# ---- block 1 ----
## src/rtl/quad_input_frontend.sv

```systemverilog
// Paddle encoder front end: 2-FF sync, per-pin debounce and quadrature decode into step/error pulses.
// Define POSITION_COUNT_EN to build the saturating per-channel position accumulators.
module quad_input_frontend #(
    parameter int CHANNELS        = 2,
    parameter int DEBOUNCE_CYCLES = 255,
    parameter int DECODE_MODE     = 4,
    parameter int POS_WIDTH       = 8
) (
    input  logic                          clk,
    input  logic                          reset_n,
    input  logic [CHANNELS-1:0]           enc_a,
    input  logic [CHANNELS-1:0]           enc_b,
    input  logic [CHANNELS-1:0]           clear_pos,
    output logic [CHANNELS-1:0]           step_up,
    output logic [CHANNELS-1:0]           step_down,
    output logic [CHANNELS-1:0]           error,
    output logic [CHANNELS*POS_WIDTH-1:0] position
);
    localparam int PINS    = 2 * CHANNELS;
    localparam int CNT_W   = (DEBOUNCE_CYCLES < 2) ? 1 : $clog2(DEBOUNCE_CYCLES + 1);
    localparam int ARM_LEN = DEBOUNCE_CYCLES + 3;
    localparam int ARM_W   = $clog2(ARM_LEN + 1);
    localparam logic [CNT_W-1:0] DB_MAX  = CNT_W'(DEBOUNCE_CYCLES);
    localparam logic [ARM_W-1:0] ARM_MAX = ARM_W'(ARM_LEN);

    // Pin p < CHANNELS is A of channel p; pin CHANNELS+c is B of channel c.
    logic [PINS-1:0]     raw;
    logic [PINS-1:0]     sync1_q, sync2_q;
    logic [PINS-1:0]     stable_q, stable_d;
    logic [PINS-1:0]     prev_q;
    logic [CNT_W-1:0]    cnt_q [PINS];
    logic [CNT_W-1:0]    cnt_d [PINS];
    logic [ARM_W-1:0]    arm_cnt_q, arm_cnt_d;
    logic                arm_done_q;
    logic                arming;
    logic [CHANNELS-1:0] up_q, up_d, dn_q, dn_d, err_q, err_d;

    assign raw       = {enc_b, enc_a};
    assign arming    = ~arm_done_q;
    assign arm_cnt_d = (arm_cnt_q == ARM_MAX) ? arm_cnt_q : arm_cnt_q + ARM_W'(1);

    always_comb begin
        stable_d = stable_q;
        for (int p = 0; p < PINS; p++) begin
            cnt_d[p] = '0;
            if (arming) begin
                stable_d[p] = sync2_q[p];
            end else if (sync2_q[p] != stable_q[p]) begin
                if (cnt_q[p] == DB_MAX) stable_d[p] = sync2_q[p];
                else                    cnt_d[p]    = cnt_q[p] + CNT_W'(1);
            end
        end
    end

    // Transition table on {prev A, prev B, cur A, cur B}; the up cycle is 00->01->11->10->00.
    always_comb begin
        up_d  = '0;
        dn_d  = '0;
        err_d = '0;
        for (int c = 0; c < CHANNELS; c++) begin
            case ({prev_q[c], prev_q[CHANNELS+c], stable_q[c], stable_q[CHANNELS+c]})
                4'b00_01, 4'b01_11, 4'b11_10, 4'b10_00: up_d[c]  = 1'b1;
                4'b00_10, 4'b10_11, 4'b11_01, 4'b01_00: dn_d[c]  = 1'b1;
                4'b00_11, 4'b11_00, 4'b01_10, 4'b10_01: err_d[c] = 1'b1;
                default: ;
            endcase
            if (DECODE_MODE == 1 && {stable_q[c], stable_q[CHANNELS+c]} != 2'b00) begin
                up_d[c] = 1'b0;
                dn_d[c] = 1'b0;
            end
            if (arming) begin
                up_d[c]  = 1'b0;
                dn_d[c]  = 1'b0;
                err_d[c] = 1'b0;
            end
        end
    end

    always_ff @(posedge clk or negedge reset_n) begin
        if (!reset_n) begin
            sync1_q    <= '0;
            sync2_q    <= '0;
            stable_q   <= '0;
            prev_q     <= '0;
            arm_cnt_q  <= '0;
            arm_done_q <= 1'b0;
            up_q       <= '0;
            dn_q       <= '0;
            err_q      <= '0;
            for (int p = 0; p < PINS; p++) cnt_q[p] <= '0;
        end else begin
            sync1_q    <= raw;
            sync2_q    <= sync1_q;
            stable_q   <= stable_d;
            prev_q     <= stable_q;
            arm_cnt_q  <= arm_cnt_d;
            arm_done_q <= arm_done_q | (arm_cnt_q == ARM_MAX);
            up_q       <= up_d;
            dn_q       <= dn_d;
            err_q      <= err_d;
            for (int p = 0; p < PINS; p++) cnt_q[p] <= cnt_d[p];
        end
    end

    assign step_up   = up_q;
    assign step_down = dn_q;
    assign error     = err_q;

`ifdef POSITION_COUNT_EN
    localparam logic signed [POS_WIDTH-1:0] POS_MAX = {1'b0, {(POS_WIDTH-1){1'b1}}};
    localparam logic signed [POS_WIDTH-1:0] POS_MIN = {1'b1, {(POS_WIDTH-1){1'b0}}};

    logic signed [POS_WIDTH-1:0] pos_q [CHANNELS];

    function automatic logic signed [POS_WIDTH-1:0] sat_step(
        input logic signed [POS_WIDTH-1:0] v,
        input logic                        up,
        input logic                        dn
    );
        sat_step = v;
        if (up && v != POS_MAX) sat_step = v + POS_WIDTH'(1);
        if (dn && v != POS_MIN) sat_step = v - POS_WIDTH'(1);
    endfunction

    // The accumulator moves on the same edge that registers the step pulse.
    always_ff @(posedge clk or negedge reset_n) begin
        if (!reset_n) begin
            for (int c = 0; c < CHANNELS; c++) pos_q[c] <= '0;
        end else begin
            for (int c = 0; c < CHANNELS; c++) begin
                if (arming || clear_pos[c]) pos_q[c] <= '0;
                else                        pos_q[c] <= sat_step(pos_q[c], up_d[c], dn_d[c]);
            end
        end
    end

    always_comb begin
        position = '0;
        for (int c = 0; c < CHANNELS; c++) position[c*POS_WIDTH +: POS_WIDTH] = pos_q[c];
    end
`else
    logic unused_clear;
    assign unused_clear = ^clear_pos;
    assign position     = '0;
`endif
endmodule

```

## config.mk

```make
export PLATFORM = sky130hd
export DESIGN_NAME = quad_input_frontend
export DESIGN_NICKNAME = d
export VERILOG_FILES = /design/src/rtl/quad_input_frontend.sv
export SDC_FILE = /design/constraint.sdc
export NUM_CORES = 1
export LEC_CHECK = 0
export ABC_AREA = 1
export CAP_MARGIN = 20
export CORE_ASPECT_RATIO = 1.1
export CORE_MARGIN = 2
export CORE_UTILIZATION = 56
export CTS_CLUSTER_DIAMETER = 100
export DETAILED_ROUTE_END_ITERATION = 12
export MAX_ROUTING_LAYER = met4
export PLACE_DENSITY = 0.78
export SETUP_SLACK_MARGIN = 0.15
export SYNTH_ARGS = -nofsm -noshare
export SYNTH_HDL_FRONTEND = slang
export SYNTH_SLANG_ARGS = --single-unit
```

## constraint.sdc

```tcl
create_clock -name clk -period 1.5 [get_ports clk]
set_clock_uncertainty 0.2 [all_clocks]
set_input_delay 0.3 -clock clk [delete_from_list [all_inputs] [get_ports clk]]
set_output_delay 0.3 -clock clk [all_outputs]
set_load 0.02 [all_outputs]
```

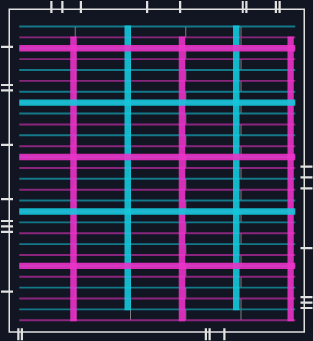
(block_1/power_grid.png)
(4 px per µm) Pins as bars on the die edge. Tap cells in gray.
| color | net |
|---|---|
| magenta | VSS |
| cyan | VDD |
met4 straps: 5
rows: 27
tap cells: 58

[per-stage QoR]
step	util	hold slack, ns
6_report	0.715	0.151
5_1_grt	0.715	0.153
4_1_cts	0.688	0.151
3_5_place_dp	0.619	0.0478
3_3_place_gp	0.619	0.0470
2_1_floorplan	-	-0.196
[metal layers]
| layer | global-route usage | vias to the layer above | wire length [µm] |
|---|---|---|---|
| met4 | 0.113 | 0 | 47 |
| met3 | 0.0477 | 6 | 197 |
| li1 | - | 1107 | - |
| met2 | 0.324 | 39 | 2760 |
| met5 | - | - | 0 |
| met1 | 0.231 | 1002 | 2300 |
[report_power, final]
group,internal (mW),switching [mW],leakage (nW)
clock,0.948,0.622,0.113
combinational,0.0384,0.0894,0.768
sequential,1.75,0.0198,0.839
[final timing paths]
kind	slack, ns	endpoint	cells after the start
max reg2reg	0.11	arm_cnt_q[8]	8
min	0.15	sync2_q[0]	0
min in group asynchronous	0.22	step_down[1]	2
min reg2reg	0.15	sync2_q[0]	0
max	0.11	arm_cnt_q[8]	8
max in group asynchronous	0.39	stable_q[0]	3
[what timing repair did]
action,CTS,global route
endpoints found under the setup margin,36,43
buffers inserted,8,8
hold buffers,1,0
pin swaps,12,12
gates resized,55,25
hold endpoints to repair,13,0
==> results.env <==
FINAL_COMMON_CELL='sky130_fd_sc_hd__nand2_1'
LOGIC_AREA_MM2=0.00125
POST-SYNTH-TOP-AREA-CELL='sky130_fd_sc_hd__dfrtp_1'
TAP_CELLS=58
DP_HPWL_MM=3.23
FLOORPLAN.CORE_UTIL=0.585
TIMING.CRITICAL_PATH.SLOWEST_CELL_DELAY_NS=0.40
SYNTH.TOP_CELLS.BY_AREA='sky130_fd_sc_hd__dfrtp_1 (54%), sky130_fd_sc_hd__nand2_1 (11%), sky130_fd_sc_hd__nor2_1 (7.1%)'
YOSYS-DOMINANT-COMB-FAMILY='simple AND/OR/NAND/NOR gates'
POST_SYNTH.CELL_AREA_AVG_UM2=8.56
GLOBALPLACE.CONGESTION=0.864
TOP_AREA_CELL_CLASS='registers'
SLEW_VIOL_FINAL=0
NFILLCELLS=340
STATUS='complete, no violations'
DPL-INSTANCE-AREA_MM2=0.00313
CRIT_PATH_MAX_FANOUT=3
DETAIL_ROUTE.WIRELENGTH_MM=5.31
TIMING.FINAL.HOLD_VIOLATIONS=0
CTS_TREE='yes'
ADDER_SHARE=0.0253
DIE_WIDTH_UM=73.4
SYN2LAYOUT_AREA_GROWTH_PCT=22.3
FP.DIEAREA_MM2=0.00589
DETAIL_ROUTE.DRC_VIOLATIONS=0

# ---- block 2 ----
### config.mk
export PLATFORM = sky130hd
export DESIGN_NAME = pipeimem_loader
export DESIGN_NICKNAME = d
export VERILOG_FILES = /design/src/rtl/pipeimem_loader_pkg.sv /design/src/rtl/pipeimem_loader_byte_packer.sv /design/src/rtl/pipeimem_loader.sv
export SDC_FILE = /design/constraint.sdc
export NUM_CORES = 1
export LEC_CHECK = 0
export CELL_PAD_IN_SITES_DETAIL_PLACEMENT = 1
export CELL_PAD_IN_SITES_GLOBAL_PLACEMENT = 2
export CORE_MARGIN = 1
export CORE_UTILIZATION = 32
export DETAILED_ROUTE_END_ITERATION = 6
export PLACE_DENSITY = 0.84
export REMOVE_ABC_BUFFERS = 1
export SLEW_MARGIN = 5
export SYNTH_ARGS = -nofsm -noshare
export SYNTH_HDL_FRONTEND = slang
export SYNTH_HIERARCHICAL = 1
export SYNTH_SLANG_ARGS = --single-unit
### constraint.sdc
create_clock -name clock -period 2.9 [get_ports clock]
set_input_delay 0.58 -clock clock [delete_from_list [all_inputs] [get_ports clock]]
set_output_delay 0.58 -clock clock [all_outputs]
set_load 0.02 [all_outputs]
### src/rtl/pipeimem_loader_pkg.sv
// Purpose: shared constants for the imem loader (FSM encodings, default imem width).
// Latency: n/a (package).
// Backpressure: n/a (package).
package pipeimem_loader_pkg;

  // Default imem word-address width (64 words).
  localparam int IMEM_AW = 6;

  // Loader FSM encodings.
  localparam logic [1:0] LD_IDLE  = 2'd0;
  localparam logic [1:0] LD_RECV  = 2'd1;
  localparam logic [1:0] LD_WRITE = 2'd2;
  localparam logic [1:0] LD_DONE  = 2'd3;

  // A load is in flight while receiving bytes or writing a word.
  function automatic logic ld_busy(input logic [1:0] st);
    return (st == LD_RECV) || (st == LD_WRITE);
  endfunction

endpackage

### src/rtl/pipeimem_loader_byte_packer.sv
// Purpose: packs a byte stream into a little-endian 32-bit word (first byte -> [7:0]).
// Latency: byte lands in word one cycle after shift_en; last is combinational from idx.
// Backpressure: none; the caller only asserts shift_en when a byte actually transfers.
//
// Ports:
//   clock, resetn  clock / async active-low reset
//   clr            restart packing: idx=0, word=0
//   shift_en       store byte_in at lane idx and advance idx
//   byte_in        incoming byte
//   idx            next byte lane (0..3)
//   word           packed word
//   last           the next accepted byte completes the word (idx==3)
module byte_packer (
  input  logic        clock,
  input  logic        resetn,
  input  logic        clr,
  input  logic        shift_en,
  input  logic [7:0]  byte_in,
  output logic [1:0]  idx,
  output logic [31:0] word,
  output logic        last
);

  always_ff @(posedge clock or negedge resetn) begin
    if (!resetn) begin
      idx  <= 2'd0;
      word <= 32'd0;
    end else if (clr) begin
      idx  <= 2'd0;
      word <= 32'd0;
    end else if (shift_en) begin
      word[8*idx +: 8] <= byte_in;
      // Two-bit index wraps 3 -> 0 naturally, ready for the next word.
      idx <= idx + 2'd1;
    end
  end

  assign last = (idx == 2'd3);

endmodule

### src/rtl/pipeimem_loader.sv
// Purpose: writes a byte-streamed program into imem as packed words at addresses 0..count-1, holding the CPU in reset until done.
// Latency: 4th byte of a word accepted at edge N -> imem_we high for cycle N..N+1; next byte accepted at N+2 earliest (1 word / 5 cycles).
// Backpressure: byte_ready is high only in RECV; the source must hold byte_in/byte_valid otherwise.
//
// Ports:
//   clock, resetn         clock / async active-low reset
//   start, word_count     load request (sampled in IDLE/DONE) and word count
//   byte_in/valid/ready   program byte stream, transfers on valid&ready
//   imem_we/addr/wdata    imem write port, one we pulse per word
//   busy, done, err       status; err is sticky until a valid start
//   cpu_resetn            CPU reset, released only in DONE
module pipeimem_loader
  import pipeimem_loader_pkg::*;
#(
  parameter int ADDR_W = IMEM_AW
) (
  input  logic              clock,
  input  logic              resetn,
  input  logic              start,
  input  logic [ADDR_W:0]   word_count,
  input  logic [7:0]        byte_in,
  input  logic              byte_valid,
  output logic              byte_ready,
  output logic              imem_we,
  output logic [ADDR_W-1:0] imem_addr,
  output logic [31:0]       imem_wdata,
  output logic              busy,
  output logic              done,
  output logic              err,
  output logic              cpu_resetn
);

  // DEPTH expressed in the count width so the range check stays width-matched.
  localparam logic [ADDR_W:0] DEPTH_W = {1'b1, {ADDR_W{1'b0}}};
  localparam logic [ADDR_W:0] ONE_W   = {{ADDR_W{1'b0}}, 1'b1};

  logic [1:0]        state;
  logic [ADDR_W:0]   count;
  logic [ADDR_W-1:0] addr;
  logic              err_r;

  logic              start_seen;
  logic              count_ok;
  logic              load_go;
  logic              pk_shift;
  logic [1:0]        pk_idx;
  logic [31:0]       pk_word;
  logic              pk_last;
  logic              at_last_addr;
  logic              unused_idx;

  assign start_seen   = start && ((state == LD_IDLE) || (state == LD_DONE));
  assign count_ok     = (word_count != '0) && (word_count <= DEPTH_W);
  assign load_go      = start_seen && count_ok;
  assign pk_shift     = (state == LD_RECV) && byte_valid;
  // count >= 1 whenever a load is active, so count-1 never underflows here.
  assign at_last_addr = ({1'b0, addr} == (count - ONE_W));

  byte_packer u_packer (
    .clock    (clock),
    .resetn   (resetn),
    .clr      (load_go),
    .shift_en (pk_shift),
    .byte_in  (byte_in),
    .idx      (pk_idx),
    .word     (pk_word),
    .last     (pk_last)
  );

  // Word completion is signalled by pk_last; the raw lane index is not needed here.
  assign unused_idx = ^pk_idx;

  always_ff @(posedge clock or negedge resetn) begin
    if (!resetn) begin
      state <= LD_IDLE;
      count <= '0;
      addr  <= '0;
      err_r <= 1'b0;
    end else begin
      case (state)
        LD_IDLE, LD_DONE: begin
          if (start_seen) begin
            if (count_ok) begin
              count <= word_count;
              addr  <= '0;
              err_r <= 1'b0;
              state <= LD_RECV;
            end else begin
              // Bad count: flag it, keep state (done/cpu_resetn unaffected).
              err_r <= 1'b1;
            end
          end
        end
        LD_RECV: begin
          if (pk_shift && pk_last) begin
            state <= LD_WRITE;
          end
        end
        LD_WRITE: begin
          if (at_last_addr) begin
            // Address is left at the final word; it never wraps past DEPTH-1.
            state <= LD_DONE;
          end else begin
            addr  <= addr + {{(ADDR_W-1){1'b0}}, 1'b1};
            state <= LD_RECV;
          end
        end
        default: state <= LD_IDLE;
      endcase
    end
  end

  assign byte_ready = (state == LD_RECV);
  assign imem_we    = (state == LD_WRITE);
  assign imem_addr  = addr;
  assign imem_wdata = pk_word;
  assign busy       = ld_busy(state);
  assign done       = (state == LD_DONE);
  assign err        = err_r;
  assign cpu_resetn = (state == LD_DONE);

endmodule

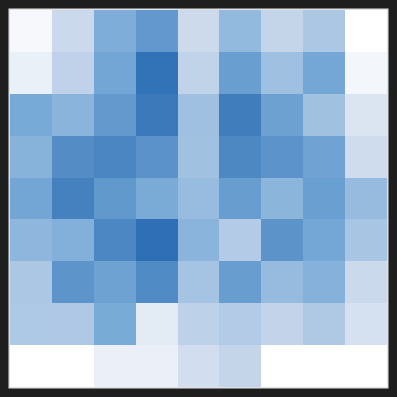
(block_2/cell_density.png)
(4 px per µm) 9 x 9 tiles, from white (low) to dark blue (high), 0 to 100% covered.
mean over tiles: 39%
nearly empty tiles: 7.4%
fullest tile: 75%
emptiest ninth of the die: lower right
densest ninth of the die: middle left

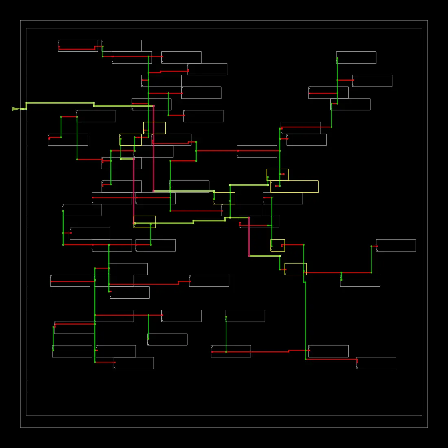
(block_2/clocks.png)
Worst-Skew Late Latency: 0.31 ns
clock group total power: 539 µW
Setup Skew: 0.00181 ns
number of clock buffers in the layout: 6
sequential cell count: 50

==> results.env <==
MET3_GLOBAL_ROUTE_USAGE=0.0445
ROUTED-VIA-COUNT=2194
CRITPATHBUFINV=3
IO_PINS=63
CTS_TREE='yes'
GRT_MOST_USED_LAYER='met2'
FINALWORSTSETUPSLACK_NS=0.295
DR.PASS1.ITERS=4
TOP_POWER_GROUP='combinational cells'
COMB_CELL_POWER_mW=1.59
WORST-PATH-STAGES=4
ANTENNA_CELLS_INSERTED=0
CRIT_TYPE='reg2out'
CP_DATA_ARRIVAL_TIME_NS=2.02
SYNTH-WARNING-COUNT=6
MET3WIRELENGTH_UM=387
FINISH.INSTANCE_AREA_MM2=0.00359
SYN_INST=235
SLEW_VIOL_FINAL=0
MAXSLEWHEADROOM=0.533
YOSYS.AREA.TOP_TYPE_SHARE=0.460
CRITICAL_PATH.ENDPOINT='busy'
SEQ_AREA_FRAC=0.349
SYNTHDISTINCTLIBCELLS=47
NFILLCELLS=915
TIMING.FINAL.SETUP_VIOLATIONS=0
INTPOWER_mW=1.85
FINAL_MIN_PERIOD_NS=2.60
R2R_END='u_packer/word[20]'
SEQUENTIAL_CELL_AREA_MM2=0.00125
POST-PLACE-CELLS=399
CTS_HOLD_BUF=0
POST_SYNTH.CELL_AREA_AVG_UM2=11.6
IO_BUFFER_COUNT=62
DIE_WIDTH_UM=94.2
M1WIRELENGTH_MM=3.43
STATUS='complete, no violations'
TOP_AREA_CELL_CLASS='multi-input combinational cells'
YOSYS-DOMINANT-COMB-FAMILY='AND-OR/OR-AND gates'
## cell usage in the layout, fill, tap and decap left out, types with 3 or more instances in the layout
master,netlist,final
sky130_fd_sc_hd__clkdlybuf4s50_1,0,61
sky130_fd_sc_hd__xnor2_1,6,6
sky130_fd_sc_hd__dfrtp_1,50,50
sky130_fd_sc_hd__nor2b_1,7,7
sky130_fd_sc_hd__mux2i_1,3,3
sky130_fd_sc_hd__o2111ai_1,7,7
sky130_fd_sc_hd__nand2_1,21,21
sky130_fd_sc_hd__o21ai_0,9,9
sky130_fd_sc_hd__nor2_1,11,11
sky130_fd_sc_hd__buf_4,1,6
sky130_fd_sc_hd__nand2b_1,3,3
sky130_fd_sc_hd__and2_1,3,3
sky130_fd_sc_hd__a21oi_1,9,9
sky130_fd_sc_hd__xor2_1,3,3
sky130_fd_sc_hd__ha_1,12,12
sky130_fd_sc_hd__o211ai_2,6,6
sky130_fd_sc_hd__clkbuf_8,0,6
sky130_fd_sc_hd__a32o_1,32,32
sky130_fd_sc_hd__nand3_1,4,4
sky130_fd_sc_hd__inv_1,9,9
sky130_fd_sc_hd__and2b_1,3,3

# ---- block 3 ----
==> block_3/clocks.png <==
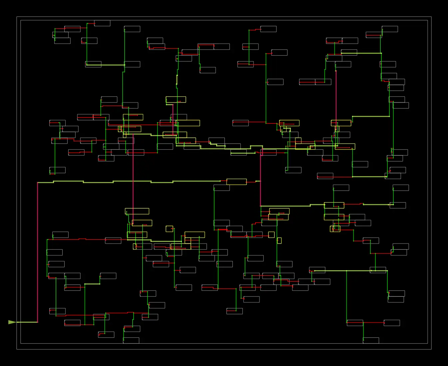
==> block_3/layer_met4.png <==
(3 px per µm) Supply wires on this layer in gray.
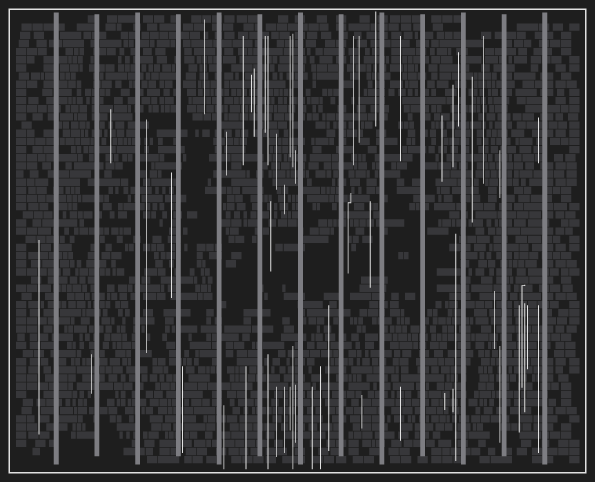
==> src/rtl/simd_addsub_sat_if.sv <==
// Handshake and datapath bundle for simd_addsub_sat. The master side drives operands and
// consumes results; the slave side is the arithmetic unit.
interface simd_addsub_sat_if #(
  parameter int unsigned DATAW = 32,
  parameter int unsigned LANES = 4
);
  logic [LANES*DATAW-1:0] dataa_i;
  logic [LANES*DATAW-1:0] datab_i;
  logic                   sub_i;
  logic                   signed_i;
  logic                   sat_en_i;
  logic                   valid_i;
  logic                   ready_o;
  logic [LANES*DATAW-1:0] sum_o;
  logic [LANES-1:0]       ovf_o;
  logic                   valid_o;
  logic                   ready_i;
  logic                   clr_sticky_i;
  logic [LANES-1:0]       ovf_sticky_o;

  modport master (
    output dataa_i, datab_i, sub_i, signed_i, sat_en_i, valid_i, ready_i, clr_sticky_i,
    input  ready_o, sum_o, ovf_o, valid_o, ovf_sticky_o
  );

  modport slave (
    input  dataa_i, datab_i, sub_i, signed_i, sat_en_i, valid_i, ready_i, clr_sticky_i,
    output ready_o, sum_o, ovf_o, valid_o, ovf_sticky_o
  );
endinterface

==> src/rtl/simd_addsub_sat.sv <==
// Multi-lane saturating add/subtract with per-lane overflow, an optional valid/ready
// pipeline and a sticky per-lane overflow register.
module simd_addsub_sat #(
  parameter int unsigned DATAW        = 32,
  parameter int unsigned LANES        = 4,
  parameter int unsigned PIPES        = 1,
  parameter int unsigned BACKPRESSURE = 1
) (
  input logic              clk_i,
  input logic              rst_ni,
  simd_addsub_sat_if.slave bus
);
  localparam int unsigned PW = LANES * DATAW + LANES;

  logic [LANES*DATAW-1:0] lane_res;
  logic [LANES-1:0]       lane_ovf;
  logic                   down_ready;
  logic                   out_hs;
  logic [LANES-1:0]       sticky_q;

  assign down_ready = (BACKPRESSURE != 0) ? bus.ready_i : 1'b1;

  for (genvar l = 0; l < LANES; l++) begin : g_lane
    logic [DATAW-1:0] a, b, bx, sat_val;
    logic [DATAW:0]   raw;
    logic             sa, sb, sr, ovf_s, ovf_u, ovf;

    assign a   = bus.dataa_i[l*DATAW +: DATAW];
    assign b   = bus.datab_i[l*DATAW +: DATAW];
    assign bx  = bus.sub_i ? ~b : b;
    assign raw = {1'b0, a} + {1'b0, bx} + {{DATAW{1'b0}}, bus.sub_i};
    assign sa  = a[DATAW-1];
    assign sb  = b[DATAW-1];
    assign sr  = raw[DATAW-1];

    // Signed overflow always saturates toward A's sign, for both add and sub.
    assign ovf_s = bus.sub_i ? ((sa != sb) && (sr != sa)) : ((sa == sb) && (sr != sa));
    assign ovf_u = bus.sub_i ? ~raw[DATAW] : raw[DATAW];
    assign ovf   = bus.signed_i ? ovf_s : ovf_u;

    always_comb begin
      sat_val = '0;
      if (bus.signed_i) begin
        sat_val = sa ? {1'b1, {(DATAW-1){1'b0}}} : {1'b0, {(DATAW-1){1'b1}}};
      end else begin
        sat_val = bus.sub_i ? '0 : '1;
      end
    end

    assign lane_ovf[l]                = ovf;
    assign lane_res[l*DATAW +: DATAW] = (bus.sat_en_i && ovf) ? sat_val : raw[DATAW-1:0];
  end

  if (PIPES == 0) begin : g_comb
    assign bus.sum_o   = lane_res;
    assign bus.ovf_o   = lane_ovf;
    assign bus.valid_o = bus.valid_i;
    assign bus.ready_o = down_ready;
  end else begin : g_pipe
    logic [PIPES-1:0]    valid_q;
    logic [PIPES*PW-1:0] data_q;
    logic [PIPES:0]      chain_v;
    logic [(PIPES+1)*PW-1:0] chain_d;
    logic [PIPES:0]      stage_ready;

    // Entry k of the chain is the input of stage k; entry 0 is the fresh transaction.
    assign chain_v = {valid_q, bus.valid_i};
    assign chain_d = {data_q, lane_res, lane_ovf};

    // An empty stage is always ready, which squeezes out bubbles.
    always_comb begin
      stage_ready        = '0;
      stage_ready[PIPES] = down_ready;
      for (int k = int'(PIPES) - 1; k >= 0; k--) begin
        stage_ready[k] = ~valid_q[k] | stage_ready[k+1];
      end
    end

    always_ff @(posedge clk_i) begin
      if (!rst_ni) begin
        valid_q <= '0;
        data_q  <= '0;
      end else begin
        for (int unsigned k = 0; k < PIPES; k++) begin
          if (stage_ready[k]) begin
            valid_q[k]         <= chain_v[k];
            data_q[k*PW +: PW] <= chain_d[k*PW +: PW];
          end
        end
      end
    end

    assign bus.sum_o   = data_q[PIPES*PW-1 -: LANES*DATAW];
    assign bus.ovf_o   = data_q[(PIPES-1)*PW +: LANES];
    assign bus.valid_o = valid_q[PIPES-1];
    assign bus.ready_o = stage_ready[0];
  end

  assign out_hs = bus.valid_o & down_ready;

  // A clear coinciding with a handshake keeps only the new flags.
  always_ff @(posedge clk_i) begin
    if (!rst_ni) begin
      sticky_q <= '0;
    end else if (bus.clr_sticky_i) begin
      sticky_q <= out_hs ? bus.ovf_o : '0;
    end else if (out_hs) begin
      sticky_q <= sticky_q | bus.ovf_o;
    end
  end

  assign bus.ovf_sticky_o = sticky_q;
endmodule

==> src/flat_wrapper.sv <==
// flat-port wrapper written by rule: the top's interface ports become plain ports
module simd_addsub_sat_flat 
#(
  parameter int unsigned DATAW        = 32,
  parameter int unsigned LANES        = 4,
  parameter int unsigned PIPES        = 1,
  parameter int unsigned BACKPRESSURE = 1
)
  (clk_i, rst_ni, bus_dataa_i, bus_datab_i, bus_sub_i, bus_signed_i, bus_sat_en_i, bus_valid_i, bus_ready_i, bus_clr_sticky_i, bus_ready_o, bus_sum_o, bus_ovf_o, bus_valid_o, bus_ovf_sticky_o);
  simd_addsub_sat_if #(.DATAW(DATAW), .LANES(LANES)) bus_i ();
  input logic clk_i;
  input logic rst_ni;
  input wire logic [$bits(bus_i.dataa_i)-1:0] bus_dataa_i;
  input wire logic [$bits(bus_i.datab_i)-1:0] bus_datab_i;
  input wire logic [$bits(bus_i.sub_i)-1:0] bus_sub_i;
  input wire logic [$bits(bus_i.signed_i)-1:0] bus_signed_i;
  input wire logic [$bits(bus_i.sat_en_i)-1:0] bus_sat_en_i;
  input wire logic [$bits(bus_i.valid_i)-1:0] bus_valid_i;
  input wire logic [$bits(bus_i.ready_i)-1:0] bus_ready_i;
  input wire logic [$bits(bus_i.clr_sticky_i)-1:0] bus_clr_sticky_i;
  output wire logic [$bits(bus_i.ready_o)-1:0] bus_ready_o;
  output wire logic [$bits(bus_i.sum_o)-1:0] bus_sum_o;
  output wire logic [$bits(bus_i.ovf_o)-1:0] bus_ovf_o;
  output wire logic [$bits(bus_i.valid_o)-1:0] bus_valid_o;
  output wire logic [$bits(bus_i.ovf_sticky_o)-1:0] bus_ovf_sticky_o;
  assign bus_i.dataa_i = bus_dataa_i;
  assign bus_i.datab_i = bus_datab_i;
  assign bus_i.sub_i = bus_sub_i;
  assign bus_i.signed_i = bus_signed_i;
  assign bus_i.sat_en_i = bus_sat_en_i;
  assign bus_i.valid_i = bus_valid_i;
  assign bus_i.ready_i = bus_ready_i;
  assign bus_i.clr_sticky_i = bus_clr_sticky_i;
  assign bus_ready_o = bus_i.ready_o;
  assign bus_sum_o = bus_i.sum_o;
  assign bus_ovf_o = bus_i.ovf_o;
  assign bus_valid_o = bus_i.valid_o;
  assign bus_ovf_sticky_o = bus_i.ovf_sticky_o;
  simd_addsub_sat #(.DATAW(DATAW), .LANES(LANES), .PIPES(PIPES), .BACKPRESSURE(BACKPRESSURE)) u_core (.clk_i(clk_i), .rst_ni(rst_ni), .bus(bus_i));
endmodule
==> config.mk <==
export PLATFORM = sky130hd
export DESIGN_NAME = simd_addsub_sat_flat
export DESIGN_NICKNAME = d
export VERILOG_FILES = /design/src/rtl/simd_addsub_sat_if.sv /design/src/rtl/simd_addsub_sat.sv /design/src/flat_wrapper.sv
export SDC_FILE = /design/constraint.sdc
export NUM_CORES = 1
export LEC_CHECK = 0
export CORE_ASPECT_RATIO = 0.8
export CORE_MARGIN = 1.5
export CORE_UTILIZATION = 50
export DETAILED_ROUTE_END_ITERATION = 8
export GPL_TIMING_DRIVEN = 0
export PLACE_DENSITY = 0.92
export SYNTH_ARGS = -nofsm -noshare
export SYNTH_HDL_FRONTEND = slang
export SYNTH_SLANG_ARGS = --single-unit
==> constraint.sdc <==
create_clock -name clk_i -period 6.94 [get_ports clk_i]
set_input_delay 1.735 -clock clk_i [delete_from_list [all_inputs] [get_ports clk_i]]
set_output_delay 1.735 -clock clk_i [all_outputs]
set_load 0.01 [all_outputs]
==> results.env <==
STD_CELL_ROWS=55
COMB_POWER_SHARE=0.531
SLOWEST_LIBRARY_CELL_ON_THE_WORST_PATH='sky130_fd_sc_hd__clkdlybuf4s15_1'
POWER.DENSITY_mW_PER_MM2=219
CRITICAL_PATH.CELL_CHAIN='buf_6, clkbuf_1, clkbuf_2, clkdlybuf4s15_1, xor2_1, ha_1, and2_1, a32o_1, o41ai_1, a21o_1, and2_1, o211ai_2, nand2b_1, o21ai_0, buf_2, o221a_2'
FINAL_MIN_PERIOD_NS=6.61
GRT_PASS1_VIAS=14600
CTS_TREE='yes'
IO_BUFFER_COUNT=399
LARGEST_VDD_SUPPLY_DROP_V=0.000167
CRIT_PATH_MAX_FANOUT=10
COREAREA_MM2=0.0281
TIMING.FINAL.SETUP_VIOLATIONS=0
INTPOWER_mW=2.65
CP_COMMON_CELL='sky130_fd_sc_hd__and2_1'
SYNTHDISTINCTLIBCELLS=79
STATUS='complete, no violations'
GLOBALPLACE.CONGESTION=0.990
POWER_SWITCHING_SHARE=0.374
DETAIL_ROUTE.WIRELENGTH_MM=50.4
WORST_R2R_PATH_DEPTH=6
M1WIRELENGTH_MM=21.2
MAX_SLEW.WORST_PIN.SLEW_NS=1.09
SYN2LAYOUT_AREA_GROWTH_PCT=35.7
CLK_TRANSITION_REPORTED_PATHS_NS=0.06
STATIC-LEAKAGE-POWER_nW=8.29
YS_AREA_MM2=0.0142
GROUTE.LAYER.MET2.USAGE=0.543
GRT_SETUP_UNREPAIRED='no'
MOST_COMMON_CELL='sky130_fd_sc_hd__a21oi_1'
FMAX_GHz=0.151
YS_DOMINANT_REG_CELL='sky130_fd_sc_hd__dfxtp_1'
FINAL_CELL_COUNT_NO_FILL=2625
Notes on block_3/clocks.png above:
Setup Skew: 0.0122 ns
clock group total power: 959 µW
count of clock tree sinks: 137
Worst-Skew Late Latency: 0.43 ns

Notes on block_3/layer_met4.png above:
longest straight run: 77.5 µm
nets with wire on the layer: 50
wire length on this layer: 1670 µm

==> timing repair <==
action / in CTS / in global routing
hold buffers: 0 / 0
gates resized: 3 / 13
endpoints found under the setup margin: 11 / 84
==> final timing paths <==
check                                   from                    endpoint  slack [ns]
hold / removal    u_core.bus.ovf_sticky_o[2]  u_core.bus.ovf_sticky_o[2]        0.49
setup / recovery                   bus_sub_i   u_core.g_pipe.data_q[100]        0.33
hold reg to reg   u_core.bus.ovf_sticky_o[2]  u_core.bus.ovf_sticky_o[2]        0.49
setup reg to reg          u_core.bus.valid_o    u_core.g_pipe.data_q[44]        4.56
==> cells by family after synthesis <==
logic type / Yosys count / synth area share
AND-OR/OR-AND: 625 / 0.290
XOR/XNOR: 238 / 0.146
adder cells (fa/ha/maj): 132 / 0.118
buffers and inverters: 258 / 0.106
flip-flops: 137 / 0.193
multiplexers: 10 / 0.00738
AND/OR/NAND/NOR: 420 / 0.140
==> final cells by class <==
cell class | instances | area [µm²]
inverter | 34 | 128
sequential | 137 | 2740
timing repair buffer | 399 | 3990
buffer | 224 | 1410
fill | 2229 | 8820
antenna | 4 | 10.0
tap | 370 | 463
multi-input combinational | 1425 | 9990
clock buffer | 21 | 440
clock inverter | 11 | 148

# ---- block 4 ----
==> block_4/wires.png <==
(6 px per µm)
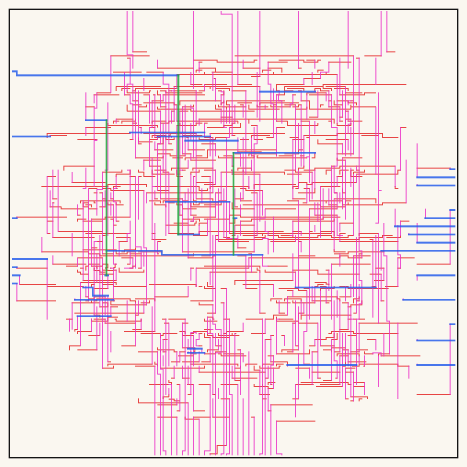
[config.mk]
export PLATFORM = sky130hd
export DESIGN_NAME = pipeline_hazard_ctrl
export DESIGN_NICKNAME = d
export VERILOG_FILES = /design/src/rtl/pipeline_hazard_ctrl.sv
export SDC_FILE = /design/constraint.sdc
export NUM_CORES = 1
export LEC_CHECK = 0
export ABC_AREA = 1
export CORE_MARGIN = 5
export CORE_UTILIZATION = 49
export CTS_CLUSTER_SIZE = 14
export DETAILED_ROUTE_END_ITERATION = 10
export PLACE_DENSITY = 0.82
export SLEW_MARGIN = 20
export SYNTH_ARGS = -nofsm -noshare
export SYNTH_HDL_FRONTEND = slang
export SYNTH_SLANG_ARGS = --single-unit
[constraint.sdc]
create_clock -name clk -period 2.85 [get_ports clk]
set_input_delay 0.57 -clock clk [delete_from_list [all_inputs] [get_ports clk]]
set_output_delay 0.57 -clock clk [all_outputs]
set_load 0.05 [all_outputs]
[src/rtl/pipeline_hazard_ctrl.sv]
// Stall/flush controller for the five-stage pipeline: load-use bubbles, EX branch
// flushes, data-memory freezes with timeout, and stall/flush statistics.
module pipeline_hazard_ctrl #(
  parameter int unsigned REG_ADDR_W  = 4,
  parameter int unsigned MEM_TIMEOUT = 15
) (
  input  logic                  clk,
  input  logic                  reset,
  input  logic [REG_ADDR_W-1:0] id_rn_addr,
  input  logic                  id_rn_used,
  input  logic [REG_ADDR_W-1:0] id_rm_addr,
  input  logic                  id_rm_used,
  input  logic [REG_ADDR_W-1:0] ex_rd_addr,
  input  logic                  ex_reg_write,
  input  logic                  ex_mem_to_reg,
  input  logic                  ex_branch_taken,
  input  logic                  mem_req,
  input  logic                  mem_ready,
  output logic                  pc_enable,
  output logic                  if_id_enable,
  output logic                  if_id_flush,
  output logic                  id_ex_enable,
  output logic                  id_ex_flush,
  output logic                  ex_mem_enable,
  output logic                  mem_wb_enable,
  output logic                  mem_wb_flush,
  output logic                  mem_error,
  output logic [15:0]           stall_cycles,
  output logic [7:0]            flush_count
);

  localparam int unsigned WAIT_W = $clog2(MEM_TIMEOUT + 1);
  localparam logic [WAIT_W-1:0] TIMEOUT_V = WAIT_W'(MEM_TIMEOUT);

  typedef enum logic [1:0] {S_RUN, S_MEM_WAIT, S_ERROR} state_t;

  state_t             r_state;
  logic [WAIT_W-1:0]  r_wait;
  logic [15:0]        r_stall_cycles;
  logic [7:0]         r_flush_count;
  logic               r_mem_error;

  logic w_mem_stall;
  logic w_lu_hazard;
  logic w_freeze;
  logic w_branch_fire;

  assign w_mem_stall = mem_req & ~mem_ready;
  assign w_lu_hazard = ex_reg_write & ex_mem_to_reg &
                       ((id_rn_used & (id_rn_addr == ex_rd_addr)) |
                        (id_rm_used & (id_rm_addr == ex_rd_addr)));

  // A MEM_WAIT release cycle falls through to the normal RUN priority chain,
  // so hazards held during the freeze are resolved in that same cycle.
  assign w_freeze = ((r_state == S_RUN) & w_mem_stall) |
                    ((r_state == S_MEM_WAIT) & ~mem_ready) |
                    (r_state == S_ERROR);

  always_comb begin
    pc_enable     = 1'b1;
    if_id_enable  = 1'b1;
    if_id_flush   = 1'b0;
    id_ex_enable  = 1'b1;
    id_ex_flush   = 1'b0;
    ex_mem_enable = 1'b1;
    mem_wb_enable = 1'b1;
    mem_wb_flush  = 1'b0;
    w_branch_fire = 1'b0;
    if (reset) begin
      pc_enable     = 1'b0;
      if_id_enable  = 1'b0;
      id_ex_enable  = 1'b0;
      ex_mem_enable = 1'b0;
      mem_wb_enable = 1'b0;
    end else if (w_freeze) begin
      pc_enable     = 1'b0;
      if_id_enable  = 1'b0;
      id_ex_enable  = 1'b0;
      ex_mem_enable = 1'b0;
      mem_wb_flush  = 1'b1;
    end else if (ex_branch_taken) begin
      if_id_flush   = 1'b1;
      id_ex_flush   = 1'b1;
      w_branch_fire = 1'b1;
    end else if (w_lu_hazard) begin
      pc_enable     = 1'b0;
      if_id_enable  = 1'b0;
      id_ex_flush   = 1'b1;
    end
  end

  always_ff @(posedge clk or posedge reset) begin
    if (reset) begin
      r_state        <= S_RUN;
      r_wait         <= '0;
      r_stall_cycles <= '0;
      r_flush_count  <= '0;
      r_mem_error    <= 1'b0;
    end else begin
      if (!pc_enable && (r_stall_cycles != '1))
        r_stall_cycles <= r_stall_cycles + 16'd1;
      if (w_branch_fire && (r_flush_count != '1))
        r_flush_count <= r_flush_count + 8'd1;

      case (r_state)
        S_RUN: begin
          if (w_mem_stall) begin
            r_state <= S_MEM_WAIT;
            r_wait  <= WAIT_W'(1);
          end
        end
        S_MEM_WAIT: begin
          if (mem_ready) begin
            r_state <= S_RUN;
            r_wait  <= '0;
          end else if (r_wait == TIMEOUT_V) begin
            r_state     <= S_ERROR;
            r_mem_error <= 1'b1;
          end else begin
            r_wait <= r_wait + WAIT_W'(1);
          end
        end
        S_ERROR: ;
        default: r_state <= S_RUN;
      endcase
    end
  end

  assign mem_error    = r_mem_error;
  assign stall_cycles = r_stall_cycles;
  assign flush_count  = r_flush_count;

endmodule
==> results.env <==
MOST_COMMON_CELL='sky130_fd_sc_hd__nand2_1'
COMB_CELL_POWER_uW=872
POSTCTSRESIZEDCELLS=0
POST-PLACE-CELLS=384
CRITICAL_PATH.ENDPOINT='id_ex_flush'
FINAL_COMMON_CELL='sky130_fd_sc_hd__nand2_1'
DPL-INSTANCE-AREA_MM2=0.00262
DETAIL_ROUTE.WIRELENGTH_MM=4.90
FP.DIEAREA_MM2=0.00555
STD_CELL_ROWS=23
CP_COMMON_CELL='sky130_fd_sc_hd__nand2_1'
CRIT_TYPE='in2out'
P_SWITCHING_uW=847
FINCLKSKEW_NS=0.00290
COMB_POWER_SHARE=0.467
H-TREE-DEPTH=2
ADDER_SHARE=0.0184
CAP_VIOLATIONS=0
YS_AREA_MM2=0.00204
M1WIRELENGTH_MM=2.11
RR_STARTPOINT='stall_cycles[0]'
MET2WIRELENGTH_MM=2.45
SETUP.WORST_PATH.START='mem_ready'
FRACTION_OF_SYNTHESIZED_AREA_IN_MULTIPLEXERS=0
ROUTE.DETAILED.WL_PER_INST_UM=12.5
SYNTH.CELLS.MOST_FREQUENT='sky130_fd_sc_hd__nand2_1 (101), sky130_fd_sc_hd__inv_1 (33), sky130_fd_sc_hd__dfrtp_1 (31)'
ANTENNA_FOUND_INITIAL=0
PLACE_WS_NS=0.302
GLOBALROUTEOVERFLOWTOTAL=0
LARGEST_VDD_SUPPLY_DROP_V=0.000362
DP_HPWL_MM=3.74
STATUS='complete, no violations'
FINISH.INSTANCE_AREA_MM2=0.00271
CTS_MADE_BUFFERS=5
CRITICAL_PATH.ENDPOINT_TYPE='output port'
P_CLK_FRAC=0.187
DR.FIRST_ITER.DRC_COUNT=114
WORST_HOLD_STARTPOINT='mem_error'
FINAL_CELL_COUNT_NO_FILL=391
TIMING.FINAL.HOLD_VIOLATIONS=0
MET3WIRELENGTH_UM=270
DR.PASS1.ITERS=6
CP_DATA_ARRIVAL_TIME_NS=2.02
About block_4/wires.png:
| color | layer | wire length |
|---|---|---|
| blue | metal 3 | 270 µm |
| red | metal 1 | 2110 µm |
| green | metal 4 | 69.4 µm |
| magenta | metal 2 | 2450 µm |

-- registers in the layout, indices dropped and copies added, names as in the netlist --
name / count
stall_cycles: 16
mem_error: 1
r_state: 2
flush_count: 8
r_wait: 4
-- tightest hold or removal path, delay by kind of cell, from the launching register on --
kind                   cells  cell delay, ns
buffers and inverters      1            0.04
DFF                        1            0.35
and+or+nand+nor            1            0.06
-- area by class of cell --
class	count	share of cell area
multi-input combinational	210	0.402
sequential	31	0.286
timing repair buffer	57	0.204
inverter	36	0.0521
clock buffer	6	0.0305
tap	50	0.0231
clock inverter	1	0.00185
-- cells by family (layout without fill, tap and decap cells) --
| kind of cell | count (synthesis) | count (layout) |
|---|---|---|
| simple gates | 175 | 175 |
| buf+inv | 43 | 100 |
| flops | 31 | 31 |
| xor+xnor | 18 | 18 |
| compound gates | 14 | 14 |
| fa+ha+maj | 3 | 3 |
-- metal layers --
metal | global-route usage | vias up
met5 | 0 | -
met4 | 0.0474 | 0
met3 | 0.0581 | 8
met2 | 0.333 | 51
met1 | 0.242 | 894
li1 | - | 1028

# ---- block 5 ----
==> block_5/wires.png <==
(4 px per µm)
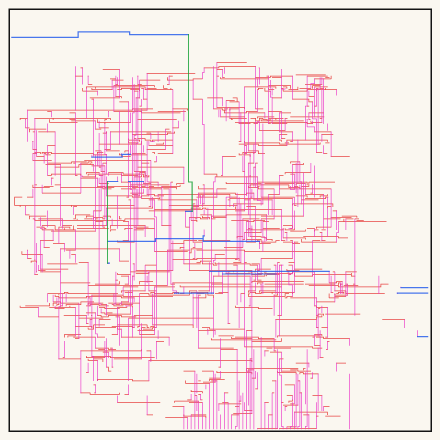
==> block_5/clocks.png <==
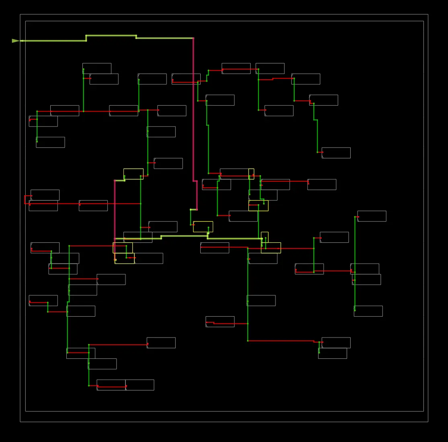
==> block_5/flops_by_reg.png <==
(4 px per µm) Other sequential cells in the stronger gray, the rest of the logic in the fainter gray.
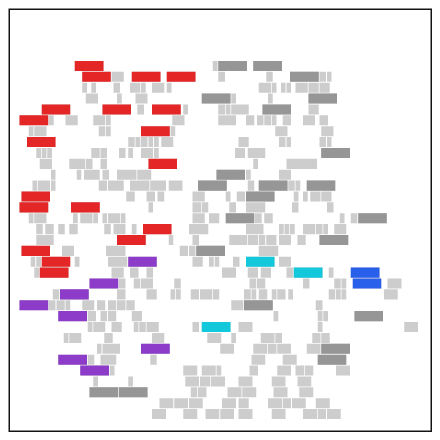
`src/rtl/game_pkg.sv`:
```
// Shared types for the round controller and the sprite movers.
// Tile codes live here so the movers and the renderer agree on the map encoding.
package game_pkg;

  typedef enum logic [2:0] {PLAY, HIT, RESPAWN, GAME_OVER, WIN} game_state_t;

  localparam logic [1:0] BDR = 2'd0;
  localparam logic [1:0] SKY = 2'd1;
  localparam logic [1:0] BLK = 2'd2;
  localparam logic [1:0] GND = 2'd3;

endpackage

```
`src/rtl/frame_tick_gen.sv`:
```
// Free-running frame counter; tick is high on the last cycle of each frame.
// Only reset restarts it, so frame timing never drifts with game state.
module frame_tick_gen #(
  parameter int FRAME_CYCLES = 420000
) (
  input  logic vga_clock,
  input  logic reset,
  output logic tick
);

  localparam int CW = (FRAME_CYCLES > 1) ? $clog2(FRAME_CYCLES) : 1;

  logic [CW-1:0] count;

  always_ff @(posedge vga_clock) begin
    if (reset)     count <= '0;
    else if (tick) count <= '0;
    else           count <= count + CW'(1);
  end

  assign tick = (count == CW'(FRAME_CYCLES - 1));

endmodule

```
`src/rtl/game_state_controller.sv`:
```
// Round flow controller: lives, hit freeze/blink, respawn, game-over, win and restart.
// Drives freeze/mover_reset back into the movers and status flags to the renderer.
module game_state_controller
  import game_pkg::*;
#(
  parameter int START_LIVES  = 3,
  parameter int FRAME_CYCLES = 420000,
  parameter int HIT_FRAMES   = 60,
  parameter int BLINK_FRAMES = 6,
  parameter int GRACE_FRAMES = 90,
  parameter int GOAL_X       = 600
) (
  input  logic               vga_clock,
  input  logic               reset,
  input  logic               lose,
  input  logic signed [31:0] mario_x,
  input  logic               start,
  output logic               freeze,
  output logic               mover_reset,
  output logic [1:0]         lives,
  output logic               mario_visible,
  output logic               game_over,
  output logic               win
);

  game_state_t state, state_d;
  logic        tick;
  logic [7:0]  grace, hit_cnt, blink_cnt;
  logic        start_q;
  logic        start_edge, hit_now, goal_reached, hit_done, blink_wrap;
  logic        freeze_d, mover_reset_d, visible_d, game_over_d, win_d;

  frame_tick_gen #(.FRAME_CYCLES(FRAME_CYCLES)) u_tick (
    .vga_clock (vga_clock),
    .reset     (reset),
    .tick      (tick)
  );

  // Hit and blink counters both count frame ticks since entering HIT.
  assign start_edge   = start && !start_q;
  assign hit_now      = lose && (grace == 8'd0);
  assign goal_reached = (mario_x >= GOAL_X);
  assign hit_done     = tick && (hit_cnt == 8'(HIT_FRAMES - 1));
  assign blink_wrap   = tick && (blink_cnt == 8'(BLINK_FRAMES - 1));

  always_comb begin
    state_d = state;
    unique case (state)
      PLAY: begin
        if (hit_now)           state_d = HIT;
        else if (goal_reached) state_d = WIN;
      end
      HIT: begin
        if (hit_done) state_d = (lives == 2'd0) ? GAME_OVER : RESPAWN;
      end
      RESPAWN:        state_d = PLAY;
      GAME_OVER, WIN: if (start_edge) state_d = RESPAWN;
      default:        state_d = PLAY;
    endcase
  end

  // Outputs are decoded from the current state and registered, so they trail the state by one cycle.
  always_comb begin
    freeze_d      = (state != PLAY);
    mover_reset_d = (state == RESPAWN);
    game_over_d   = (state == GAME_OVER);
    win_d         = (state == WIN);
    visible_d     = (state == HIT) ? (mario_visible ^ blink_wrap) : 1'b1;
  end

  always_ff @(posedge vga_clock) begin
    if (reset) begin
      state         <= PLAY;
      lives         <= 2'(START_LIVES);
      grace         <= 8'd0;
      hit_cnt       <= 8'd0;
      blink_cnt     <= 8'd0;
      start_q       <= 1'b0;
      freeze        <= 1'b0;
      mover_reset   <= 1'b0;
      mario_visible <= 1'b1;
      game_over     <= 1'b0;
      win           <= 1'b0;
    end else begin
      state         <= state_d;
      start_q       <= start;
      freeze        <= freeze_d;
      mover_reset   <= mover_reset_d;
      mario_visible <= visible_d;
      game_over     <= game_over_d;
      win           <= win_d;

      if (state == PLAY) begin
        if (tick && grace != 8'd0) grace <= grace - 8'd1;
        if (hit_now) begin
          lives     <= (lives == 2'd0) ? 2'd0 : lives - 2'd1;
          hit_cnt   <= 8'd0;
          blink_cnt <= 8'd0;
        end
      end

      if (state == HIT && tick) begin
        hit_cnt   <= hit_cnt + 8'd1;
        blink_cnt <= blink_wrap ? 8'd0 : blink_cnt + 8'd1;
      end

      if (state == RESPAWN) grace <= 8'(GRACE_FRAMES);

      if ((state == GAME_OVER || state == WIN) && start_edge) lives <= 2'(START_LIVES);
    end
  end

endmodule
```
`config.mk`:
```
export PLATFORM = sky130hd
export DESIGN_NAME = game_state_controller
export DESIGN_NICKNAME = d
export VERILOG_FILES = /design/src/rtl/game_pkg.sv /design/src/rtl/frame_tick_gen.sv /design/src/rtl/game_state_controller.sv
export SDC_FILE = /design/constraint.sdc
export NUM_CORES = 1
export LEC_CHECK = 0
export CORE_MARGIN = 1
export CORE_UTILIZATION = 25
export CTS_CLUSTER_DIAMETER = 80
export DETAILED_ROUTE_END_ITERATION = 8
export PLACE_DENSITY_LB_ADDON = 0.15
export SLEW_MARGIN = 30
export SYNTH_ARGS = -nofsm -noshare
export SYNTH_HDL_FRONTEND = slang
export SYNTH_SLANG_ARGS = --single-unit
export TNS_END_PERCENT = 5
```
`constraint.sdc`:
```
create_clock -name vga_clock -period 6.45 [get_ports vga_clock]
set_input_delay 1.29 -clock vga_clock [delete_from_list [all_inputs] [get_ports vga_clock]]
set_output_delay 1.29 -clock vga_clock [all_outputs]
set_load 0.01 [all_outputs]
```
==> results.env <==
STATUS='complete, no violations'
POWER_SWITCHING_SHARE=0.250
DETAIL_ROUTE.WIRELENGTH_MM=6.11
INTPOWER_uW=471
YOSYS.AREA.TOP_TYPE_SHARE=0.407
POSTSYNTHSEQSHARE=0.407
MET3WIRELENGTH_UM=174
DPL-INSTANCE-AREA_MM2=0.00315
FINAL.HOLD.WORST_SLACK_NS=0.478
YS_DOMINANT_REG_CELL='sky130_fd_sc_hd__dfxtp_1'
DR.PASS1.ITERS=4
FINAL_MIN_PERIOD_NS=3.57
LARGEST_VDD_SUPPLY_DROP_V=0.000137
MAXSLEWHEADROOM=0.433
TOOL_WARNINGS=30
SLEW_VIOL_FINAL=0
GRT_SETUP_UNREPAIRED='no'
P_SWITCHING_uW=157
DRIVE_GT1_FRAC=0.0602
CRIT_PATH_MAX_FANOUT=22
ROUTED-VIA-COUNT=2230
GRT.TOTAL_USAGE=0.121
POST-SYNTH-TOP-AREA-CELL='sky130_fd_sc_hd__dfxtp_1'
FRACTION_OF_SYNTHESIZED_AREA_IN_MULTIPLEXERS=0.00424
GRT_PASS1_VIAS=2195
CRIT_TYPE='in2reg'
GLOBALPLACE.CONGESTION=0.723
STD_CELL_ROWS=37
TIMING.FINAL.HOLD_VIOLATIONS=0
DP_HPWL_MM=4.53
GLOBALROUTEOVERFLOWTOTAL=0
FINAL_NET_COUNT=389
RR_STARTPOINT='u_tick.count[15]'
FINALWORSTSETUPSLACK_NS=2.88
FINAL_CELL_COUNT_NO_FILL=485
NETLIST_AREA_MM2=0.00266
GRT_START_MAX_NET_PINS=23
About block_5/wires.png:
| color | layer | wire length |
|---|---|---|
| blue | metal 3 | 175 µm |
| red | metal 1 | 3040 µm |
| magenta | metal 2 | 2830 µm |
| green | metal 4 | 65.5 µm |

About block_5/clocks.png:
sequential cell count: 54
cts bufs inserted: 5
clock group total power: 195 µW

About block_5/flops_by_reg.png:
| color | signal | sequential cells |
|---|---|---|
| red | `u_tick.count` | 19 |
| purple | `grace` | 8 |
| cyan | `state` | 3 |
| blue | `lives` | 2 |

## routing by layer
metal	vias up	GRT usage
met3	5	0.0256
met4	0	0.0372
met1	1035	0.160
met5	-	0
met2	19	0.195
li1	1171	-
## kinds of logic (layout without fill, tap and decap cells)
group / Yosys count / after routing
XOR/XNOR: 31 / 31
adder cells (fa/ha/maj): 5 / 5
multiplexers: 1 / 1
AND-OR/OR-AND: 37 / 37
flip-flops: 54 / 54
buffers and inverters: 13 / 53
AND/OR/NAND/NOR: 168 / 168
## final cells by class
cell class | count | area share
Tap cell | 136 | 0.0526
Multi-Input combinational cell | 242 | 0.457
Sequential cell | 54 | 0.334
Clock inverter | 1 | 0.00155
Clock buffer | 7 | 0.0267
Timing Repair Buffer | 40 | 0.123
Inverter | 5 | 0.00580
## state kept, by name (all words and copies together) (netlist names)
| signal | count |
|---|---|
| blink_cnt | 8 |
| start_q | 1 |
| lives | 2 |
| state | 3 |
| game_over | 1 |
| freeze | 1 |
| win | 1 |
| grace | 8 |
| hit_cnt | 8 |
| mover_reset | 1 |
| u_tick.count | 19 |
| mario_visible | 1 |

# ---- block 6 ----
==> block_6/wires.png <==
(3 px per µm)
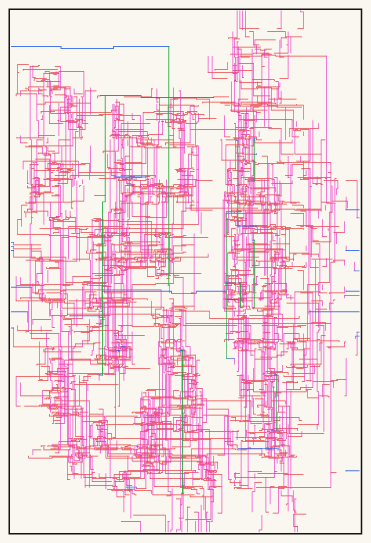
==> block_6/flops_by_reg.png <==
(3 px per µm) Other sequential cells in the stronger gray, the rest of the logic in the fainter gray.
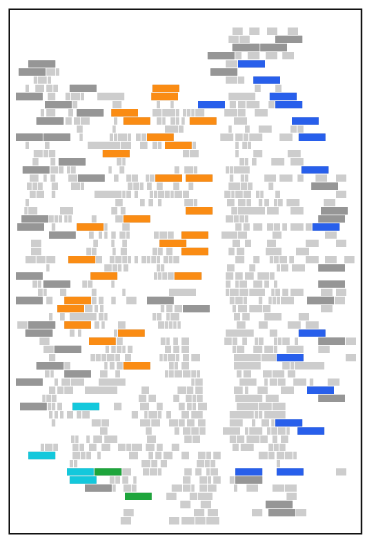
### config.mk
export PLATFORM = sky130hd
export DESIGN_NAME = ps2_cmd_decoder
export DESIGN_NICKNAME = d
export VERILOG_FILES = /design/src/rtl/game_pkg.sv /design/src/rtl/ps2_prefix_parser.sv /design/src/rtl/ps2_cmd_decoder.sv
export SDC_FILE = /design/constraint.sdc
export NUM_CORES = 1
export LEC_CHECK = 0
export CAP_MARGIN = 20
export CORE_ASPECT_RATIO = 1.5
export CORE_UTILIZATION = 30
export CTS_CLUSTER_SIZE = 12
export DETAILED_ROUTE_END_ITERATION = 16
export PLACE_DENSITY_LB_ADDON = 0.08
export SYNTH_ARGS = -nofsm -noshare
export SYNTH_HDL_FRONTEND = slang
export SYNTH_SLANG_ARGS = --single-unit
### constraint.sdc
create_clock -name clk_in -period 4.95 [get_ports clk_in]
set_clock_uncertainty 0.05 [all_clocks]
set_input_delay 0.7425 -clock clk_in [delete_from_list [all_inputs] [get_ports clk_in]]
set_output_delay 0.7425 -clock clk_in [all_outputs]
set_load 0.05 [all_outputs]
### src/rtl/game_pkg.sv
// Shared types and PS/2 set-2 scancode constants for the Game-of-life keyboard path.
package game_pkg;

    typedef enum logic [1:0] {
        MODE_STOPPED = 2'd0,
        MODE_RUNNING = 2'd1,
        MODE_PAUSED  = 2'd2,
        MODE_MANUAL  = 2'd3
    } mode_t;

    localparam logic [7:0] SC_E0    = 8'hE0;
    localparam logic [7:0] SC_F0    = 8'hF0;

    localparam logic [7:0] SC_0     = 8'h45;
    localparam logic [7:0] SC_1     = 8'h16;
    localparam logic [7:0] SC_2     = 8'h1E;
    localparam logic [7:0] SC_3     = 8'h26;
    localparam logic [7:0] SC_4     = 8'h25;
    localparam logic [7:0] SC_5     = 8'h2E;
    localparam logic [7:0] SC_6     = 8'h36;
    localparam logic [7:0] SC_7     = 8'h3D;
    localparam logic [7:0] SC_8     = 8'h3E;
    localparam logic [7:0] SC_9     = 8'h46;

    localparam logic [7:0] SC_ESC   = 8'h76;
    localparam logic [7:0] SC_ENTER = 8'h5A;
    localparam logic [7:0] SC_P     = 8'h4D;
    localparam logic [7:0] SC_R     = 8'h2D;
    localparam logic [7:0] SC_M     = 8'h3A;
    localparam logic [7:0] SC_N     = 8'h31;

    localparam logic [7:0] SC_A     = 8'h1C;
    localparam logic [7:0] SC_W     = 8'h1D;
    localparam logic [7:0] SC_S     = 8'h1B;
    localparam logic [7:0] SC_D     = 8'h23;

    localparam logic [7:0] SC_LEFT  = 8'h6B;
    localparam logic [7:0] SC_UP    = 8'h75;
    localparam logic [7:0] SC_DOWN  = 8'h72;
    localparam logic [7:0] SC_RIGHT = 8'h74;

    localparam logic [1:0] DIR_A = 2'd0;
    localparam logic [1:0] DIR_W = 2'd1;
    localparam logic [1:0] DIR_S = 2'd2;
    localparam logic [1:0] DIR_D = 2'd3;

    typedef struct packed {
        logic       hit;
        logic [3:0] val;
    } digit_t;

    typedef struct packed {
        logic       hit;
        logic [1:0] idx;
    } dir_t;

    function automatic digit_t decode_digit(input logic [7:0] code);
        digit_t r;
        r = '0;
        r.hit = 1'b1;
        case (code)
            SC_0:    r.val = 4'd0;
            SC_1:    r.val = 4'd1;
            SC_2:    r.val = 4'd2;
            SC_3:    r.val = 4'd3;
            SC_4:    r.val = 4'd4;
            SC_5:    r.val = 4'd5;
            SC_6:    r.val = 4'd6;
            SC_7:    r.val = 4'd7;
            SC_8:    r.val = 4'd8;
            SC_9:    r.val = 4'd9;
            default: r.hit = 1'b0;
        endcase
        return r;
    endfunction

    // WASD and the arrow keys share direction bits; arrows only count when E0-prefixed.
    function automatic dir_t decode_dir(input logic [7:0] code, input logic ext);
        dir_t r;
        r = '0;
        r.hit = 1'b1;
        if (!ext) begin
            case (code)
                SC_A:    r.idx = DIR_A;
                SC_W:    r.idx = DIR_W;
                SC_S:    r.idx = DIR_S;
                SC_D:    r.idx = DIR_D;
                default: r.hit = 1'b0;
            endcase
        end else begin
            case (code)
                SC_LEFT:  r.idx = DIR_A;
                SC_UP:    r.idx = DIR_W;
                SC_DOWN:  r.idx = DIR_S;
                SC_RIGHT: r.idx = DIR_D;
                default:  r.hit = 1'b0;
            endcase
        end
        return r;
    endfunction

endpackage

### src/rtl/ps2_prefix_parser.sv
// Folds E0 / F0 prefix bytes into single make/break events tagged extended or plain.
module ps2_prefix_parser import game_pkg::*; (
    input  logic       clk_in,
    input  logic       reset,
    input  logic [7:0] scancode,
    input  logic       scancode_valid,
    output logic       event_valid,
    output logic       is_break,
    output logic       is_ext,
    output logic [7:0] code
);

    localparam logic [1:0] ST_IDLE    = 2'd0;
    localparam logic [1:0] ST_EXT     = 2'd1;
    localparam logic [1:0] ST_BRK     = 2'd2;
    localparam logic [1:0] ST_EXT_BRK = 2'd3;

    logic [1:0] state;
    logic [1:0] state_nxt;

    always_comb begin
        state_nxt   = state;
        event_valid = 1'b0;
        if (scancode_valid) begin
            case (state)
                ST_IDLE: begin
                    if (scancode == SC_E0)      state_nxt = ST_EXT;
                    else if (scancode == SC_F0) state_nxt = ST_BRK;
                    else                        event_valid = 1'b1;
                end
                ST_EXT: begin
                    if (scancode == SC_F0) begin
                        state_nxt = ST_EXT_BRK;
                    end else begin
                        event_valid = 1'b1;
                        state_nxt   = ST_IDLE;
                    end
                end
                default: begin
                    event_valid = 1'b1;
                    state_nxt   = ST_IDLE;
                end
            endcase
        end
    end

    always_ff @(posedge clk_in or posedge reset) begin
        if (reset) state <= ST_IDLE;
        else       state <= state_nxt;
    end

    // Event flags describe the prefix state the final byte arrived in.
    assign is_break = (state == ST_BRK) || (state == ST_EXT_BRK);
    assign is_ext   = (state == ST_EXT) || (state == ST_EXT_BRK);
    assign code     = scancode;

endmodule

### src/rtl/ps2_cmd_decoder.sv
// Keyboard command decoder: run-mode FSM, stretched control pulses, decimal pattern-ID
// entry and manual-mode cursor moves with locally generated auto-repeat.
module ps2_cmd_decoder import game_pkg::*; #(
    parameter int ID_W          = 16,
    parameter int MAX_ID        = 99,
    parameter int HOLD_CYCLES   = 65536,
    parameter int REPEAT_DELAY  = 25000000,
    parameter int REPEAT_PERIOD = 5000000
) (
    input  logic            clk_in,
    input  logic            reset,
    input  logic [7:0]      scancode,
    input  logic            scancode_valid,
    output logic [1:0]      mode,
    output logic            running,
    output logic            manual,
    output logic            start,
    output logic            pause,
    output logic            clear,
    output logic [3:0]      move,
    output logic [ID_W-1:0] file_id
);

    localparam int HOLD_W  = (HOLD_CYCLES > 1) ? $clog2(HOLD_CYCLES) : 1;
    localparam int REP_MAX = (REPEAT_DELAY > REPEAT_PERIOD) ? REPEAT_DELAY : REPEAT_PERIOD;
    localparam int REP_W   = $clog2(REP_MAX + 2);

    function automatic logic [ID_W-1:0] acc_push(input logic [ID_W-1:0] a, input logic [3:0] d);
        logic [ID_W+3:0] v;
        v = ({4'b0, a} << 3) + ({4'b0, a} << 1) + {{ID_W{1'b0}}, d};
        if (v > (ID_W+4)'(MAX_ID)) acc_push = ID_W'(d);
        else                       acc_push = v[ID_W-1:0];
    endfunction

    logic       ev_valid;
    logic       ev_break;
    logic       ev_ext;
    logic [7:0] ev_code;

    ps2_prefix_parser u_parser (
        .clk_in         (clk_in),
        .reset          (reset),
        .scancode       (scancode),
        .scancode_valid (scancode_valid),
        .event_valid    (ev_valid),
        .is_break       (ev_break),
        .is_ext         (ev_ext),
        .code           (ev_code)
    );

    digit_t dig;
    dir_t   dir;
    logic   plain_make;
    logic   cmd_start, cmd_pause, cmd_clear, cmd_manual, cmd_leave, cmd_esc, cmd_digit;
    logic   dir_make, dir_brk;

    assign dig        = decode_digit(ev_code);
    assign dir        = decode_dir(ev_code, ev_ext);
    assign plain_make = ev_valid && !ev_break && !ev_ext;
    assign cmd_start  = plain_make && (ev_code == SC_ENTER);
    assign cmd_pause  = plain_make && (ev_code == SC_P);
    assign cmd_clear  = plain_make && (ev_code == SC_R);
    assign cmd_manual = plain_make && (ev_code == SC_M);
    assign cmd_leave  = plain_make && (ev_code == SC_N);
    assign cmd_esc    = plain_make && (ev_code == SC_ESC);
    assign cmd_digit  = plain_make && dig.hit;
    assign dir_make   = ev_valid && dir.hit && !ev_break;
    assign dir_brk    = ev_valid && dir.hit && ev_break;

    mode_t mode_q, mode_nxt;
    logic  take_start, take_pause, take_clear;

    always_comb begin
        mode_nxt   = mode_q;
        take_start = 1'b0;
        take_pause = 1'b0;
        take_clear = 1'b0;
        if (cmd_clear) begin
            mode_nxt   = MODE_STOPPED;
            take_clear = 1'b1;
        end else if (cmd_start && (mode_q != MODE_RUNNING)) begin
            mode_nxt   = MODE_RUNNING;
            take_start = 1'b1;
        end else if (cmd_pause && (mode_q == MODE_RUNNING)) begin
            mode_nxt   = MODE_PAUSED;
            take_pause = 1'b1;
        end else if (cmd_manual && ((mode_q == MODE_STOPPED) || (mode_q == MODE_PAUSED))) begin
            mode_nxt   = MODE_MANUAL;
        end else if (cmd_leave && (mode_q == MODE_MANUAL)) begin
            mode_nxt   = MODE_STOPPED;
        end
    end

    always_ff @(posedge clk_in or posedge reset) begin
        if (reset) mode_q <= MODE_STOPPED;
        else       mode_q <= mode_nxt;
    end

    assign mode    = mode_q;
    assign running = (mode_q == MODE_RUNNING);
    assign manual  = (mode_q == MODE_MANUAL);

    // One shared counter: a newly taken command replaces whichever pulse is active.
    logic [HOLD_W-1:0] hold_cnt;

    always_ff @(posedge clk_in or posedge reset) begin
        if (reset) begin
            start    <= 1'b0;
            pause    <= 1'b0;
            clear    <= 1'b0;
            hold_cnt <= '0;
        end else if (take_start || take_pause || take_clear) begin
            start    <= take_start;
            pause    <= take_pause;
            clear    <= take_clear;
            hold_cnt <= HOLD_W'(HOLD_CYCLES - 1);
        end else if (start || pause || clear) begin
            if (hold_cnt == '0) begin
                start <= 1'b0;
                pause <= 1'b0;
                clear <= 1'b0;
            end else begin
                hold_cnt <= hold_cnt - 1'b1;
            end
        end
    end

    logic [ID_W-1:0] acc;

    always_ff @(posedge clk_in or posedge reset) begin
        if (reset) begin
            acc     <= '0;
            file_id <= '0;
        end else begin
            if (cmd_esc)        acc <= '0;
            else if (cmd_digit) acc <= acc_push(acc, dig.val);
            if (mode_q != MODE_RUNNING) file_id <= acc;
        end
    end

    logic [3:0]       held;
    logic             rep_on;
    logic [1:0]       rep_idx;
    logic [REP_W-1:0] rep_cnt;
    logic             stay_manual;
    logic             fresh;
    logic             rep_stop;

    assign stay_manual = (mode_q == MODE_MANUAL) && (mode_nxt == MODE_MANUAL);
    assign fresh       = stay_manual && dir_make && !held[dir.idx];
    assign rep_stop    = dir_brk && rep_on && (rep_idx == dir.idx);

    // Repeat expiry is detected at count 1 so the pulse lands exactly DELAY/PERIOD cycles later.
    always_ff @(posedge clk_in or posedge reset) begin
        if (reset) begin
            move    <= '0;
            held    <= '0;
            rep_on  <= 1'b0;
            rep_idx <= '0;
            rep_cnt <= '0;
        end else begin
            move <= '0;
            if (!stay_manual) begin
                held    <= '0;
                rep_on  <= 1'b0;
                rep_cnt <= '0;
            end else if (fresh) begin
                move[dir.idx] <= 1'b1;
                held[dir.idx] <= 1'b1;
                rep_on        <= 1'b1;
                rep_idx       <= dir.idx;
                rep_cnt       <= REP_W'(REPEAT_DELAY);
            end else begin
                if (dir_brk) held[dir.idx] <= 1'b0;
                if (rep_stop) begin
                    rep_on <= 1'b0;
                end else if (rep_on) begin
                    if (rep_cnt <= REP_W'(1)) begin
                        move[rep_idx] <= 1'b1;
                        rep_cnt       <= REP_W'(REPEAT_PERIOD);
                    end else begin
                        rep_cnt <= rep_cnt - 1'b1;
                    end
                end
            end
        end
    end

endmodule

==> results.env <==
STATUS='complete, no violations'
DETAIL_ROUTE.WIRELENGTH_MM=15.7
FINISH.INSTANCE_AREA_MM2=0.00732
FINAL_COMMON_CELL='sky130_fd_sc_hd__dfrtp_1'
P_CLK_FRAC=0.431
YOSYS.AREA_SHARE.SIMPLE=0.252
SLOWEST_LIBRARY_CELL_ON_THE_WORST_PATH='sky130_fd_sc_hd__clkdlybuf4s50_1'
SYNTH.FF_LATCH_COUNT=91
H-TREE-DEPTH=3
RR_STARTPOINT='acc[0]'
CLK_LATENCY_NS=0.35
SETUP.WORST_PATH.START='scancode[1]'
CTS_TREE='yes'
GRT_PASS1_VIAS=5380
ANTENNA_FOUND_INITIAL=0
ROUTE.DETAILED.WL_PER_INST_UM=15.6
FINAL_NET_COUNT=791
CRIT_PATH_MAX_FANOUT=4
POST_SYNTH.CELL_AREA_AVG_UM2=8.74
SYN_INST=680
MAXSLEWHEADROOM=0.472
CRIT_TYPE='in2reg'
R2R_END='acc[5]'
WORST_HOLD_PATH.NUM_CELLS=1
Notes on block_6/wires.png above:
| color | layer | wire length |
|---|---|---|
| green | metal 4 | 376 µm |
| red | metal 1 | 6570 µm |
| blue | metal 3 | 277 µm |
| magenta | metal 2 | 8450 µm |

Notes on block_6/flops_by_reg.png above:
| color | signal | sequential cells |
|---|---|---|
| blue | `acc` | 16 |
| cyan | `held` | 4 |
| orange | `rep_cnt` | 25 |
| green | `u_parser.state` | 2 |
not colored: 44

## worst register-to-register path, cell delays in order, from the launching register on
cell	delay, ns
sky130_fd_sc_hd__dfrtp_1	0.43
sky130_fd_sc_hd__fa_2	0.62
sky130_fd_sc_hd__inv_1	0.06
sky130_fd_sc_hd__fa_1	0.46
sky130_fd_sc_hd__nand2b_4	0.18
sky130_fd_sc_hd__a21oi_4	0.19
sky130_fd_sc_hd__o2111ai_2	0.18
sky130_fd_sc_hd__a21boi_2	0.24
sky130_fd_sc_hd__o21a_1	0.15
sky130_fd_sc_hd__o22ai_1	0.09
sky130_fd_sc_hd__or3b_4	0.41
sky130_fd_sc_hd__or3_4	0.41
sky130_fd_sc_hd__o41ai_4	0.21
## routing by layer
metal,wire length (µm),GRT usage,vias up,share of wire
met4,375,0.0665,0,0.024
met3,276,0.0244,25,0.018
li1,-,-,2595,-
met1,6570,0.188,2553,0.42
met2,8450,0.304,58,0.54
met5,0,0,-,0
## area by class of cell
cell class / instances / share of cell area
clock inverter: 5 / 0.0116
clock buffer: 11 / 0.0318
tap: 256 / 0.0438
sequential: 91 / 0.311
multi-input combinational: 537 / 0.492
inverter: 24 / 0.0127
timing repair buffer: 81 / 0.0965

# ---- block 7 ----
### src/rtl/regfile_wb_writer_if.sv
// Producer channels A (ALU) and B (load unit) plus the register file write port.
// slave = the write-back writer, master = producers / register file side.
interface regfile_wb_writer_if #(
    parameter int XLEN = 32,
    parameter int AW   = 5
);
    logic            a_valid;
    logic            a_ready;
    logic [AW-1:0]   a_rd;
    logic [XLEN-1:0] a_data;

    logic            b_valid;
    logic            b_ready;
    logic [AW-1:0]   b_rd;
    logic [XLEN-1:0] b_data;

    logic            wen;
    logic [AW-1:0]   rd;
    logic [XLEN-1:0] dataRd;

    modport master (
        output a_valid, a_rd, a_data,
        output b_valid, b_rd, b_data,
        input  a_ready, b_ready,
        input  wen, rd, dataRd
    );

    modport slave (
        input  a_valid, a_rd, a_data,
        input  b_valid, b_rd, b_data,
        output a_ready, b_ready,
        output wen, rd, dataRd
    );
endinterface

### src/rtl/regfile_wb_writer.sv
// Write-back writer: two producer FIFOs, round-robin onto the register file write port, busy scoreboard.
// Optional macro REGFILE_WB_BYPASS_EN hides the busy bit of the register being written this cycle.
module regfile_wb_writer #(
    parameter int XLEN  = 32,
    parameter int AW    = 5,
    parameter int DEPTH = 2
) (
    input  logic                clk_i,
    input  logic                rst_ni,
    regfile_wb_writer_if.slave  wb,
    input  logic                iss_valid_i,
    input  logic [AW-1:0]       iss_rd_i,
    input  logic [AW-1:0]       q_rs1_i,
    input  logic [AW-1:0]       q_rs2_i,
    output logic                busy1_o,
    output logic                busy2_o
);
    localparam int            PW   = $clog2(DEPTH);
    localparam int            CW   = PW + 1;
    localparam int            NREG = 1 << AW;
    localparam logic [CW-1:0] FULL = CW'(DEPTH);
    localparam logic [0:0]    RR_A = 1'b0;
    localparam logic [0:0]    RR_B = 1'b1;

    logic [AW-1:0]   aRd_q   [DEPTH];
    logic [XLEN-1:0] aData_q [DEPTH];
    logic [PW-1:0]   aWptr_q, aRptr_q;
    logic [CW-1:0]   aCnt_q, aCnt_d;

    logic [AW-1:0]   bRd_q   [DEPTH];
    logic [XLEN-1:0] bData_q [DEPTH];
    logic [PW-1:0]   bWptr_q, bRptr_q;
    logic [CW-1:0]   bCnt_q, bCnt_d;

    logic [0:0]      rr_q, rr_d;
    logic            wen_q, wen_d;
    logic [AW-1:0]   rd_q, rd_d;
    logic [XLEN-1:0] dataRd_q, dataRd_d;
    logic [NREG-1:0] busy_q, busy_d;

    logic            aPush, bPush, aEmpty, bEmpty;
    logic            popA, popB, pop;
    logic [AW-1:0]   popRd;
    logic [XLEN-1:0] popData;

    // Ready comes from registered occupancy only, never from valid.
    assign wb.a_ready = (aCnt_q != FULL);
    assign wb.b_ready = (bCnt_q != FULL);
    assign aPush      = wb.a_valid && wb.a_ready;
    assign bPush      = wb.b_valid && wb.b_ready;
    assign aEmpty     = (aCnt_q == '0);
    assign bEmpty     = (bCnt_q == '0);

    assign popA    = !aEmpty && (bEmpty || rr_q == RR_A);
    assign popB    = !bEmpty && !popA;
    assign pop     = popA || popB;
    assign popRd   = popA ? aRd_q[aRptr_q]   : bRd_q[bRptr_q];
    assign popData = popA ? aData_q[aRptr_q] : bData_q[bRptr_q];

    assign aCnt_d = aCnt_q + CW'(aPush) - CW'(popA);
    assign bCnt_d = bCnt_q + CW'(bPush) - CW'(popB);

    // The pointer only moves when both channels competed; a lone channel does not steal the turn.
    always_comb begin
        rr_d = rr_q;
        if (!aEmpty && !bEmpty) begin
            rr_d = popA ? RR_B : RR_A;
        end
    end

    always_comb begin
        wen_d    = pop && (popRd != '0);
        rd_d     = pop ? popRd   : rd_q;
        dataRd_d = pop ? popData : dataRd_q;
    end

    // Clear follows the visible write; a same-edge issue to the same register wins.
    always_comb begin
        busy_d = busy_q;
        if (wen_q) begin
            busy_d[rd_q] = 1'b0;
        end
        if (iss_valid_i && (iss_rd_i != '0)) begin
            busy_d[iss_rd_i] = 1'b1;
        end
    end

    always_ff @(posedge clk_i) begin
        if (aPush) begin
            aRd_q[aWptr_q]   <= wb.a_rd;
            aData_q[aWptr_q] <= wb.a_data;
        end
        if (bPush) begin
            bRd_q[bWptr_q]   <= wb.b_rd;
            bData_q[bWptr_q] <= wb.b_data;
        end
    end

    always_ff @(posedge clk_i or negedge rst_ni) begin
        if (!rst_ni) begin
            aWptr_q  <= '0;
            aRptr_q  <= '0;
            aCnt_q   <= '0;
            bWptr_q  <= '0;
            bRptr_q  <= '0;
            bCnt_q   <= '0;
            rr_q     <= RR_A;
            wen_q    <= 1'b0;
            rd_q     <= '0;
            dataRd_q <= '0;
            busy_q   <= '0;
        end else begin
            if (aPush) aWptr_q <= aWptr_q + PW'(1);
            if (popA)  aRptr_q <= aRptr_q + PW'(1);
            if (bPush) bWptr_q <= bWptr_q + PW'(1);
            if (popB)  bRptr_q <= bRptr_q + PW'(1);
            aCnt_q   <= aCnt_d;
            bCnt_q   <= bCnt_d;
            rr_q     <= rr_d;
            wen_q    <= wen_d;
            rd_q     <= rd_d;
            dataRd_q <= dataRd_d;
            busy_q   <= busy_d;
        end
    end

    assign wb.wen    = wen_q;
    assign wb.rd     = rd_q;
    assign wb.dataRd = dataRd_q;

`ifdef REGFILE_WB_BYPASS_EN
    assign busy1_o = busy_q[q_rs1_i] && !(wen_q && (rd_q == q_rs1_i));
    assign busy2_o = busy_q[q_rs2_i] && !(wen_q && (rd_q == q_rs2_i));
`else
    assign busy1_o = busy_q[q_rs1_i];
    assign busy2_o = busy_q[q_rs2_i];
`endif

endmodule

### src/flat_wrapper.sv
// flat-port wrapper written by rule: the top's interface ports become plain ports
module regfile_wb_writer_flat 
#(
    parameter int XLEN  = 32,
    parameter int AW    = 5,
    parameter int DEPTH = 2
)
  (clk_i, rst_ni, iss_valid_i, iss_rd_i, q_rs1_i, q_rs2_i, busy1_o, busy2_o, wb_a_valid, wb_a_rd, wb_a_data, wb_b_valid, wb_b_rd, wb_b_data, wb_a_ready, wb_b_ready, wb_wen, wb_rd, wb_dataRd);
  regfile_wb_writer_if #(.XLEN(XLEN), .AW(AW)) wb_i ();
  input  logic clk_i;
  input  logic rst_ni;
  input  logic iss_valid_i;
  input  logic [AW-1:0] iss_rd_i;
  input  logic [AW-1:0] q_rs1_i;
  input  logic [AW-1:0] q_rs2_i;
  output logic busy1_o;
  output logic busy2_o;
  input wire logic [$bits(wb_i.a_valid)-1:0] wb_a_valid;
  input wire logic [$bits(wb_i.a_rd)-1:0] wb_a_rd;
  input wire logic [$bits(wb_i.a_data)-1:0] wb_a_data;
  input wire logic [$bits(wb_i.b_valid)-1:0] wb_b_valid;
  input wire logic [$bits(wb_i.b_rd)-1:0] wb_b_rd;
  input wire logic [$bits(wb_i.b_data)-1:0] wb_b_data;
  output wire logic [$bits(wb_i.a_ready)-1:0] wb_a_ready;
  output wire logic [$bits(wb_i.b_ready)-1:0] wb_b_ready;
  output wire logic [$bits(wb_i.wen)-1:0] wb_wen;
  output wire logic [$bits(wb_i.rd)-1:0] wb_rd;
  output wire logic [$bits(wb_i.dataRd)-1:0] wb_dataRd;
  assign wb_i.a_valid = wb_a_valid;
  assign wb_i.a_rd = wb_a_rd;
  assign wb_i.a_data = wb_a_data;
  assign wb_i.b_valid = wb_b_valid;
  assign wb_i.b_rd = wb_b_rd;
  assign wb_i.b_data = wb_b_data;
  assign wb_a_ready = wb_i.a_ready;
  assign wb_b_ready = wb_i.b_ready;
  assign wb_wen = wb_i.wen;
  assign wb_rd = wb_i.rd;
  assign wb_dataRd = wb_i.dataRd;
  regfile_wb_writer #(.XLEN(XLEN), .AW(AW), .DEPTH(DEPTH)) u_core (.clk_i(clk_i), .rst_ni(rst_ni), .wb(wb_i), .iss_valid_i(iss_valid_i), .iss_rd_i(iss_rd_i), .q_rs1_i(q_rs1_i), .q_rs2_i(q_rs2_i), .busy1_o(busy1_o), .busy2_o(busy2_o));
endmodule
### config.mk
export PLATFORM = sky130hd
export DESIGN_NAME = regfile_wb_writer_flat
export DESIGN_NICKNAME = d
export VERILOG_FILES = /design/src/rtl/regfile_wb_writer_if.sv /design/src/rtl/regfile_wb_writer.sv /design/src/flat_wrapper.sv
export SDC_FILE = /design/constraint.sdc
export NUM_CORES = 1
export LEC_CHECK = 0
export ABC_CLOCK_PERIOD_IN_PS = 4250
export CAP_MARGIN = 10
export CORE_UTILIZATION = 45
export CTS_CLUSTER_SIZE = 20
export DETAILED_ROUTE_END_ITERATION = 12
export PLACE_DENSITY = 0.79
export SYNTH_ARGS = -nofsm -noshare
export SYNTH_HDL_FRONTEND = slang
export SYNTH_SLANG_ARGS = --single-unit
export TNS_END_PERCENT = 10
### constraint.sdc
create_clock -name clk_i -period 4.25 [get_ports clk_i]
set_input_delay 0.6375 -clock clk_i [delete_from_list [all_inputs] [get_ports clk_i]]
set_output_delay 0.6375 -clock clk_i [all_outputs]
set_load 0.05 [all_outputs]
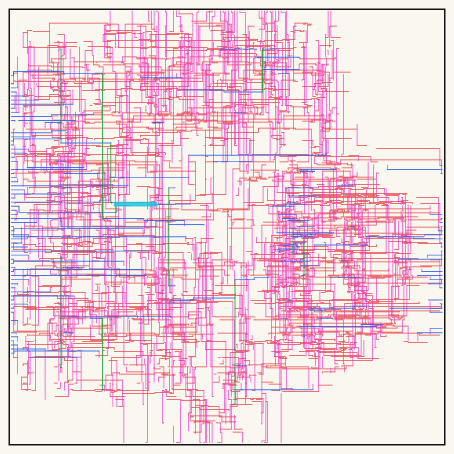
(block_7/wires.png)
(3 px per µm)
| color | layer | wire length |
|---|---|---|
| blue | metal 3 | 1660 µm |
| cyan | metal 5 | 12.9 µm |
| magenta | metal 2 | 10100 µm |
| red | metal 1 | 8610 µm |
| green | metal 4 | 275 µm |

==> results.env <==
STATUS='complete, no violations'
NUM-NONCLK-BUFFERS=147
BUF_SHARE=0.125
DPL-INSTANCE-AREA_MM2=0.0108
DETAIL_ROUTE.DRC_VIOLATIONS=0
POST-SYNTH-TOP-AREA-CELL='sky130_fd_sc_hd__edfxtp_1'
GLOBALROUTEOVERFLOWTOTAL=0
CTS_ROOT_BUFFER='sky130_fd_sc_hd__clkbuf_16'
ROUTE.DETAILED.WL_PER_INST_UM=19.7
FP.DIEAREA_MM2=0.0209
FINAL_MIN_PERIOD_NS=3.55
CTS-ROOT-TO-SINK-BUFFERS=3
FINISH.INSTANCE_AREA_MM2=0.0115
TOOL_WARNINGS=26
POWER.DENSITY_mW_PER_MM2=760
TIMING.CRITICAL_PATH.REQUIRED_NS=3.61
SYN2LAYOUT_AREA_GROWTH_PCT=25.5
STD_CELL_ROWS=51
LAY_TOP_CELLS='sky130_fd_sc_hd__edfxtp_1 (148), sky130_fd_sc_hd__clkdlybuf4s50_1 (134), sky130_fd_sc_hd__mux2i_1 (99), sky130_fd_sc_hd__dfrtp_1 (77), sky130_fd_sc_hd__o21ai_0 (65)'
TIMING.FINAL.SETUP_VIOLATIONS=0
N_SEQUENTIAL_CELL=227
CRITICAL_PATH.ENDPOINT_TYPE='output port'
R2R_SLACK_NS=1.81
STATIC-LEAKAGE-POWER_nW=4.28
SYN_INST=622
GRT_SETUP_UNREPAIRED='no'
MULTIINPUTCOMBCELLCOUNT=360
DP_HPWL_MM=13.5
DIE_WIDTH_UM=145
P_CLK_FRAC=0.205
GRT_PASS1_WL_MM=32.2
SYNTH.CELLS.MOST_FREQUENT='sky130_fd_sc_hd__edfxtp_1 (148), sky130_fd_sc_hd__mux2i_1 (99), sky130_fd_sc_hd__dfrtp_1 (79)'
ANTENNA_CELLS_INSERTED=1
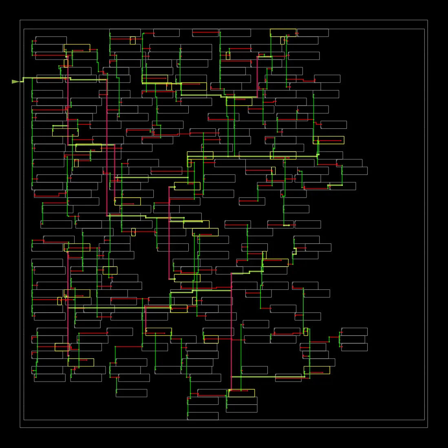
(block_7/clocks.png)
count of clock tree sinks: 227
cts bufs inserted: 22

through the flow:
step,setup WS (ns),std cells,hold WS (ns),util,power (mW)
after global placement,0.701,1007,0.458,0.549,6.91
final,0.700,1048,0.202,0.583,8.73
after detailed placement,0.704,1007,0.474,0.549,7.00
after CTS,0.691,1047,0.254,0.583,8.80
after floorplan,1.18,622,0.342,-,5.80
after global routing,0.608,1047,0.261,0.583,9.19
worst paths after layout:
path,from,to,depth (start not counted)
max reg2reg,u_core.bCnt_q[1],u_core.bCnt_q[1],10
max in group asynchronous,rst_ni,u_core.wb.dataRd[24],2
min,rst_ni,u_core.wb.dataRd[2],1
max,q_rs1_i[1],busy1_o,8
min reg2reg,u_core.wb.dataRd[16],u_core.wb.dataRd[16],2
min in group clk_i,u_core.wb.dataRd[16],u_core.wb.dataRd[16],2
routing by layer:
layer	share of wire	track usage
met3	0.080	0.0523
met5	0.00058	0
met1	0.42	0.263
met2	0.49	0.347
met4	0.013	0.0454

# ---- block 8 ----
==> block_8/clocks.png <==
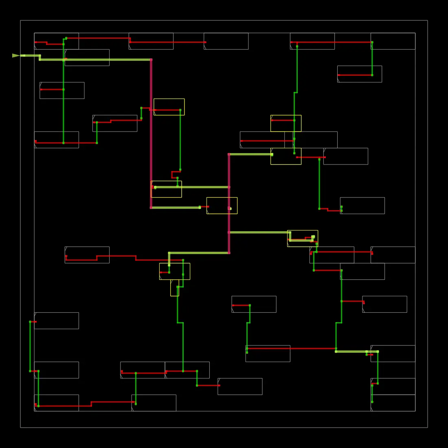
==> block_8/layer_met4.png <==
(8 px per µm) Supply wires on this layer in gray.
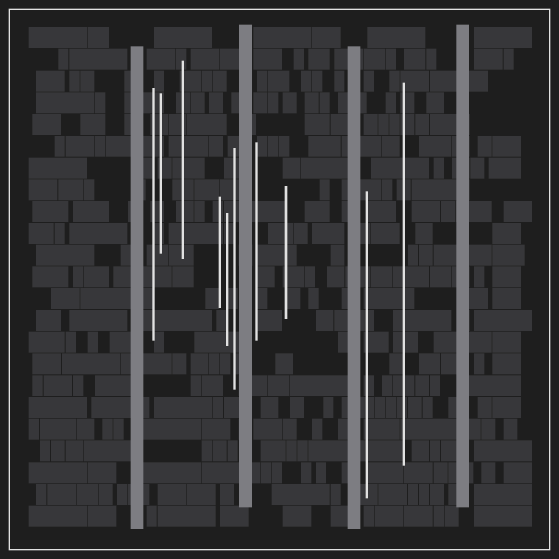
**src/rtl/detect_reporter_if.sv**
```systemverilog
// Mask-in / position-out handshake bundle for detect_reporter.
// slave is the reporter's view; master is the driver/consumer view.
interface detect_reporter_if #(
  parameter int WIDTH = 16,
  parameter int POS_W = 4,
  parameter int CNT_W = 5
);
  logic [WIDTH-1:0] mask_in;
  logic             mask_valid;
  logic             mask_ready;
  logic [POS_W-1:0] pos_out;
  logic             pos_valid;
  logic             pos_ready;
  logic [CNT_W-1:0] match_count;
  logic             count_valid;
  logic             done;
  logic             drop;

  modport slave (
    input  mask_in, mask_valid, pos_ready,
    output mask_ready, pos_out, pos_valid,
    output match_count, count_valid, done, drop
  );

  modport master (
    output mask_in, mask_valid, pos_ready,
    input  mask_ready, pos_out, pos_valid,
    input  match_count, count_valid, done, drop
  );
endinterface

```
**src/rtl/detect_reporter.sv**
```systemverilog
// Reports set-bit positions of a detection mask, MSB first,
// one per handshake, after registering the match count.
module detect_reporter #(
  parameter int WIDTH = 16,
  parameter int POS_W = 4,
  parameter int CNT_W = 5
) (
  input logic              clk,
  input logic              reset,
  detect_reporter_if.slave io
);

  typedef enum logic [1:0] {
    IDLE, COUNT, EMIT, DONE
  } state_t;

  state_t           state_q, state_d;
  logic [WIDTH-1:0] shadow_q, shadow_d;
  logic [POS_W-1:0] pos_q, pos_d;
  logic             pos_valid_q, pos_valid_d;
  logic [CNT_W-1:0] cnt_q, cnt_d;
  logic             cnt_valid_q, cnt_valid_d;
  logic             done_q, done_d;
  logic             drop_q, drop_d;
  logic [WIDTH-1:0] shadow_clr;

  function automatic logic [CNT_W-1:0] popcnt(
    input logic [WIDTH-1:0] v
  );
    logic [CNT_W-1:0] c;
    c = '0;
    for (int i = 0; i < WIDTH; i++)
      c = c + CNT_W'(v[i]);
    return c;
  endfunction

  function automatic logic [POS_W-1:0] msb_idx(
    input logic [WIDTH-1:0] v
  );
    logic [POS_W-1:0] idx;
    idx = '0;
    for (int i = 0; i < WIDTH; i++)
      if (v[i]) idx = POS_W'(i);
    return idx;
  endfunction

  // Shadow with the currently presented position removed
  assign shadow_clr = shadow_q & ~(WIDTH'(1) << pos_q);

  // Next-state and next-output logic for the report FSM
  always_comb begin
    state_d     = state_q;
    shadow_d    = shadow_q;
    pos_d       = pos_q;
    pos_valid_d = pos_valid_q;
    cnt_d       = cnt_q;
    cnt_valid_d = cnt_valid_q;
    done_d      = 1'b0;
    drop_d      = drop_q;
    if (io.mask_valid && state_q != IDLE)
      drop_d = 1'b1;
    unique case (state_q)
      IDLE: begin
        if (io.mask_valid) begin
          shadow_d    = io.mask_in;
          cnt_valid_d = 1'b0;
          state_d     = COUNT;
        end
      end
      COUNT: begin
        cnt_d       = popcnt(shadow_q);
        cnt_valid_d = 1'b1;
        if (shadow_q != '0) begin
          pos_d       = msb_idx(shadow_q);
          pos_valid_d = 1'b1;
          state_d     = EMIT;
        end else begin
          done_d  = 1'b1;
          state_d = DONE;
        end
      end
      EMIT: begin
        if (io.pos_ready) begin
          shadow_d = shadow_clr;
          if (shadow_clr != '0) begin
            pos_d = msb_idx(shadow_clr);
          end else begin
            pos_valid_d = 1'b0;
            done_d      = 1'b1;
            state_d     = DONE;
          end
        end
      end
      DONE: state_d = IDLE;
      default: state_d = IDLE;
    endcase
  end

  // State and output registers with synchronous reset
  always_ff @(posedge clk) begin
    if (reset) begin
      state_q     <= IDLE;
      shadow_q    <= '0;
      pos_q       <= '0;
      pos_valid_q <= 1'b0;
      cnt_q       <= '0;
      cnt_valid_q <= 1'b0;
      done_q      <= 1'b0;
      drop_q      <= 1'b0;
    end else begin
      state_q     <= state_d;
      shadow_q    <= shadow_d;
      pos_q       <= pos_d;
      pos_valid_q <= pos_valid_d;
      cnt_q       <= cnt_d;
      cnt_valid_q <= cnt_valid_d;
      done_q      <= done_d;
      drop_q      <= drop_d;
    end
  end

  assign io.mask_ready  = (state_q == IDLE) && !reset;
  assign io.pos_out     = pos_q;
  assign io.pos_valid   = pos_valid_q;
  assign io.match_count = cnt_q;
  assign io.count_valid = cnt_valid_q;
  assign io.done        = done_q;
  assign io.drop        = drop_q;

endmodule

```
**src/flat_wrapper.sv**
```systemverilog
// flat-port wrapper written by rule: the top's interface ports become plain ports
module detect_reporter_flat 
#(
  parameter int WIDTH = 16,
  parameter int POS_W = 4,
  parameter int CNT_W = 5
)
  (clk, reset, io_mask_in, io_mask_valid, io_pos_ready, io_mask_ready, io_pos_out, io_pos_valid, io_match_count, io_count_valid, io_done, io_drop);
  detect_reporter_if #(.WIDTH(WIDTH), .POS_W(POS_W), .CNT_W(CNT_W)) io_i ();
  input logic clk;
  input logic reset;
  input wire logic [$bits(io_i.mask_in)-1:0] io_mask_in;
  input wire logic [$bits(io_i.mask_valid)-1:0] io_mask_valid;
  input wire logic [$bits(io_i.pos_ready)-1:0] io_pos_ready;
  output wire logic [$bits(io_i.mask_ready)-1:0] io_mask_ready;
  output wire logic [$bits(io_i.pos_out)-1:0] io_pos_out;
  output wire logic [$bits(io_i.pos_valid)-1:0] io_pos_valid;
  output wire logic [$bits(io_i.match_count)-1:0] io_match_count;
  output wire logic [$bits(io_i.count_valid)-1:0] io_count_valid;
  output wire logic [$bits(io_i.done)-1:0] io_done;
  output wire logic [$bits(io_i.drop)-1:0] io_drop;
  assign io_i.mask_in = io_mask_in;
  assign io_i.mask_valid = io_mask_valid;
  assign io_i.pos_ready = io_pos_ready;
  assign io_mask_ready = io_i.mask_ready;
  assign io_pos_out = io_i.pos_out;
  assign io_pos_valid = io_i.pos_valid;
  assign io_match_count = io_i.match_count;
  assign io_count_valid = io_i.count_valid;
  assign io_done = io_i.done;
  assign io_drop = io_i.drop;
  detect_reporter #(.WIDTH(WIDTH), .POS_W(POS_W), .CNT_W(CNT_W)) u_core (.clk(clk), .reset(reset), .io(io_i));
endmodule
```
**config.mk**
```make
export PLATFORM = sky130hd
export DESIGN_NAME = detect_reporter_flat
export DESIGN_NICKNAME = d
export VERILOG_FILES = /design/src/rtl/detect_reporter_if.sv /design/src/rtl/detect_reporter.sv /design/src/flat_wrapper.sv
export SDC_FILE = /design/constraint.sdc
export NUM_CORES = 1
export LEC_CHECK = 0
export CAP_MARGIN = 20
export CORE_MARGIN = 2
export CORE_UTILIZATION = 59
export DETAILED_ROUTE_END_ITERATION = 8
export GPL_TIMING_DRIVEN = 0
export MAX_ROUTING_LAYER = met4
export PLACE_DENSITY = 0.86
export SETUP_SLACK_MARGIN = 0.1
export SLEW_MARGIN = 20
export SYNTH_ARGS = -nofsm -noshare
export SYNTH_HDL_FRONTEND = slang
export SYNTH_SLANG_ARGS = --single-unit
```
**constraint.sdc**
```tcl
create_clock -name clk -period 10.2 [get_ports clk]
set_input_delay 3.06 -clock clk [delete_from_list [all_inputs] [get_ports clk]]
set_output_delay 3.06 -clock clk [all_outputs]
set_load 0.1 [all_outputs]
```
==> results.env <==
NONCLOCKINVERTERCOUNT=29
TOPROUTINGLAYERUSED='met4'
CRITICAL_PATH.CELL_CHAIN='clkdlybuf4s50_1, clkbuf_1, nor2_1, clkdlybuf4s50_1'
STATUS='complete, no violations'
PATH_DELAY_FAMILY='buffers and inverters'
CELLS_IN_SYNTH_STAT_TXT=301
GLOBALPLACE.CONGESTION=0.987
H-TREE-DEPTH=2
MET2WIRELENGTH_MM=3.42
GRT.TOTAL_USAGE=0.352
TOOL_WARNINGS=30
YOSYS.AREA.TOP_TYPE_SHARE=0.262
SLEW_VIOL_FINAL=0
DP_HPWL_MM=5.56
ASYNC_FLOP_SHARE=0
ROUTE.DETAILED.WL_PER_INST_UM=18.7
SYN_INST=301
MET3_GLOBAL_ROUTE_USAGE=0.0467
FINALWORSTSETUPSLACK_NS=1.98
CTS-ROOT-TO-SINK-BUFFERS=2
POST_SYNTH.CELL_AREA_AVG_UM2=7.87
AOI_SHARE=0.264
CTS_MADE_BUFFERS=5
BUF_SHARE=0.144
SYNTHDISTINCTLIBCELLS=52
IO_BUFFER_COUNT=33
GLOBAL_ROUTE.USAGE.MET1=0.432
MOST_COMMON_CELL='sky130_fd_sc_hd__nor2_1'
DIE.SIZE.Y_UM=67.4
DR.FIRST_ITER.DRC_COUNT=269
CTS_TREE='yes'
CAP_VIOLATIONS=0
MAXSLEWHEADROOM=0.331
SETUP.WORST_PATH.START='reset'
About block_8/clocks.png:
Setup Skew: 0.00677 ns
count of clock tree sinks: 31
Worst-Skew Late Latency: 0.29 ns
number of clock buffers in the layout: 8

About block_8/layer_met4.png:
share of all routed wire: 3.6%
wire length on this layer: 262 µm
longest straight run: 47.6 µm

## worst min-delay path, cell delays in order (launching register included)
cell	delay, ns
sky130_fd_sc_hd__dfxtp_1	0.32
sky130_fd_sc_hd__nor2_1	0.08
sky130_fd_sc_hd__a211oi_1	0.05
## final timing paths
| kind | to | slack (ns) | depth (start not counted) |
|---|---|---|---|
| max | io_mask_ready | 1.98 | 4 |
| min | u_core.io.match_count[1] | 0.49 | 2 |
| max reg2reg | u_core.io.match_count[3] | 5.82 | 14 |
| min reg2reg | u_core.io.match_count[1] | 0.49 | 2 |
## registers in the layout, indices dropped and copies added (netlist names)
signal and flops:
u_core.io.done 1, u_core.io.pos_out 4, u_core.io.pos_valid 1, u_core.state_q 2
u_core.io.count_valid 1, u_core.io.match_count 5, u_core.shadow_q 16, u_core.io.drop 1
## metrics by stage
step,instances,utilization
global route,392,0.726
finish,392,0.726
global placement,384,0.700
CTS,392,0.726
floorplan,301,-
detailed placement,384,0.700

# ---- block 9 ----
==> block_9/wires.png <==
(4 px per µm)
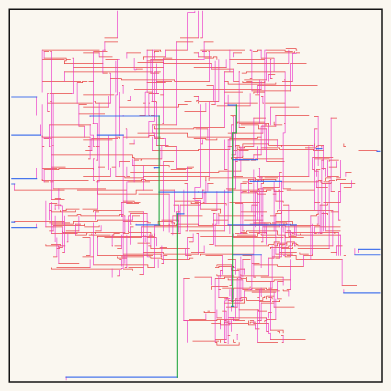
==> block_9/cell_density.png <==
(4 px per µm) 9 x 9 tiles, from white (low) to dark blue (high), 0 to 100% covered.
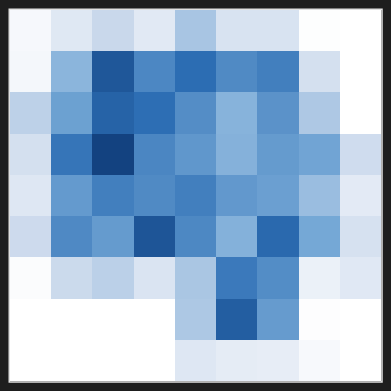
## config.mk

```make
export PLATFORM = sky130hd
export DESIGN_NAME = uart_tx_buffered_flat
export DESIGN_NICKNAME = d
export VERILOG_FILES = /design/src/rtl/uart_pkg.sv /design/src/rtl/uart_tx_buffered_if.sv /design/src/rtl/uart_tx_fifo.sv /design/src/rtl/uart_tx_buffered.sv /design/src/flat_wrapper.sv
export SDC_FILE = /design/constraint.sdc
export NUM_CORES = 1
export LEC_CHECK = 0
export CORE_MARGIN = 5
export CORE_UTILIZATION = 40
export CTS_CLUSTER_SIZE = 24
export DETAILED_ROUTE_END_ITERATION = 16
export REMOVE_ABC_BUFFERS = 1
export SLEW_MARGIN = 40
export SYNTH_ARGS = -nofsm -noshare
export SYNTH_HDL_FRONTEND = slang
export SYNTH_SLANG_ARGS = --single-unit
```

## constraint.sdc

```tcl
create_clock -name clk_50M -period 4.86 [get_ports clk_50M]
set_input_delay 1.215 -clock clk_50M [delete_from_list [all_inputs] [get_ports clk_50M]]
set_output_delay 1.215 -clock clk_50M [all_outputs]
set_load 0.05 [all_outputs]
```

## src/rtl/uart_pkg.sv

```systemverilog
// Shared UART definitions: default clocking, bit-period helper and FSM state encoding.
// Used by both the transmitter and the receiver.
package uart_pkg;

    localparam int   DEFAULT_CLK_FREQ = 50_000_000;
    localparam int   DEFAULT_BAUD     = 115_200;
    localparam logic UART_IDLE_LEVEL  = 1'b1;

    typedef enum logic [1:0] {
        IDLE  = 2'd0,
        START = 2'd1,
        DATA  = 2'd2,
        STOP  = 2'd3
    } uart_state_e;

    function automatic int clks_per_bit(input int clk_freq, input int baud);
        return clk_freq / baud;
    endfunction

endpackage

```

## src/rtl/uart_tx_buffered_if.sv

```systemverilog
// Byte-write handshake into the buffered UART transmitter.
interface uart_tx_buffered_if;
    logic [7:0] tx_data;
    logic       tx_valid;
    logic       tx_ready;

    modport master (output tx_data, output tx_valid, input tx_ready);
    modport slave  (input tx_data, input tx_valid, output tx_ready);
endinterface

```

## src/rtl/uart_tx_fifo.sv

```systemverilog
// Small synchronous FIFO; DEPTH must be a power of two so the pointers wrap naturally.
module uart_tx_fifo #(
    parameter int WIDTH = 8,
    parameter int DEPTH = 4
) (
    input  logic                     clk,
    input  logic                     rst_n,
    input  logic                     push,
    input  logic [WIDTH-1:0]         wdata,
    input  logic                     pop,
    output logic [WIDTH-1:0]         rdata,
    output logic                     full,
    output logic                     empty,
    output logic [$clog2(DEPTH):0]   count
);
    localparam int AW = $clog2(DEPTH);
    localparam logic [AW:0] FULL_CNT = DEPTH[AW:0];

    logic [WIDTH-1:0] mem_q [DEPTH];
    logic [WIDTH-1:0] mem_d [DEPTH];
    logic [AW-1:0]    wr_ptr_q, wr_ptr_d;
    logic [AW-1:0]    rd_ptr_q, rd_ptr_d;
    logic [AW:0]      count_q, count_d;
    logic             do_push, do_pop;

    assign full    = (count_q == FULL_CNT);
    assign empty   = (count_q == '0);
    assign count   = count_q;
    assign rdata   = mem_q[rd_ptr_q];
    assign do_push = push && !full;
    assign do_pop  = pop && !empty;

    always_comb begin
        mem_d    = mem_q;
        wr_ptr_d = wr_ptr_q;
        rd_ptr_d = rd_ptr_q;
        count_d  = count_q;
        if (do_push) begin
            mem_d[wr_ptr_q] = wdata;
            wr_ptr_d        = wr_ptr_q + AW'(1);
        end
        if (do_pop) begin
            rd_ptr_d = rd_ptr_q + AW'(1);
        end
        case ({do_push, do_pop})
            2'b10:   count_d = count_q + (AW+1)'(1);
            2'b01:   count_d = count_q - (AW+1)'(1);
            default: count_d = count_q;
        endcase
    end

    always_ff @(posedge clk) begin
        if (!rst_n) begin
            wr_ptr_q <= '0;
            rd_ptr_q <= '0;
            count_q  <= '0;
        end else begin
            wr_ptr_q <= wr_ptr_d;
            rd_ptr_q <= rd_ptr_d;
            count_q  <= count_d;
        end
        mem_q <= mem_d;
    end

endmodule

```

## src/rtl/uart_tx_buffered.sv

```systemverilog
// 8N1 LSB-first UART transmitter fed from a byte FIFO; frames leave back-to-back
// with no idle gap while the FIFO holds data.
module uart_tx_buffered
    import uart_pkg::*;
#(
    parameter int CLK_FREQ   = DEFAULT_CLK_FREQ,
    parameter int BAUD       = DEFAULT_BAUD,
    parameter int FIFO_DEPTH = 4
) (
    input  logic               clk_50M,
    input  logic               rst_n,
    uart_tx_buffered_if.slave  tx_if,
    output logic               rs232_tx,
    output logic               tx_busy,
    output logic               tx_done
);
    localparam int CPB    = clks_per_bit(CLK_FREQ, BAUD);
    localparam int BAUD_W = (CPB > 1) ? $clog2(CPB) : 1;
    localparam int CNT_W  = $clog2(FIFO_DEPTH) + 1;
    localparam logic [BAUD_W-1:0] BAUD_LAST = BAUD_W'(CPB - 1);

    uart_state_e       state_q, state_d;
    logic [BAUD_W-1:0] baud_q, baud_d;
    logic [2:0]        bit_q, bit_d;
    logic [7:0]        shift_q, shift_d;
    logic              rs232_tx_q, rs232_tx_d;
    logic              tx_done_q, tx_done_d;

    logic              fifo_push, fifo_pop, fifo_full, fifo_empty;
    logic [7:0]        fifo_rdata;
    logic [CNT_W-1:0]  fifo_count;
    logic              baud_last;

    assign tx_if.tx_ready = !fifo_full;
    assign fifo_push      = tx_if.tx_valid && !fifo_full;
    assign baud_last      = (baud_q == BAUD_LAST);
    assign rs232_tx       = rs232_tx_q;
    assign tx_done        = tx_done_q;
    // The line is registered one cycle behind the FSM, so busy also covers the
    // final stop-bit cycle flagged by tx_done.
    assign tx_busy        = (state_q != IDLE) || (fifo_count != '0) || tx_done_q;

    uart_tx_fifo #(
        .WIDTH (8),
        .DEPTH (FIFO_DEPTH)
    ) u_fifo (
        .clk   (clk_50M),
        .rst_n (rst_n),
        .push  (fifo_push),
        .wdata (tx_if.tx_data),
        .pop   (fifo_pop),
        .rdata (fifo_rdata),
        .full  (fifo_full),
        .empty (fifo_empty),
        .count (fifo_count)
    );

    always_comb begin
        state_d    = state_q;
        baud_d     = baud_q;
        bit_d      = bit_q;
        shift_d    = shift_q;
        fifo_pop   = 1'b0;
        tx_done_d  = 1'b0;
        rs232_tx_d = UART_IDLE_LEVEL;
        case (state_q)
            IDLE: begin
                baud_d = '0;
                bit_d  = '0;
                if (!fifo_empty) begin
                    fifo_pop = 1'b1;
                    shift_d  = fifo_rdata;
                    state_d  = START;
                end
            end
            START: begin
                rs232_tx_d = ~UART_IDLE_LEVEL;
                if (baud_last) begin
                    baud_d  = '0;
                    state_d = DATA;
                end else begin
                    baud_d = baud_q + BAUD_W'(1);
                end
            end
            DATA: begin
                rs232_tx_d = shift_q[0];
                if (baud_last) begin
                    baud_d  = '0;
                    shift_d = shift_q >> 1;
                    if (bit_q == 3'd7) begin
                        bit_d   = '0;
                        state_d = STOP;
                    end else begin
                        bit_d = bit_q + 3'd1;
                    end
                end else begin
                    baud_d = baud_q + BAUD_W'(1);
                end
            end
            STOP: begin
                if (baud_last) begin
                    baud_d    = '0;
                    tx_done_d = 1'b1;
                    // Chain straight into the next start bit when more data waits.
                    if (!fifo_empty) begin
                        fifo_pop = 1'b1;
                        shift_d  = fifo_rdata;
                        state_d  = START;
                    end else begin
                        state_d = IDLE;
                    end
                end else begin
                    baud_d = baud_q + BAUD_W'(1);
                end
            end
            default: state_d = IDLE;
        endcase
    end

    always_ff @(posedge clk_50M) begin
        if (!rst_n) begin
            state_q    <= IDLE;
            baud_q     <= '0;
            bit_q      <= '0;
            rs232_tx_q <= UART_IDLE_LEVEL;
            tx_done_q  <= 1'b0;
        end else begin
            state_q    <= state_d;
            baud_q     <= baud_d;
            bit_q      <= bit_d;
            rs232_tx_q <= rs232_tx_d;
            tx_done_q  <= tx_done_d;
        end
        shift_q <= shift_d;
    end

endmodule
```

## src/flat_wrapper.sv

```systemverilog
// flat-port wrapper written by rule: the top's interface ports become plain ports
module uart_tx_buffered_flat import uart_pkg::*;
#(
    parameter int CLK_FREQ   = DEFAULT_CLK_FREQ,
    parameter int BAUD       = DEFAULT_BAUD,
    parameter int FIFO_DEPTH = 4
)
  (clk_50M, rst_n, rs232_tx, tx_busy, tx_done, tx_if_tx_data, tx_if_tx_valid, tx_if_tx_ready);
  uart_tx_buffered_if tx_if_i ();
  input  logic clk_50M;
  input  logic rst_n;
  output logic rs232_tx;
  output logic tx_busy;
  output logic tx_done;
  input wire logic [$bits(tx_if_i.tx_data)-1:0] tx_if_tx_data;
  input wire logic [$bits(tx_if_i.tx_valid)-1:0] tx_if_tx_valid;
  output wire logic [$bits(tx_if_i.tx_ready)-1:0] tx_if_tx_ready;
  assign tx_if_i.tx_data = tx_if_tx_data;
  assign tx_if_i.tx_valid = tx_if_tx_valid;
  assign tx_if_tx_ready = tx_if_i.tx_ready;
  uart_tx_buffered #(.CLK_FREQ(CLK_FREQ), .BAUD(BAUD), .FIFO_DEPTH(FIFO_DEPTH)) u_core (.clk_50M(clk_50M), .rst_n(rst_n), .tx_if(tx_if_i), .rs232_tx(rs232_tx), .tx_busy(tx_busy), .tx_done(tx_done));
endmodule
```

==> results.env <==
CP_DATA_ARRIVAL_TIME_NS=2.05
CRIT_PATH_MAX_FANOUT=6
POWER_SWITCHING_SHARE=0.359
TIMING.CRITICAL_PATH.SLOWEST_CELL_DELAY_NS=0.80
STATUS='complete, no violations'
YOSYS.AREA_SHARE.SIMPLE=0.125
YS_DOMINANT_REG_CELL='sky130_fd_sc_hd__edfxtp_1'
CTS-ROOT-TO-SINK-BUFFERS=2
VIAS_PER_CELL=5.15
CRIT_TYPE='reg2out'
FINISH.INSTANCE_AREA_MM2=0.00315
SYN_INST=203
DR.FIRST_ITER.DRC_COUNT=49
WORST_R2R_PATH_DEPTH=10
ANTENNA_FOUND_INITIAL=0
PATH_DELAY_FAMILY='buffers and inverters'
IO_BUFFER_COUNT=14
SYNTHDISTINCTLIBCELLS=38
MET2WIRELENGTH_MM=1.94
IO_PINS=15
YOSYS-DOMINANT-COMB-FAMILY='simple AND/OR/NAND/NOR gates'
FINAL_MIN_PERIOD_NS=3.26
POST-SYNTH-TOP-AREA-CELL='sky130_fd_sc_hd__edfxtp_1'
LAY_TOP_CELLS='sky130_fd_sc_hd__edfxtp_1 (40), sky130_fd_sc_hd__dfxtp_1 (23), sky130_fd_sc_hd__nor2_1 (16), sky130_fd_sc_hd__ha_1 (14), sky130_fd_sc_hd__clkdlybuf4s50_1 (14)'
DETAIL_ROUTE.DRC_VIOLATIONS=0
MULTIINPUTCOMBCELLCOUNT=125
SYNTH.CELLS.MOST_FREQUENT='sky130_fd_sc_hd__edfxtp_1 (40), sky130_fd_sc_hd__dfxtp_1 (23), sky130_fd_sc_hd__nor2_1 (16)'
About block_9/wires.png:
| color | layer | wire length |
|---|---|---|
| green | metal 4 | 119 µm |
| red | metal 1 | 2340 µm |
| magenta | metal 2 | 1940 µm |
| blue | metal 3 | 169 µm |

About block_9/cell_density.png:
emptiest ninth of the die: lower left
fullest tile: 93%
nearly empty tiles: 20%
tiles over 75% full: 8.6%

## stage by stage
| stage | instances | setup slack [ns] | hold slack, ns | util |
|---|---|---|---|---|
| 2_1_floorplan | 198 | 2.12 | 0.423 | - |
| 3_3_place_gp | 293 | 1.60 | 0.431 | 0.442 |
| 3_5_place_dp | 293 | 1.57 | 0.441 | 0.442 |
| 4_1_cts | 309 | 1.58 | 0.459 | 0.469 |
| 5_1_grt | 309 | 1.50 | 0.484 | 0.469 |
| 6_report | 309 | 1.60 | 0.458 | 0.469 |
## power groups by stage
stage / Sequential (mW) / Combinational [mW] / Clock (mW)
floorplan: 0.794 / 0.489 / 0
global placement: 0.804 / 0.661 / 0
detailed placement: 0.804 / 0.674 / 0
CTS: 0.795 / 0.674 / 0.428
global route: 0.808 / 0.738 / 0.448
finish: 0.793 / 0.669 / 0.414
## flip-flops by register name, summed over array words and instances (netlist names)
register and count:
u_core.baud_q 9, u_core.bit_q 3, u_core.rs232_tx 1, u_core.shift_q 8
u_core.state_q 2, u_core.tx_done 1, u_core.u_fifo.count 3, u_core.u_fifo.mem_q 32
u_core.u_fifo.rd_ptr_q 2, u_core.u_fifo.wr_ptr_q 2

# ---- block 10 ----
<file path="src/rtl/fft_spectrum_reader.sv">
// fft_spectrum_reader: kicks the FFT, sweeps the magnitude RAM and
// streams bins through a 2-entry buffer with sof/eof and bin index.
module fft_spectrum_reader #(
  parameter int RAM_ADDR_WIDTH = 8,
  parameter int DATA_WIDTH     = 12,
  parameter int NUM_BINS       = 128,
  parameter bit AUTO_RESTART   = 1'b0
) (
  input  logic                      clk,
  input  logic                      rst_n,
  input  logic                      trig,
  output logic                      fft_start,
  input  logic                      fft_done,
  input  logic [RAM_ADDR_WIDTH-1:0] peak_bin1_in,
  input  logic [RAM_ADDR_WIDTH-1:0] peak_bin2_in,
  output logic                      ram_ren,
  output logic [RAM_ADDR_WIDTH-1:0] ram_raddr,
  input  logic [DATA_WIDTH-1:0]     ram_rdata,
  output logic                      m_valid,
  input  logic                      m_ready,
  output logic [DATA_WIDTH-1:0]     m_data,
  output logic [RAM_ADDR_WIDTH-1:0] m_bin,
  output logic                      m_sof,
  output logic                      m_eof,
  output logic [RAM_ADDR_WIDTH-1:0] peak_bin1,
  output logic [RAM_ADDR_WIDTH-1:0] peak_bin2,
  output logic                      busy,
  output logic [15:0]               frame_cnt
);

  localparam int AW = RAM_ADDR_WIDTH;
  localparam int DW = DATA_WIDTH;
  localparam logic [AW-1:0] LAST = AW'(NUM_BINS - 1);

  typedef enum logic [2:0] {
    IDLE,
    START,
    WAIT_DONE,
    READ,
    DRAIN
  } state_t;

  state_t        state;
  logic [AW-1:0] addr;
  logic          rd_pend;
  logic [AW-1:0] rd_bin;

  logic [DW-1:0] q_data [2];
  logic [AW-1:0] q_bin  [2];
  logic [1:0]    q_sof;
  logic [1:0]    q_eof;
  logic          wr_ptr;
  logic          rd_ptr;
  logic [1:0]    count;

  logic          pop;
  logic          issue;
  logic          eof_acc;
  logic [2:0]    level;

  assign m_valid = count != 2'd0;
  assign m_data  = q_data[rd_ptr];
  assign m_bin   = q_bin[rd_ptr];
  assign m_sof   = q_sof[rd_ptr];
  assign m_eof   = q_eof[rd_ptr];

  assign pop     = m_valid & m_ready;
  assign eof_acc = pop & m_eof;

  // Occupancy after this cycle's pop, counting the read in flight.
  assign level = {1'b0, count} + {2'b0, rd_pend} - {2'b0, pop};
  assign issue = (state == READ) && (level < 3'd2);

  assign ram_ren   = issue;
  assign ram_raddr = addr;
  assign busy      = state != IDLE;

  always_ff @(posedge clk or negedge rst_n) begin
    if (!rst_n) begin
      for (int i = 0; i < 2; i++) begin
        q_data[i] <= '0;
        q_bin[i]  <= '0;
      end
      q_sof   <= '0;
      q_eof   <= '0;
      wr_ptr  <= 1'b0;
      rd_ptr  <= 1'b0;
      count   <= 2'd0;
      rd_pend <= 1'b0;
      rd_bin  <= '0;
    end else begin
      rd_pend <= issue;
      if (issue) rd_bin <= addr;
      if (rd_pend) begin
        q_data[wr_ptr] <= ram_rdata;
        q_bin[wr_ptr]  <= rd_bin;
        q_sof[wr_ptr]  <= rd_bin == '0;
        q_eof[wr_ptr]  <= rd_bin == LAST;
        wr_ptr         <= ~wr_ptr;
      end
      if (pop) rd_ptr <= ~rd_ptr;
      count <= count + {1'b0, rd_pend} - {1'b0, pop};
    end
  end

  always_ff @(posedge clk or negedge rst_n) begin
    if (!rst_n) begin
      state     <= IDLE;
      fft_start <= 1'b0;
      addr      <= '0;
      peak_bin1 <= '0;
      peak_bin2 <= '0;
      frame_cnt <= 16'd0;
    end else begin
      fft_start <= 1'b0;
      unique case (state)
        IDLE: begin
          if (trig) begin
            state     <= START;
            fft_start <= 1'b1;
          end
        end
        START: state <= WAIT_DONE;
        WAIT_DONE: begin
          if (fft_done) begin
            state     <= READ;
            peak_bin1 <= peak_bin1_in;
            peak_bin2 <= peak_bin2_in;
          end
        end
        READ: begin
          if (issue && addr == LAST) state <= DRAIN;
        end
        DRAIN: begin
          if (eof_acc) begin
            if (AUTO_RESTART) begin
              state     <= START;
              fft_start <= 1'b1;
            end else begin
              state <= IDLE;
            end
          end
        end
        default: state <= IDLE;
      endcase
      if (issue) addr <= addr + 1'b1;
      else if (eof_acc) addr <= '0;
      if (eof_acc) frame_cnt <= frame_cnt + 16'd1;
    end
  end

endmodule

</file>
<file path="config.mk">
export PLATFORM = sky130hd
export DESIGN_NAME = fft_spectrum_reader
export DESIGN_NICKNAME = d
export VERILOG_FILES = /design/src/rtl/fft_spectrum_reader.sv
export SDC_FILE = /design/constraint.sdc
export NUM_CORES = 1
export LEC_CHECK = 0
export ABC_CLOCK_PERIOD_IN_PS = 4800
export CORE_MARGIN = 2
export CORE_UTILIZATION = 55
export CTS_BUF_LIST = sky130_fd_sc_hd__clkbuf_16
export DETAILED_ROUTE_END_ITERATION = 7
export DONT_BUFFER_PORTS = 1
export PLACE_DENSITY = 0.72
export SKIP_LAST_GASP = 1
export SLEW_MARGIN = 10
export SYNTH_ARGS = -nofsm -noshare
export SYNTH_HDL_FRONTEND = slang
export SYNTH_SLANG_ARGS = --single-unit
</file>
<file path="constraint.sdc">
create_clock -name clk -period 4.8 [get_ports clk]
set_input_delay 0.72 -clock clk [delete_from_list [all_inputs] [get_ports clk]]
set_output_delay 0.72 -clock clk [all_outputs]
set_load 0.005 [all_outputs]
</file>
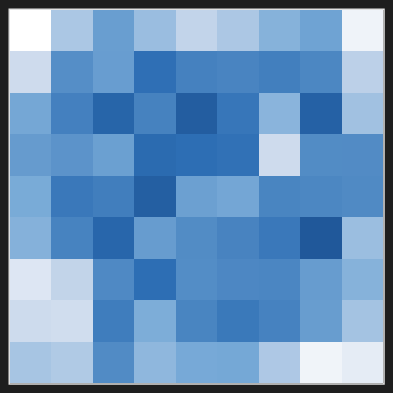
(block_10/cell_density.png)
(4 px per µm) 9 x 9 tiles, from white (low) to dark blue (high), 0 to 100% covered.
densest ninth of the die: center
fullest tile: 84%
nearly empty tiles: 1.2%

==> results.env <==
FLOORPLAN.CORE_UTIL=0.568
DIE.SIZE.Y_UM=93.3
SYNTH-EDFF-COUNT=0
MAXSLEWHEADROOM=0.263
M1WIRELENGTH_MM=3.43
WORST-PATH-STAGES=10
R2R_SLACK_NS=1.53
CLK_LATENCY_NS=0.33
STATUS='complete, no violations'
DPL-INSTANCE-AREA_MM2=0.00445
POSTLAYOUTCOREUTIL=0.618
FINAL_NET_COUNT=411
DIE_WIDTH_UM=93.3
SETUP.WORST_PATH.START='count[1]'
ADDER_SHARE=0.0160
==> power breakdown <==
group          total (mW)  switching (mW)  internal [mW]
Sequential           1.36           0.232           1.13
Clock               0.753           0.298          0.455
Combinational       0.827           0.425          0.402
Total                2.94           0.955           1.99
==> sequential cells by signal, summed over array words and instances (netlist names), 3 cells and up <==
name,flops
peak_bin2,8
ram_raddr,8
q_bin,16
frame_cnt,16
q_data,24
state,3
rd_bin,8
peak_bin1,8
==> layer usage <==
layer | global-route usage | up-vias
met5 | 0 | -
met4 | 0.0478 | 0
met3 | 0.0564 | 6
met2 | 0.308 | 66
met1 | 0.257 | 1338
li1 | - | 1264
==> final cells by class <==
class                      count  area, µm²
fill                         617       2960
sequential                   101       2530
multi-input combinational    249       1750
clock buffer                   9        225
tap                          102        128
clock inverter                 7       92.6
inverter                      11       41.3
timing repair buffer           1       7.51
==> logic make-up (layout without fill, tap and decap cells) <==
| family | count (synthesis) | after routing |
|---|---|---|
| and+or+nand+nor | 142 | 142 |
| DFF | 101 | 101 |
| muxes | 60 | 60 |
| buffers and inverters | 25 | 28 |
| AOI/OAI and AO/OA | 24 | 24 |
| xor gates and xnor gates | 18 | 18 |
| adders and majority gates | 5 | 5 |

# ---- block 11 ----
==> block_11/wires.png <==
(4 px per µm)
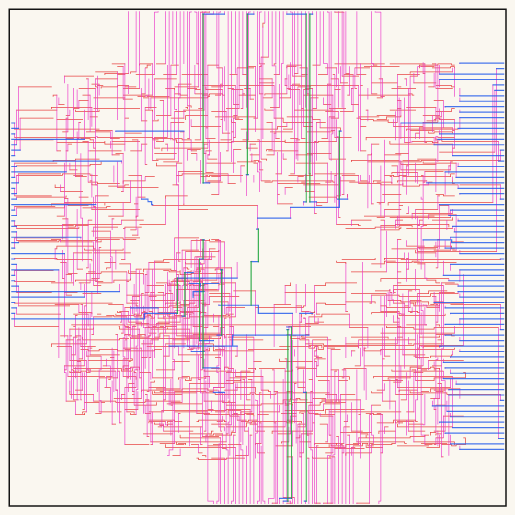
==> block_11/flops_by_reg.png <==
(4 px per µm) Other sequential cells in the stronger gray, the rest of the logic in the fainter gray.
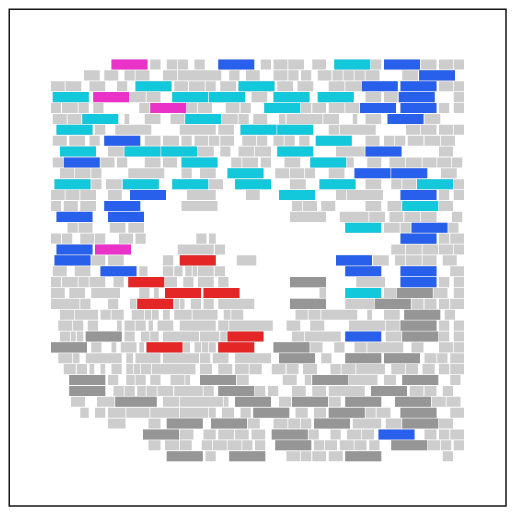
`config.mk`:
```
export PLATFORM = sky130hd
export DESIGN_NAME = kmkz_dm_ctrl_flat
export DESIGN_NICKNAME = d
export VERILOG_FILES = /design/src/rtl/kmkz_dm_ctrl_if.sv /design/src/rtl/kmkz_dm_ctrl.sv /design/src/flat_wrapper.sv
export SDC_FILE = /design/constraint.sdc
export NUM_CORES = 1
export LEC_CHECK = 0
export CAP_MARGIN = 20
export CORE_MARGIN = 10
export CORE_UTILIZATION = 41
export DETAILED_ROUTE_END_ITERATION = 10
export GPL_ROUTABILITY_DRIVEN = 1
export MAX_ROUTING_LAYER = met4
export PLACE_DENSITY = 0.86
export SETUP_SLACK_MARGIN = 0.2
export SYNTH_ARGS = -nofsm -noshare
export SYNTH_HDL_FRONTEND = slang
export SYNTH_SLANG_ARGS = --single-unit
```
`constraint.sdc`:
```
create_clock -name clk_i -period 1.8 [get_ports clk_i]
set_input_delay 0.27 -clock clk_i [delete_from_list [all_inputs] [get_ports clk_i]]
set_output_delay 0.27 -clock clk_i [all_outputs]
set_load 0.1 [all_outputs]
```
`src/rtl/kmkz_dm_ctrl_if.sv`:
```
// kmkz_dm_ctrl_if -- groups the core-side data-memory handshake and the
// external word-bus signals of kmkz_dm_ctrl.
//
// Signals keep the controller's _i/_o naming, so the direction suffix is
// always read from the controller's point of view.
//   core side : dm_addr_i, dm_data_s_i, dm_data_select_i, dm_load_i,
//               dm_store_i, dm_ready_o, dm_data_l_o, dm_load_done_o,
//               dm_store_done_o
//   bus side  : bus_addr_o, bus_we_o, bus_be_o, bus_wdata_o, bus_req_o,
//               bus_ack_i, bus_rdata_i, bus_err_o
// Modports:
//   slave  - used by the controller itself
//   master - used by whatever drives the core requests and answers the bus
interface kmkz_dm_ctrl_if;
  logic [31:0] dm_addr_i;
  logic [31:0] dm_data_s_i;
  logic [3:0]  dm_data_select_i;
  logic        dm_load_i;
  logic        dm_store_i;
  logic        dm_ready_o;
  logic [31:0] dm_data_l_o;
  logic        dm_load_done_o;
  logic        dm_store_done_o;
  logic [29:0] bus_addr_o;
  logic        bus_we_o;
  logic [3:0]  bus_be_o;
  logic [31:0] bus_wdata_o;
  logic        bus_req_o;
  logic        bus_ack_i;
  logic [31:0] bus_rdata_i;
  logic        bus_err_o;

  modport slave (
    input  dm_addr_i, dm_data_s_i, dm_data_select_i, dm_load_i, dm_store_i,
    input  bus_ack_i, bus_rdata_i,
    output dm_ready_o, dm_data_l_o, dm_load_done_o, dm_store_done_o,
    output bus_addr_o, bus_we_o, bus_be_o, bus_wdata_o, bus_req_o, bus_err_o
  );

  modport master (
    output dm_addr_i, dm_data_s_i, dm_data_select_i, dm_load_i, dm_store_i,
    output bus_ack_i, bus_rdata_i,
    input  dm_ready_o, dm_data_l_o, dm_load_done_o, dm_store_done_o,
    input  bus_addr_o, bus_we_o, bus_be_o, bus_wdata_o, bus_req_o, bus_err_o
  );
endinterface

```
`src/rtl/kmkz_dm_ctrl.sv`:
```
// kmkz_dm_ctrl -- data-memory controller between the core's load/store
// port and a simple request/acknowledge word bus.
//
// A request is accepted only in IDLE; address, data and byte enables are
// captured and a single bus transfer is issued. The bus request is held,
// with stable address/data, until the bus acknowledges it or the timeout
// counter expires. Loads return bus_rdata_i (or all ones on a timeout)
// together with a one-cycle dm_load_done_o pulse; stores give a one-cycle
// dm_store_done_o pulse. A timeout also raises the sticky bus_err_o flag,
// which only reset clears.
//
// Parameters:
//   g_timeout - bus-ack timeout in request cycles, 0 disables the timeout
// Ports:
//   clk_i - clock, rising edge
//   rst_i - asynchronous reset, active low
//   dm    - kmkz_dm_ctrl_if.slave, core request port and bus port
// Build option:
//   KMKZ_DM_WBUF_EN - posted writes: dm_store_done_o pulses the cycle after
//   a store is accepted and the bus write retires in the background; a
//   timeout on such a write only sets bus_err_o.
module kmkz_dm_ctrl #(
  parameter int unsigned g_timeout = 255
) (
  input  logic           clk_i,
  input  logic           rst_i,
  kmkz_dm_ctrl_if.slave  dm
);

  // Counter is wide enough for g_timeout, clamped to 8..32 bits.
  localparam int unsigned cnt_bits = $clog2(g_timeout + 1);
  localparam int unsigned cnt_w    = (cnt_bits < 8)  ? 8  :
                                     (cnt_bits > 32) ? 32 : cnt_bits;
  localparam logic [cnt_w-1:0] timeout_last = cnt_w'(g_timeout - 1);

`ifdef KMKZ_DM_WBUF_EN
  localparam bit posted_writes = 1'b1;
`else
  localparam bit posted_writes = 1'b0;
`endif

  typedef enum logic [1:0] {
    IDLE,
    READ,
    WRITE
  } state_t;

  state_t           state_q;
  logic [cnt_w-1:0] cnt_q;
  logic [29:0]      bus_addr_q;
  logic             bus_we_q;
  logic [3:0]       bus_be_q;
  logic [31:0]      bus_wdata_q;
  logic             bus_req_q;
  logic             bus_err_q;
  logic [31:0]      data_l_q;
  logic             load_done_q;
  logic             store_done_q;
  logic             bus_ack;
  logic             timeout_hit;
  logic             unused_addr_bits;

  // Sub-word address bits never reach the word bus.
  assign unused_addr_bits = ^dm.dm_addr_i[1:0];

  // An ack only counts while a request is actually outstanding.
  assign bus_ack = bus_req_q & dm.bus_ack_i;

  // Counter holds the number of unacknowledged request cycles already
  // completed, so this cycle is the g_timeout-th one when it equals
  // g_timeout-1.
  assign timeout_hit = (g_timeout != 0) && (cnt_q == timeout_last);

  always_ff @(posedge clk_i or negedge rst_i) begin
    if (!rst_i) begin
      state_q      <= IDLE;
      cnt_q        <= '0;
      bus_addr_q   <= '0;
      bus_we_q     <= 1'b0;
      bus_be_q     <= '0;
      bus_wdata_q  <= '0;
      bus_req_q    <= 1'b0;
      bus_err_q    <= 1'b0;
      data_l_q     <= '0;
      load_done_q  <= 1'b0;
      store_done_q <= 1'b0;
    end else begin
      load_done_q  <= 1'b0;
      store_done_q <= 1'b0;
      case (state_q)
        IDLE: begin
          cnt_q <= '0;
          if (dm.dm_store_i || dm.dm_load_i) begin
            bus_addr_q  <= dm.dm_addr_i[31:2];
            bus_be_q    <= dm.dm_data_select_i;
            bus_wdata_q <= dm.dm_data_s_i;
            bus_req_q   <= 1'b1;
            // A store wins over a simultaneous load; the load is dropped.
            bus_we_q    <= dm.dm_store_i;
            state_q     <= dm.dm_store_i ? WRITE : READ;
            if (posted_writes && dm.dm_store_i) begin
              store_done_q <= 1'b1;
            end
          end
        end
        READ: begin
          if (bus_ack) begin
            data_l_q    <= dm.bus_rdata_i;
            load_done_q <= 1'b1;
            bus_req_q   <= 1'b0;
            state_q     <= IDLE;
          end else if (timeout_hit) begin
            data_l_q    <= 32'hFFFF_FFFF;
            load_done_q <= 1'b1;
            bus_err_q   <= 1'b1;
            bus_req_q   <= 1'b0;
            state_q     <= IDLE;
          end else begin
            cnt_q <= cnt_q + 1'b1;
          end
        end
        WRITE: begin
          if (bus_ack) begin
            store_done_q <= !posted_writes;
            bus_req_q    <= 1'b0;
            state_q      <= IDLE;
          end else if (timeout_hit) begin
            // A posted write already reported completion; only flag it.
            store_done_q <= !posted_writes;
            bus_err_q    <= 1'b1;
            bus_req_q    <= 1'b0;
            state_q      <= IDLE;
          end else begin
            cnt_q <= cnt_q + 1'b1;
          end
        end
        default: begin
          bus_req_q <= 1'b0;
          state_q   <= IDLE;
        end
      endcase
    end
  end

  assign dm.dm_ready_o      = (state_q == IDLE);
  assign dm.dm_data_l_o     = data_l_q;
  assign dm.dm_load_done_o  = load_done_q;
  assign dm.dm_store_done_o = store_done_q;
  assign dm.bus_addr_o      = bus_addr_q;
  assign dm.bus_we_o        = bus_we_q;
  assign dm.bus_be_o        = bus_be_q;
  assign dm.bus_wdata_o     = bus_wdata_q;
  assign dm.bus_req_o       = bus_req_q;
  assign dm.bus_err_o       = bus_err_q;

endmodule

```
`src/flat_wrapper.sv`:
```
// flat-port wrapper written by rule: the top's interface ports become plain ports
module kmkz_dm_ctrl_flat 
#(
  parameter int unsigned g_timeout = 255
)
  (clk_i, rst_i, dm_dm_addr_i, dm_dm_data_s_i, dm_dm_data_select_i, dm_dm_load_i, dm_dm_store_i, dm_bus_ack_i, dm_bus_rdata_i, dm_dm_ready_o, dm_dm_data_l_o, dm_dm_load_done_o, dm_dm_store_done_o, dm_bus_addr_o, dm_bus_we_o, dm_bus_be_o, dm_bus_wdata_o, dm_bus_req_o, dm_bus_err_o);
  kmkz_dm_ctrl_if dm_i ();
  input  logic clk_i;
  input  logic rst_i;
  input wire logic [$bits(dm_i.dm_addr_i)-1:0] dm_dm_addr_i;
  input wire logic [$bits(dm_i.dm_data_s_i)-1:0] dm_dm_data_s_i;
  input wire logic [$bits(dm_i.dm_data_select_i)-1:0] dm_dm_data_select_i;
  input wire logic [$bits(dm_i.dm_load_i)-1:0] dm_dm_load_i;
  input wire logic [$bits(dm_i.dm_store_i)-1:0] dm_dm_store_i;
  input wire logic [$bits(dm_i.bus_ack_i)-1:0] dm_bus_ack_i;
  input wire logic [$bits(dm_i.bus_rdata_i)-1:0] dm_bus_rdata_i;
  output wire logic [$bits(dm_i.dm_ready_o)-1:0] dm_dm_ready_o;
  output wire logic [$bits(dm_i.dm_data_l_o)-1:0] dm_dm_data_l_o;
  output wire logic [$bits(dm_i.dm_load_done_o)-1:0] dm_dm_load_done_o;
  output wire logic [$bits(dm_i.dm_store_done_o)-1:0] dm_dm_store_done_o;
  output wire logic [$bits(dm_i.bus_addr_o)-1:0] dm_bus_addr_o;
  output wire logic [$bits(dm_i.bus_we_o)-1:0] dm_bus_we_o;
  output wire logic [$bits(dm_i.bus_be_o)-1:0] dm_bus_be_o;
  output wire logic [$bits(dm_i.bus_wdata_o)-1:0] dm_bus_wdata_o;
  output wire logic [$bits(dm_i.bus_req_o)-1:0] dm_bus_req_o;
  output wire logic [$bits(dm_i.bus_err_o)-1:0] dm_bus_err_o;
  assign dm_i.dm_addr_i = dm_dm_addr_i;
  assign dm_i.dm_data_s_i = dm_dm_data_s_i;
  assign dm_i.dm_data_select_i = dm_dm_data_select_i;
  assign dm_i.dm_load_i = dm_dm_load_i;
  assign dm_i.dm_store_i = dm_dm_store_i;
  assign dm_i.bus_ack_i = dm_bus_ack_i;
  assign dm_i.bus_rdata_i = dm_bus_rdata_i;
  assign dm_dm_ready_o = dm_i.dm_ready_o;
  assign dm_dm_data_l_o = dm_i.dm_data_l_o;
  assign dm_dm_load_done_o = dm_i.dm_load_done_o;
  assign dm_dm_store_done_o = dm_i.dm_store_done_o;
  assign dm_bus_addr_o = dm_i.bus_addr_o;
  assign dm_bus_we_o = dm_i.bus_we_o;
  assign dm_bus_be_o = dm_i.bus_be_o;
  assign dm_bus_wdata_o = dm_i.bus_wdata_o;
  assign dm_bus_req_o = dm_i.bus_req_o;
  assign dm_bus_err_o = dm_i.bus_err_o;
  kmkz_dm_ctrl #(.g_timeout(g_timeout)) u_core (.clk_i(clk_i), .rst_i(rst_i), .dm(dm_i));
endmodule
```
==> results.env <==
WORST_R2R_PATH_DEPTH=7
CRIT_TYPE='reg2reg'
STD_CELL_ROWS=37
TOOL_WARNINGS=35
CP_DATA_ARRIVAL_TIME_NS=2.04
FLOORPLAN.CORE_UTIL=0.424
FINAL_CELL_COUNT_NO_FILL=698
STATUS='complete, no violations'
SYNTH.FF_LATCH_COUNT=113
FMAX_GHz=0.614
GLOBALROUTEOVERFLOWTOTAL=0
SYN_INST=299
DIE_WIDTH_UM=124
NONCLOCKINVERTERCOUNT=7
COREAREA_MM2=0.0104
DR.PASS1.ITERS=5
## Picture notes: block_11/wires.png
| color | layer | wire length |
|---|---|---|
| magenta | metal 2 | 7170 µm |
| red | metal 1 | 5190 µm |
| blue | metal 3 | 1290 µm |
| green | metal 4 | 407 µm |

## Picture notes: block_11/flops_by_reg.png
| color | signal | sequential cells |
|---|---|---|
| blue | `u_core.dm.bus_addr_o` | 30 |
| red | `u_core.cnt_q` | 8 |
| magenta | `u_core.dm.bus_be_o` | 4 |
| cyan | `u_core.dm.bus_wdata_o` | 32 |

==> metrics by stage <==
| step | setup WS, ns | hold slack [ns] |
|---|---|---|
| after floorplan | 0.184 | -0.0256 |
| after global placement | 0.0199 | 0.0799 |
| after detailed placement | -0.0711 | 0.0799 |
| after CTS | 0.147 | 0.0881 |
| after global routing | 0.117 | 0.0928 |
| final | 0.172 | 0.114 |
==> worst max-delay path by stage <==
stage	from	depth (start not counted)	end	slack [ns]
2_1_floorplan	u_core.state_q[1]	6	u_core.dm.bus_addr_o[0]	0.18
3_3_place_gp	u_core.cnt_q[0]	7	u_core.dm.dm_data_l_o[25]	0.02
5_1_grt	u_core.cnt_q[1]	7	u_core.cnt_q[6]	0.12
6_report	u_core.cnt_q[0]	7	u_core.cnt_q[0]	0.17
4_1_cts	u_core.cnt_q[1]	6	u_core.cnt_q[6]	0.15
3_5_place_dp	u_core.cnt_q[0]	7	u_core.dm.dm_data_l_o[19]	-0.07
==> layer usage <==
layer	GRT usage	wire length, µm	up-vias
met4	0.0706	407	0
met3	0.0656	1290	32
met5	-	0	-
met2	0.296	7170	160
met1	0.193	5190	1771
li1	-	-	1600

# ---- block 12 ----
==> block_12/clocks.png <==
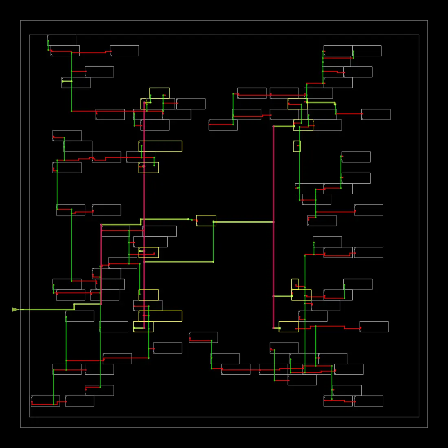
==> block_12/flops_by_reg.png <==
(4 px per µm) Other sequential cells in the stronger gray, the rest of the logic in the fainter gray.
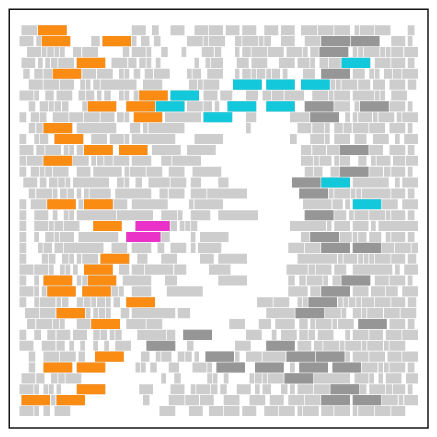
===== src/rtl/mem_access_unit.sv =====
// Load/store initiator between the execute stage and a word-wide data memory port.
// Define SUBWORD_EN to enable byte/halfword access (read-modify-write stores, extended loads).
module mem_access_unit #(
  parameter int ADDR_W = 11
) (
  input  logic              clk,
  input  logic              rst,
  input  logic              req_valid,
  output logic              req_ready,
  input  logic              req_we,
  input  logic [1:0]        req_size,
  input  logic              req_signed,
  input  logic [31:0]       req_addr,
  input  logic [31:0]       req_wdata,
  output logic              resp_valid,
  output logic [31:0]       resp_rdata,
  output logic              resp_err,
  output logic              DM_ena,
  output logic              DM_R,
  output logic              DM_W,
  output logic [ADDR_W-1:0] DM_addr,
  output logic [31:0]       DM_wdata,
  input  logic [31:0]       DM_rdata
);

  typedef enum logic [1:0] {
    S_IDLE,
    S_READ,
    S_WRITE,
    S_RESP
  } state_t;

  state_t              r_state;
  state_t              w_next;
  logic                r_we;
  logic                r_err;
  logic [ADDR_W-1:0]   r_waddr;
  logic [31:0]         r_wdata;
  logic [31:0]         r_rbuf;
  logic                w_accept;
  logic                w_illegal;
  logic [31:0]         w_store_word;
  logic [31:0]         w_load_word;

  assign w_accept = (r_state == S_IDLE) && req_valid;

`ifdef SUBWORD_EN
  logic [1:0]          r_size;
  logic                r_signed;
  logic [1:0]          r_boff;
  logic [7:0]          w_byte;
  logic [15:0]         w_half;
  logic                w_unused;

  // Address bits above the word port never reach the memory.
  assign w_unused = ^req_addr[31:ADDR_W+2];

  always_comb begin
    case (req_size)
      2'd0:    w_illegal = 1'b0;
      2'd1:    w_illegal = req_addr[0];
      2'd2:    w_illegal = |req_addr[1:0];
      default: w_illegal = 1'b1;
    endcase
  end

  always_comb begin
    w_store_word = r_rbuf;
    case (r_size)
      2'd0:    w_store_word[{r_boff, 3'b000} +: 8]      = r_wdata[7:0];
      2'd1:    w_store_word[{r_boff[1], 4'b0000} +: 16] = r_wdata[15:0];
      default: w_store_word = r_wdata;
    endcase
  end

  assign w_byte = r_rbuf[{r_boff, 3'b000} +: 8];
  assign w_half = r_rbuf[{r_boff[1], 4'b0000} +: 16];

  always_comb begin
    case (r_size)
      2'd0:    w_load_word = {{24{r_signed & w_byte[7]}}, w_byte};
      2'd1:    w_load_word = {{16{r_signed & w_half[15]}}, w_half};
      default: w_load_word = r_rbuf;
    endcase
  end

  always_ff @(posedge clk) begin
    if (rst) begin
      r_size   <= 2'd0;
      r_signed <= 1'b0;
      r_boff   <= 2'd0;
    end else if (w_accept) begin
      r_size   <= req_size;
      r_signed <= req_signed;
      r_boff   <= req_addr[1:0];
    end
  end
`else
  logic                w_unused;

  // Without sub-word support the sign flag and upper address bits are irrelevant.
  assign w_unused     = ^{req_signed, req_addr[31:ADDR_W+2]};
  assign w_illegal    = (req_size != 2'd2) || (|req_addr[1:0]);
  assign w_store_word = r_wdata;
  assign w_load_word  = r_rbuf;
`endif

  always_comb begin
    w_next = r_state;
    case (r_state)
      S_IDLE: begin
        if (req_valid) begin
          if (w_illegal)
            w_next = S_RESP;
          else if (req_we && (req_size == 2'd2))
            w_next = S_WRITE;
          else
            w_next = S_READ;
        end
      end
`ifdef SUBWORD_EN
      S_READ:  w_next = r_we ? S_WRITE : S_RESP;
`else
      S_READ:  w_next = S_RESP;
`endif
      S_WRITE: w_next = S_RESP;
      S_RESP:  w_next = S_IDLE;
      default: w_next = S_IDLE;
    endcase
  end

  // NOTE: sequential state uses non-blocking assignments so every register
  // samples the pre-edge values regardless of statement order.
  always_ff @(posedge clk) begin
    if (rst) begin
      r_state <= S_IDLE;
      r_we    <= 1'b0;
      r_err   <= 1'b0;
      r_waddr <= '0;
      r_wdata <= 32'h0;
      r_rbuf  <= 32'h0;
    end else begin
      r_state <= w_next;
      if (w_accept) begin
        r_we    <= req_we;
        r_err   <= w_illegal;
        r_waddr <= req_addr[ADDR_W+1:2];
        r_wdata <= req_wdata;
      end
      if (r_state == S_READ)
        r_rbuf <= DM_rdata;
    end
  end

  // Memory-side and response outputs decode only from registered state.
  always_comb begin
    // NOTE: every output is defaulted first so no path through the case infers a latch.
    req_ready  = 1'b0;
    resp_valid = 1'b0;
    resp_err   = 1'b0;
    resp_rdata = 32'h0;
    DM_ena     = 1'b0;
    DM_R       = 1'b0;
    DM_W       = 1'b0;
    DM_addr    = '0;
    DM_wdata   = 32'h0;
    case (r_state)
      S_IDLE: req_ready = 1'b1;
      S_READ: begin
        DM_ena  = 1'b1;
        DM_R    = 1'b1;
        DM_addr = r_waddr;
      end
      S_WRITE: begin
        DM_ena   = 1'b1;
        DM_W     = 1'b1;
        DM_addr  = r_waddr;
        DM_wdata = w_store_word;
      end
      S_RESP: begin
        resp_valid = 1'b1;
        resp_err   = r_err;
        resp_rdata = (r_err || r_we) ? 32'h0 : w_load_word;
      end
      default: ;
    endcase
  end

endmodule


===== config.mk =====
export PLATFORM = sky130hd
export DESIGN_NAME = mem_access_unit
export DESIGN_NICKNAME = d
export VERILOG_FILES = /design/src/rtl/mem_access_unit.sv
export SDC_FILE = /design/constraint.sdc
export NUM_CORES = 1
export LEC_CHECK = 0
export ABC_AREA = 1
export CORE_MARGIN = 2
export CORE_UTILIZATION = 36
export DETAILED_ROUTE_END_ITERATION = 6
export PLACE_DENSITY = 0.81
export REMOVE_ABC_BUFFERS = 1
export SLEW_MARGIN = 20
export SYNTH_ARGS = -nofsm -noshare
export SYNTH_HDL_FRONTEND = slang
export SYNTH_SLANG_ARGS = --single-unit

===== constraint.sdc =====
create_clock -name clk -period 1.4 [get_ports clk]
set_input_delay 0.21 -clock clk [delete_from_list [all_inputs] [get_ports clk]]
set_output_delay 0.21 -clock clk [all_outputs]
set_load 0.005 [all_outputs]

==> results.env <==
DR.FIRST_ITER.DRC_COUNT=126
RR_STARTPOINT='r_state[0]'
TIMING.FINAL.SETUP_VIOLATIONS=127
DP_HPWL_MM=7.00
STATUS='finished with violations'
FINALWORSTSETUPSLACK_NS=-0.392
SYNTH.TOP_CELLS.BY_AREA='sky130_fd_sc_hd__dfxtp_1 (44%), sky130_fd_sc_hd__nor2_1 (15%), sky130_fd_sc_hd__o21ai_0 (11%)'
FAILING_CHECKS='setup timing'
CRITICAL_PATH.CELL_CHAIN='inv_4, buf_6, ha_4, buf_6, buf_6, nand2_4, inv_2, buf_6'
GLOBALPLACE.CONGESTION=0.792
CTS_HOLD_BUF=0
FINAL_COMMON_CELL='sky130_fd_sc_hd__nor2_1'
NFILLCELLS=659
LAY_TOP_CELLS='sky130_fd_sc_hd__nor2_1 (122), sky130_fd_sc_hd__clkdlybuf4s50_1 (82), sky130_fd_sc_hd__dfxtp_1 (77), sky130_fd_sc_hd__nand2_4 (56), sky130_fd_sc_hd__buf_6 (56)'
POWER.DENSITY_mW_PER_MM2=1930
DIE_WIDTH_UM=104
FINAL_NET_COUNT=839
SLEW_VIOL_FINAL=0
SYN2LAYOUT_AREA_GROWTH_PCT=97.9
FINCLKSKEW_NS=0.00648
DETAIL_ROUTE.DRC_VIOLATIONS=0
ANTENNA_CELLS_INSERTED=0
COREAREA_MM2=0.00977
POST-PLACE-CELLS=807
CRITICAL_PATH.ENDPOINT_TYPE='output port'
FLOORPLAN.CORE_UTIL=0.371
POWER_SWITCHING_SHARE=0.405
GRT.TOTAL_USAGE=0.224
MIN-DELAY-PATH-CLASS='in2reg'
TRITONCTS_NUM_SINKS=79
YS_DOMINANT_REG_CELL='sky130_fd_sc_hd__dfxtp_1'
DETAIL_ROUTE.WIRELENGTH_MM=15.0
CLK_TRANSITION_REPORTED_PATHS_NS=0.08
IO_BUFFER_COUNT=163
P_SWITCHING_mW=5.60
YOSYS.AREA_SHARE.SIMPLE=0.306
DR.PASS1.ITERS=4
TOTAL_POWER_AFTER_LAYOUT_mW=13.9
INTPOWER_mW=8.25
## Picture notes: block_12/clocks.png
clock group total power: 1.85 mW
Worst-Skew Late Latency: 0.35 ns
cts bufs inserted: 9
number of clock buffers in the layout: 11

## Picture notes: block_12/flops_by_reg.png
| color | signal | sequential cells |
|---|---|---|
| magenta | `r_state` | 2 |
| orange | `r_rbuf` | 32 |
| cyan | `r_waddr` | 11 |
not colored: 34

-- power by group through the flow --
stage          Combinational (mW)  Clock [mW]  Sequential (mW)
6_report                     8.17        1.85             3.83
5_1_grt                      8.60        1.96             3.89
4_1_cts                      6.38        1.86             3.52
3_5_place_dp                 4.16           0             3.41
3_3_place_gp                 4.06           0             3.38
2_1_floorplan                2.03           0             3.32
-- state kept, by name (all words and copies together), names as in the netlist --
name and flops:
r_err 1, r_state 2, r_wdata 32, r_waddr 11
r_rbuf 32, r_we 1
-- cell type report --
| type | instances | area share |
|---|---|---|
| timing repair buffer | 228 | 0.350 |
| multi-input combinational | 357 | 0.344 |
| sequential | 79 | 0.221 |
| inverter | 55 | 0.0319 |
| tap | 133 | 0.0232 |
| clock buffer | 11 | 0.0197 |
| clock inverter | 4 | 0.00977 |
-- tightest hold or removal path, cell delays in order --
cell and delay, ns:
sky130_fd_sc_hd__clkdlybuf4s50_1 0.40, sky130_fd_sc_hd__nor2_1 0.10, sky130_fd_sc_hd__nor2_1 0.05
-- layer usage --
layer,up-vias,GRT usage,share of wire
met3,41,0.0583,0.067
met5,-,0,0
met1,2007,0.255,0.39
met4,0,0.0946,0.036
li1,2005,-,-
met2,207,0.393,0.51

# ---- block 13 ----
==> block_13/cell_density.png <==
(2 px per µm) 14 x 14 tiles, from white (low) to dark blue (high), 0 to 100% covered.
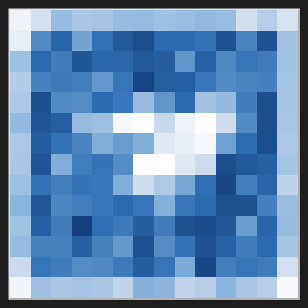
==> block_13/layer_met4.png <==
(4 px per µm) Supply wires on this layer in gray.
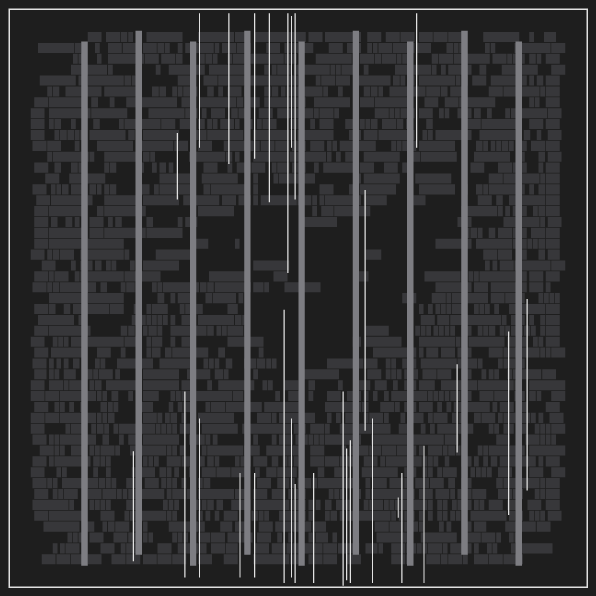
## src/rtl/hash_lookup_ctrl_pkg.sv

```systemverilog
// Shared definitions for the hash lookup controller.
// Holds the bucket entry layout (valid bit, stored key, stored data),
// bus widths and the controller state type.
package hash_lookup_ctrl_pkg;

  localparam int unsigned QUAD_W = 64;  // key width
  localparam int unsigned DATA_W = 32;  // hash and data word width

  // Bucket entry: {valid, key[63:0], data[31:0]}
  localparam int unsigned ENTRY_W         = 97;
  localparam int unsigned ENTRY_VALID_BIT = 96;
  localparam int unsigned ENTRY_KEY_MSB   = 95;
  localparam int unsigned ENTRY_KEY_LSB   = 32;
  localparam int unsigned ENTRY_DATA_MSB  = 31;
  localparam int unsigned ENTRY_DATA_LSB  = 0;

  typedef enum logic [2:0] {
    StIdle,
    StHash,
    StRead,
    StCmp,
    StResp
  } lookup_state_t;

endpackage

```

## src/rtl/hash_lookup_ctrl.sv

```systemverilog
// Hash lookup controller: accepts one key lookup at a time, drives the hash
// engine, reads the bucket selected by the low hash bits, compares the stored
// key and returns hit/miss, the stored data and the hash used.
//
// Ports:
//   clk, rst            clock, asynchronous active-high reset
//   req_*               lookup request handshake and key
//   hash_start_o/key_o  hash engine request (held until the result arrives)
//   hash_ready_i/val_i  hash engine result
//   tbl_rd_*            synchronous bucket table read (data one cycle later)
//   resp_*              response handshake: hit, timeout error, data, hash
module hash_lookup_ctrl
  import hash_lookup_ctrl_pkg::*;
#(
  parameter int unsigned IDX_W        = 10,
  parameter int unsigned HASH_TIMEOUT = 64
) (
  input  logic               clk,
  input  logic               rst,
  input  logic               req_valid_i,
  output logic               req_ready_o,
  input  logic [QUAD_W-1:0]  req_key_i,
  output logic               hash_start_o,
  output logic [QUAD_W-1:0]  hash_key_o,
  input  logic               hash_ready_i,
  input  logic [DATA_W-1:0]  hash_val_i,
  output logic               tbl_rd_en_o,
  output logic [IDX_W-1:0]   tbl_rd_addr_o,
  input  logic [ENTRY_W-1:0] tbl_rd_data_i,
  output logic               resp_valid_o,
  input  logic               resp_ready_i,
  output logic               resp_hit_o,
  output logic               resp_err_o,
  output logic [DATA_W-1:0]  resp_data_o,
  output logic [DATA_W-1:0]  resp_hash_o
);

  // One spare bit so the final increment on leaving HASH cannot wrap.
  localparam int unsigned       TimerW    = $clog2(HASH_TIMEOUT) + 1;
  localparam logic [TimerW-1:0] TimerLast = TimerW'(HASH_TIMEOUT - 1);

  lookup_state_t     state_q;
  logic [QUAD_W-1:0] key_q;
  logic [DATA_W-1:0] hash_q;
  logic [TimerW-1:0] timer_q;
  logic              req_ready_q;
  logic              hash_start_q;
  logic              tbl_rd_en_q;
  logic [IDX_W-1:0]  tbl_rd_addr_q;
  logic              resp_valid_q;
  logic              resp_hit_q;
  logic              resp_err_q;
  logic [DATA_W-1:0] resp_data_q;
  logic [DATA_W-1:0] resp_hash_q;

  logic entry_hit;
  assign entry_hit = tbl_rd_data_i[ENTRY_VALID_BIT] &&
                     (tbl_rd_data_i[ENTRY_KEY_MSB:ENTRY_KEY_LSB] == key_q);

  always_ff @(posedge clk or posedge rst) begin
    if (rst) begin
      state_q       <= StIdle;
      key_q         <= '0;
      hash_q        <= '0;
      timer_q       <= '0;
      req_ready_q   <= 1'b0;
      hash_start_q  <= 1'b0;
      tbl_rd_en_q   <= 1'b0;
      tbl_rd_addr_q <= '0;
      resp_valid_q  <= 1'b0;
      resp_hit_q    <= 1'b0;
      resp_err_q    <= 1'b0;
      resp_data_q   <= '0;
      resp_hash_q   <= '0;
    end else begin
      tbl_rd_en_q <= 1'b0;  // single-cycle strobe
      unique case (state_q)
        StIdle: begin
          // Ready rises on the first edge out of reset and stays up while idle.
          req_ready_q <= 1'b1;
          resp_hit_q  <= 1'b0;
          resp_err_q  <= 1'b0;
          resp_data_q <= '0;
          resp_hash_q <= '0;
          if (req_valid_i && req_ready_q) begin
            key_q        <= req_key_i;
            timer_q      <= '0;
            req_ready_q  <= 1'b0;
            hash_start_q <= 1'b1;
            state_q      <= StHash;
          end
        end
        StHash: begin
          timer_q <= timer_q + TimerW'(1);
          // A result on the last allowed cycle still wins over the timeout.
          if (hash_ready_i) begin
            hash_q        <= hash_val_i;
            tbl_rd_en_q   <= 1'b1;
            tbl_rd_addr_q <= hash_val_i[IDX_W-1:0];
            hash_start_q  <= 1'b0;
            state_q       <= StRead;
          end else if (timer_q == TimerLast) begin
            hash_start_q <= 1'b0;
            resp_valid_q <= 1'b1;
            resp_hit_q   <= 1'b0;
            resp_err_q   <= 1'b1;
            resp_data_q  <= '0;
            resp_hash_q  <= '0;
            state_q      <= StResp;
          end
        end
        StRead: begin
          state_q <= StCmp;
        end
        StCmp: begin
          resp_valid_q <= 1'b1;
          resp_hit_q   <= entry_hit;
          resp_err_q   <= 1'b0;
          resp_data_q  <= entry_hit ? tbl_rd_data_i[ENTRY_DATA_MSB:ENTRY_DATA_LSB] : '0;
          resp_hash_q  <= hash_q;
          state_q      <= StResp;
        end
        StResp: begin
          if (resp_ready_i) begin
            resp_valid_q <= 1'b0;
            req_ready_q  <= 1'b1;
            state_q      <= StIdle;
          end
        end
        default: begin
          state_q <= StIdle;
        end
      endcase
    end
  end

  assign req_ready_o   = req_ready_q;
  assign hash_start_o  = hash_start_q;
  assign hash_key_o    = key_q;
  assign tbl_rd_en_o   = tbl_rd_en_q;
  assign tbl_rd_addr_o = tbl_rd_addr_q;
  assign resp_valid_o  = resp_valid_q;
  assign resp_hit_o    = resp_hit_q;
  assign resp_err_o    = resp_err_q;
  assign resp_data_o   = resp_data_q;
  assign resp_hash_o   = resp_hash_q;

endmodule

```

## config.mk

```make
export PLATFORM = sky130hd
export DESIGN_NAME = hash_lookup_ctrl
export DESIGN_NICKNAME = d
export VERILOG_FILES = /design/src/rtl/hash_lookup_ctrl_pkg.sv /design/src/rtl/hash_lookup_ctrl.sv
export SDC_FILE = /design/constraint.sdc
export NUM_CORES = 1
export LEC_CHECK = 0
export ABC_AREA = 1
export CAP_MARGIN = 20
export CORE_MARGIN = 5
export CORE_UTILIZATION = 44
export DETAILED_ROUTE_END_ITERATION = 10
export PLACE_DENSITY = 0.83
export SYNTH_ARGS = -nofsm -noshare
export SYNTH_HDL_FRONTEND = slang
export SYNTH_SLANG_ARGS = --single-unit
```

## constraint.sdc

```tcl
create_clock -name clk -period 11.4 [get_ports clk]
set_input_delay 2.28 -clock clk [delete_from_list [all_inputs] [get_ports clk]]
set_output_delay 2.28 -clock clk [all_outputs]
set_load 0.02 [all_outputs]
```

==> results.env <==
MIN-DELAY-PATH-CLASS='reg2reg'
SYNTHDISTINCTLIBCELLS=25
FINCLKSKEW_NS=0.0127
GLOBALROUTEOVERFLOWTOTAL=0
POSTSYNTHSEQSHARE=0.556
POWER_SEQUENTIAL_mW=1.03
STATUS='complete, no violations'
SYN_INST=988
RR_STARTPOINT='state_q[0]'
ROUTE.DETAILED.WL_PER_INST_UM=15.8
MAXSLEWHEADROOM=0.359
FINISH.INSTANCE_AREA_MM2=0.0120
AREA.SHARE.COMBINATIONAL=0.233
H-TREE-DEPTH=4
SLOWEST_LIBRARY_CELL_ON_THE_WORST_PATH='sky130_fd_sc_hd__buf_4'
INTPOWER_mW=1.73
NFILLCELLS=1437
CRIT_TYPE='in2reg'
R2R_END='timer_q[4]'
R2R_SLACK_NS=8.46
TRITONCTS_NUM_SINKS=176
P_CLK_FRAC=0.195
TIMING.FINAL.HOLD_VIOLATIONS=0
FLOORPLAN.CORE_UTIL=0.444
WORSTHOLDENDPOINT='hash_q[26]'
MULTIINPUTCOMBCELLCOUNT=641
FP.DIEAREA_MM2=0.0208
SYNTH-EDFF-COUNT=0
ANTENNA_CELLS_INSERTED=0
## Picture notes: block_13/cell_density.png
emptiest ninth of the die: center
nearly empty tiles: 2.0%
mean over tiles: 57%
fullest tile: 93%
tiles over 75% full: 27%

## Picture notes: block_13/layer_met4.png
share of all routed wire: 4.4%
nets with wire on the layer: 28
longest straight run: 68.0 µm

[how the worst max path moves through the flow]
stage,slack (ns),endpoint,from,depth (start not counted)
finish,7.14,timer_q[4],req_valid_i,7
global route,6.94,timer_q[4],req_valid_i,7
CTS,7.17,timer_q[4],req_valid_i,7
detailed placement,6.70,timer_q[4],req_valid_i,7
global placement,6.79,timer_q[0],req_valid_i,7
floorplan,4.35,hash_key_o[0],rst,1
[metal layers]
| layer | track usage | wire (µm) |
|---|---|---|
| met1 | 0.288 | 9720 |
| met2 | 0.392 | 12100 |
| met3 | 0.0499 | 1700 |
| met4 | 0.107 | 1070 |
| met5 | 0 | 0 |
[cells in the mapped netlist, types with 5 or more instances]
cell type / instances
sky130_fd_sc_hd__a22o_1: 5
sky130_fd_sc_hd__buf_2: 16
sky130_fd_sc_hd__buf_4: 15
sky130_fd_sc_hd__clkbuf_1: 14
sky130_fd_sc_hd__dfrtp_1: 176
sky130_fd_sc_hd__inv_1: 122
sky130_fd_sc_hd__nand2_1: 400
sky130_fd_sc_hd__nand3_1: 42
sky130_fd_sc_hd__nor2_1: 47
sky130_fd_sc_hd__o21ai_0: 107
sky130_fd_sc_hd__xnor2_1: 11
sky130_fd_sc_hd__xor2_1: 7

# ---- block 14 ----
===== src/rtl/regfile_pkg.sv =====
// Shared register-file types and constants, used by the writeback arbiter,
// the register file and decode.
package regfile_pkg;

   localparam int REG_ADDR_W = 4;
   localparam int DATA_W     = 32;
   localparam int NUM_GPR    = 13;

   typedef logic [REG_ADDR_W-1:0] reg_addr_t;
   typedef logic [DATA_W-1:0]     reg_data_t;

   function automatic logic addr_ok(input reg_addr_t addr, input int num_gpr);
      return int'(addr) < num_gpr;
   endfunction

endpackage


===== src/rtl/rr_arbiter.sv =====
// Combinational round-robin arbiter: picks the first requester at or after ptr (mod N).
// The pointer register is owned by the caller.
module rr_arbiter #(
   parameter  int N     = 3,
   localparam int IDX_W = (N > 1) ? $clog2(N) : 1
) (
   input  logic [N-1:0]     req,
   input  logic [IDX_W-1:0] ptr,
   output logic [N-1:0]     grant,
   output logic [IDX_W-1:0] grant_idx,
   output logic             grant_any
);

   logic [IDX_W-1:0] w_cand [N];

   // w_cand[k] is the requester index examined at search position k
   genvar gi;
   generate
      for (gi = 0; gi < N; gi++) begin : g_cand
         assign w_cand[gi] = IDX_W'((int'(ptr) + gi) % N);
      end
   endgenerate

   always_comb begin
      grant     = '0;
      grant_idx = '0;
      grant_any = 1'b0;
      for (int k = 0; k < N; k++) begin
         if (!grant_any && req[w_cand[k]]) begin
            grant[w_cand[k]] = 1'b1;
            grant_idx        = w_cand[k];
            grant_any        = 1'b1;
         end
      end
   end

endmodule


===== src/rtl/regfile_wb_arbiter.sv =====
// Round-robin sharing of the register-file write port among NUM_REQ writeback sources,
// with registered write outputs, address range checking and RAW hazard flags.
module regfile_wb_arbiter
   import regfile_pkg::*;
#(
   parameter int NUM_REQ = 3,
   parameter int NUM_GPR = regfile_pkg::NUM_GPR
) (
   input  logic                         clk,
   input  logic                         rst,
   input  logic                         stall,
   input  logic [NUM_REQ-1:0]           req_valid,
   input  logic [REG_ADDR_W*NUM_REQ-1:0] req_addr,
   input  logic [DATA_W*NUM_REQ-1:0]    req_data,
   output logic [NUM_REQ-1:0]           req_ready,
   input  logic [REG_ADDR_W-1:0]        A1,
   input  logic [REG_ADDR_W-1:0]        A2,
   output logic [REG_ADDR_W-1:0]        WriteReg,
   output logic [DATA_W-1:0]            ALUResult,
   output logic                         RegWrite,
   output logic                         hazard1,
   output logic                         hazard2,
   output logic                         err_addr,
   output logic [2:0]                   err_id
);

   localparam int IDX_W = (NUM_REQ > 1) ? $clog2(NUM_REQ) : 1;

   reg_addr_t        w_addr_arr [NUM_REQ];
   reg_data_t        w_data_arr [NUM_REQ];
   logic [NUM_REQ-1:0] w_req_eff;
   logic [NUM_REQ-1:0] w_grant;
   logic [IDX_W-1:0] w_gidx;
   logic             w_any;
   reg_addr_t        w_sel_addr;
   reg_data_t        w_sel_data;
   logic             w_addr_ok;
   logic             w_do_write;
   logic             w_do_err;
   logic [IDX_W-1:0] w_ptr_next;

   logic [IDX_W-1:0] r_ptr;
   logic             r_regwrite;
   reg_addr_t        r_writereg;
   reg_data_t        r_aluresult;
   logic             r_err_addr;
   logic [2:0]       r_err_id;

   genvar gi;
   generate
      for (gi = 0; gi < NUM_REQ; gi++) begin : g_unpack
         assign w_addr_arr[gi] = req_addr[REG_ADDR_W*gi +: REG_ADDR_W];
         assign w_data_arr[gi] = req_data[DATA_W*gi +: DATA_W];
      end
   endgenerate

   // No grants while stalled or held in reset
   assign w_req_eff = req_valid & {NUM_REQ{~stall & rst}};

   rr_arbiter #(.N(NUM_REQ)) u_arb (
      .req       (w_req_eff),
      .ptr       (r_ptr),
      .grant     (w_grant),
      .grant_idx (w_gidx),
      .grant_any (w_any)
   );

   assign req_ready  = w_grant;
   assign w_sel_addr = w_addr_arr[w_gidx];
   assign w_sel_data = w_data_arr[w_gidx];
   assign w_addr_ok  = addr_ok(w_sel_addr, NUM_GPR);
   assign w_do_write = w_any & w_addr_ok;
   assign w_do_err   = w_any & ~w_addr_ok;
   assign w_ptr_next = (w_gidx == IDX_W'(NUM_REQ - 1)) ? '0 : w_gidx + 1'b1;

   // Out-of-range requests are still acked so the requester cannot deadlock
   always_ff @(posedge clk or negedge rst) begin
      if (!rst) begin
         r_ptr       <= '0;
         r_regwrite  <= 1'b0;
         r_writereg  <= '0;
         r_aluresult <= '0;
         r_err_addr  <= 1'b0;
         r_err_id    <= '0;
      end else begin
         r_regwrite  <= w_do_write;
         r_writereg  <= w_do_write ? w_sel_addr : '0;
         r_aluresult <= w_do_write ? w_sel_data : '0;
         r_err_addr  <= w_do_err;
         r_err_id    <= w_do_err ? 3'(w_gidx) : 3'd0;
         if (w_any) begin
            r_ptr <= w_ptr_next;
         end
      end
   end

   assign RegWrite  = r_regwrite;
   assign WriteReg  = r_writereg;
   assign ALUResult = r_aluresult;
   assign err_addr  = r_err_addr;
   assign err_id    = r_err_id;

   assign hazard1 = r_regwrite && (r_writereg == A1) && addr_ok(A1, NUM_GPR);
   assign hazard2 = r_regwrite && (r_writereg == A2) && addr_ok(A2, NUM_GPR);

endmodule


===== config.mk =====
export PLATFORM = sky130hd
export DESIGN_NAME = regfile_wb_arbiter
export DESIGN_NICKNAME = d
export VERILOG_FILES = /design/src/rtl/regfile_pkg.sv /design/src/rtl/rr_arbiter.sv /design/src/rtl/regfile_wb_arbiter.sv
export SDC_FILE = /design/constraint.sdc
export NUM_CORES = 1
export LEC_CHECK = 0
export CAP_MARGIN = 10
export CORE_UTILIZATION = 38
export CTS_CLUSTER_DIAMETER = 40
export DETAILED_ROUTE_END_ITERATION = 8
export GPL_TIMING_DRIVEN = 1
export PLACE_DENSITY = 0.82
export SETUP_SLACK_MARGIN = 0.1
export SLEW_MARGIN = 20
export SYNTH_ARGS = -nofsm -noshare
export SYNTH_HDL_FRONTEND = slang
export SYNTH_SLANG_ARGS = --single-unit

===== constraint.sdc =====
create_clock -name clk -period 2.7 [get_ports clk]
set_input_delay 0.675 -clock clk [delete_from_list [all_inputs] [get_ports clk]]
set_output_delay 0.675 -clock clk [all_outputs]
set_load 0.03 [all_outputs]

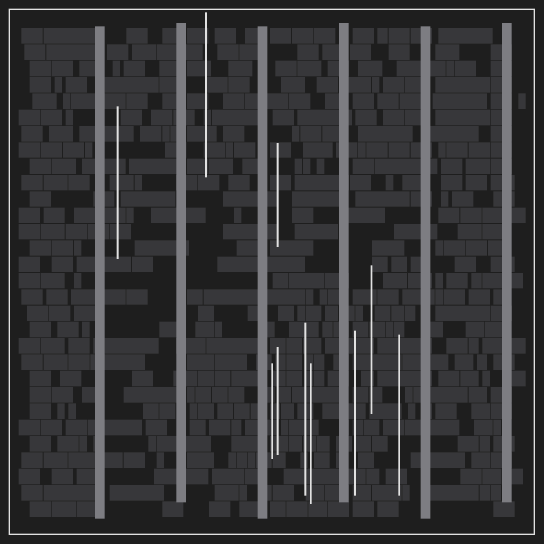
(block_14/layer_met4.png)
(6 px per µm) Supply wires on this layer in gray.
main direction: vertical
wire length on this layer: 233 µm
longest straight run: 28.6 µm

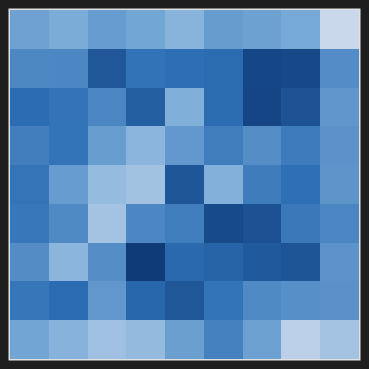
(block_14/cell_density.png)
(4 px per µm) 9 x 9 tiles, from white (low) to dark blue (high), 0 to 100% covered.
mean over tiles: 64%
tiles over 75% full: 25%
fullest tile: 95%

==> results.env <==
POST-PLACE-CELLS=552
YOSYS.AREA_SHARE.SIMPLE=0.126
LOGIC_AREA_MM2=0.00164
DR.FIRST_ITER.DRC_COUNT=73
DP_HPWL_MM=6.81
FINALWORSTSETUPSLACK_NS=-0.101
YS_DOMINANT_REG_CELL='sky130_fd_sc_hd__dfrtp_1'
CAP_VIOLATIONS=0
GRT_PASS1_WL_MM=13.1
R2R_SLACK_NS=0.13
GLOBALPLACE.CONGESTION=0.938
IO_PINS=168
P_SWITCHING_mW=1.45
COREAREA_MM2=0.00691
SEQUENTIAL_CELL_AREA_MM2=0.00105
FAILING_CHECKS='setup timing'
CP_COMMON_CELL='sky130_fd_sc_hd__buf_6'
FP.DIEAREA_MM2=0.00762
CLK_LATENCY_NS=0.29
ROUTED-VIA-COUNT=2789
SYNTH.FF_LATCH_COUNT=42
CRITICAL_PATH.ENDPOINT_TYPE='output port'
POST_SYNTH.CELL_AREA_AVG_UM2=10.4
TIMING.FINAL.SETUP_VIOLATIONS=3
SETUP.WORST_PATH.START='r_ptr[1]'
LARGEST_VDD_SUPPLY_DROP_V=0.000348
SYNTHESIS.NETS=391
CTS_ROOT_BUFFER='sky130_fd_sc_hd__clkbuf_8'
FINAL_COMMON_CELL='sky130_fd_sc_hd__clkdlybuf4s50_1'
GRT_START_MAX_NET_PINS=43
DR.PASS1.ITERS=4
H-TREE-DEPTH=2
SETUP_TOTAL_NEGATIVE_SLACK_NS=-0.267
STATUS='finished with violations'
[layout make-up]
cell class / instances / share of cell area
Timing Repair Buffer: 210 / 0.414
Multi-Input combinational cell: 200 / 0.329
Clock buffer: 6 / 0.0146
Sequential cell: 42 / 0.211
Clock inverter: 1 / 0.00151
Inverter: 8 / 0.00602
Tap cell: 96 / 0.0241
[layer usage]
layer  track usage  vias up  routed length [µm]  part of all wire
met2         0.438      130                4580              0.54
met1         0.224     1310                2970              0.35
met5             0        -                   0                 0
met4        0.0879        0                 232             0.028
met3        0.0664       20                 646             0.077
li1              -     1329                   -                 -
[power groups by stage]
stage | Sequential (mW) | Combinational [mW] | Clock (mW)
floorplan | 1.26 | 0.844 | 0
global placement | 0.894 | 2.14 | 0
detailed placement | 0.904 | 2.18 | 0
CTS | 0.890 | 2.31 | 0.397
global route | 0.911 | 2.47 | 0.428
finish | 0.887 | 2.33 | 0.385
[sequential cells by signal, summed over array words and instances, names as in the netlist]
name	cells
err_id	2
r_ptr	2
WriteReg	4
ALUResult	32
RegWrite	1
err_addr	1
[what timing repair did]
action / 4_1_cts / 5_1_grt
pin swaps: 10 / 1
gates resized: 34 / 4
setup endpoints to repair: 43 / 44
setup buffers: 3 / 1

# ---- block 15 ----
**src/rtl/core_cache_arb.sv**
```systemverilog
// core_cache_arb: round-robin arbiter from NUM_CORES request ports onto one
// cache port. The winning request is registered toward the cache, and an
// owner-ID FIFO routes in-order cache responses back to the issuing core.
module core_cache_arb #(
  parameter int NUM_CORES = 4,
  parameter int ADDR_W    = 32,
  parameter int DATA_W    = 32,
  parameter int MAX_OUTST = 4
) (
  input  logic                          clk,
  input  logic                          rst,
  input  logic [NUM_CORES-1:0]          core_req_valid,
  output logic [NUM_CORES-1:0]          core_req_ready,
  input  logic [NUM_CORES-1:0]          core_req_we,
  input  logic [NUM_CORES*ADDR_W-1:0]   core_req_addr,
  input  logic [NUM_CORES*DATA_W-1:0]   core_req_wdata,
  output logic [NUM_CORES-1:0]          core_rsp_valid,
  output logic [DATA_W-1:0]             core_rsp_rdata,
  output logic                          cache_req_valid,
  input  logic                          cache_req_ready,
  output logic                          cache_req_we,
  output logic [ADDR_W-1:0]             cache_req_addr,
  output logic [DATA_W-1:0]             cache_req_wdata,
  input  logic                          cache_rsp_valid,
  input  logic [DATA_W-1:0]             cache_rsp_rdata,
  output logic                          err_unsolicited
);

  localparam int ID_W  = $clog2(NUM_CORES);
  localparam int PTR_W = $clog2(MAX_OUTST);
  localparam int CNT_W = $clog2(MAX_OUTST) + 1;

  // Holding register toward the cache
  logic              hr_valid_reg;
  logic              hr_we_reg;
  logic [ADDR_W-1:0] hr_addr_reg;
  logic [DATA_W-1:0] hr_wdata_reg;

  // Arbitration and bookkeeping state
  logic [ID_W-1:0]  rr_ptr_reg;
  logic [CNT_W-1:0] cnt_reg;
  logic [PTR_W-1:0] wr_ptr_reg;
  logic [PTR_W-1:0] rd_ptr_reg;
  logic [ID_W-1:0]  owner_mem [MAX_OUTST];

  // Response path registers
  logic [NUM_CORES-1:0] rsp_valid_reg;
  logic [DATA_W-1:0]    rsp_rdata_reg;
  logic                 err_reg;

  // Combinational helpers
  logic                 grant_found;
  logic [ID_W-1:0]      grant_idx;
  logic [ID_W:0]        scan_idx;
  logic                 hr_free;
  logic                 capture;
  logic                 rsp_pop;
  logic                 rsp_unsolicited;
  logic [ID_W-1:0]      owner_head;
  logic [NUM_CORES-1:0] rsp_valid_next;
  logic [ID_W-1:0]      rr_ptr_next;

  // Round-robin search: first valid core at or after rr_ptr, wrapping
  always_comb begin
    grant_found = 1'b0;
    grant_idx   = '0;
    scan_idx    = '0;
    for (int k = 0; k < NUM_CORES; k++) begin
      scan_idx = {1'b0, rr_ptr_reg} + (ID_W+1)'(k);
      if (scan_idx >= (ID_W+1)'(NUM_CORES))
        scan_idx = scan_idx - (ID_W+1)'(NUM_CORES);
      if (!grant_found && core_req_valid[scan_idx[ID_W-1:0]]) begin
        grant_found = 1'b1;
        grant_idx   = scan_idx[ID_W-1:0];
      end
    end
  end

  // HR can take a new request when empty or draining this cycle. Capture is
  // held off during reset so core_req_ready reads 0 while rst is low.
  assign hr_free         = !hr_valid_reg || cache_req_ready;
  assign capture         = rst && hr_free && (cnt_reg < CNT_W'(MAX_OUTST)) && grant_found;
  assign rsp_pop         = cache_rsp_valid && (cnt_reg != '0);
  assign rsp_unsolicited = cache_rsp_valid && (cnt_reg == '0);
  assign owner_head      = owner_mem[rd_ptr_reg];
  assign rr_ptr_next     = (grant_idx == ID_W'(NUM_CORES - 1)) ? '0 : grant_idx + ID_W'(1);

  // Per-core ready and response strobes decoded from the grant / FIFO head
  generate
    for (genvar gi = 0; gi < NUM_CORES; gi++) begin : g_core
      assign core_req_ready[gi] = capture && (grant_idx == ID_W'(gi));
      assign rsp_valid_next[gi] = rsp_pop && (owner_head == ID_W'(gi));
    end
  endgenerate

  // Holding register: refill on capture, otherwise empty once the cache accepts
  always_ff @(posedge clk or negedge rst) begin
    if (!rst) begin
      hr_valid_reg <= 1'b0;
      hr_we_reg    <= 1'b0;
      hr_addr_reg  <= '0;
      hr_wdata_reg <= '0;
    end else if (capture) begin
      hr_valid_reg <= 1'b1;
      hr_we_reg    <= core_req_we[grant_idx];
      hr_addr_reg  <= core_req_addr[int'(grant_idx)*ADDR_W +: ADDR_W];
      hr_wdata_reg <= core_req_wdata[int'(grant_idx)*DATA_W +: DATA_W];
    end else if (cache_req_ready) begin
      hr_valid_reg <= 1'b0;
    end
  end

  // Round-robin pointer, outstanding count and FIFO pointers
  always_ff @(posedge clk or negedge rst) begin
    if (!rst) begin
      rr_ptr_reg <= '0;
      cnt_reg    <= '0;
      wr_ptr_reg <= '0;
      rd_ptr_reg <= '0;
    end else begin
      if (capture) begin
        rr_ptr_reg <= rr_ptr_next;
        wr_ptr_reg <= wr_ptr_reg + PTR_W'(1);
      end
      if (rsp_pop)
        rd_ptr_reg <= rd_ptr_reg + PTR_W'(1);
      if (capture && !rsp_pop)
        cnt_reg <= cnt_reg + CNT_W'(1);
      else if (!capture && rsp_pop)
        cnt_reg <= cnt_reg - CNT_W'(1);
    end
  end

  // Owner FIFO storage; contents are meaningless outside the pointer window
  always_ff @(posedge clk) begin
    if (capture)
      owner_mem[wr_ptr_reg] <= grant_idx;
  end

  // Response routing and sticky unsolicited-response flag
  always_ff @(posedge clk or negedge rst) begin
    if (!rst) begin
      rsp_valid_reg <= '0;
      rsp_rdata_reg <= '0;
      err_reg       <= 1'b0;
    end else begin
      rsp_valid_reg <= rsp_valid_next;
      if (rsp_pop)
        rsp_rdata_reg <= cache_rsp_rdata;
      if (rsp_unsolicited)
        err_reg <= 1'b1;
    end
  end

  assign cache_req_valid = hr_valid_reg;
  assign cache_req_we    = hr_we_reg;
  assign cache_req_addr  = hr_addr_reg;
  assign cache_req_wdata = hr_wdata_reg;
  assign core_rsp_valid  = rsp_valid_reg;
  assign core_rsp_rdata  = rsp_rdata_reg;
  assign err_unsolicited = err_reg;

endmodule
```
**config.mk**
```make
export PLATFORM = sky130hd
export DESIGN_NAME = core_cache_arb
export DESIGN_NICKNAME = d
export VERILOG_FILES = /design/src/rtl/core_cache_arb.sv
export SDC_FILE = /design/constraint.sdc
export NUM_CORES = 1
export LEC_CHECK = 0
export CORE_AREA = 2 2 158 160
export DETAILED_ROUTE_END_ITERATION = 10
export DIE_AREA = 0 0 160 162
export HOLD_SLACK_MARGIN = 0.12
export SYNTH_ARGS = -nofsm -noshare
export SYNTH_HDL_FRONTEND = slang
export SYNTH_SLANG_ARGS = --single-unit
```
**constraint.sdc**
```tcl
create_clock -name clk -period 2.7 [get_ports clk]
set_input_delay 0.54 -clock clk [delete_from_list [all_inputs] [get_ports clk]]
set_output_delay 0.54 -clock clk [all_outputs]
set_load 0.02 [all_outputs]
```
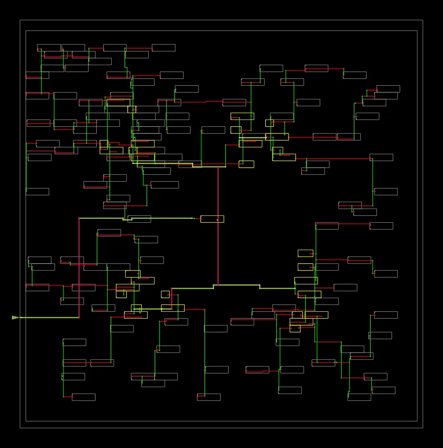
(block_15/clocks.png)
sequential cell count: 120
Setup Skew: 0.0107 ns
count of clock tree sinks: 120
Worst-Skew Late Latency: 0.42 ns

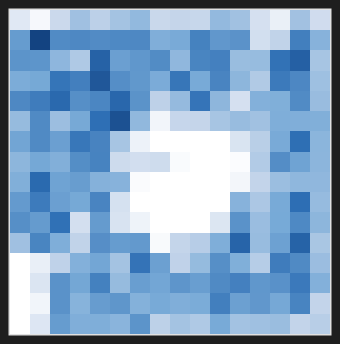
(block_15/cell_density.png)
(2 px per µm) 16 x 16 tiles, from white (low) to dark blue (high), 0 to 100% covered.
tiles over 75% full: 4.3%
mean over tiles: 43%
fullest tile: 92%
emptiest ninth of the die: center

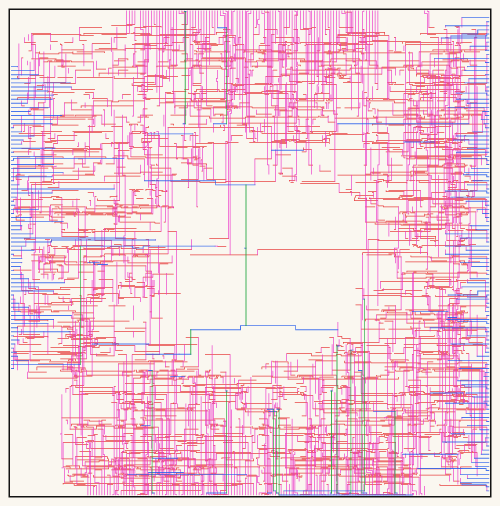
(block_15/wires.png)
(3 px per µm)
| color | layer | wire length |
|---|---|---|
| magenta | metal 2 | 12200 µm |
| blue | metal 3 | 1940 µm |
| green | metal 4 | 584 µm |
| red | metal 1 | 10800 µm |

==> where the power goes <==
group / total (mW) / switching [mW] / internal (mW)
logic: 5.27 / 2.72 / 2.55
registers: 2.96 / 0.411 / 2.55
clock network: 2.30 / 1.04 / 1.26
==> layer usage <==
metal / up-vias / track usage / routed length [µm]
li1: 3287 / - / -
met1: 3206 / 0.241 / 10800
met2: 260 / 0.324 / 12200
met3: 33 / 0.0618 / 1940
met4: 0 / 0.0586 / 584
met5: - / 0 / 0
==> cells in the final DEF (no fill, tap or decap), drive strengths merged, types with 2 or more instances in the layout <==
| cell type | n |
|---|---|
| clkdlybuf4s50 | 401 |
| xnor2 | 3 |
| or3b | 2 |
| nor3 | 3 |
| o21ai | 2 |
| buf | 31 |
| mux2 | 34 |
| xor2 | 3 |
| inv | 20 |
| nor2b | 2 |
| ha | 9 |
| clkinv | 5 |
| mux4 | 2 |
| dfrtp | 112 |
| nand2b | 4 |
| and2 | 8 |
| clkbuf | 17 |
| nor2 | 6 |
| edfxtp | 8 |
| nand2 | 265 |
| a211o | 65 |
| a21oi | 132 |
==> results.env <==
STATUS='complete, no violations'
TOOL_WARNINGS=32
LAYOUT_WORST_PATH_CYCLE_SHARE=0.974
MAXSLEWHEADROOM=0.417
CRIT_PATH_MAX_FANOUT=4
YS_DOMINANT_REG_CELL='sky130_fd_sc_hd__dfrtp_1'
POST_CTS_BUFFERS=1
FINAL_CELL_COUNT_NO_FILL=1467
CTS_ROOT_BUFFER='sky130_fd_sc_hd__clkbuf_16'
MAX_SLEW.WORST_PIN.SLEW_NS=0.874
CTS_TREE='yes'
SYNTH.FF_LATCH_COUNT=120
SYNTH.CELLS.MOST_FREQUENT='sky130_fd_sc_hd__nand2_1 (265), sky130_fd_sc_hd__a21oi_1 (112), sky130_fd_sc_hd__dfrtp_1 (112)'
ADDER_SHARE=0.0201
GRT.TOTAL_USAGE=0.194
IO_PINS=407
FP.DIEAREA_MM2=0.0259
CRITPATHBUFINV=2
FINALWORSTSETUPSLACK_NS=0.0694
POST-SYNTH-TOP-AREA-CELL='sky130_fd_sc_hd__dfrtp_1'
BUF_SHARE=0.372
GRT_START_MAX_NET_PINS=80
FINAL_MIN_PERIOD_NS=2.63
SYN_INST=733
TIMING.CRITICAL_PATH.SLOWEST_CELL_DELAY_NS=0.45
SYNTHESIS.NETS=1043
GRT_PASS1_WL_MM=39.4
VIAS_PER_CELL=4.63
CLOCK_CELL_AREA_SHARE=0.0520
DRIVE_GT1_FRAC=0.115
ANTENNA_FOUND_INITIAL=1
MOST_COMMON_CELL='sky130_fd_sc_hd__nand2_1'
NONCLOCKINVERTERCOUNT=10
SYNTHDISTINCTLIBCELLS=34
R2R_SLACK_NS=0.38
FINAL.HOLD.WORST_SLACK_NS=0.280
DETAIL_ROUTE.WIRELENGTH_MM=25.5
NFILLCELLS=2327
SEQ_AREA_FRAC=0.263
MULTIINPUTCOMBCELLCOUNT=548
SYN2LAYOUT_AREA_GROWTH_PCT=75.7
CAP_VIOLATIONS=0
FINISH.INSTANCE_AREA_MM2=0.0116

# ---- block 16 ----
==> block_16/power_grid.png <==
(6 px per µm) Pins as bars on the die edge. Tap cells in gray.
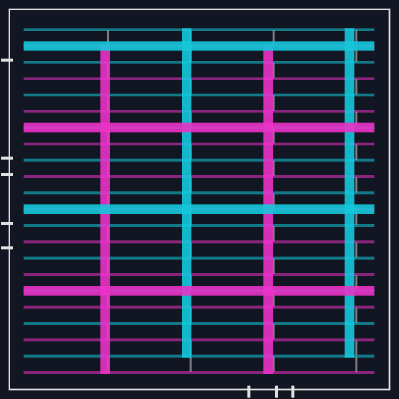
File: src/rtl/quad_enc_step_gen.sv
// rtl/quad_enc_step_gen.sv - quadrature encoder to INC_CE/DEC_CE step pulse generator
// Sync, per-channel glitch filter, quadrature decode and detent accumulator.
module quad_enc_step_gen #(
  parameter int FILTER_CYCLES    = 4,
  parameter int STEPS_PER_DETENT = 4
) (
  input  logic CLK,
  input  logic CLR_N,
  input  logic ENABLE,
  input  logic ENC_A,
  input  logic ENC_B,
  output logic INC_CE,
  output logic DEC_CE,
  output logic ERR
);

  localparam logic [7:0]        FC_LAST = 8'(FILTER_CYCLES - 1);
  localparam logic signed [3:0] ACC_MAX = 4'(STEPS_PER_DETENT - 1);
  localparam logic signed [3:0] ACC_MIN = -ACC_MAX;

  typedef enum logic {ST_INIT = 1'b0, ST_RUN = 1'b1} state_t;

  state_t             r_state;
  state_t             w_next_state;
  logic [1:0]         r_init_cnt;
  logic               w_load;
  logic               w_run;
  logic [1:0]         r_s1;
  logic [1:0]         r_s2;
  logic [1:0]         r_filt;
  logic [1:0]         r_prev;
  logic [7:0]         r_fcnt [2];
  logic signed [3:0]  r_acc;
  logic [1:0]         w_prev_pos;
  logic [1:0]         w_cur_pos;
  logic [1:0]         w_delta;

  always_ff @(posedge CLK) begin
    if (!CLR_N) begin
      r_state <= ST_INIT;
    end else begin
      r_state <= w_next_state;
    end
  end

  always_comb begin
    w_next_state = r_state;
    if (r_state == ST_INIT && r_init_cnt == 2'd2) begin
      w_next_state = ST_RUN;
    end
  end

  // Seed waits until the raw level has propagated through both sync stages.
  always_comb begin
    w_load = 1'b0;
    w_run  = 1'b0;
    case (r_state)
      ST_INIT: w_load = (r_init_cnt == 2'd2);
      ST_RUN:  w_run  = 1'b1;
      default: ;
    endcase
  end

  always_ff @(posedge CLK) begin
    if (!CLR_N) begin
      r_init_cnt <= 2'd0;
      r_s1       <= 2'b00;
      r_s2       <= 2'b00;
      r_filt     <= 2'b00;
      r_prev     <= 2'b00;
      for (int i = 0; i < 2; i++) r_fcnt[i] <= 8'd0;
    end else begin
      r_s1 <= {ENC_A, ENC_B};
      r_s2 <= r_s1;
      if (r_state == ST_INIT && r_init_cnt != 2'd2) r_init_cnt <= r_init_cnt + 2'd1;
      if (w_load) begin
        r_filt <= r_s2;
        r_prev <= r_s2;
      end else if (w_run) begin
        r_prev <= r_filt;
        for (int i = 0; i < 2; i++) begin
          if (r_s2[i] == r_filt[i]) begin
            r_fcnt[i] <= 8'd0;
          end else if (r_fcnt[i] == FC_LAST) begin
            r_filt[i] <= r_s2[i];
            r_fcnt[i] <= 8'd0;
          end else begin
            r_fcnt[i] <= r_fcnt[i] + 8'd1;
          end
        end
      end
    end
  end

  // Gray code to position: forward motion adds 1 mod 4, a difference of 2 is illegal.
  assign w_prev_pos = {r_prev[1], r_prev[1] ^ r_prev[0]};
  assign w_cur_pos  = {r_filt[1], r_filt[1] ^ r_filt[0]};
  assign w_delta    = w_cur_pos - w_prev_pos;

  always_ff @(posedge CLK) begin
    if (!CLR_N) begin
      r_acc  <= 4'sd0;
      INC_CE <= 1'b0;
      DEC_CE <= 1'b0;
      ERR    <= 1'b0;
    end else begin
      INC_CE <= 1'b0;
      DEC_CE <= 1'b0;
      ERR    <= 1'b0;
      if (w_run && ENABLE) begin
        case (w_delta)
          2'd1: begin
            if (r_acc == ACC_MAX) begin
              INC_CE <= 1'b1;
              r_acc  <= 4'sd0;
            end else begin
              r_acc <= r_acc + 4'sd1;
            end
          end
          2'd3: begin
            if (r_acc == ACC_MIN) begin
              DEC_CE <= 1'b1;
              r_acc  <= 4'sd0;
            end else begin
              r_acc <= r_acc - 4'sd1;
            end
          end
          2'd2: begin
            ERR   <= 1'b1;
            r_acc <= 4'sd0;
          end
          default: ;
        endcase
      end else begin
        r_acc <= 4'sd0;
      end
    end
  end

endmodule
File: config.mk
export PLATFORM = sky130hd
export DESIGN_NAME = quad_enc_step_gen
export DESIGN_NICKNAME = d
export VERILOG_FILES = /design/src/rtl/quad_enc_step_gen.sv
export SDC_FILE = /design/constraint.sdc
export NUM_CORES = 1
export LEC_CHECK = 0
export CAP_MARGIN = 20
export CORE_MARGIN = 2
export CORE_UTILIZATION = 50
export DETAILED_ROUTE_END_ITERATION = 12
export GPL_TIMING_DRIVEN = 0
export HOLD_SLACK_MARGIN = 0.03
export PLACE_DENSITY = 0.71
export SKIP_LAST_GASP = 1
export SYNTH_ARGS = -nofsm -noshare
export SYNTH_HDL_FRONTEND = slang
export SYNTH_SLANG_ARGS = --single-unit
File: constraint.sdc
create_clock -name CLK -period 1.7 [get_ports CLK]
set_input_delay 0.34 -clock CLK [delete_from_list [all_inputs] [get_ports CLK]]
set_output_delay 0.34 -clock CLK [all_outputs]
set_load 0.01 [all_outputs]
==> results.env <==
STATUS='finished with violations'
YOSYS.AREA.TOP_TYPE_SHARE=0.275
FAILING_CHECKS='setup timing'
POST-PLACE-CELLS=223
LAY_TOP_CELLS='sky130_fd_sc_hd__edfxtp_1 (16), sky130_fd_sc_hd__dfxtp_1 (15), sky130_fd_sc_hd__nor2_1 (13), sky130_fd_sc_hd__nand3_1 (13), sky130_fd_sc_hd__buf_4 (12)'
AOI_SHARE=0.0580
MIN-DELAY-PATH-CLASS='in2reg'
FINALWORSTSETUPSLACK_NS=-0.0854
ANTENNA_FOUND_INITIAL=0
CTS_ROOT_BUFFER='sky130_fd_sc_hd__clkbuf_4'
YOSYS-DOMINANT-COMB-FAMILY='simple AND/OR/NAND/NOR gates'
YS_DOMINANT_REG_CELL='sky130_fd_sc_hd__dfxtp_1'
MET2WIRELENGTH_MM=1.56
GRT_PASS1_WL_MM=5.40
TRITONCTS_NUM_SINKS=34
CTS_TREE='yes'
MULTIINPUTCOMBCELLCOUNT=123
CTS-ROOT-TO-SINK-BUFFERS=2
POWER.DENSITY_mW_PER_MM2=920
FINAL_NET_COUNT=206
MET3WIRELENGTH_UM=109
TIMING.FINAL.SETUP_VIOLATIONS=13
GLOBALROUTEOVERFLOWTOTAL=0
P_CLK_FRAC=0.235
FINAL_COMMON_CELL='sky130_fd_sc_hd__edfxtp_1'
SYNTHESIS.NETS=183
FINAL.HOLD.WORST_SLACK_NS=0.337
## Picture notes: block_16/power_grid.png
| color | net |
|---|---|
| magenta | VSS |
| cyan | VDD |
met5 straps: 4
signal pins: 8
tap cells: 46
rows: 21

-- critical path, cell delays in order (launching register included) --
cell                       delay (ns)
sky130_fd_sc_hd__edfxtp_1        0.40
sky130_fd_sc_hd__ha_4            0.15
sky130_fd_sc_hd__or4b_4          0.47
sky130_fd_sc_hd__nor4_4          0.18
sky130_fd_sc_hd__or2_1           0.16
sky130_fd_sc_hd__buf_6           0.14
sky130_fd_sc_hd__nor2_1          0.05
-- power groups by stage --
stage	Sequential (mW)	Combinational [mW]	Clock [mW]
after floorplan	1.04	0.310	0
after global placement	1.06	0.362	0
after detailed placement	1.06	0.377	0
after CTS	1.05	0.438	0.481
after global routing	1.06	0.529	0.523
final	1.05	0.481	0.470
-- sequential cells by signal, summed over array words and instances (netlist names) --
| register | flops |
|---|---|
| r_prev | 2 |
| r_filt | 2 |
| r_acc | 4 |
| r_s1 | 2 |
| r_fcnt | 16 |
| DEC_CE | 1 |
| r_s2 | 2 |
| r_init_cnt | 2 |
| ERR | 1 |
| INC_CE | 1 |
| r_state | 1 |
-- routing by layer --
layer,GRT usage,vias up
met4,0.0750,0
met2,0.298,20
met5,0,-
met3,0.0482,5
li1,-,643
met1,0.200,627

# ---- block 17 ----
==> block_17/layer_met4.png <==
(6 px per µm) Supply wires on this layer in gray.
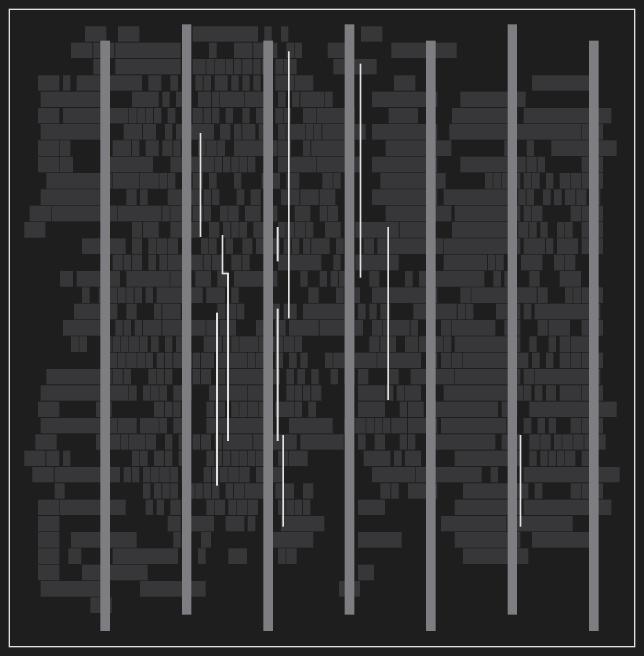
==> block_17/flops_by_reg.png <==
(4 px per µm) Other sequential cells in the stronger gray, the rest of the logic in the fainter gray.
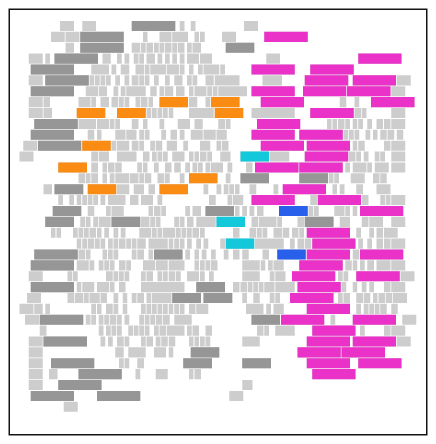
==> block_17/wires.png <==
(4 px per µm)
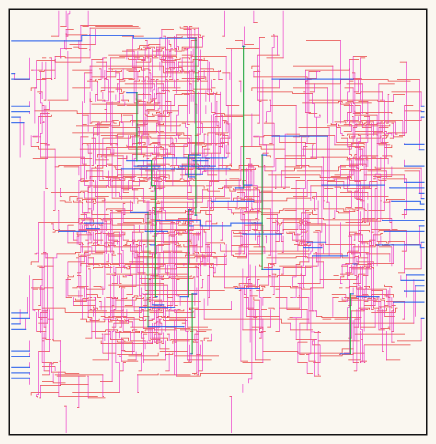
File: config.mk
export PLATFORM = sky130hd
export DESIGN_NAME = cam_stream_framer
export DESIGN_NICKNAME = d
export VERILOG_FILES = /design/src/rtl/cam_stream_framer.sv
export SDC_FILE = /design/constraint.sdc
export NUM_CORES = 1
export LEC_CHECK = 0
export ABC_AREA = 1
export CAP_MARGIN = 20
export CORE_AREA = 2 2 102 104
export DETAILED_ROUTE_END_ITERATION = 16
export DIE_AREA = 0 0 104 106
export PLACE_DENSITY = 0.79
export SLEW_MARGIN = 20
export SYNTH_ARGS = -nofsm -noshare
export SYNTH_HDL_FRONTEND = slang
export SYNTH_SLANG_ARGS = --single-unit
File: constraint.sdc
create_clock -name CLK -period 3.35 [get_ports CLK]
set_clock_uncertainty 0.05 [all_clocks]
set_input_delay 0.335 -clock CLK [delete_from_list [all_inputs] [get_ports CLK]]
set_output_delay 0.335 -clock CLK [all_outputs]
set_load 0.01 [all_outputs]
File: src/rtl/cam_stream_framer.sv
// Camera pixel framer: buffers the incoming byte stream in a small FIFO and tags
// each pixel with start-of-frame / end-of-line / end-of-frame flags.
module cam_stream_framer #(
  parameter int DEPTH = 4,
  parameter int AW    = 2
) (
  input  logic       CLK,
  input  logic       RESET,
  input  logic       start_pulse,
  input  logic [9:0] ctrlreg_width,
  input  logic [9:0] ctrlreg_height,
  input  logic [7:0] cam_stream_rsc_dat,
  input  logic       cam_stream_rsc_vld,
  output logic       cam_stream_rsc_rdy,
  output logic [7:0] pix_dat,
  output logic       pix_vld,
  input  logic       pix_rdy,
  output logic       pix_sof,
  output logic       pix_eol,
  output logic       pix_eof,
  output logic       frame_done,
  output logic       busy
);

  localparam logic [AW:0] FULL = (AW+1)'(DEPTH);

  typedef enum logic {IDLE, RUN} state_t;

  state_t        state, state_nxt;
  logic          done_nxt;
  logic [10:0]   mem [DEPTH];
  logic [AW-1:0] wptr, rptr;
  logic [AW:0]   count;
  logic [9:0]    w, h, col_in, row_in;
  logic          in_done;
  logic          push, pop;
  logic          sof_in, eol_in, eof_in;
  logic          dims_zero;
  logic [10:0]   head;

  // Ready depends only on registered state so the input side never waits on pix_rdy.
  assign cam_stream_rsc_rdy = (state == RUN) && !in_done && (count < FULL);
  assign push      = cam_stream_rsc_vld && cam_stream_rsc_rdy;
  assign pix_vld   = (count != '0);
  assign pop       = pix_vld && pix_rdy;
  assign busy      = (state == RUN);
  assign dims_zero = (ctrlreg_width == 10'd0) || (ctrlreg_height == 10'd0);

  assign sof_in = (col_in == 10'd0) && (row_in == 10'd0);
  assign eol_in = (col_in == w - 10'd1);
  assign eof_in = eol_in && (row_in == h - 10'd1);

  assign head    = mem[rptr];
  assign pix_dat = pix_vld ? head[10:3] : 8'd0;
  assign pix_sof = pix_vld && head[2];
  assign pix_eol = pix_vld && head[1];
  assign pix_eof = pix_vld && head[0];

  always_comb begin
    state_nxt = state;
    done_nxt  = 1'b0;
    case (state)
      IDLE: begin
        if (start_pulse) begin
          if (dims_zero) done_nxt  = 1'b1;
          else           state_nxt = RUN;
        end
      end
      RUN: begin
        if (pop && head[0]) begin
          state_nxt = IDLE;
          done_nxt  = 1'b1;
        end
      end
      default: state_nxt = IDLE;
    endcase
  end

  always_ff @(posedge CLK) begin
    if (!RESET) begin
      state      <= IDLE;
      frame_done <= 1'b0;
      wptr       <= '0;
      rptr       <= '0;
      count      <= '0;
      col_in     <= '0;
      row_in     <= '0;
      in_done    <= 1'b0;
    end else begin
      state      <= state_nxt;
      frame_done <= done_nxt;
      if (state == IDLE && start_pulse) begin
        col_in  <= '0;
        row_in  <= '0;
        in_done <= 1'b0;
      end
      if (push) begin
        wptr <= wptr + 1'b1;
        if (eol_in) begin
          col_in <= '0;
          row_in <= row_in + 10'd1;
        end else begin
          col_in <= col_in + 10'd1;
        end
        if (eof_in) in_done <= 1'b1;
      end
      if (pop) rptr <= rptr + 1'b1;
      case ({push, pop})
        2'b10:   count <= count + 1'b1;
        2'b01:   count <= count - 1'b1;
        default: count <= count;
      endcase
    end
  end

  // Payload and frame geometry carry no reset; they are only observed behind valid state.
  always_ff @(posedge CLK) begin
    if (push) mem[wptr] <= {cam_stream_rsc_dat, sof_in, eol_in, eof_in};
    if (state == IDLE && start_pulse) begin
      w <= ctrlreg_width;
      h <= ctrlreg_height;
    end
  end

endmodule

==> results.env <==
STATUS='complete, no violations'
ANTENNA_CELLS_INSERTED=0
SYNTHESIS.NETS=647
MIN-DELAY-PATH-CLASS='reg2reg'
WORST_HOLD_STARTPOINT='in_done'
CRIT_TYPE='reg2out'
CRITPATHBUFINV=3
POST_CTS_BUFFERS=0
TIMING.CRITICAL_PATH.FROM_TYPE='flop'
SYNTH.CELLS.MOST_FREQUENT='sky130_fd_sc_hd__nand2_1 (123), sky130_fd_sc_hd__nor2_1 (105), sky130_fd_sc_hd__edfxtp_1 (64)'
TIMING.CRITICAL_PATH.SLOWEST_CELL_DELAY_NS=0.53
DETAIL_ROUTE.WIRELENGTH_MM=10.3
ROUTE.DETAILED.WL_PER_INST_UM=13.0
FMAX_GHz=0.375
ANT_NETS=0
GROUTE.LAYER.MET2.USAGE=0.330
SYNTH-WARNING-COUNT=0
ASYNC_FLOP_SHARE=0
CTS-ROOT-TO-SINK-BUFFERS=2
DP_HPWL_MM=7.70
SLEW_VIOL_FINAL=0
YOSYS-DOMINANT-COMB-FAMILY='simple AND/OR/NAND/NOR gates'
FLOORPLAN.CORE_UTIL=0.506
POWER_SWITCHING_SHARE=0.281
FINAL_NET_COUNT=699
Notes on block_17/layer_met4.png above:
share of all routed wire: 2.4%
wire length on this layer: 246 µm
main direction: vertical
longest straight run: 44.2 µm
nets with wire on the layer: 8

Notes on block_17/flops_by_reg.png above:
| color | signal | sequential cells |
|---|---|---|
| magenta | `mem` | 44 |
| blue | `rptr` | 2 |
| orange | `col_in` | 10 |
| cyan | `count` | 3 |
not colored: 37

Notes on block_17/wires.png above:
| color | layer | wire length |
|---|---|---|
| green | metal 4 | 246 µm |
| blue | metal 3 | 474 µm |
| red | metal 1 | 4600 µm |
| magenta | metal 2 | 4980 µm |

[area by class of cell]
type                            instances  area [µm²]
Clock buffer                           10         128
Clock inverter                          6        88.8
Fill cell                             890        4100
Inverter                               69         259
Multi-Input combinational cell        423        2160
Sequential cell                        96        2560
Tap cell                              136         170
Timing Repair Buffer                   55         531
[state kept, by name (all words and copies together), names as in the netlist, named ones only]
signal,cells
h,10
rptr,2
w,10
in_done,1
busy,1
frame_done,1
row_in,10
wptr,2
mem,44
count,3
col_in,10
[power groups by stage]
| stage | Combinational [mW] | Clock, mW | Sequential [mW] |
|---|---|---|---|
| floorplan | 0.364 | 0 | 1.38 |
| global placement | 0.586 | 0 | 1.39 |
| detailed placement | 0.607 | 0 | 1.39 |
| CTS | 0.610 | 0.842 | 1.37 |
| global route | 0.677 | 0.893 | 1.37 |
| finish | 0.608 | 0.826 | 1.37 |
[layer usage]
| layer | part of all wire | routed length (µm) |
|---|---|---|
| met1 | 0.45 | 4600 |
| met3 | 0.046 | 473 |
| met5 | 0 | 0 |
| met4 | 0.024 | 245 |
| met2 | 0.48 | 4980 |

# ---- block 18 ----
==> block_18/clocks.png <==
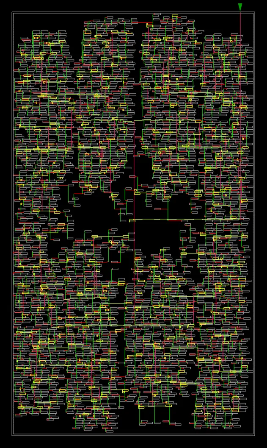
==> block_18/cell_density.png <==
19 x 34 tiles, from white (low) to dark blue (high), 0 to 100% covered.
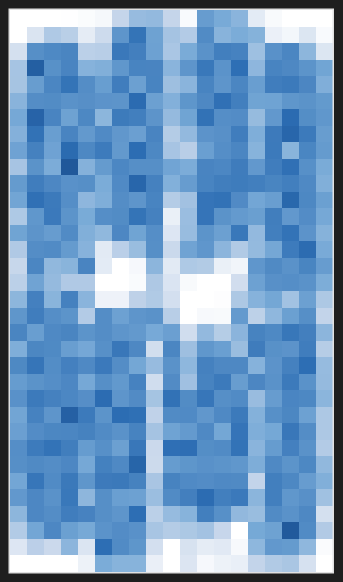
[config.mk]
export PLATFORM = sky130hd
export DESIGN_NAME = psum_ofifo
export DESIGN_NICKNAME = d
export VERILOG_FILES = /design/src/rtl/psum_ofifo.sv
export SDC_FILE = /design/constraint.sdc
export NUM_CORES = 2
export LEC_CHECK = 0
export CAP_MARGIN = 30
export CORE_ASPECT_RATIO = 1.75
export CORE_MARGIN = 2
export CORE_UTILIZATION = 46
export DETAILED_ROUTE_END_ITERATION = 6
export HOLD_SLACK_MARGIN = 0.06
export SYNTH_ARGS = -nofsm -noshare
export SYNTH_HDL_FRONTEND = slang
export SYNTH_SLANG_ARGS = --single-unit
[constraint.sdc]
create_clock -name clk -period 7.13 [get_ports clk]
set_input_delay 1.426 -clock clk [delete_from_list [all_inputs] [get_ports clk]]
set_output_delay 1.426 -clock clk [all_outputs]
set_load 0.05 [all_outputs]
[src/rtl/psum_ofifo.sv]
// Per-column psum output FIFO behind mac_array: independent lanes absorb the skewed wavefront, read side pops one aligned row.
// Latency: write visible in status next cycle; accepted rd -> out/out_vld one cycle later.
// Backpressure: none upstream (writes to a full lane are dropped and flagged sticky); rd is ignored unless every lane holds data.
module psum_ofifo #(
  parameter int col     = 8,
  parameter int bw_psum = 22,
  parameter int depth   = 16
) (
  input  logic                   clk,
  input  logic                   reset,
  input  logic [col*bw_psum-1:0] in,
  input  logic [col-1:0]         wr,
  input  logic                   rd,
  output logic [col*bw_psum-1:0] out,
  output logic                   out_vld,
  output logic                   o_valid,
  output logic                   o_full,
  output logic                   overflow
);

  localparam int AW = $clog2(depth);
  localparam logic [AW:0] PTR_ONE = (AW+1)'(1);

  // Pointers carry one extra wrap bit so full and empty are distinguishable.
  logic [AW:0]            wptr_q [col];
  logic [AW:0]            wptr_d [col];
  logic [AW:0]            rptr_q [col];
  logic [AW:0]            rptr_d [col];
  logic [bw_psum-1:0]     mem_q  [col][depth];
  logic [col-1:0]         empty;
  logic [col-1:0]         full;
  logic [col-1:0]         wr_acc;
  logic                   rd_acc;
  logic [col*bw_psum-1:0] out_q;
  logic [col*bw_psum-1:0] out_d;
  logic                   out_vld_q;
  logic                   overflow_q;
  logic                   overflow_d;

  // Per-lane empty/full flags straight from the pointer pair.
  always_comb begin
    empty = '0;
    full  = '0;
    for (int i = 0; i < col; i++) begin
      empty[i] = (wptr_q[i] == rptr_q[i]);
      full[i]  = (wptr_q[i][AW-1:0] == rptr_q[i][AW-1:0]) &&
                 (wptr_q[i][AW] != rptr_q[i][AW]);
    end
  end

  assign o_valid = ~|empty;
  assign o_full  = |full;
  assign rd_acc  = rd & o_valid;
  // A full lane still accepts a write when the same edge pops a row, freeing its slot.
  assign wr_acc  = wr & (~full | {col{rd_acc}});

  // Next-state for pointers, row register and the sticky overflow flag.
  always_comb begin
    out_d      = out_q;
    overflow_d = overflow_q | (|(wr & ~wr_acc));
    for (int i = 0; i < col; i++) begin
      wptr_d[i] = wr_acc[i] ? wptr_q[i] + PTR_ONE : wptr_q[i];
      rptr_d[i] = rd_acc    ? rptr_q[i] + PTR_ONE : rptr_q[i];
      if (rd_acc) begin
        out_d[i*bw_psum +: bw_psum] = mem_q[i][rptr_q[i][AW-1:0]];
      end
    end
  end

  // Control state; async reset drops all queued entries at once.
  always_ff @(posedge clk or negedge reset) begin
    if (!reset) begin
      for (int i = 0; i < col; i++) begin
        wptr_q[i] <= '0;
        rptr_q[i] <= '0;
      end
      out_q      <= '0;
      out_vld_q  <= 1'b0;
      overflow_q <= 1'b0;
    end else begin
      for (int i = 0; i < col; i++) begin
        wptr_q[i] <= wptr_d[i];
        rptr_q[i] <= rptr_d[i];
      end
      out_q      <= out_d;
      out_vld_q  <= rd_acc;
      overflow_q <= overflow_d;
    end
  end

  // Lane storage is not reset; only the pointers define what is valid.
  always_ff @(posedge clk) begin
    for (int i = 0; i < col; i++) begin
      if (wr_acc[i]) begin
        mem_q[i][wptr_q[i][AW-1:0]] <= in[i*bw_psum +: bw_psum];
      end
    end
  end

  assign out      = out_q;
  assign out_vld  = out_vld_q;
  assign overflow = overflow_q;

endmodule

==> results.env <==
NETLIST_AREA_MM2=0.118
TIMING.CRITICAL_PATH.SLOWEST_CELL_DELAY_NS=0.85
SETUP.WORST_PATH.START='rptr_q[1]'
CRITPATHBUFINV=2
GLOBALPLACE.CONGESTION=0.742
LAY_TOP_CELLS='sky130_fd_sc_hd__edfxtp_1 (2816), sky130_fd_sc_hd__mux4_2 (880), sky130_fd_sc_hd__clkdlybuf4s50_1 (364), sky130_fd_sc_hd__clkbuf_16 (295), sky130_fd_sc_hd__dfrtp_1 (234)'
FINAL_CELL_COUNT_NO_FILL=9156
TIMING.CRITICAL_PATH.FROM_TYPE='flop'
WORST_HOLD_STARTPOINT='rptr_q[39]'
SYNTH.TOP_CELLS.BY_AREA='sky130_fd_sc_hd__edfxtp_1 (72%), sky130_fd_sc_hd__mux4_2 (17%), sky130_fd_sc_hd__dfrtp_1 (5.5%)'
MET2WIRELENGTH_MM=145
DIE.SIZE.Y_UM=674
TOTAL_POWER_AFTER_LAYOUT_mW=57.6
POST_CTS_BUFFERS=0
FINISH.INSTANCE_AREA_MM2=0.136
TIMING.CRITICAL_PATH.REQUIRED_NS=5.70
STATUS='complete, no violations'
CRIT_PATH_MAX_FANOUT=34
FINAL_MIN_PERIOD_NS=6.17
GLOBALROUTEOVERFLOWTOTAL=0
COREAREA_MM2=0.256
CP_DATA_ARRIVAL_TIME_NS=4.75
H-TREE-DEPTH=5
YS_AREA_MM2=0.118
POST-PLACE-CELLS=8624
SYNTH-WARNING-COUNT=0
## Picture notes: block_18/clocks.png
clock group total power: 15.3 mW
Worst-Skew Late Latency: 0.85 ns
number of clock buffers in the layout: 374
count of clock tree sinks: 3074

## Picture notes: block_18/cell_density.png
nearly empty tiles: 3.9%
fullest tile: 84%
tiles over 75% full: 2.9%
mean over tiles: 51%

## report_power, final
group | leakage (nW) | total, mW | switching (mW) | internal (mW)
registers | 28.4 | 23.6 | 1.43 | 22.2
clock network | 4.59 | 15.3 | 6.55 | 8.79
logic | 10.3 | 18.6 | 10.1 | 8.50
total | 43.3 | 57.6 | 18.1 | 39.5
## cells by family after synthesis
kind of cell / after synthesis / synth area share
AOI/OAI and AO/OA: 88 / 0.00608
xor gates and xnor gates: 72 / 0.00535
adders and majority gates: 40 / 0.00424
buffers and inverters: 319 / 0.0122
DFF: 3074 / 0.772
muxes: 1064 / 0.186
and+or+nand+nor: 349 / 0.0150
## state kept, by name, summed over array words and instances (netlist names)
register  flops
overflow      1
mem_q      2816
out_vld       1
out         176
rptr_q       40
wptr_q       40
## cell type report
type,count,share of cell area
Multi-Input combinational cell,1613,0.192
Tap cell,3348,0.0307
Clock inverter,132,0.0106
Sequential cell,3074,0.668
Timing Repair Buffer,565,0.0392
Inverter,30,0.000936
Antenna cell,20,0.000367
Clock buffer,374,0.0581

# ---- block 19 ----
===== config.mk =====
export PLATFORM = sky130hd
export DESIGN_NAME = hazard_scoreboard
export DESIGN_NICKNAME = d
export VERILOG_FILES = /design/src/rtl/hazard_scoreboard.sv
export SDC_FILE = /design/constraint.sdc
export NUM_CORES = 1
export LEC_CHECK = 0
export ABC_AREA = 1
export CAP_MARGIN = 0
export CORE_ASPECT_RATIO = 0.7
export CORE_MARGIN = 4
export CORE_UTILIZATION = 57
export CTS_CLUSTER_DIAMETER = 200
export DETAILED_ROUTE_END_ITERATION = 8
export GPL_TIMING_DRIVEN = 1
export PLACE_DENSITY = 0.94
export SLEW_MARGIN = 20
export SYNTH_ARGS = -nofsm -noshare
export SYNTH_HDL_FRONTEND = slang
export SYNTH_SLANG_ARGS = --single-unit

===== constraint.sdc =====
create_clock -name clk -period 2.93 [get_ports clk]
set_input_delay 0.586 -clock clk [delete_from_list [all_inputs] [get_ports clk]]
set_output_delay 0.586 -clock clk [all_outputs]
set_load 0.005 [all_outputs]

===== src/rtl/hazard_scoreboard.sv =====
// Decode-stage hazard scoreboard: tracks in-flight writers, raises load-use stall, registers forwarding selects.
// Optional performance counters are enabled by defining HAZARD_SCOREBOARD_PERF_EN.
module hazard_scoreboard #(
    parameter int NSRC       = 2,
    parameter int DEPTH      = 3,
    parameter int LOAD_AVAIL = 3,
    parameter int SW         = $clog2(DEPTH + 1)
) (
    input  logic                      clk,
    input  logic                      reset,
    input  logic                      id_valid,
    input  logic [NSRC-1:0][4:0]      id_rs,
    input  logic [NSRC-1:0]           id_rs_used,
    input  logic [4:0]                id_rd,
    input  logic                      id_we,
    input  logic                      id_ld,
    input  logic                      flush,
    input  logic                      hold,
    output logic                      stall,
    output logic [NSRC-1:0][SW-1:0]   fwd_sel
`ifdef HAZARD_SCOREBOARD_PERF_EN
    ,
    output logic [31:0]               stall_cycles,
    output logic [31:0]               fwd_count
`endif
);

    typedef struct packed {
        logic       valid;
        logic       we;
        logic       ld;
        logic [4:0] rd;
    } entry_t;

    entry_t                    s_q [1:DEPTH];
    entry_t                    s1_d;
    logic [NSRC-1:0][SW-1:0]   fwd_q, fwd_d, fwd_nxt;
    logic [NSRC-1:0]           hit, hit_ld, haz;
    int                        hit_k [NSRC];
    logic                      accept;

    // Youngest matching writer per source: scan oldest-to-youngest so the smallest stage wins.
    always_comb begin
        hit     = '0;
        hit_ld  = '0;
        haz     = '0;
        fwd_nxt = '0;
        for (int j = 0; j < NSRC; j++) begin
            hit_k[j] = 0;
            for (int k = DEPTH; k >= 1; k--) begin
                if (id_rs_used[j] && (id_rs[j] != 5'd0) && s_q[k].valid &&
                    s_q[k].we && (s_q[k].rd == id_rs[j])) begin
                    hit[j]    = 1'b1;
                    hit_ld[j] = s_q[k].ld;
                    hit_k[j]  = k;
                end
            end
            haz[j] = hit[j] && hit_ld[j] && ((hit_k[j] + 1) < LOAD_AVAIL);
            if (hit[j] && !haz[j] && ((hit_k[j] + 1) <= DEPTH))
                fwd_nxt[j] = SW'(hit_k[j] + 1);
        end
    end

    always_comb begin
        stall  = id_valid && !flush && (|haz);
        accept = id_valid && !stall && !flush && !hold;
        s1_d   = '0;
        fwd_d  = '0;
        if (accept) begin
            s1_d  = '{valid: 1'b1, we: id_we, ld: id_ld, rd: id_rd};
            fwd_d = fwd_nxt;
        end
    end

    always_ff @(posedge clk or negedge reset) begin
        if (!reset) begin
            for (int k = 1; k <= DEPTH; k++) s_q[k] <= '0;
            fwd_q <= '0;
        end else if (!hold) begin
            for (int k = DEPTH; k >= 2; k--) s_q[k] <= s_q[k-1];
            s_q[1] <= s1_d;
            fwd_q  <= fwd_d;
        end
    end

    assign fwd_sel = fwd_q;

`ifdef HAZARD_SCOREBOARD_PERF_EN
    logic [31:0] stall_cycles_q, fwd_count_q;

    always_ff @(posedge clk or negedge reset) begin
        if (!reset) begin
            stall_cycles_q <= '0;
            fwd_count_q    <= '0;
        end else begin
            if (stall && !hold) stall_cycles_q <= stall_cycles_q + 32'd1;
            if (accept && (|fwd_d)) fwd_count_q <= fwd_count_q + 32'd1;
        end
    end

    assign stall_cycles = stall_cycles_q;
    assign fwd_count    = fwd_count_q;
`endif

endmodule


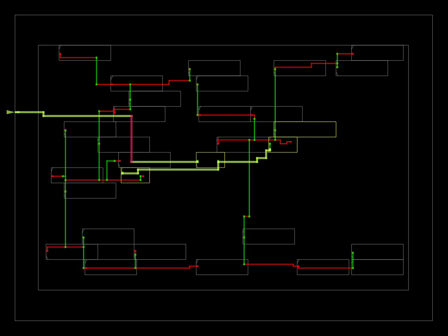
(block_19/clocks.png)
cts bufs inserted: 3
Setup Skew: 0.00449 ns
count of clock tree sinks: 26
Worst-Skew Late Latency: 0.27 ns
sequential cell count: 26

==> results.env <==
YOSYS.AREA_SHARE.SIMPLE=0.383
GRT_PASS1_VIAS=1807
STATIC-LEAKAGE-POWER_nW=1.20
GRT_SETUP_UNREPAIRED='no'
WORST_HOLD_STARTPOINT='fwd_sel[0]'
TIMING.CRITICAL_PATH.SLOWEST_CELL_DELAY_NS=0.50
POSTCTSRESIZEDCELLS=13
MET3WIRELENGTH_UM=480
SYNTH-EDFF-COUNT=0
ANTENNA_CELLS_INSERTED=0
M1WIRELENGTH_MM=2.13
MIN-DELAY-PATH-CLASS='reg2reg'
POWER.DENSITY_mW_PER_MM2=390
R2R_SLACK_NS=0.94
POST_SYNTH.CELL_AREA_AVG_UM2=6.38
TOP_POWER_GROUP='sequential cells'
SYNTH-WARNING-COUNT=0
VIAS_PER_CELL=5.36
ADDER_SHARE=0.0143
TIMING.FINAL.SETUP_VIOLATIONS=0
H-TREE-DEPTH=1
GROUTE.LAYER.MET2.USAGE=0.463
TIMING.CRITICAL_PATH.FROM_TYPE='input pin'
ANTENNA_FOUND_INITIAL=0
ROUTE.DETAILED.WL_PER_INST_UM=13.9
POSTSYNTHSEQSHARE=0.372
DR.FIRST_ITER.DRC_COUNT=170
CRIT_TYPE='in2out'
PATH_DELAY_FAMILY='buffers and inverters'
NETLIST_AREA_MM2=0.00175
GRT.TOTAL_USAGE=0.266
SYNTHDISTINCTLIBCELLS=23
CAP_VIOLATIONS=0
NONCLOCKINVERTERCOUNT=42
GRT_MOST_USED_LAYER='met2'
STATUS='complete, no violations'
DIE_WIDTH_UM=74.2
POWER.SEQUENTIAL.FRACTION=0.460
CTS_TREE='yes'
-- layout by cell type (no fill, tap or decap), drive strengths merged --
| cell | instances |
|---|---|
| inv | 42 |
| nor3 | 4 |
| o22ai | 1 |
| o21ai | 23 |
| a21oi | 11 |
| nand2 | 102 |
| xor2 | 4 |
| nand2b | 1 |
| dlygate4sd2 | 7 |
| ha | 2 |
| nand4 | 1 |
| dfrtp | 26 |
| bufinv | 1 |
| dlymetal6s2s | 1 |
| buf | 22 |
| clkdlybuf4s15 | 2 |
| clkbuf | 3 |
| nor2 | 30 |
| clkdlybuf4s50 | 18 |
| nand3 | 21 |
-- metrics by stage --
stage | total power, mW | cell area, µm² | utilization | std cells | hold slack, ns
floorplan | 0.500 | 1750 | - | 274 | 0.290
global placement | 0.584 | 2190 | 0.764 | 351 | 0.464
CTS | 0.891 | 2280 | 0.798 | 358 | 0.493
global route | 0.932 | 2290 | 0.799 | 358 | 0.512
finish | 0.892 | 2290 | 0.799 | 358 | 0.490
detailed placement | 0.591 | 2190 | 0.764 | 351 | 0.469


==> screenshots <==
Met4 routing.
picture 1
(3 px per µm) Supply wires on this layer in gray.
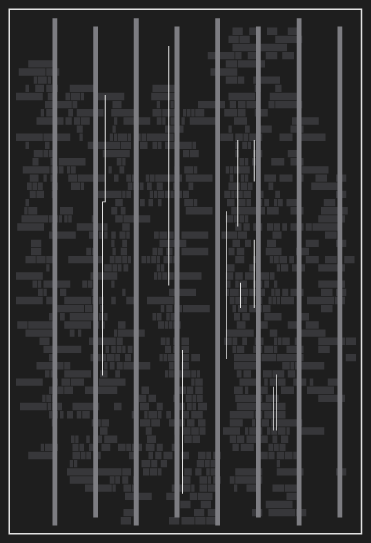
picture 2
(6 px per µm) Supply wires on this layer in gray.
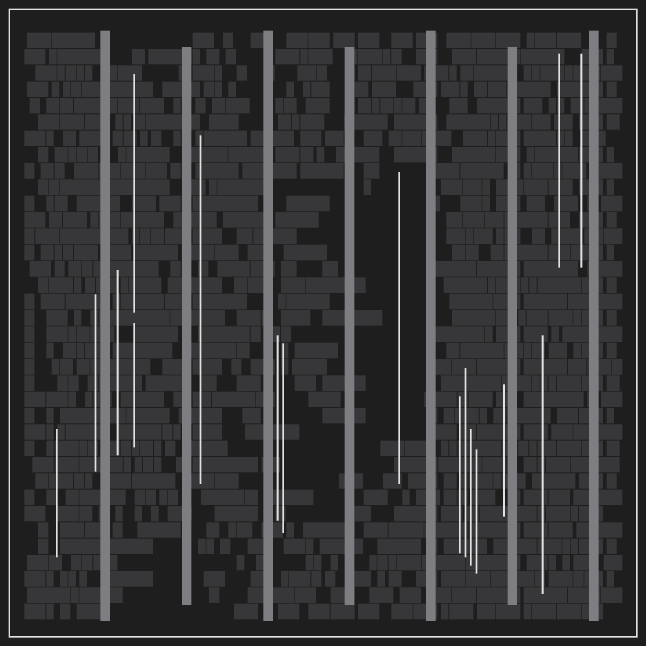
picture 3
(6 px per µm) Supply wires on this layer in gray.
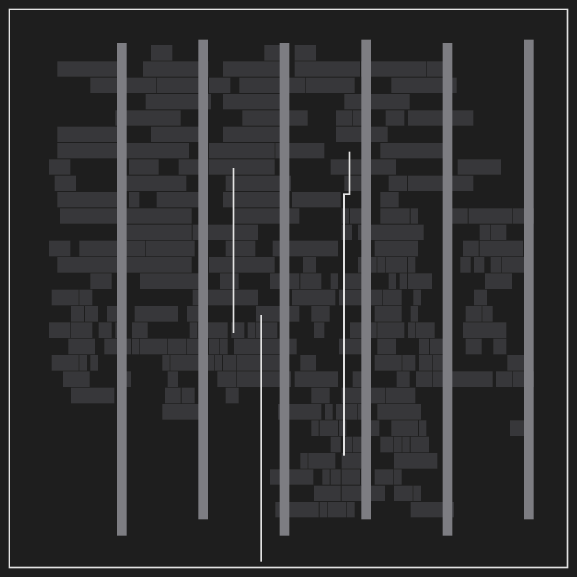
picture 4
(4 px per µm) Supply wires on this layer in gray.
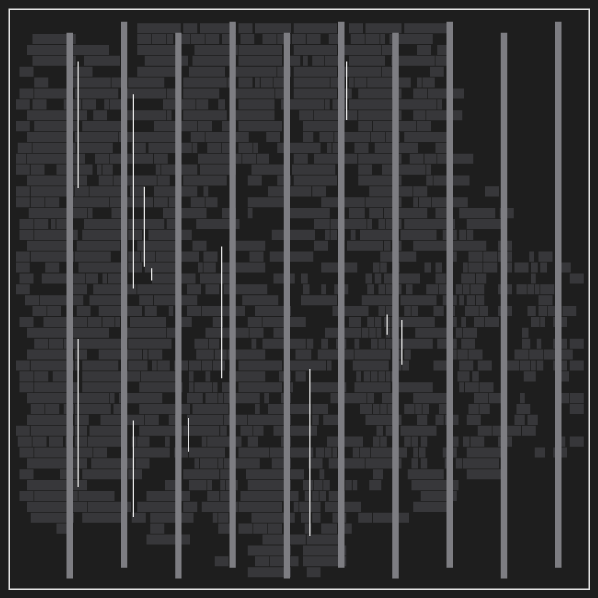
picture 5
(4 px per µm) Supply wires on this layer in gray.
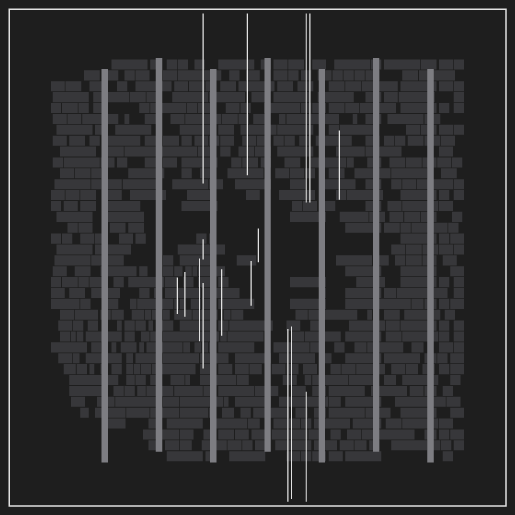
picture 6
(4 px per µm) Supply wires on this layer in gray.
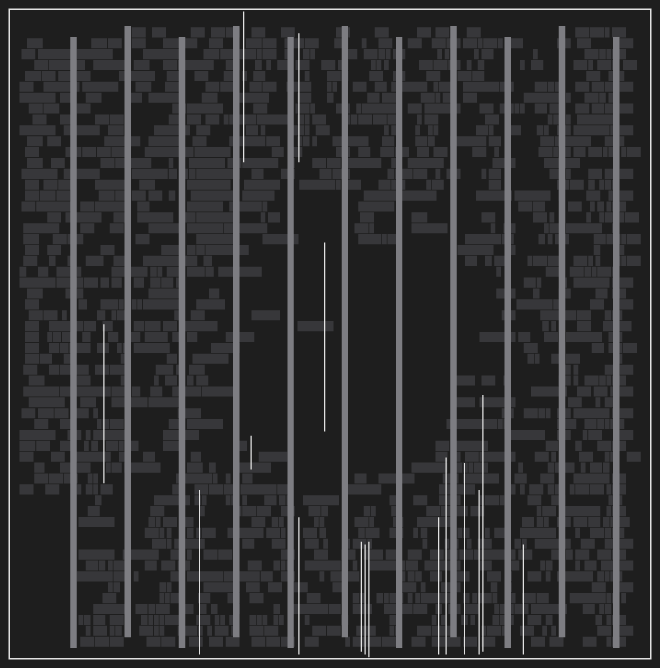
- largest die: picture 6
- smallest die: picture 3
Picture 5 is block 11.
Picture 2 is block 12.
Picture 6 is block 15.
Picture 4 is block 7.
Picture 1 is block 6.
Picture 3 is block 9.

Key to picture 1:
main direction: vertical
share of all routed wire: 2.4%
wire length on this layer: 376 µm
nets with wire on the layer: 9
longest straight run: 79.6 µm


==> notes/layouts.md <==
Pictures saved along the way, in no particular order.

Signal wires by layer.
Plate I
(6 px per µm)
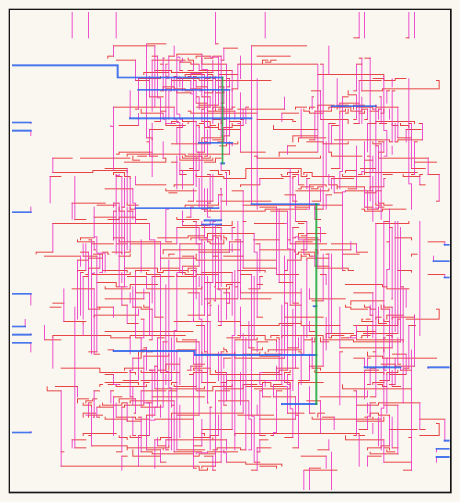
Plate II
(1 px per µm)
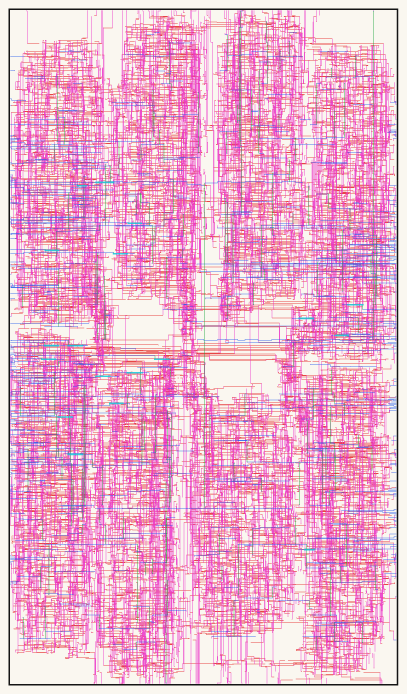
Plate III
(4 px per µm)
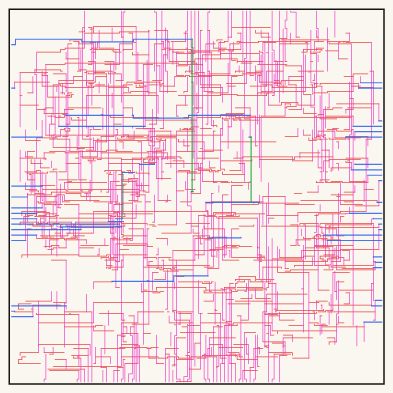
Plate IV
(8 px per µm)
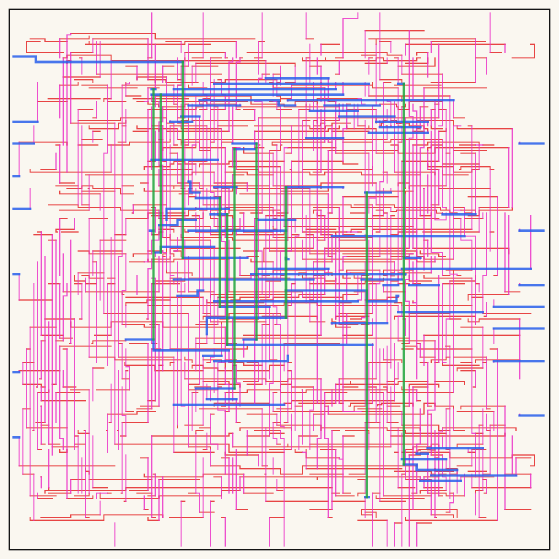
Plate V
(4 px per µm)
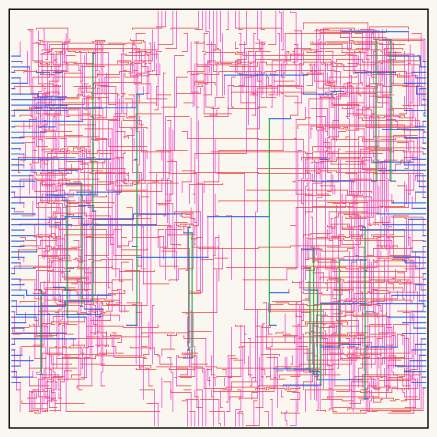
Plate VI
(4 px per µm)
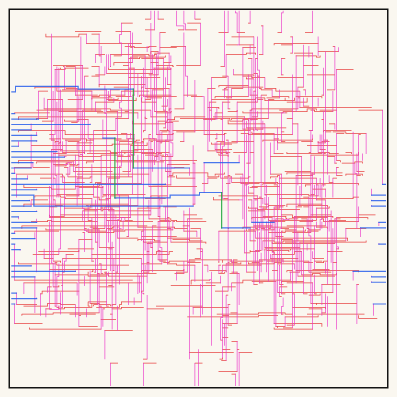
block 10: Plate III
block 2: Plate VI
block 12: Plate V
block 18: Plate II
block 8: Plate IV
block 1: Plate I
Of these, smallest die: Plate IV
Of these, most wire: Plate II

Power figures rest on the tool's default switching activity, not on a simulated workload.
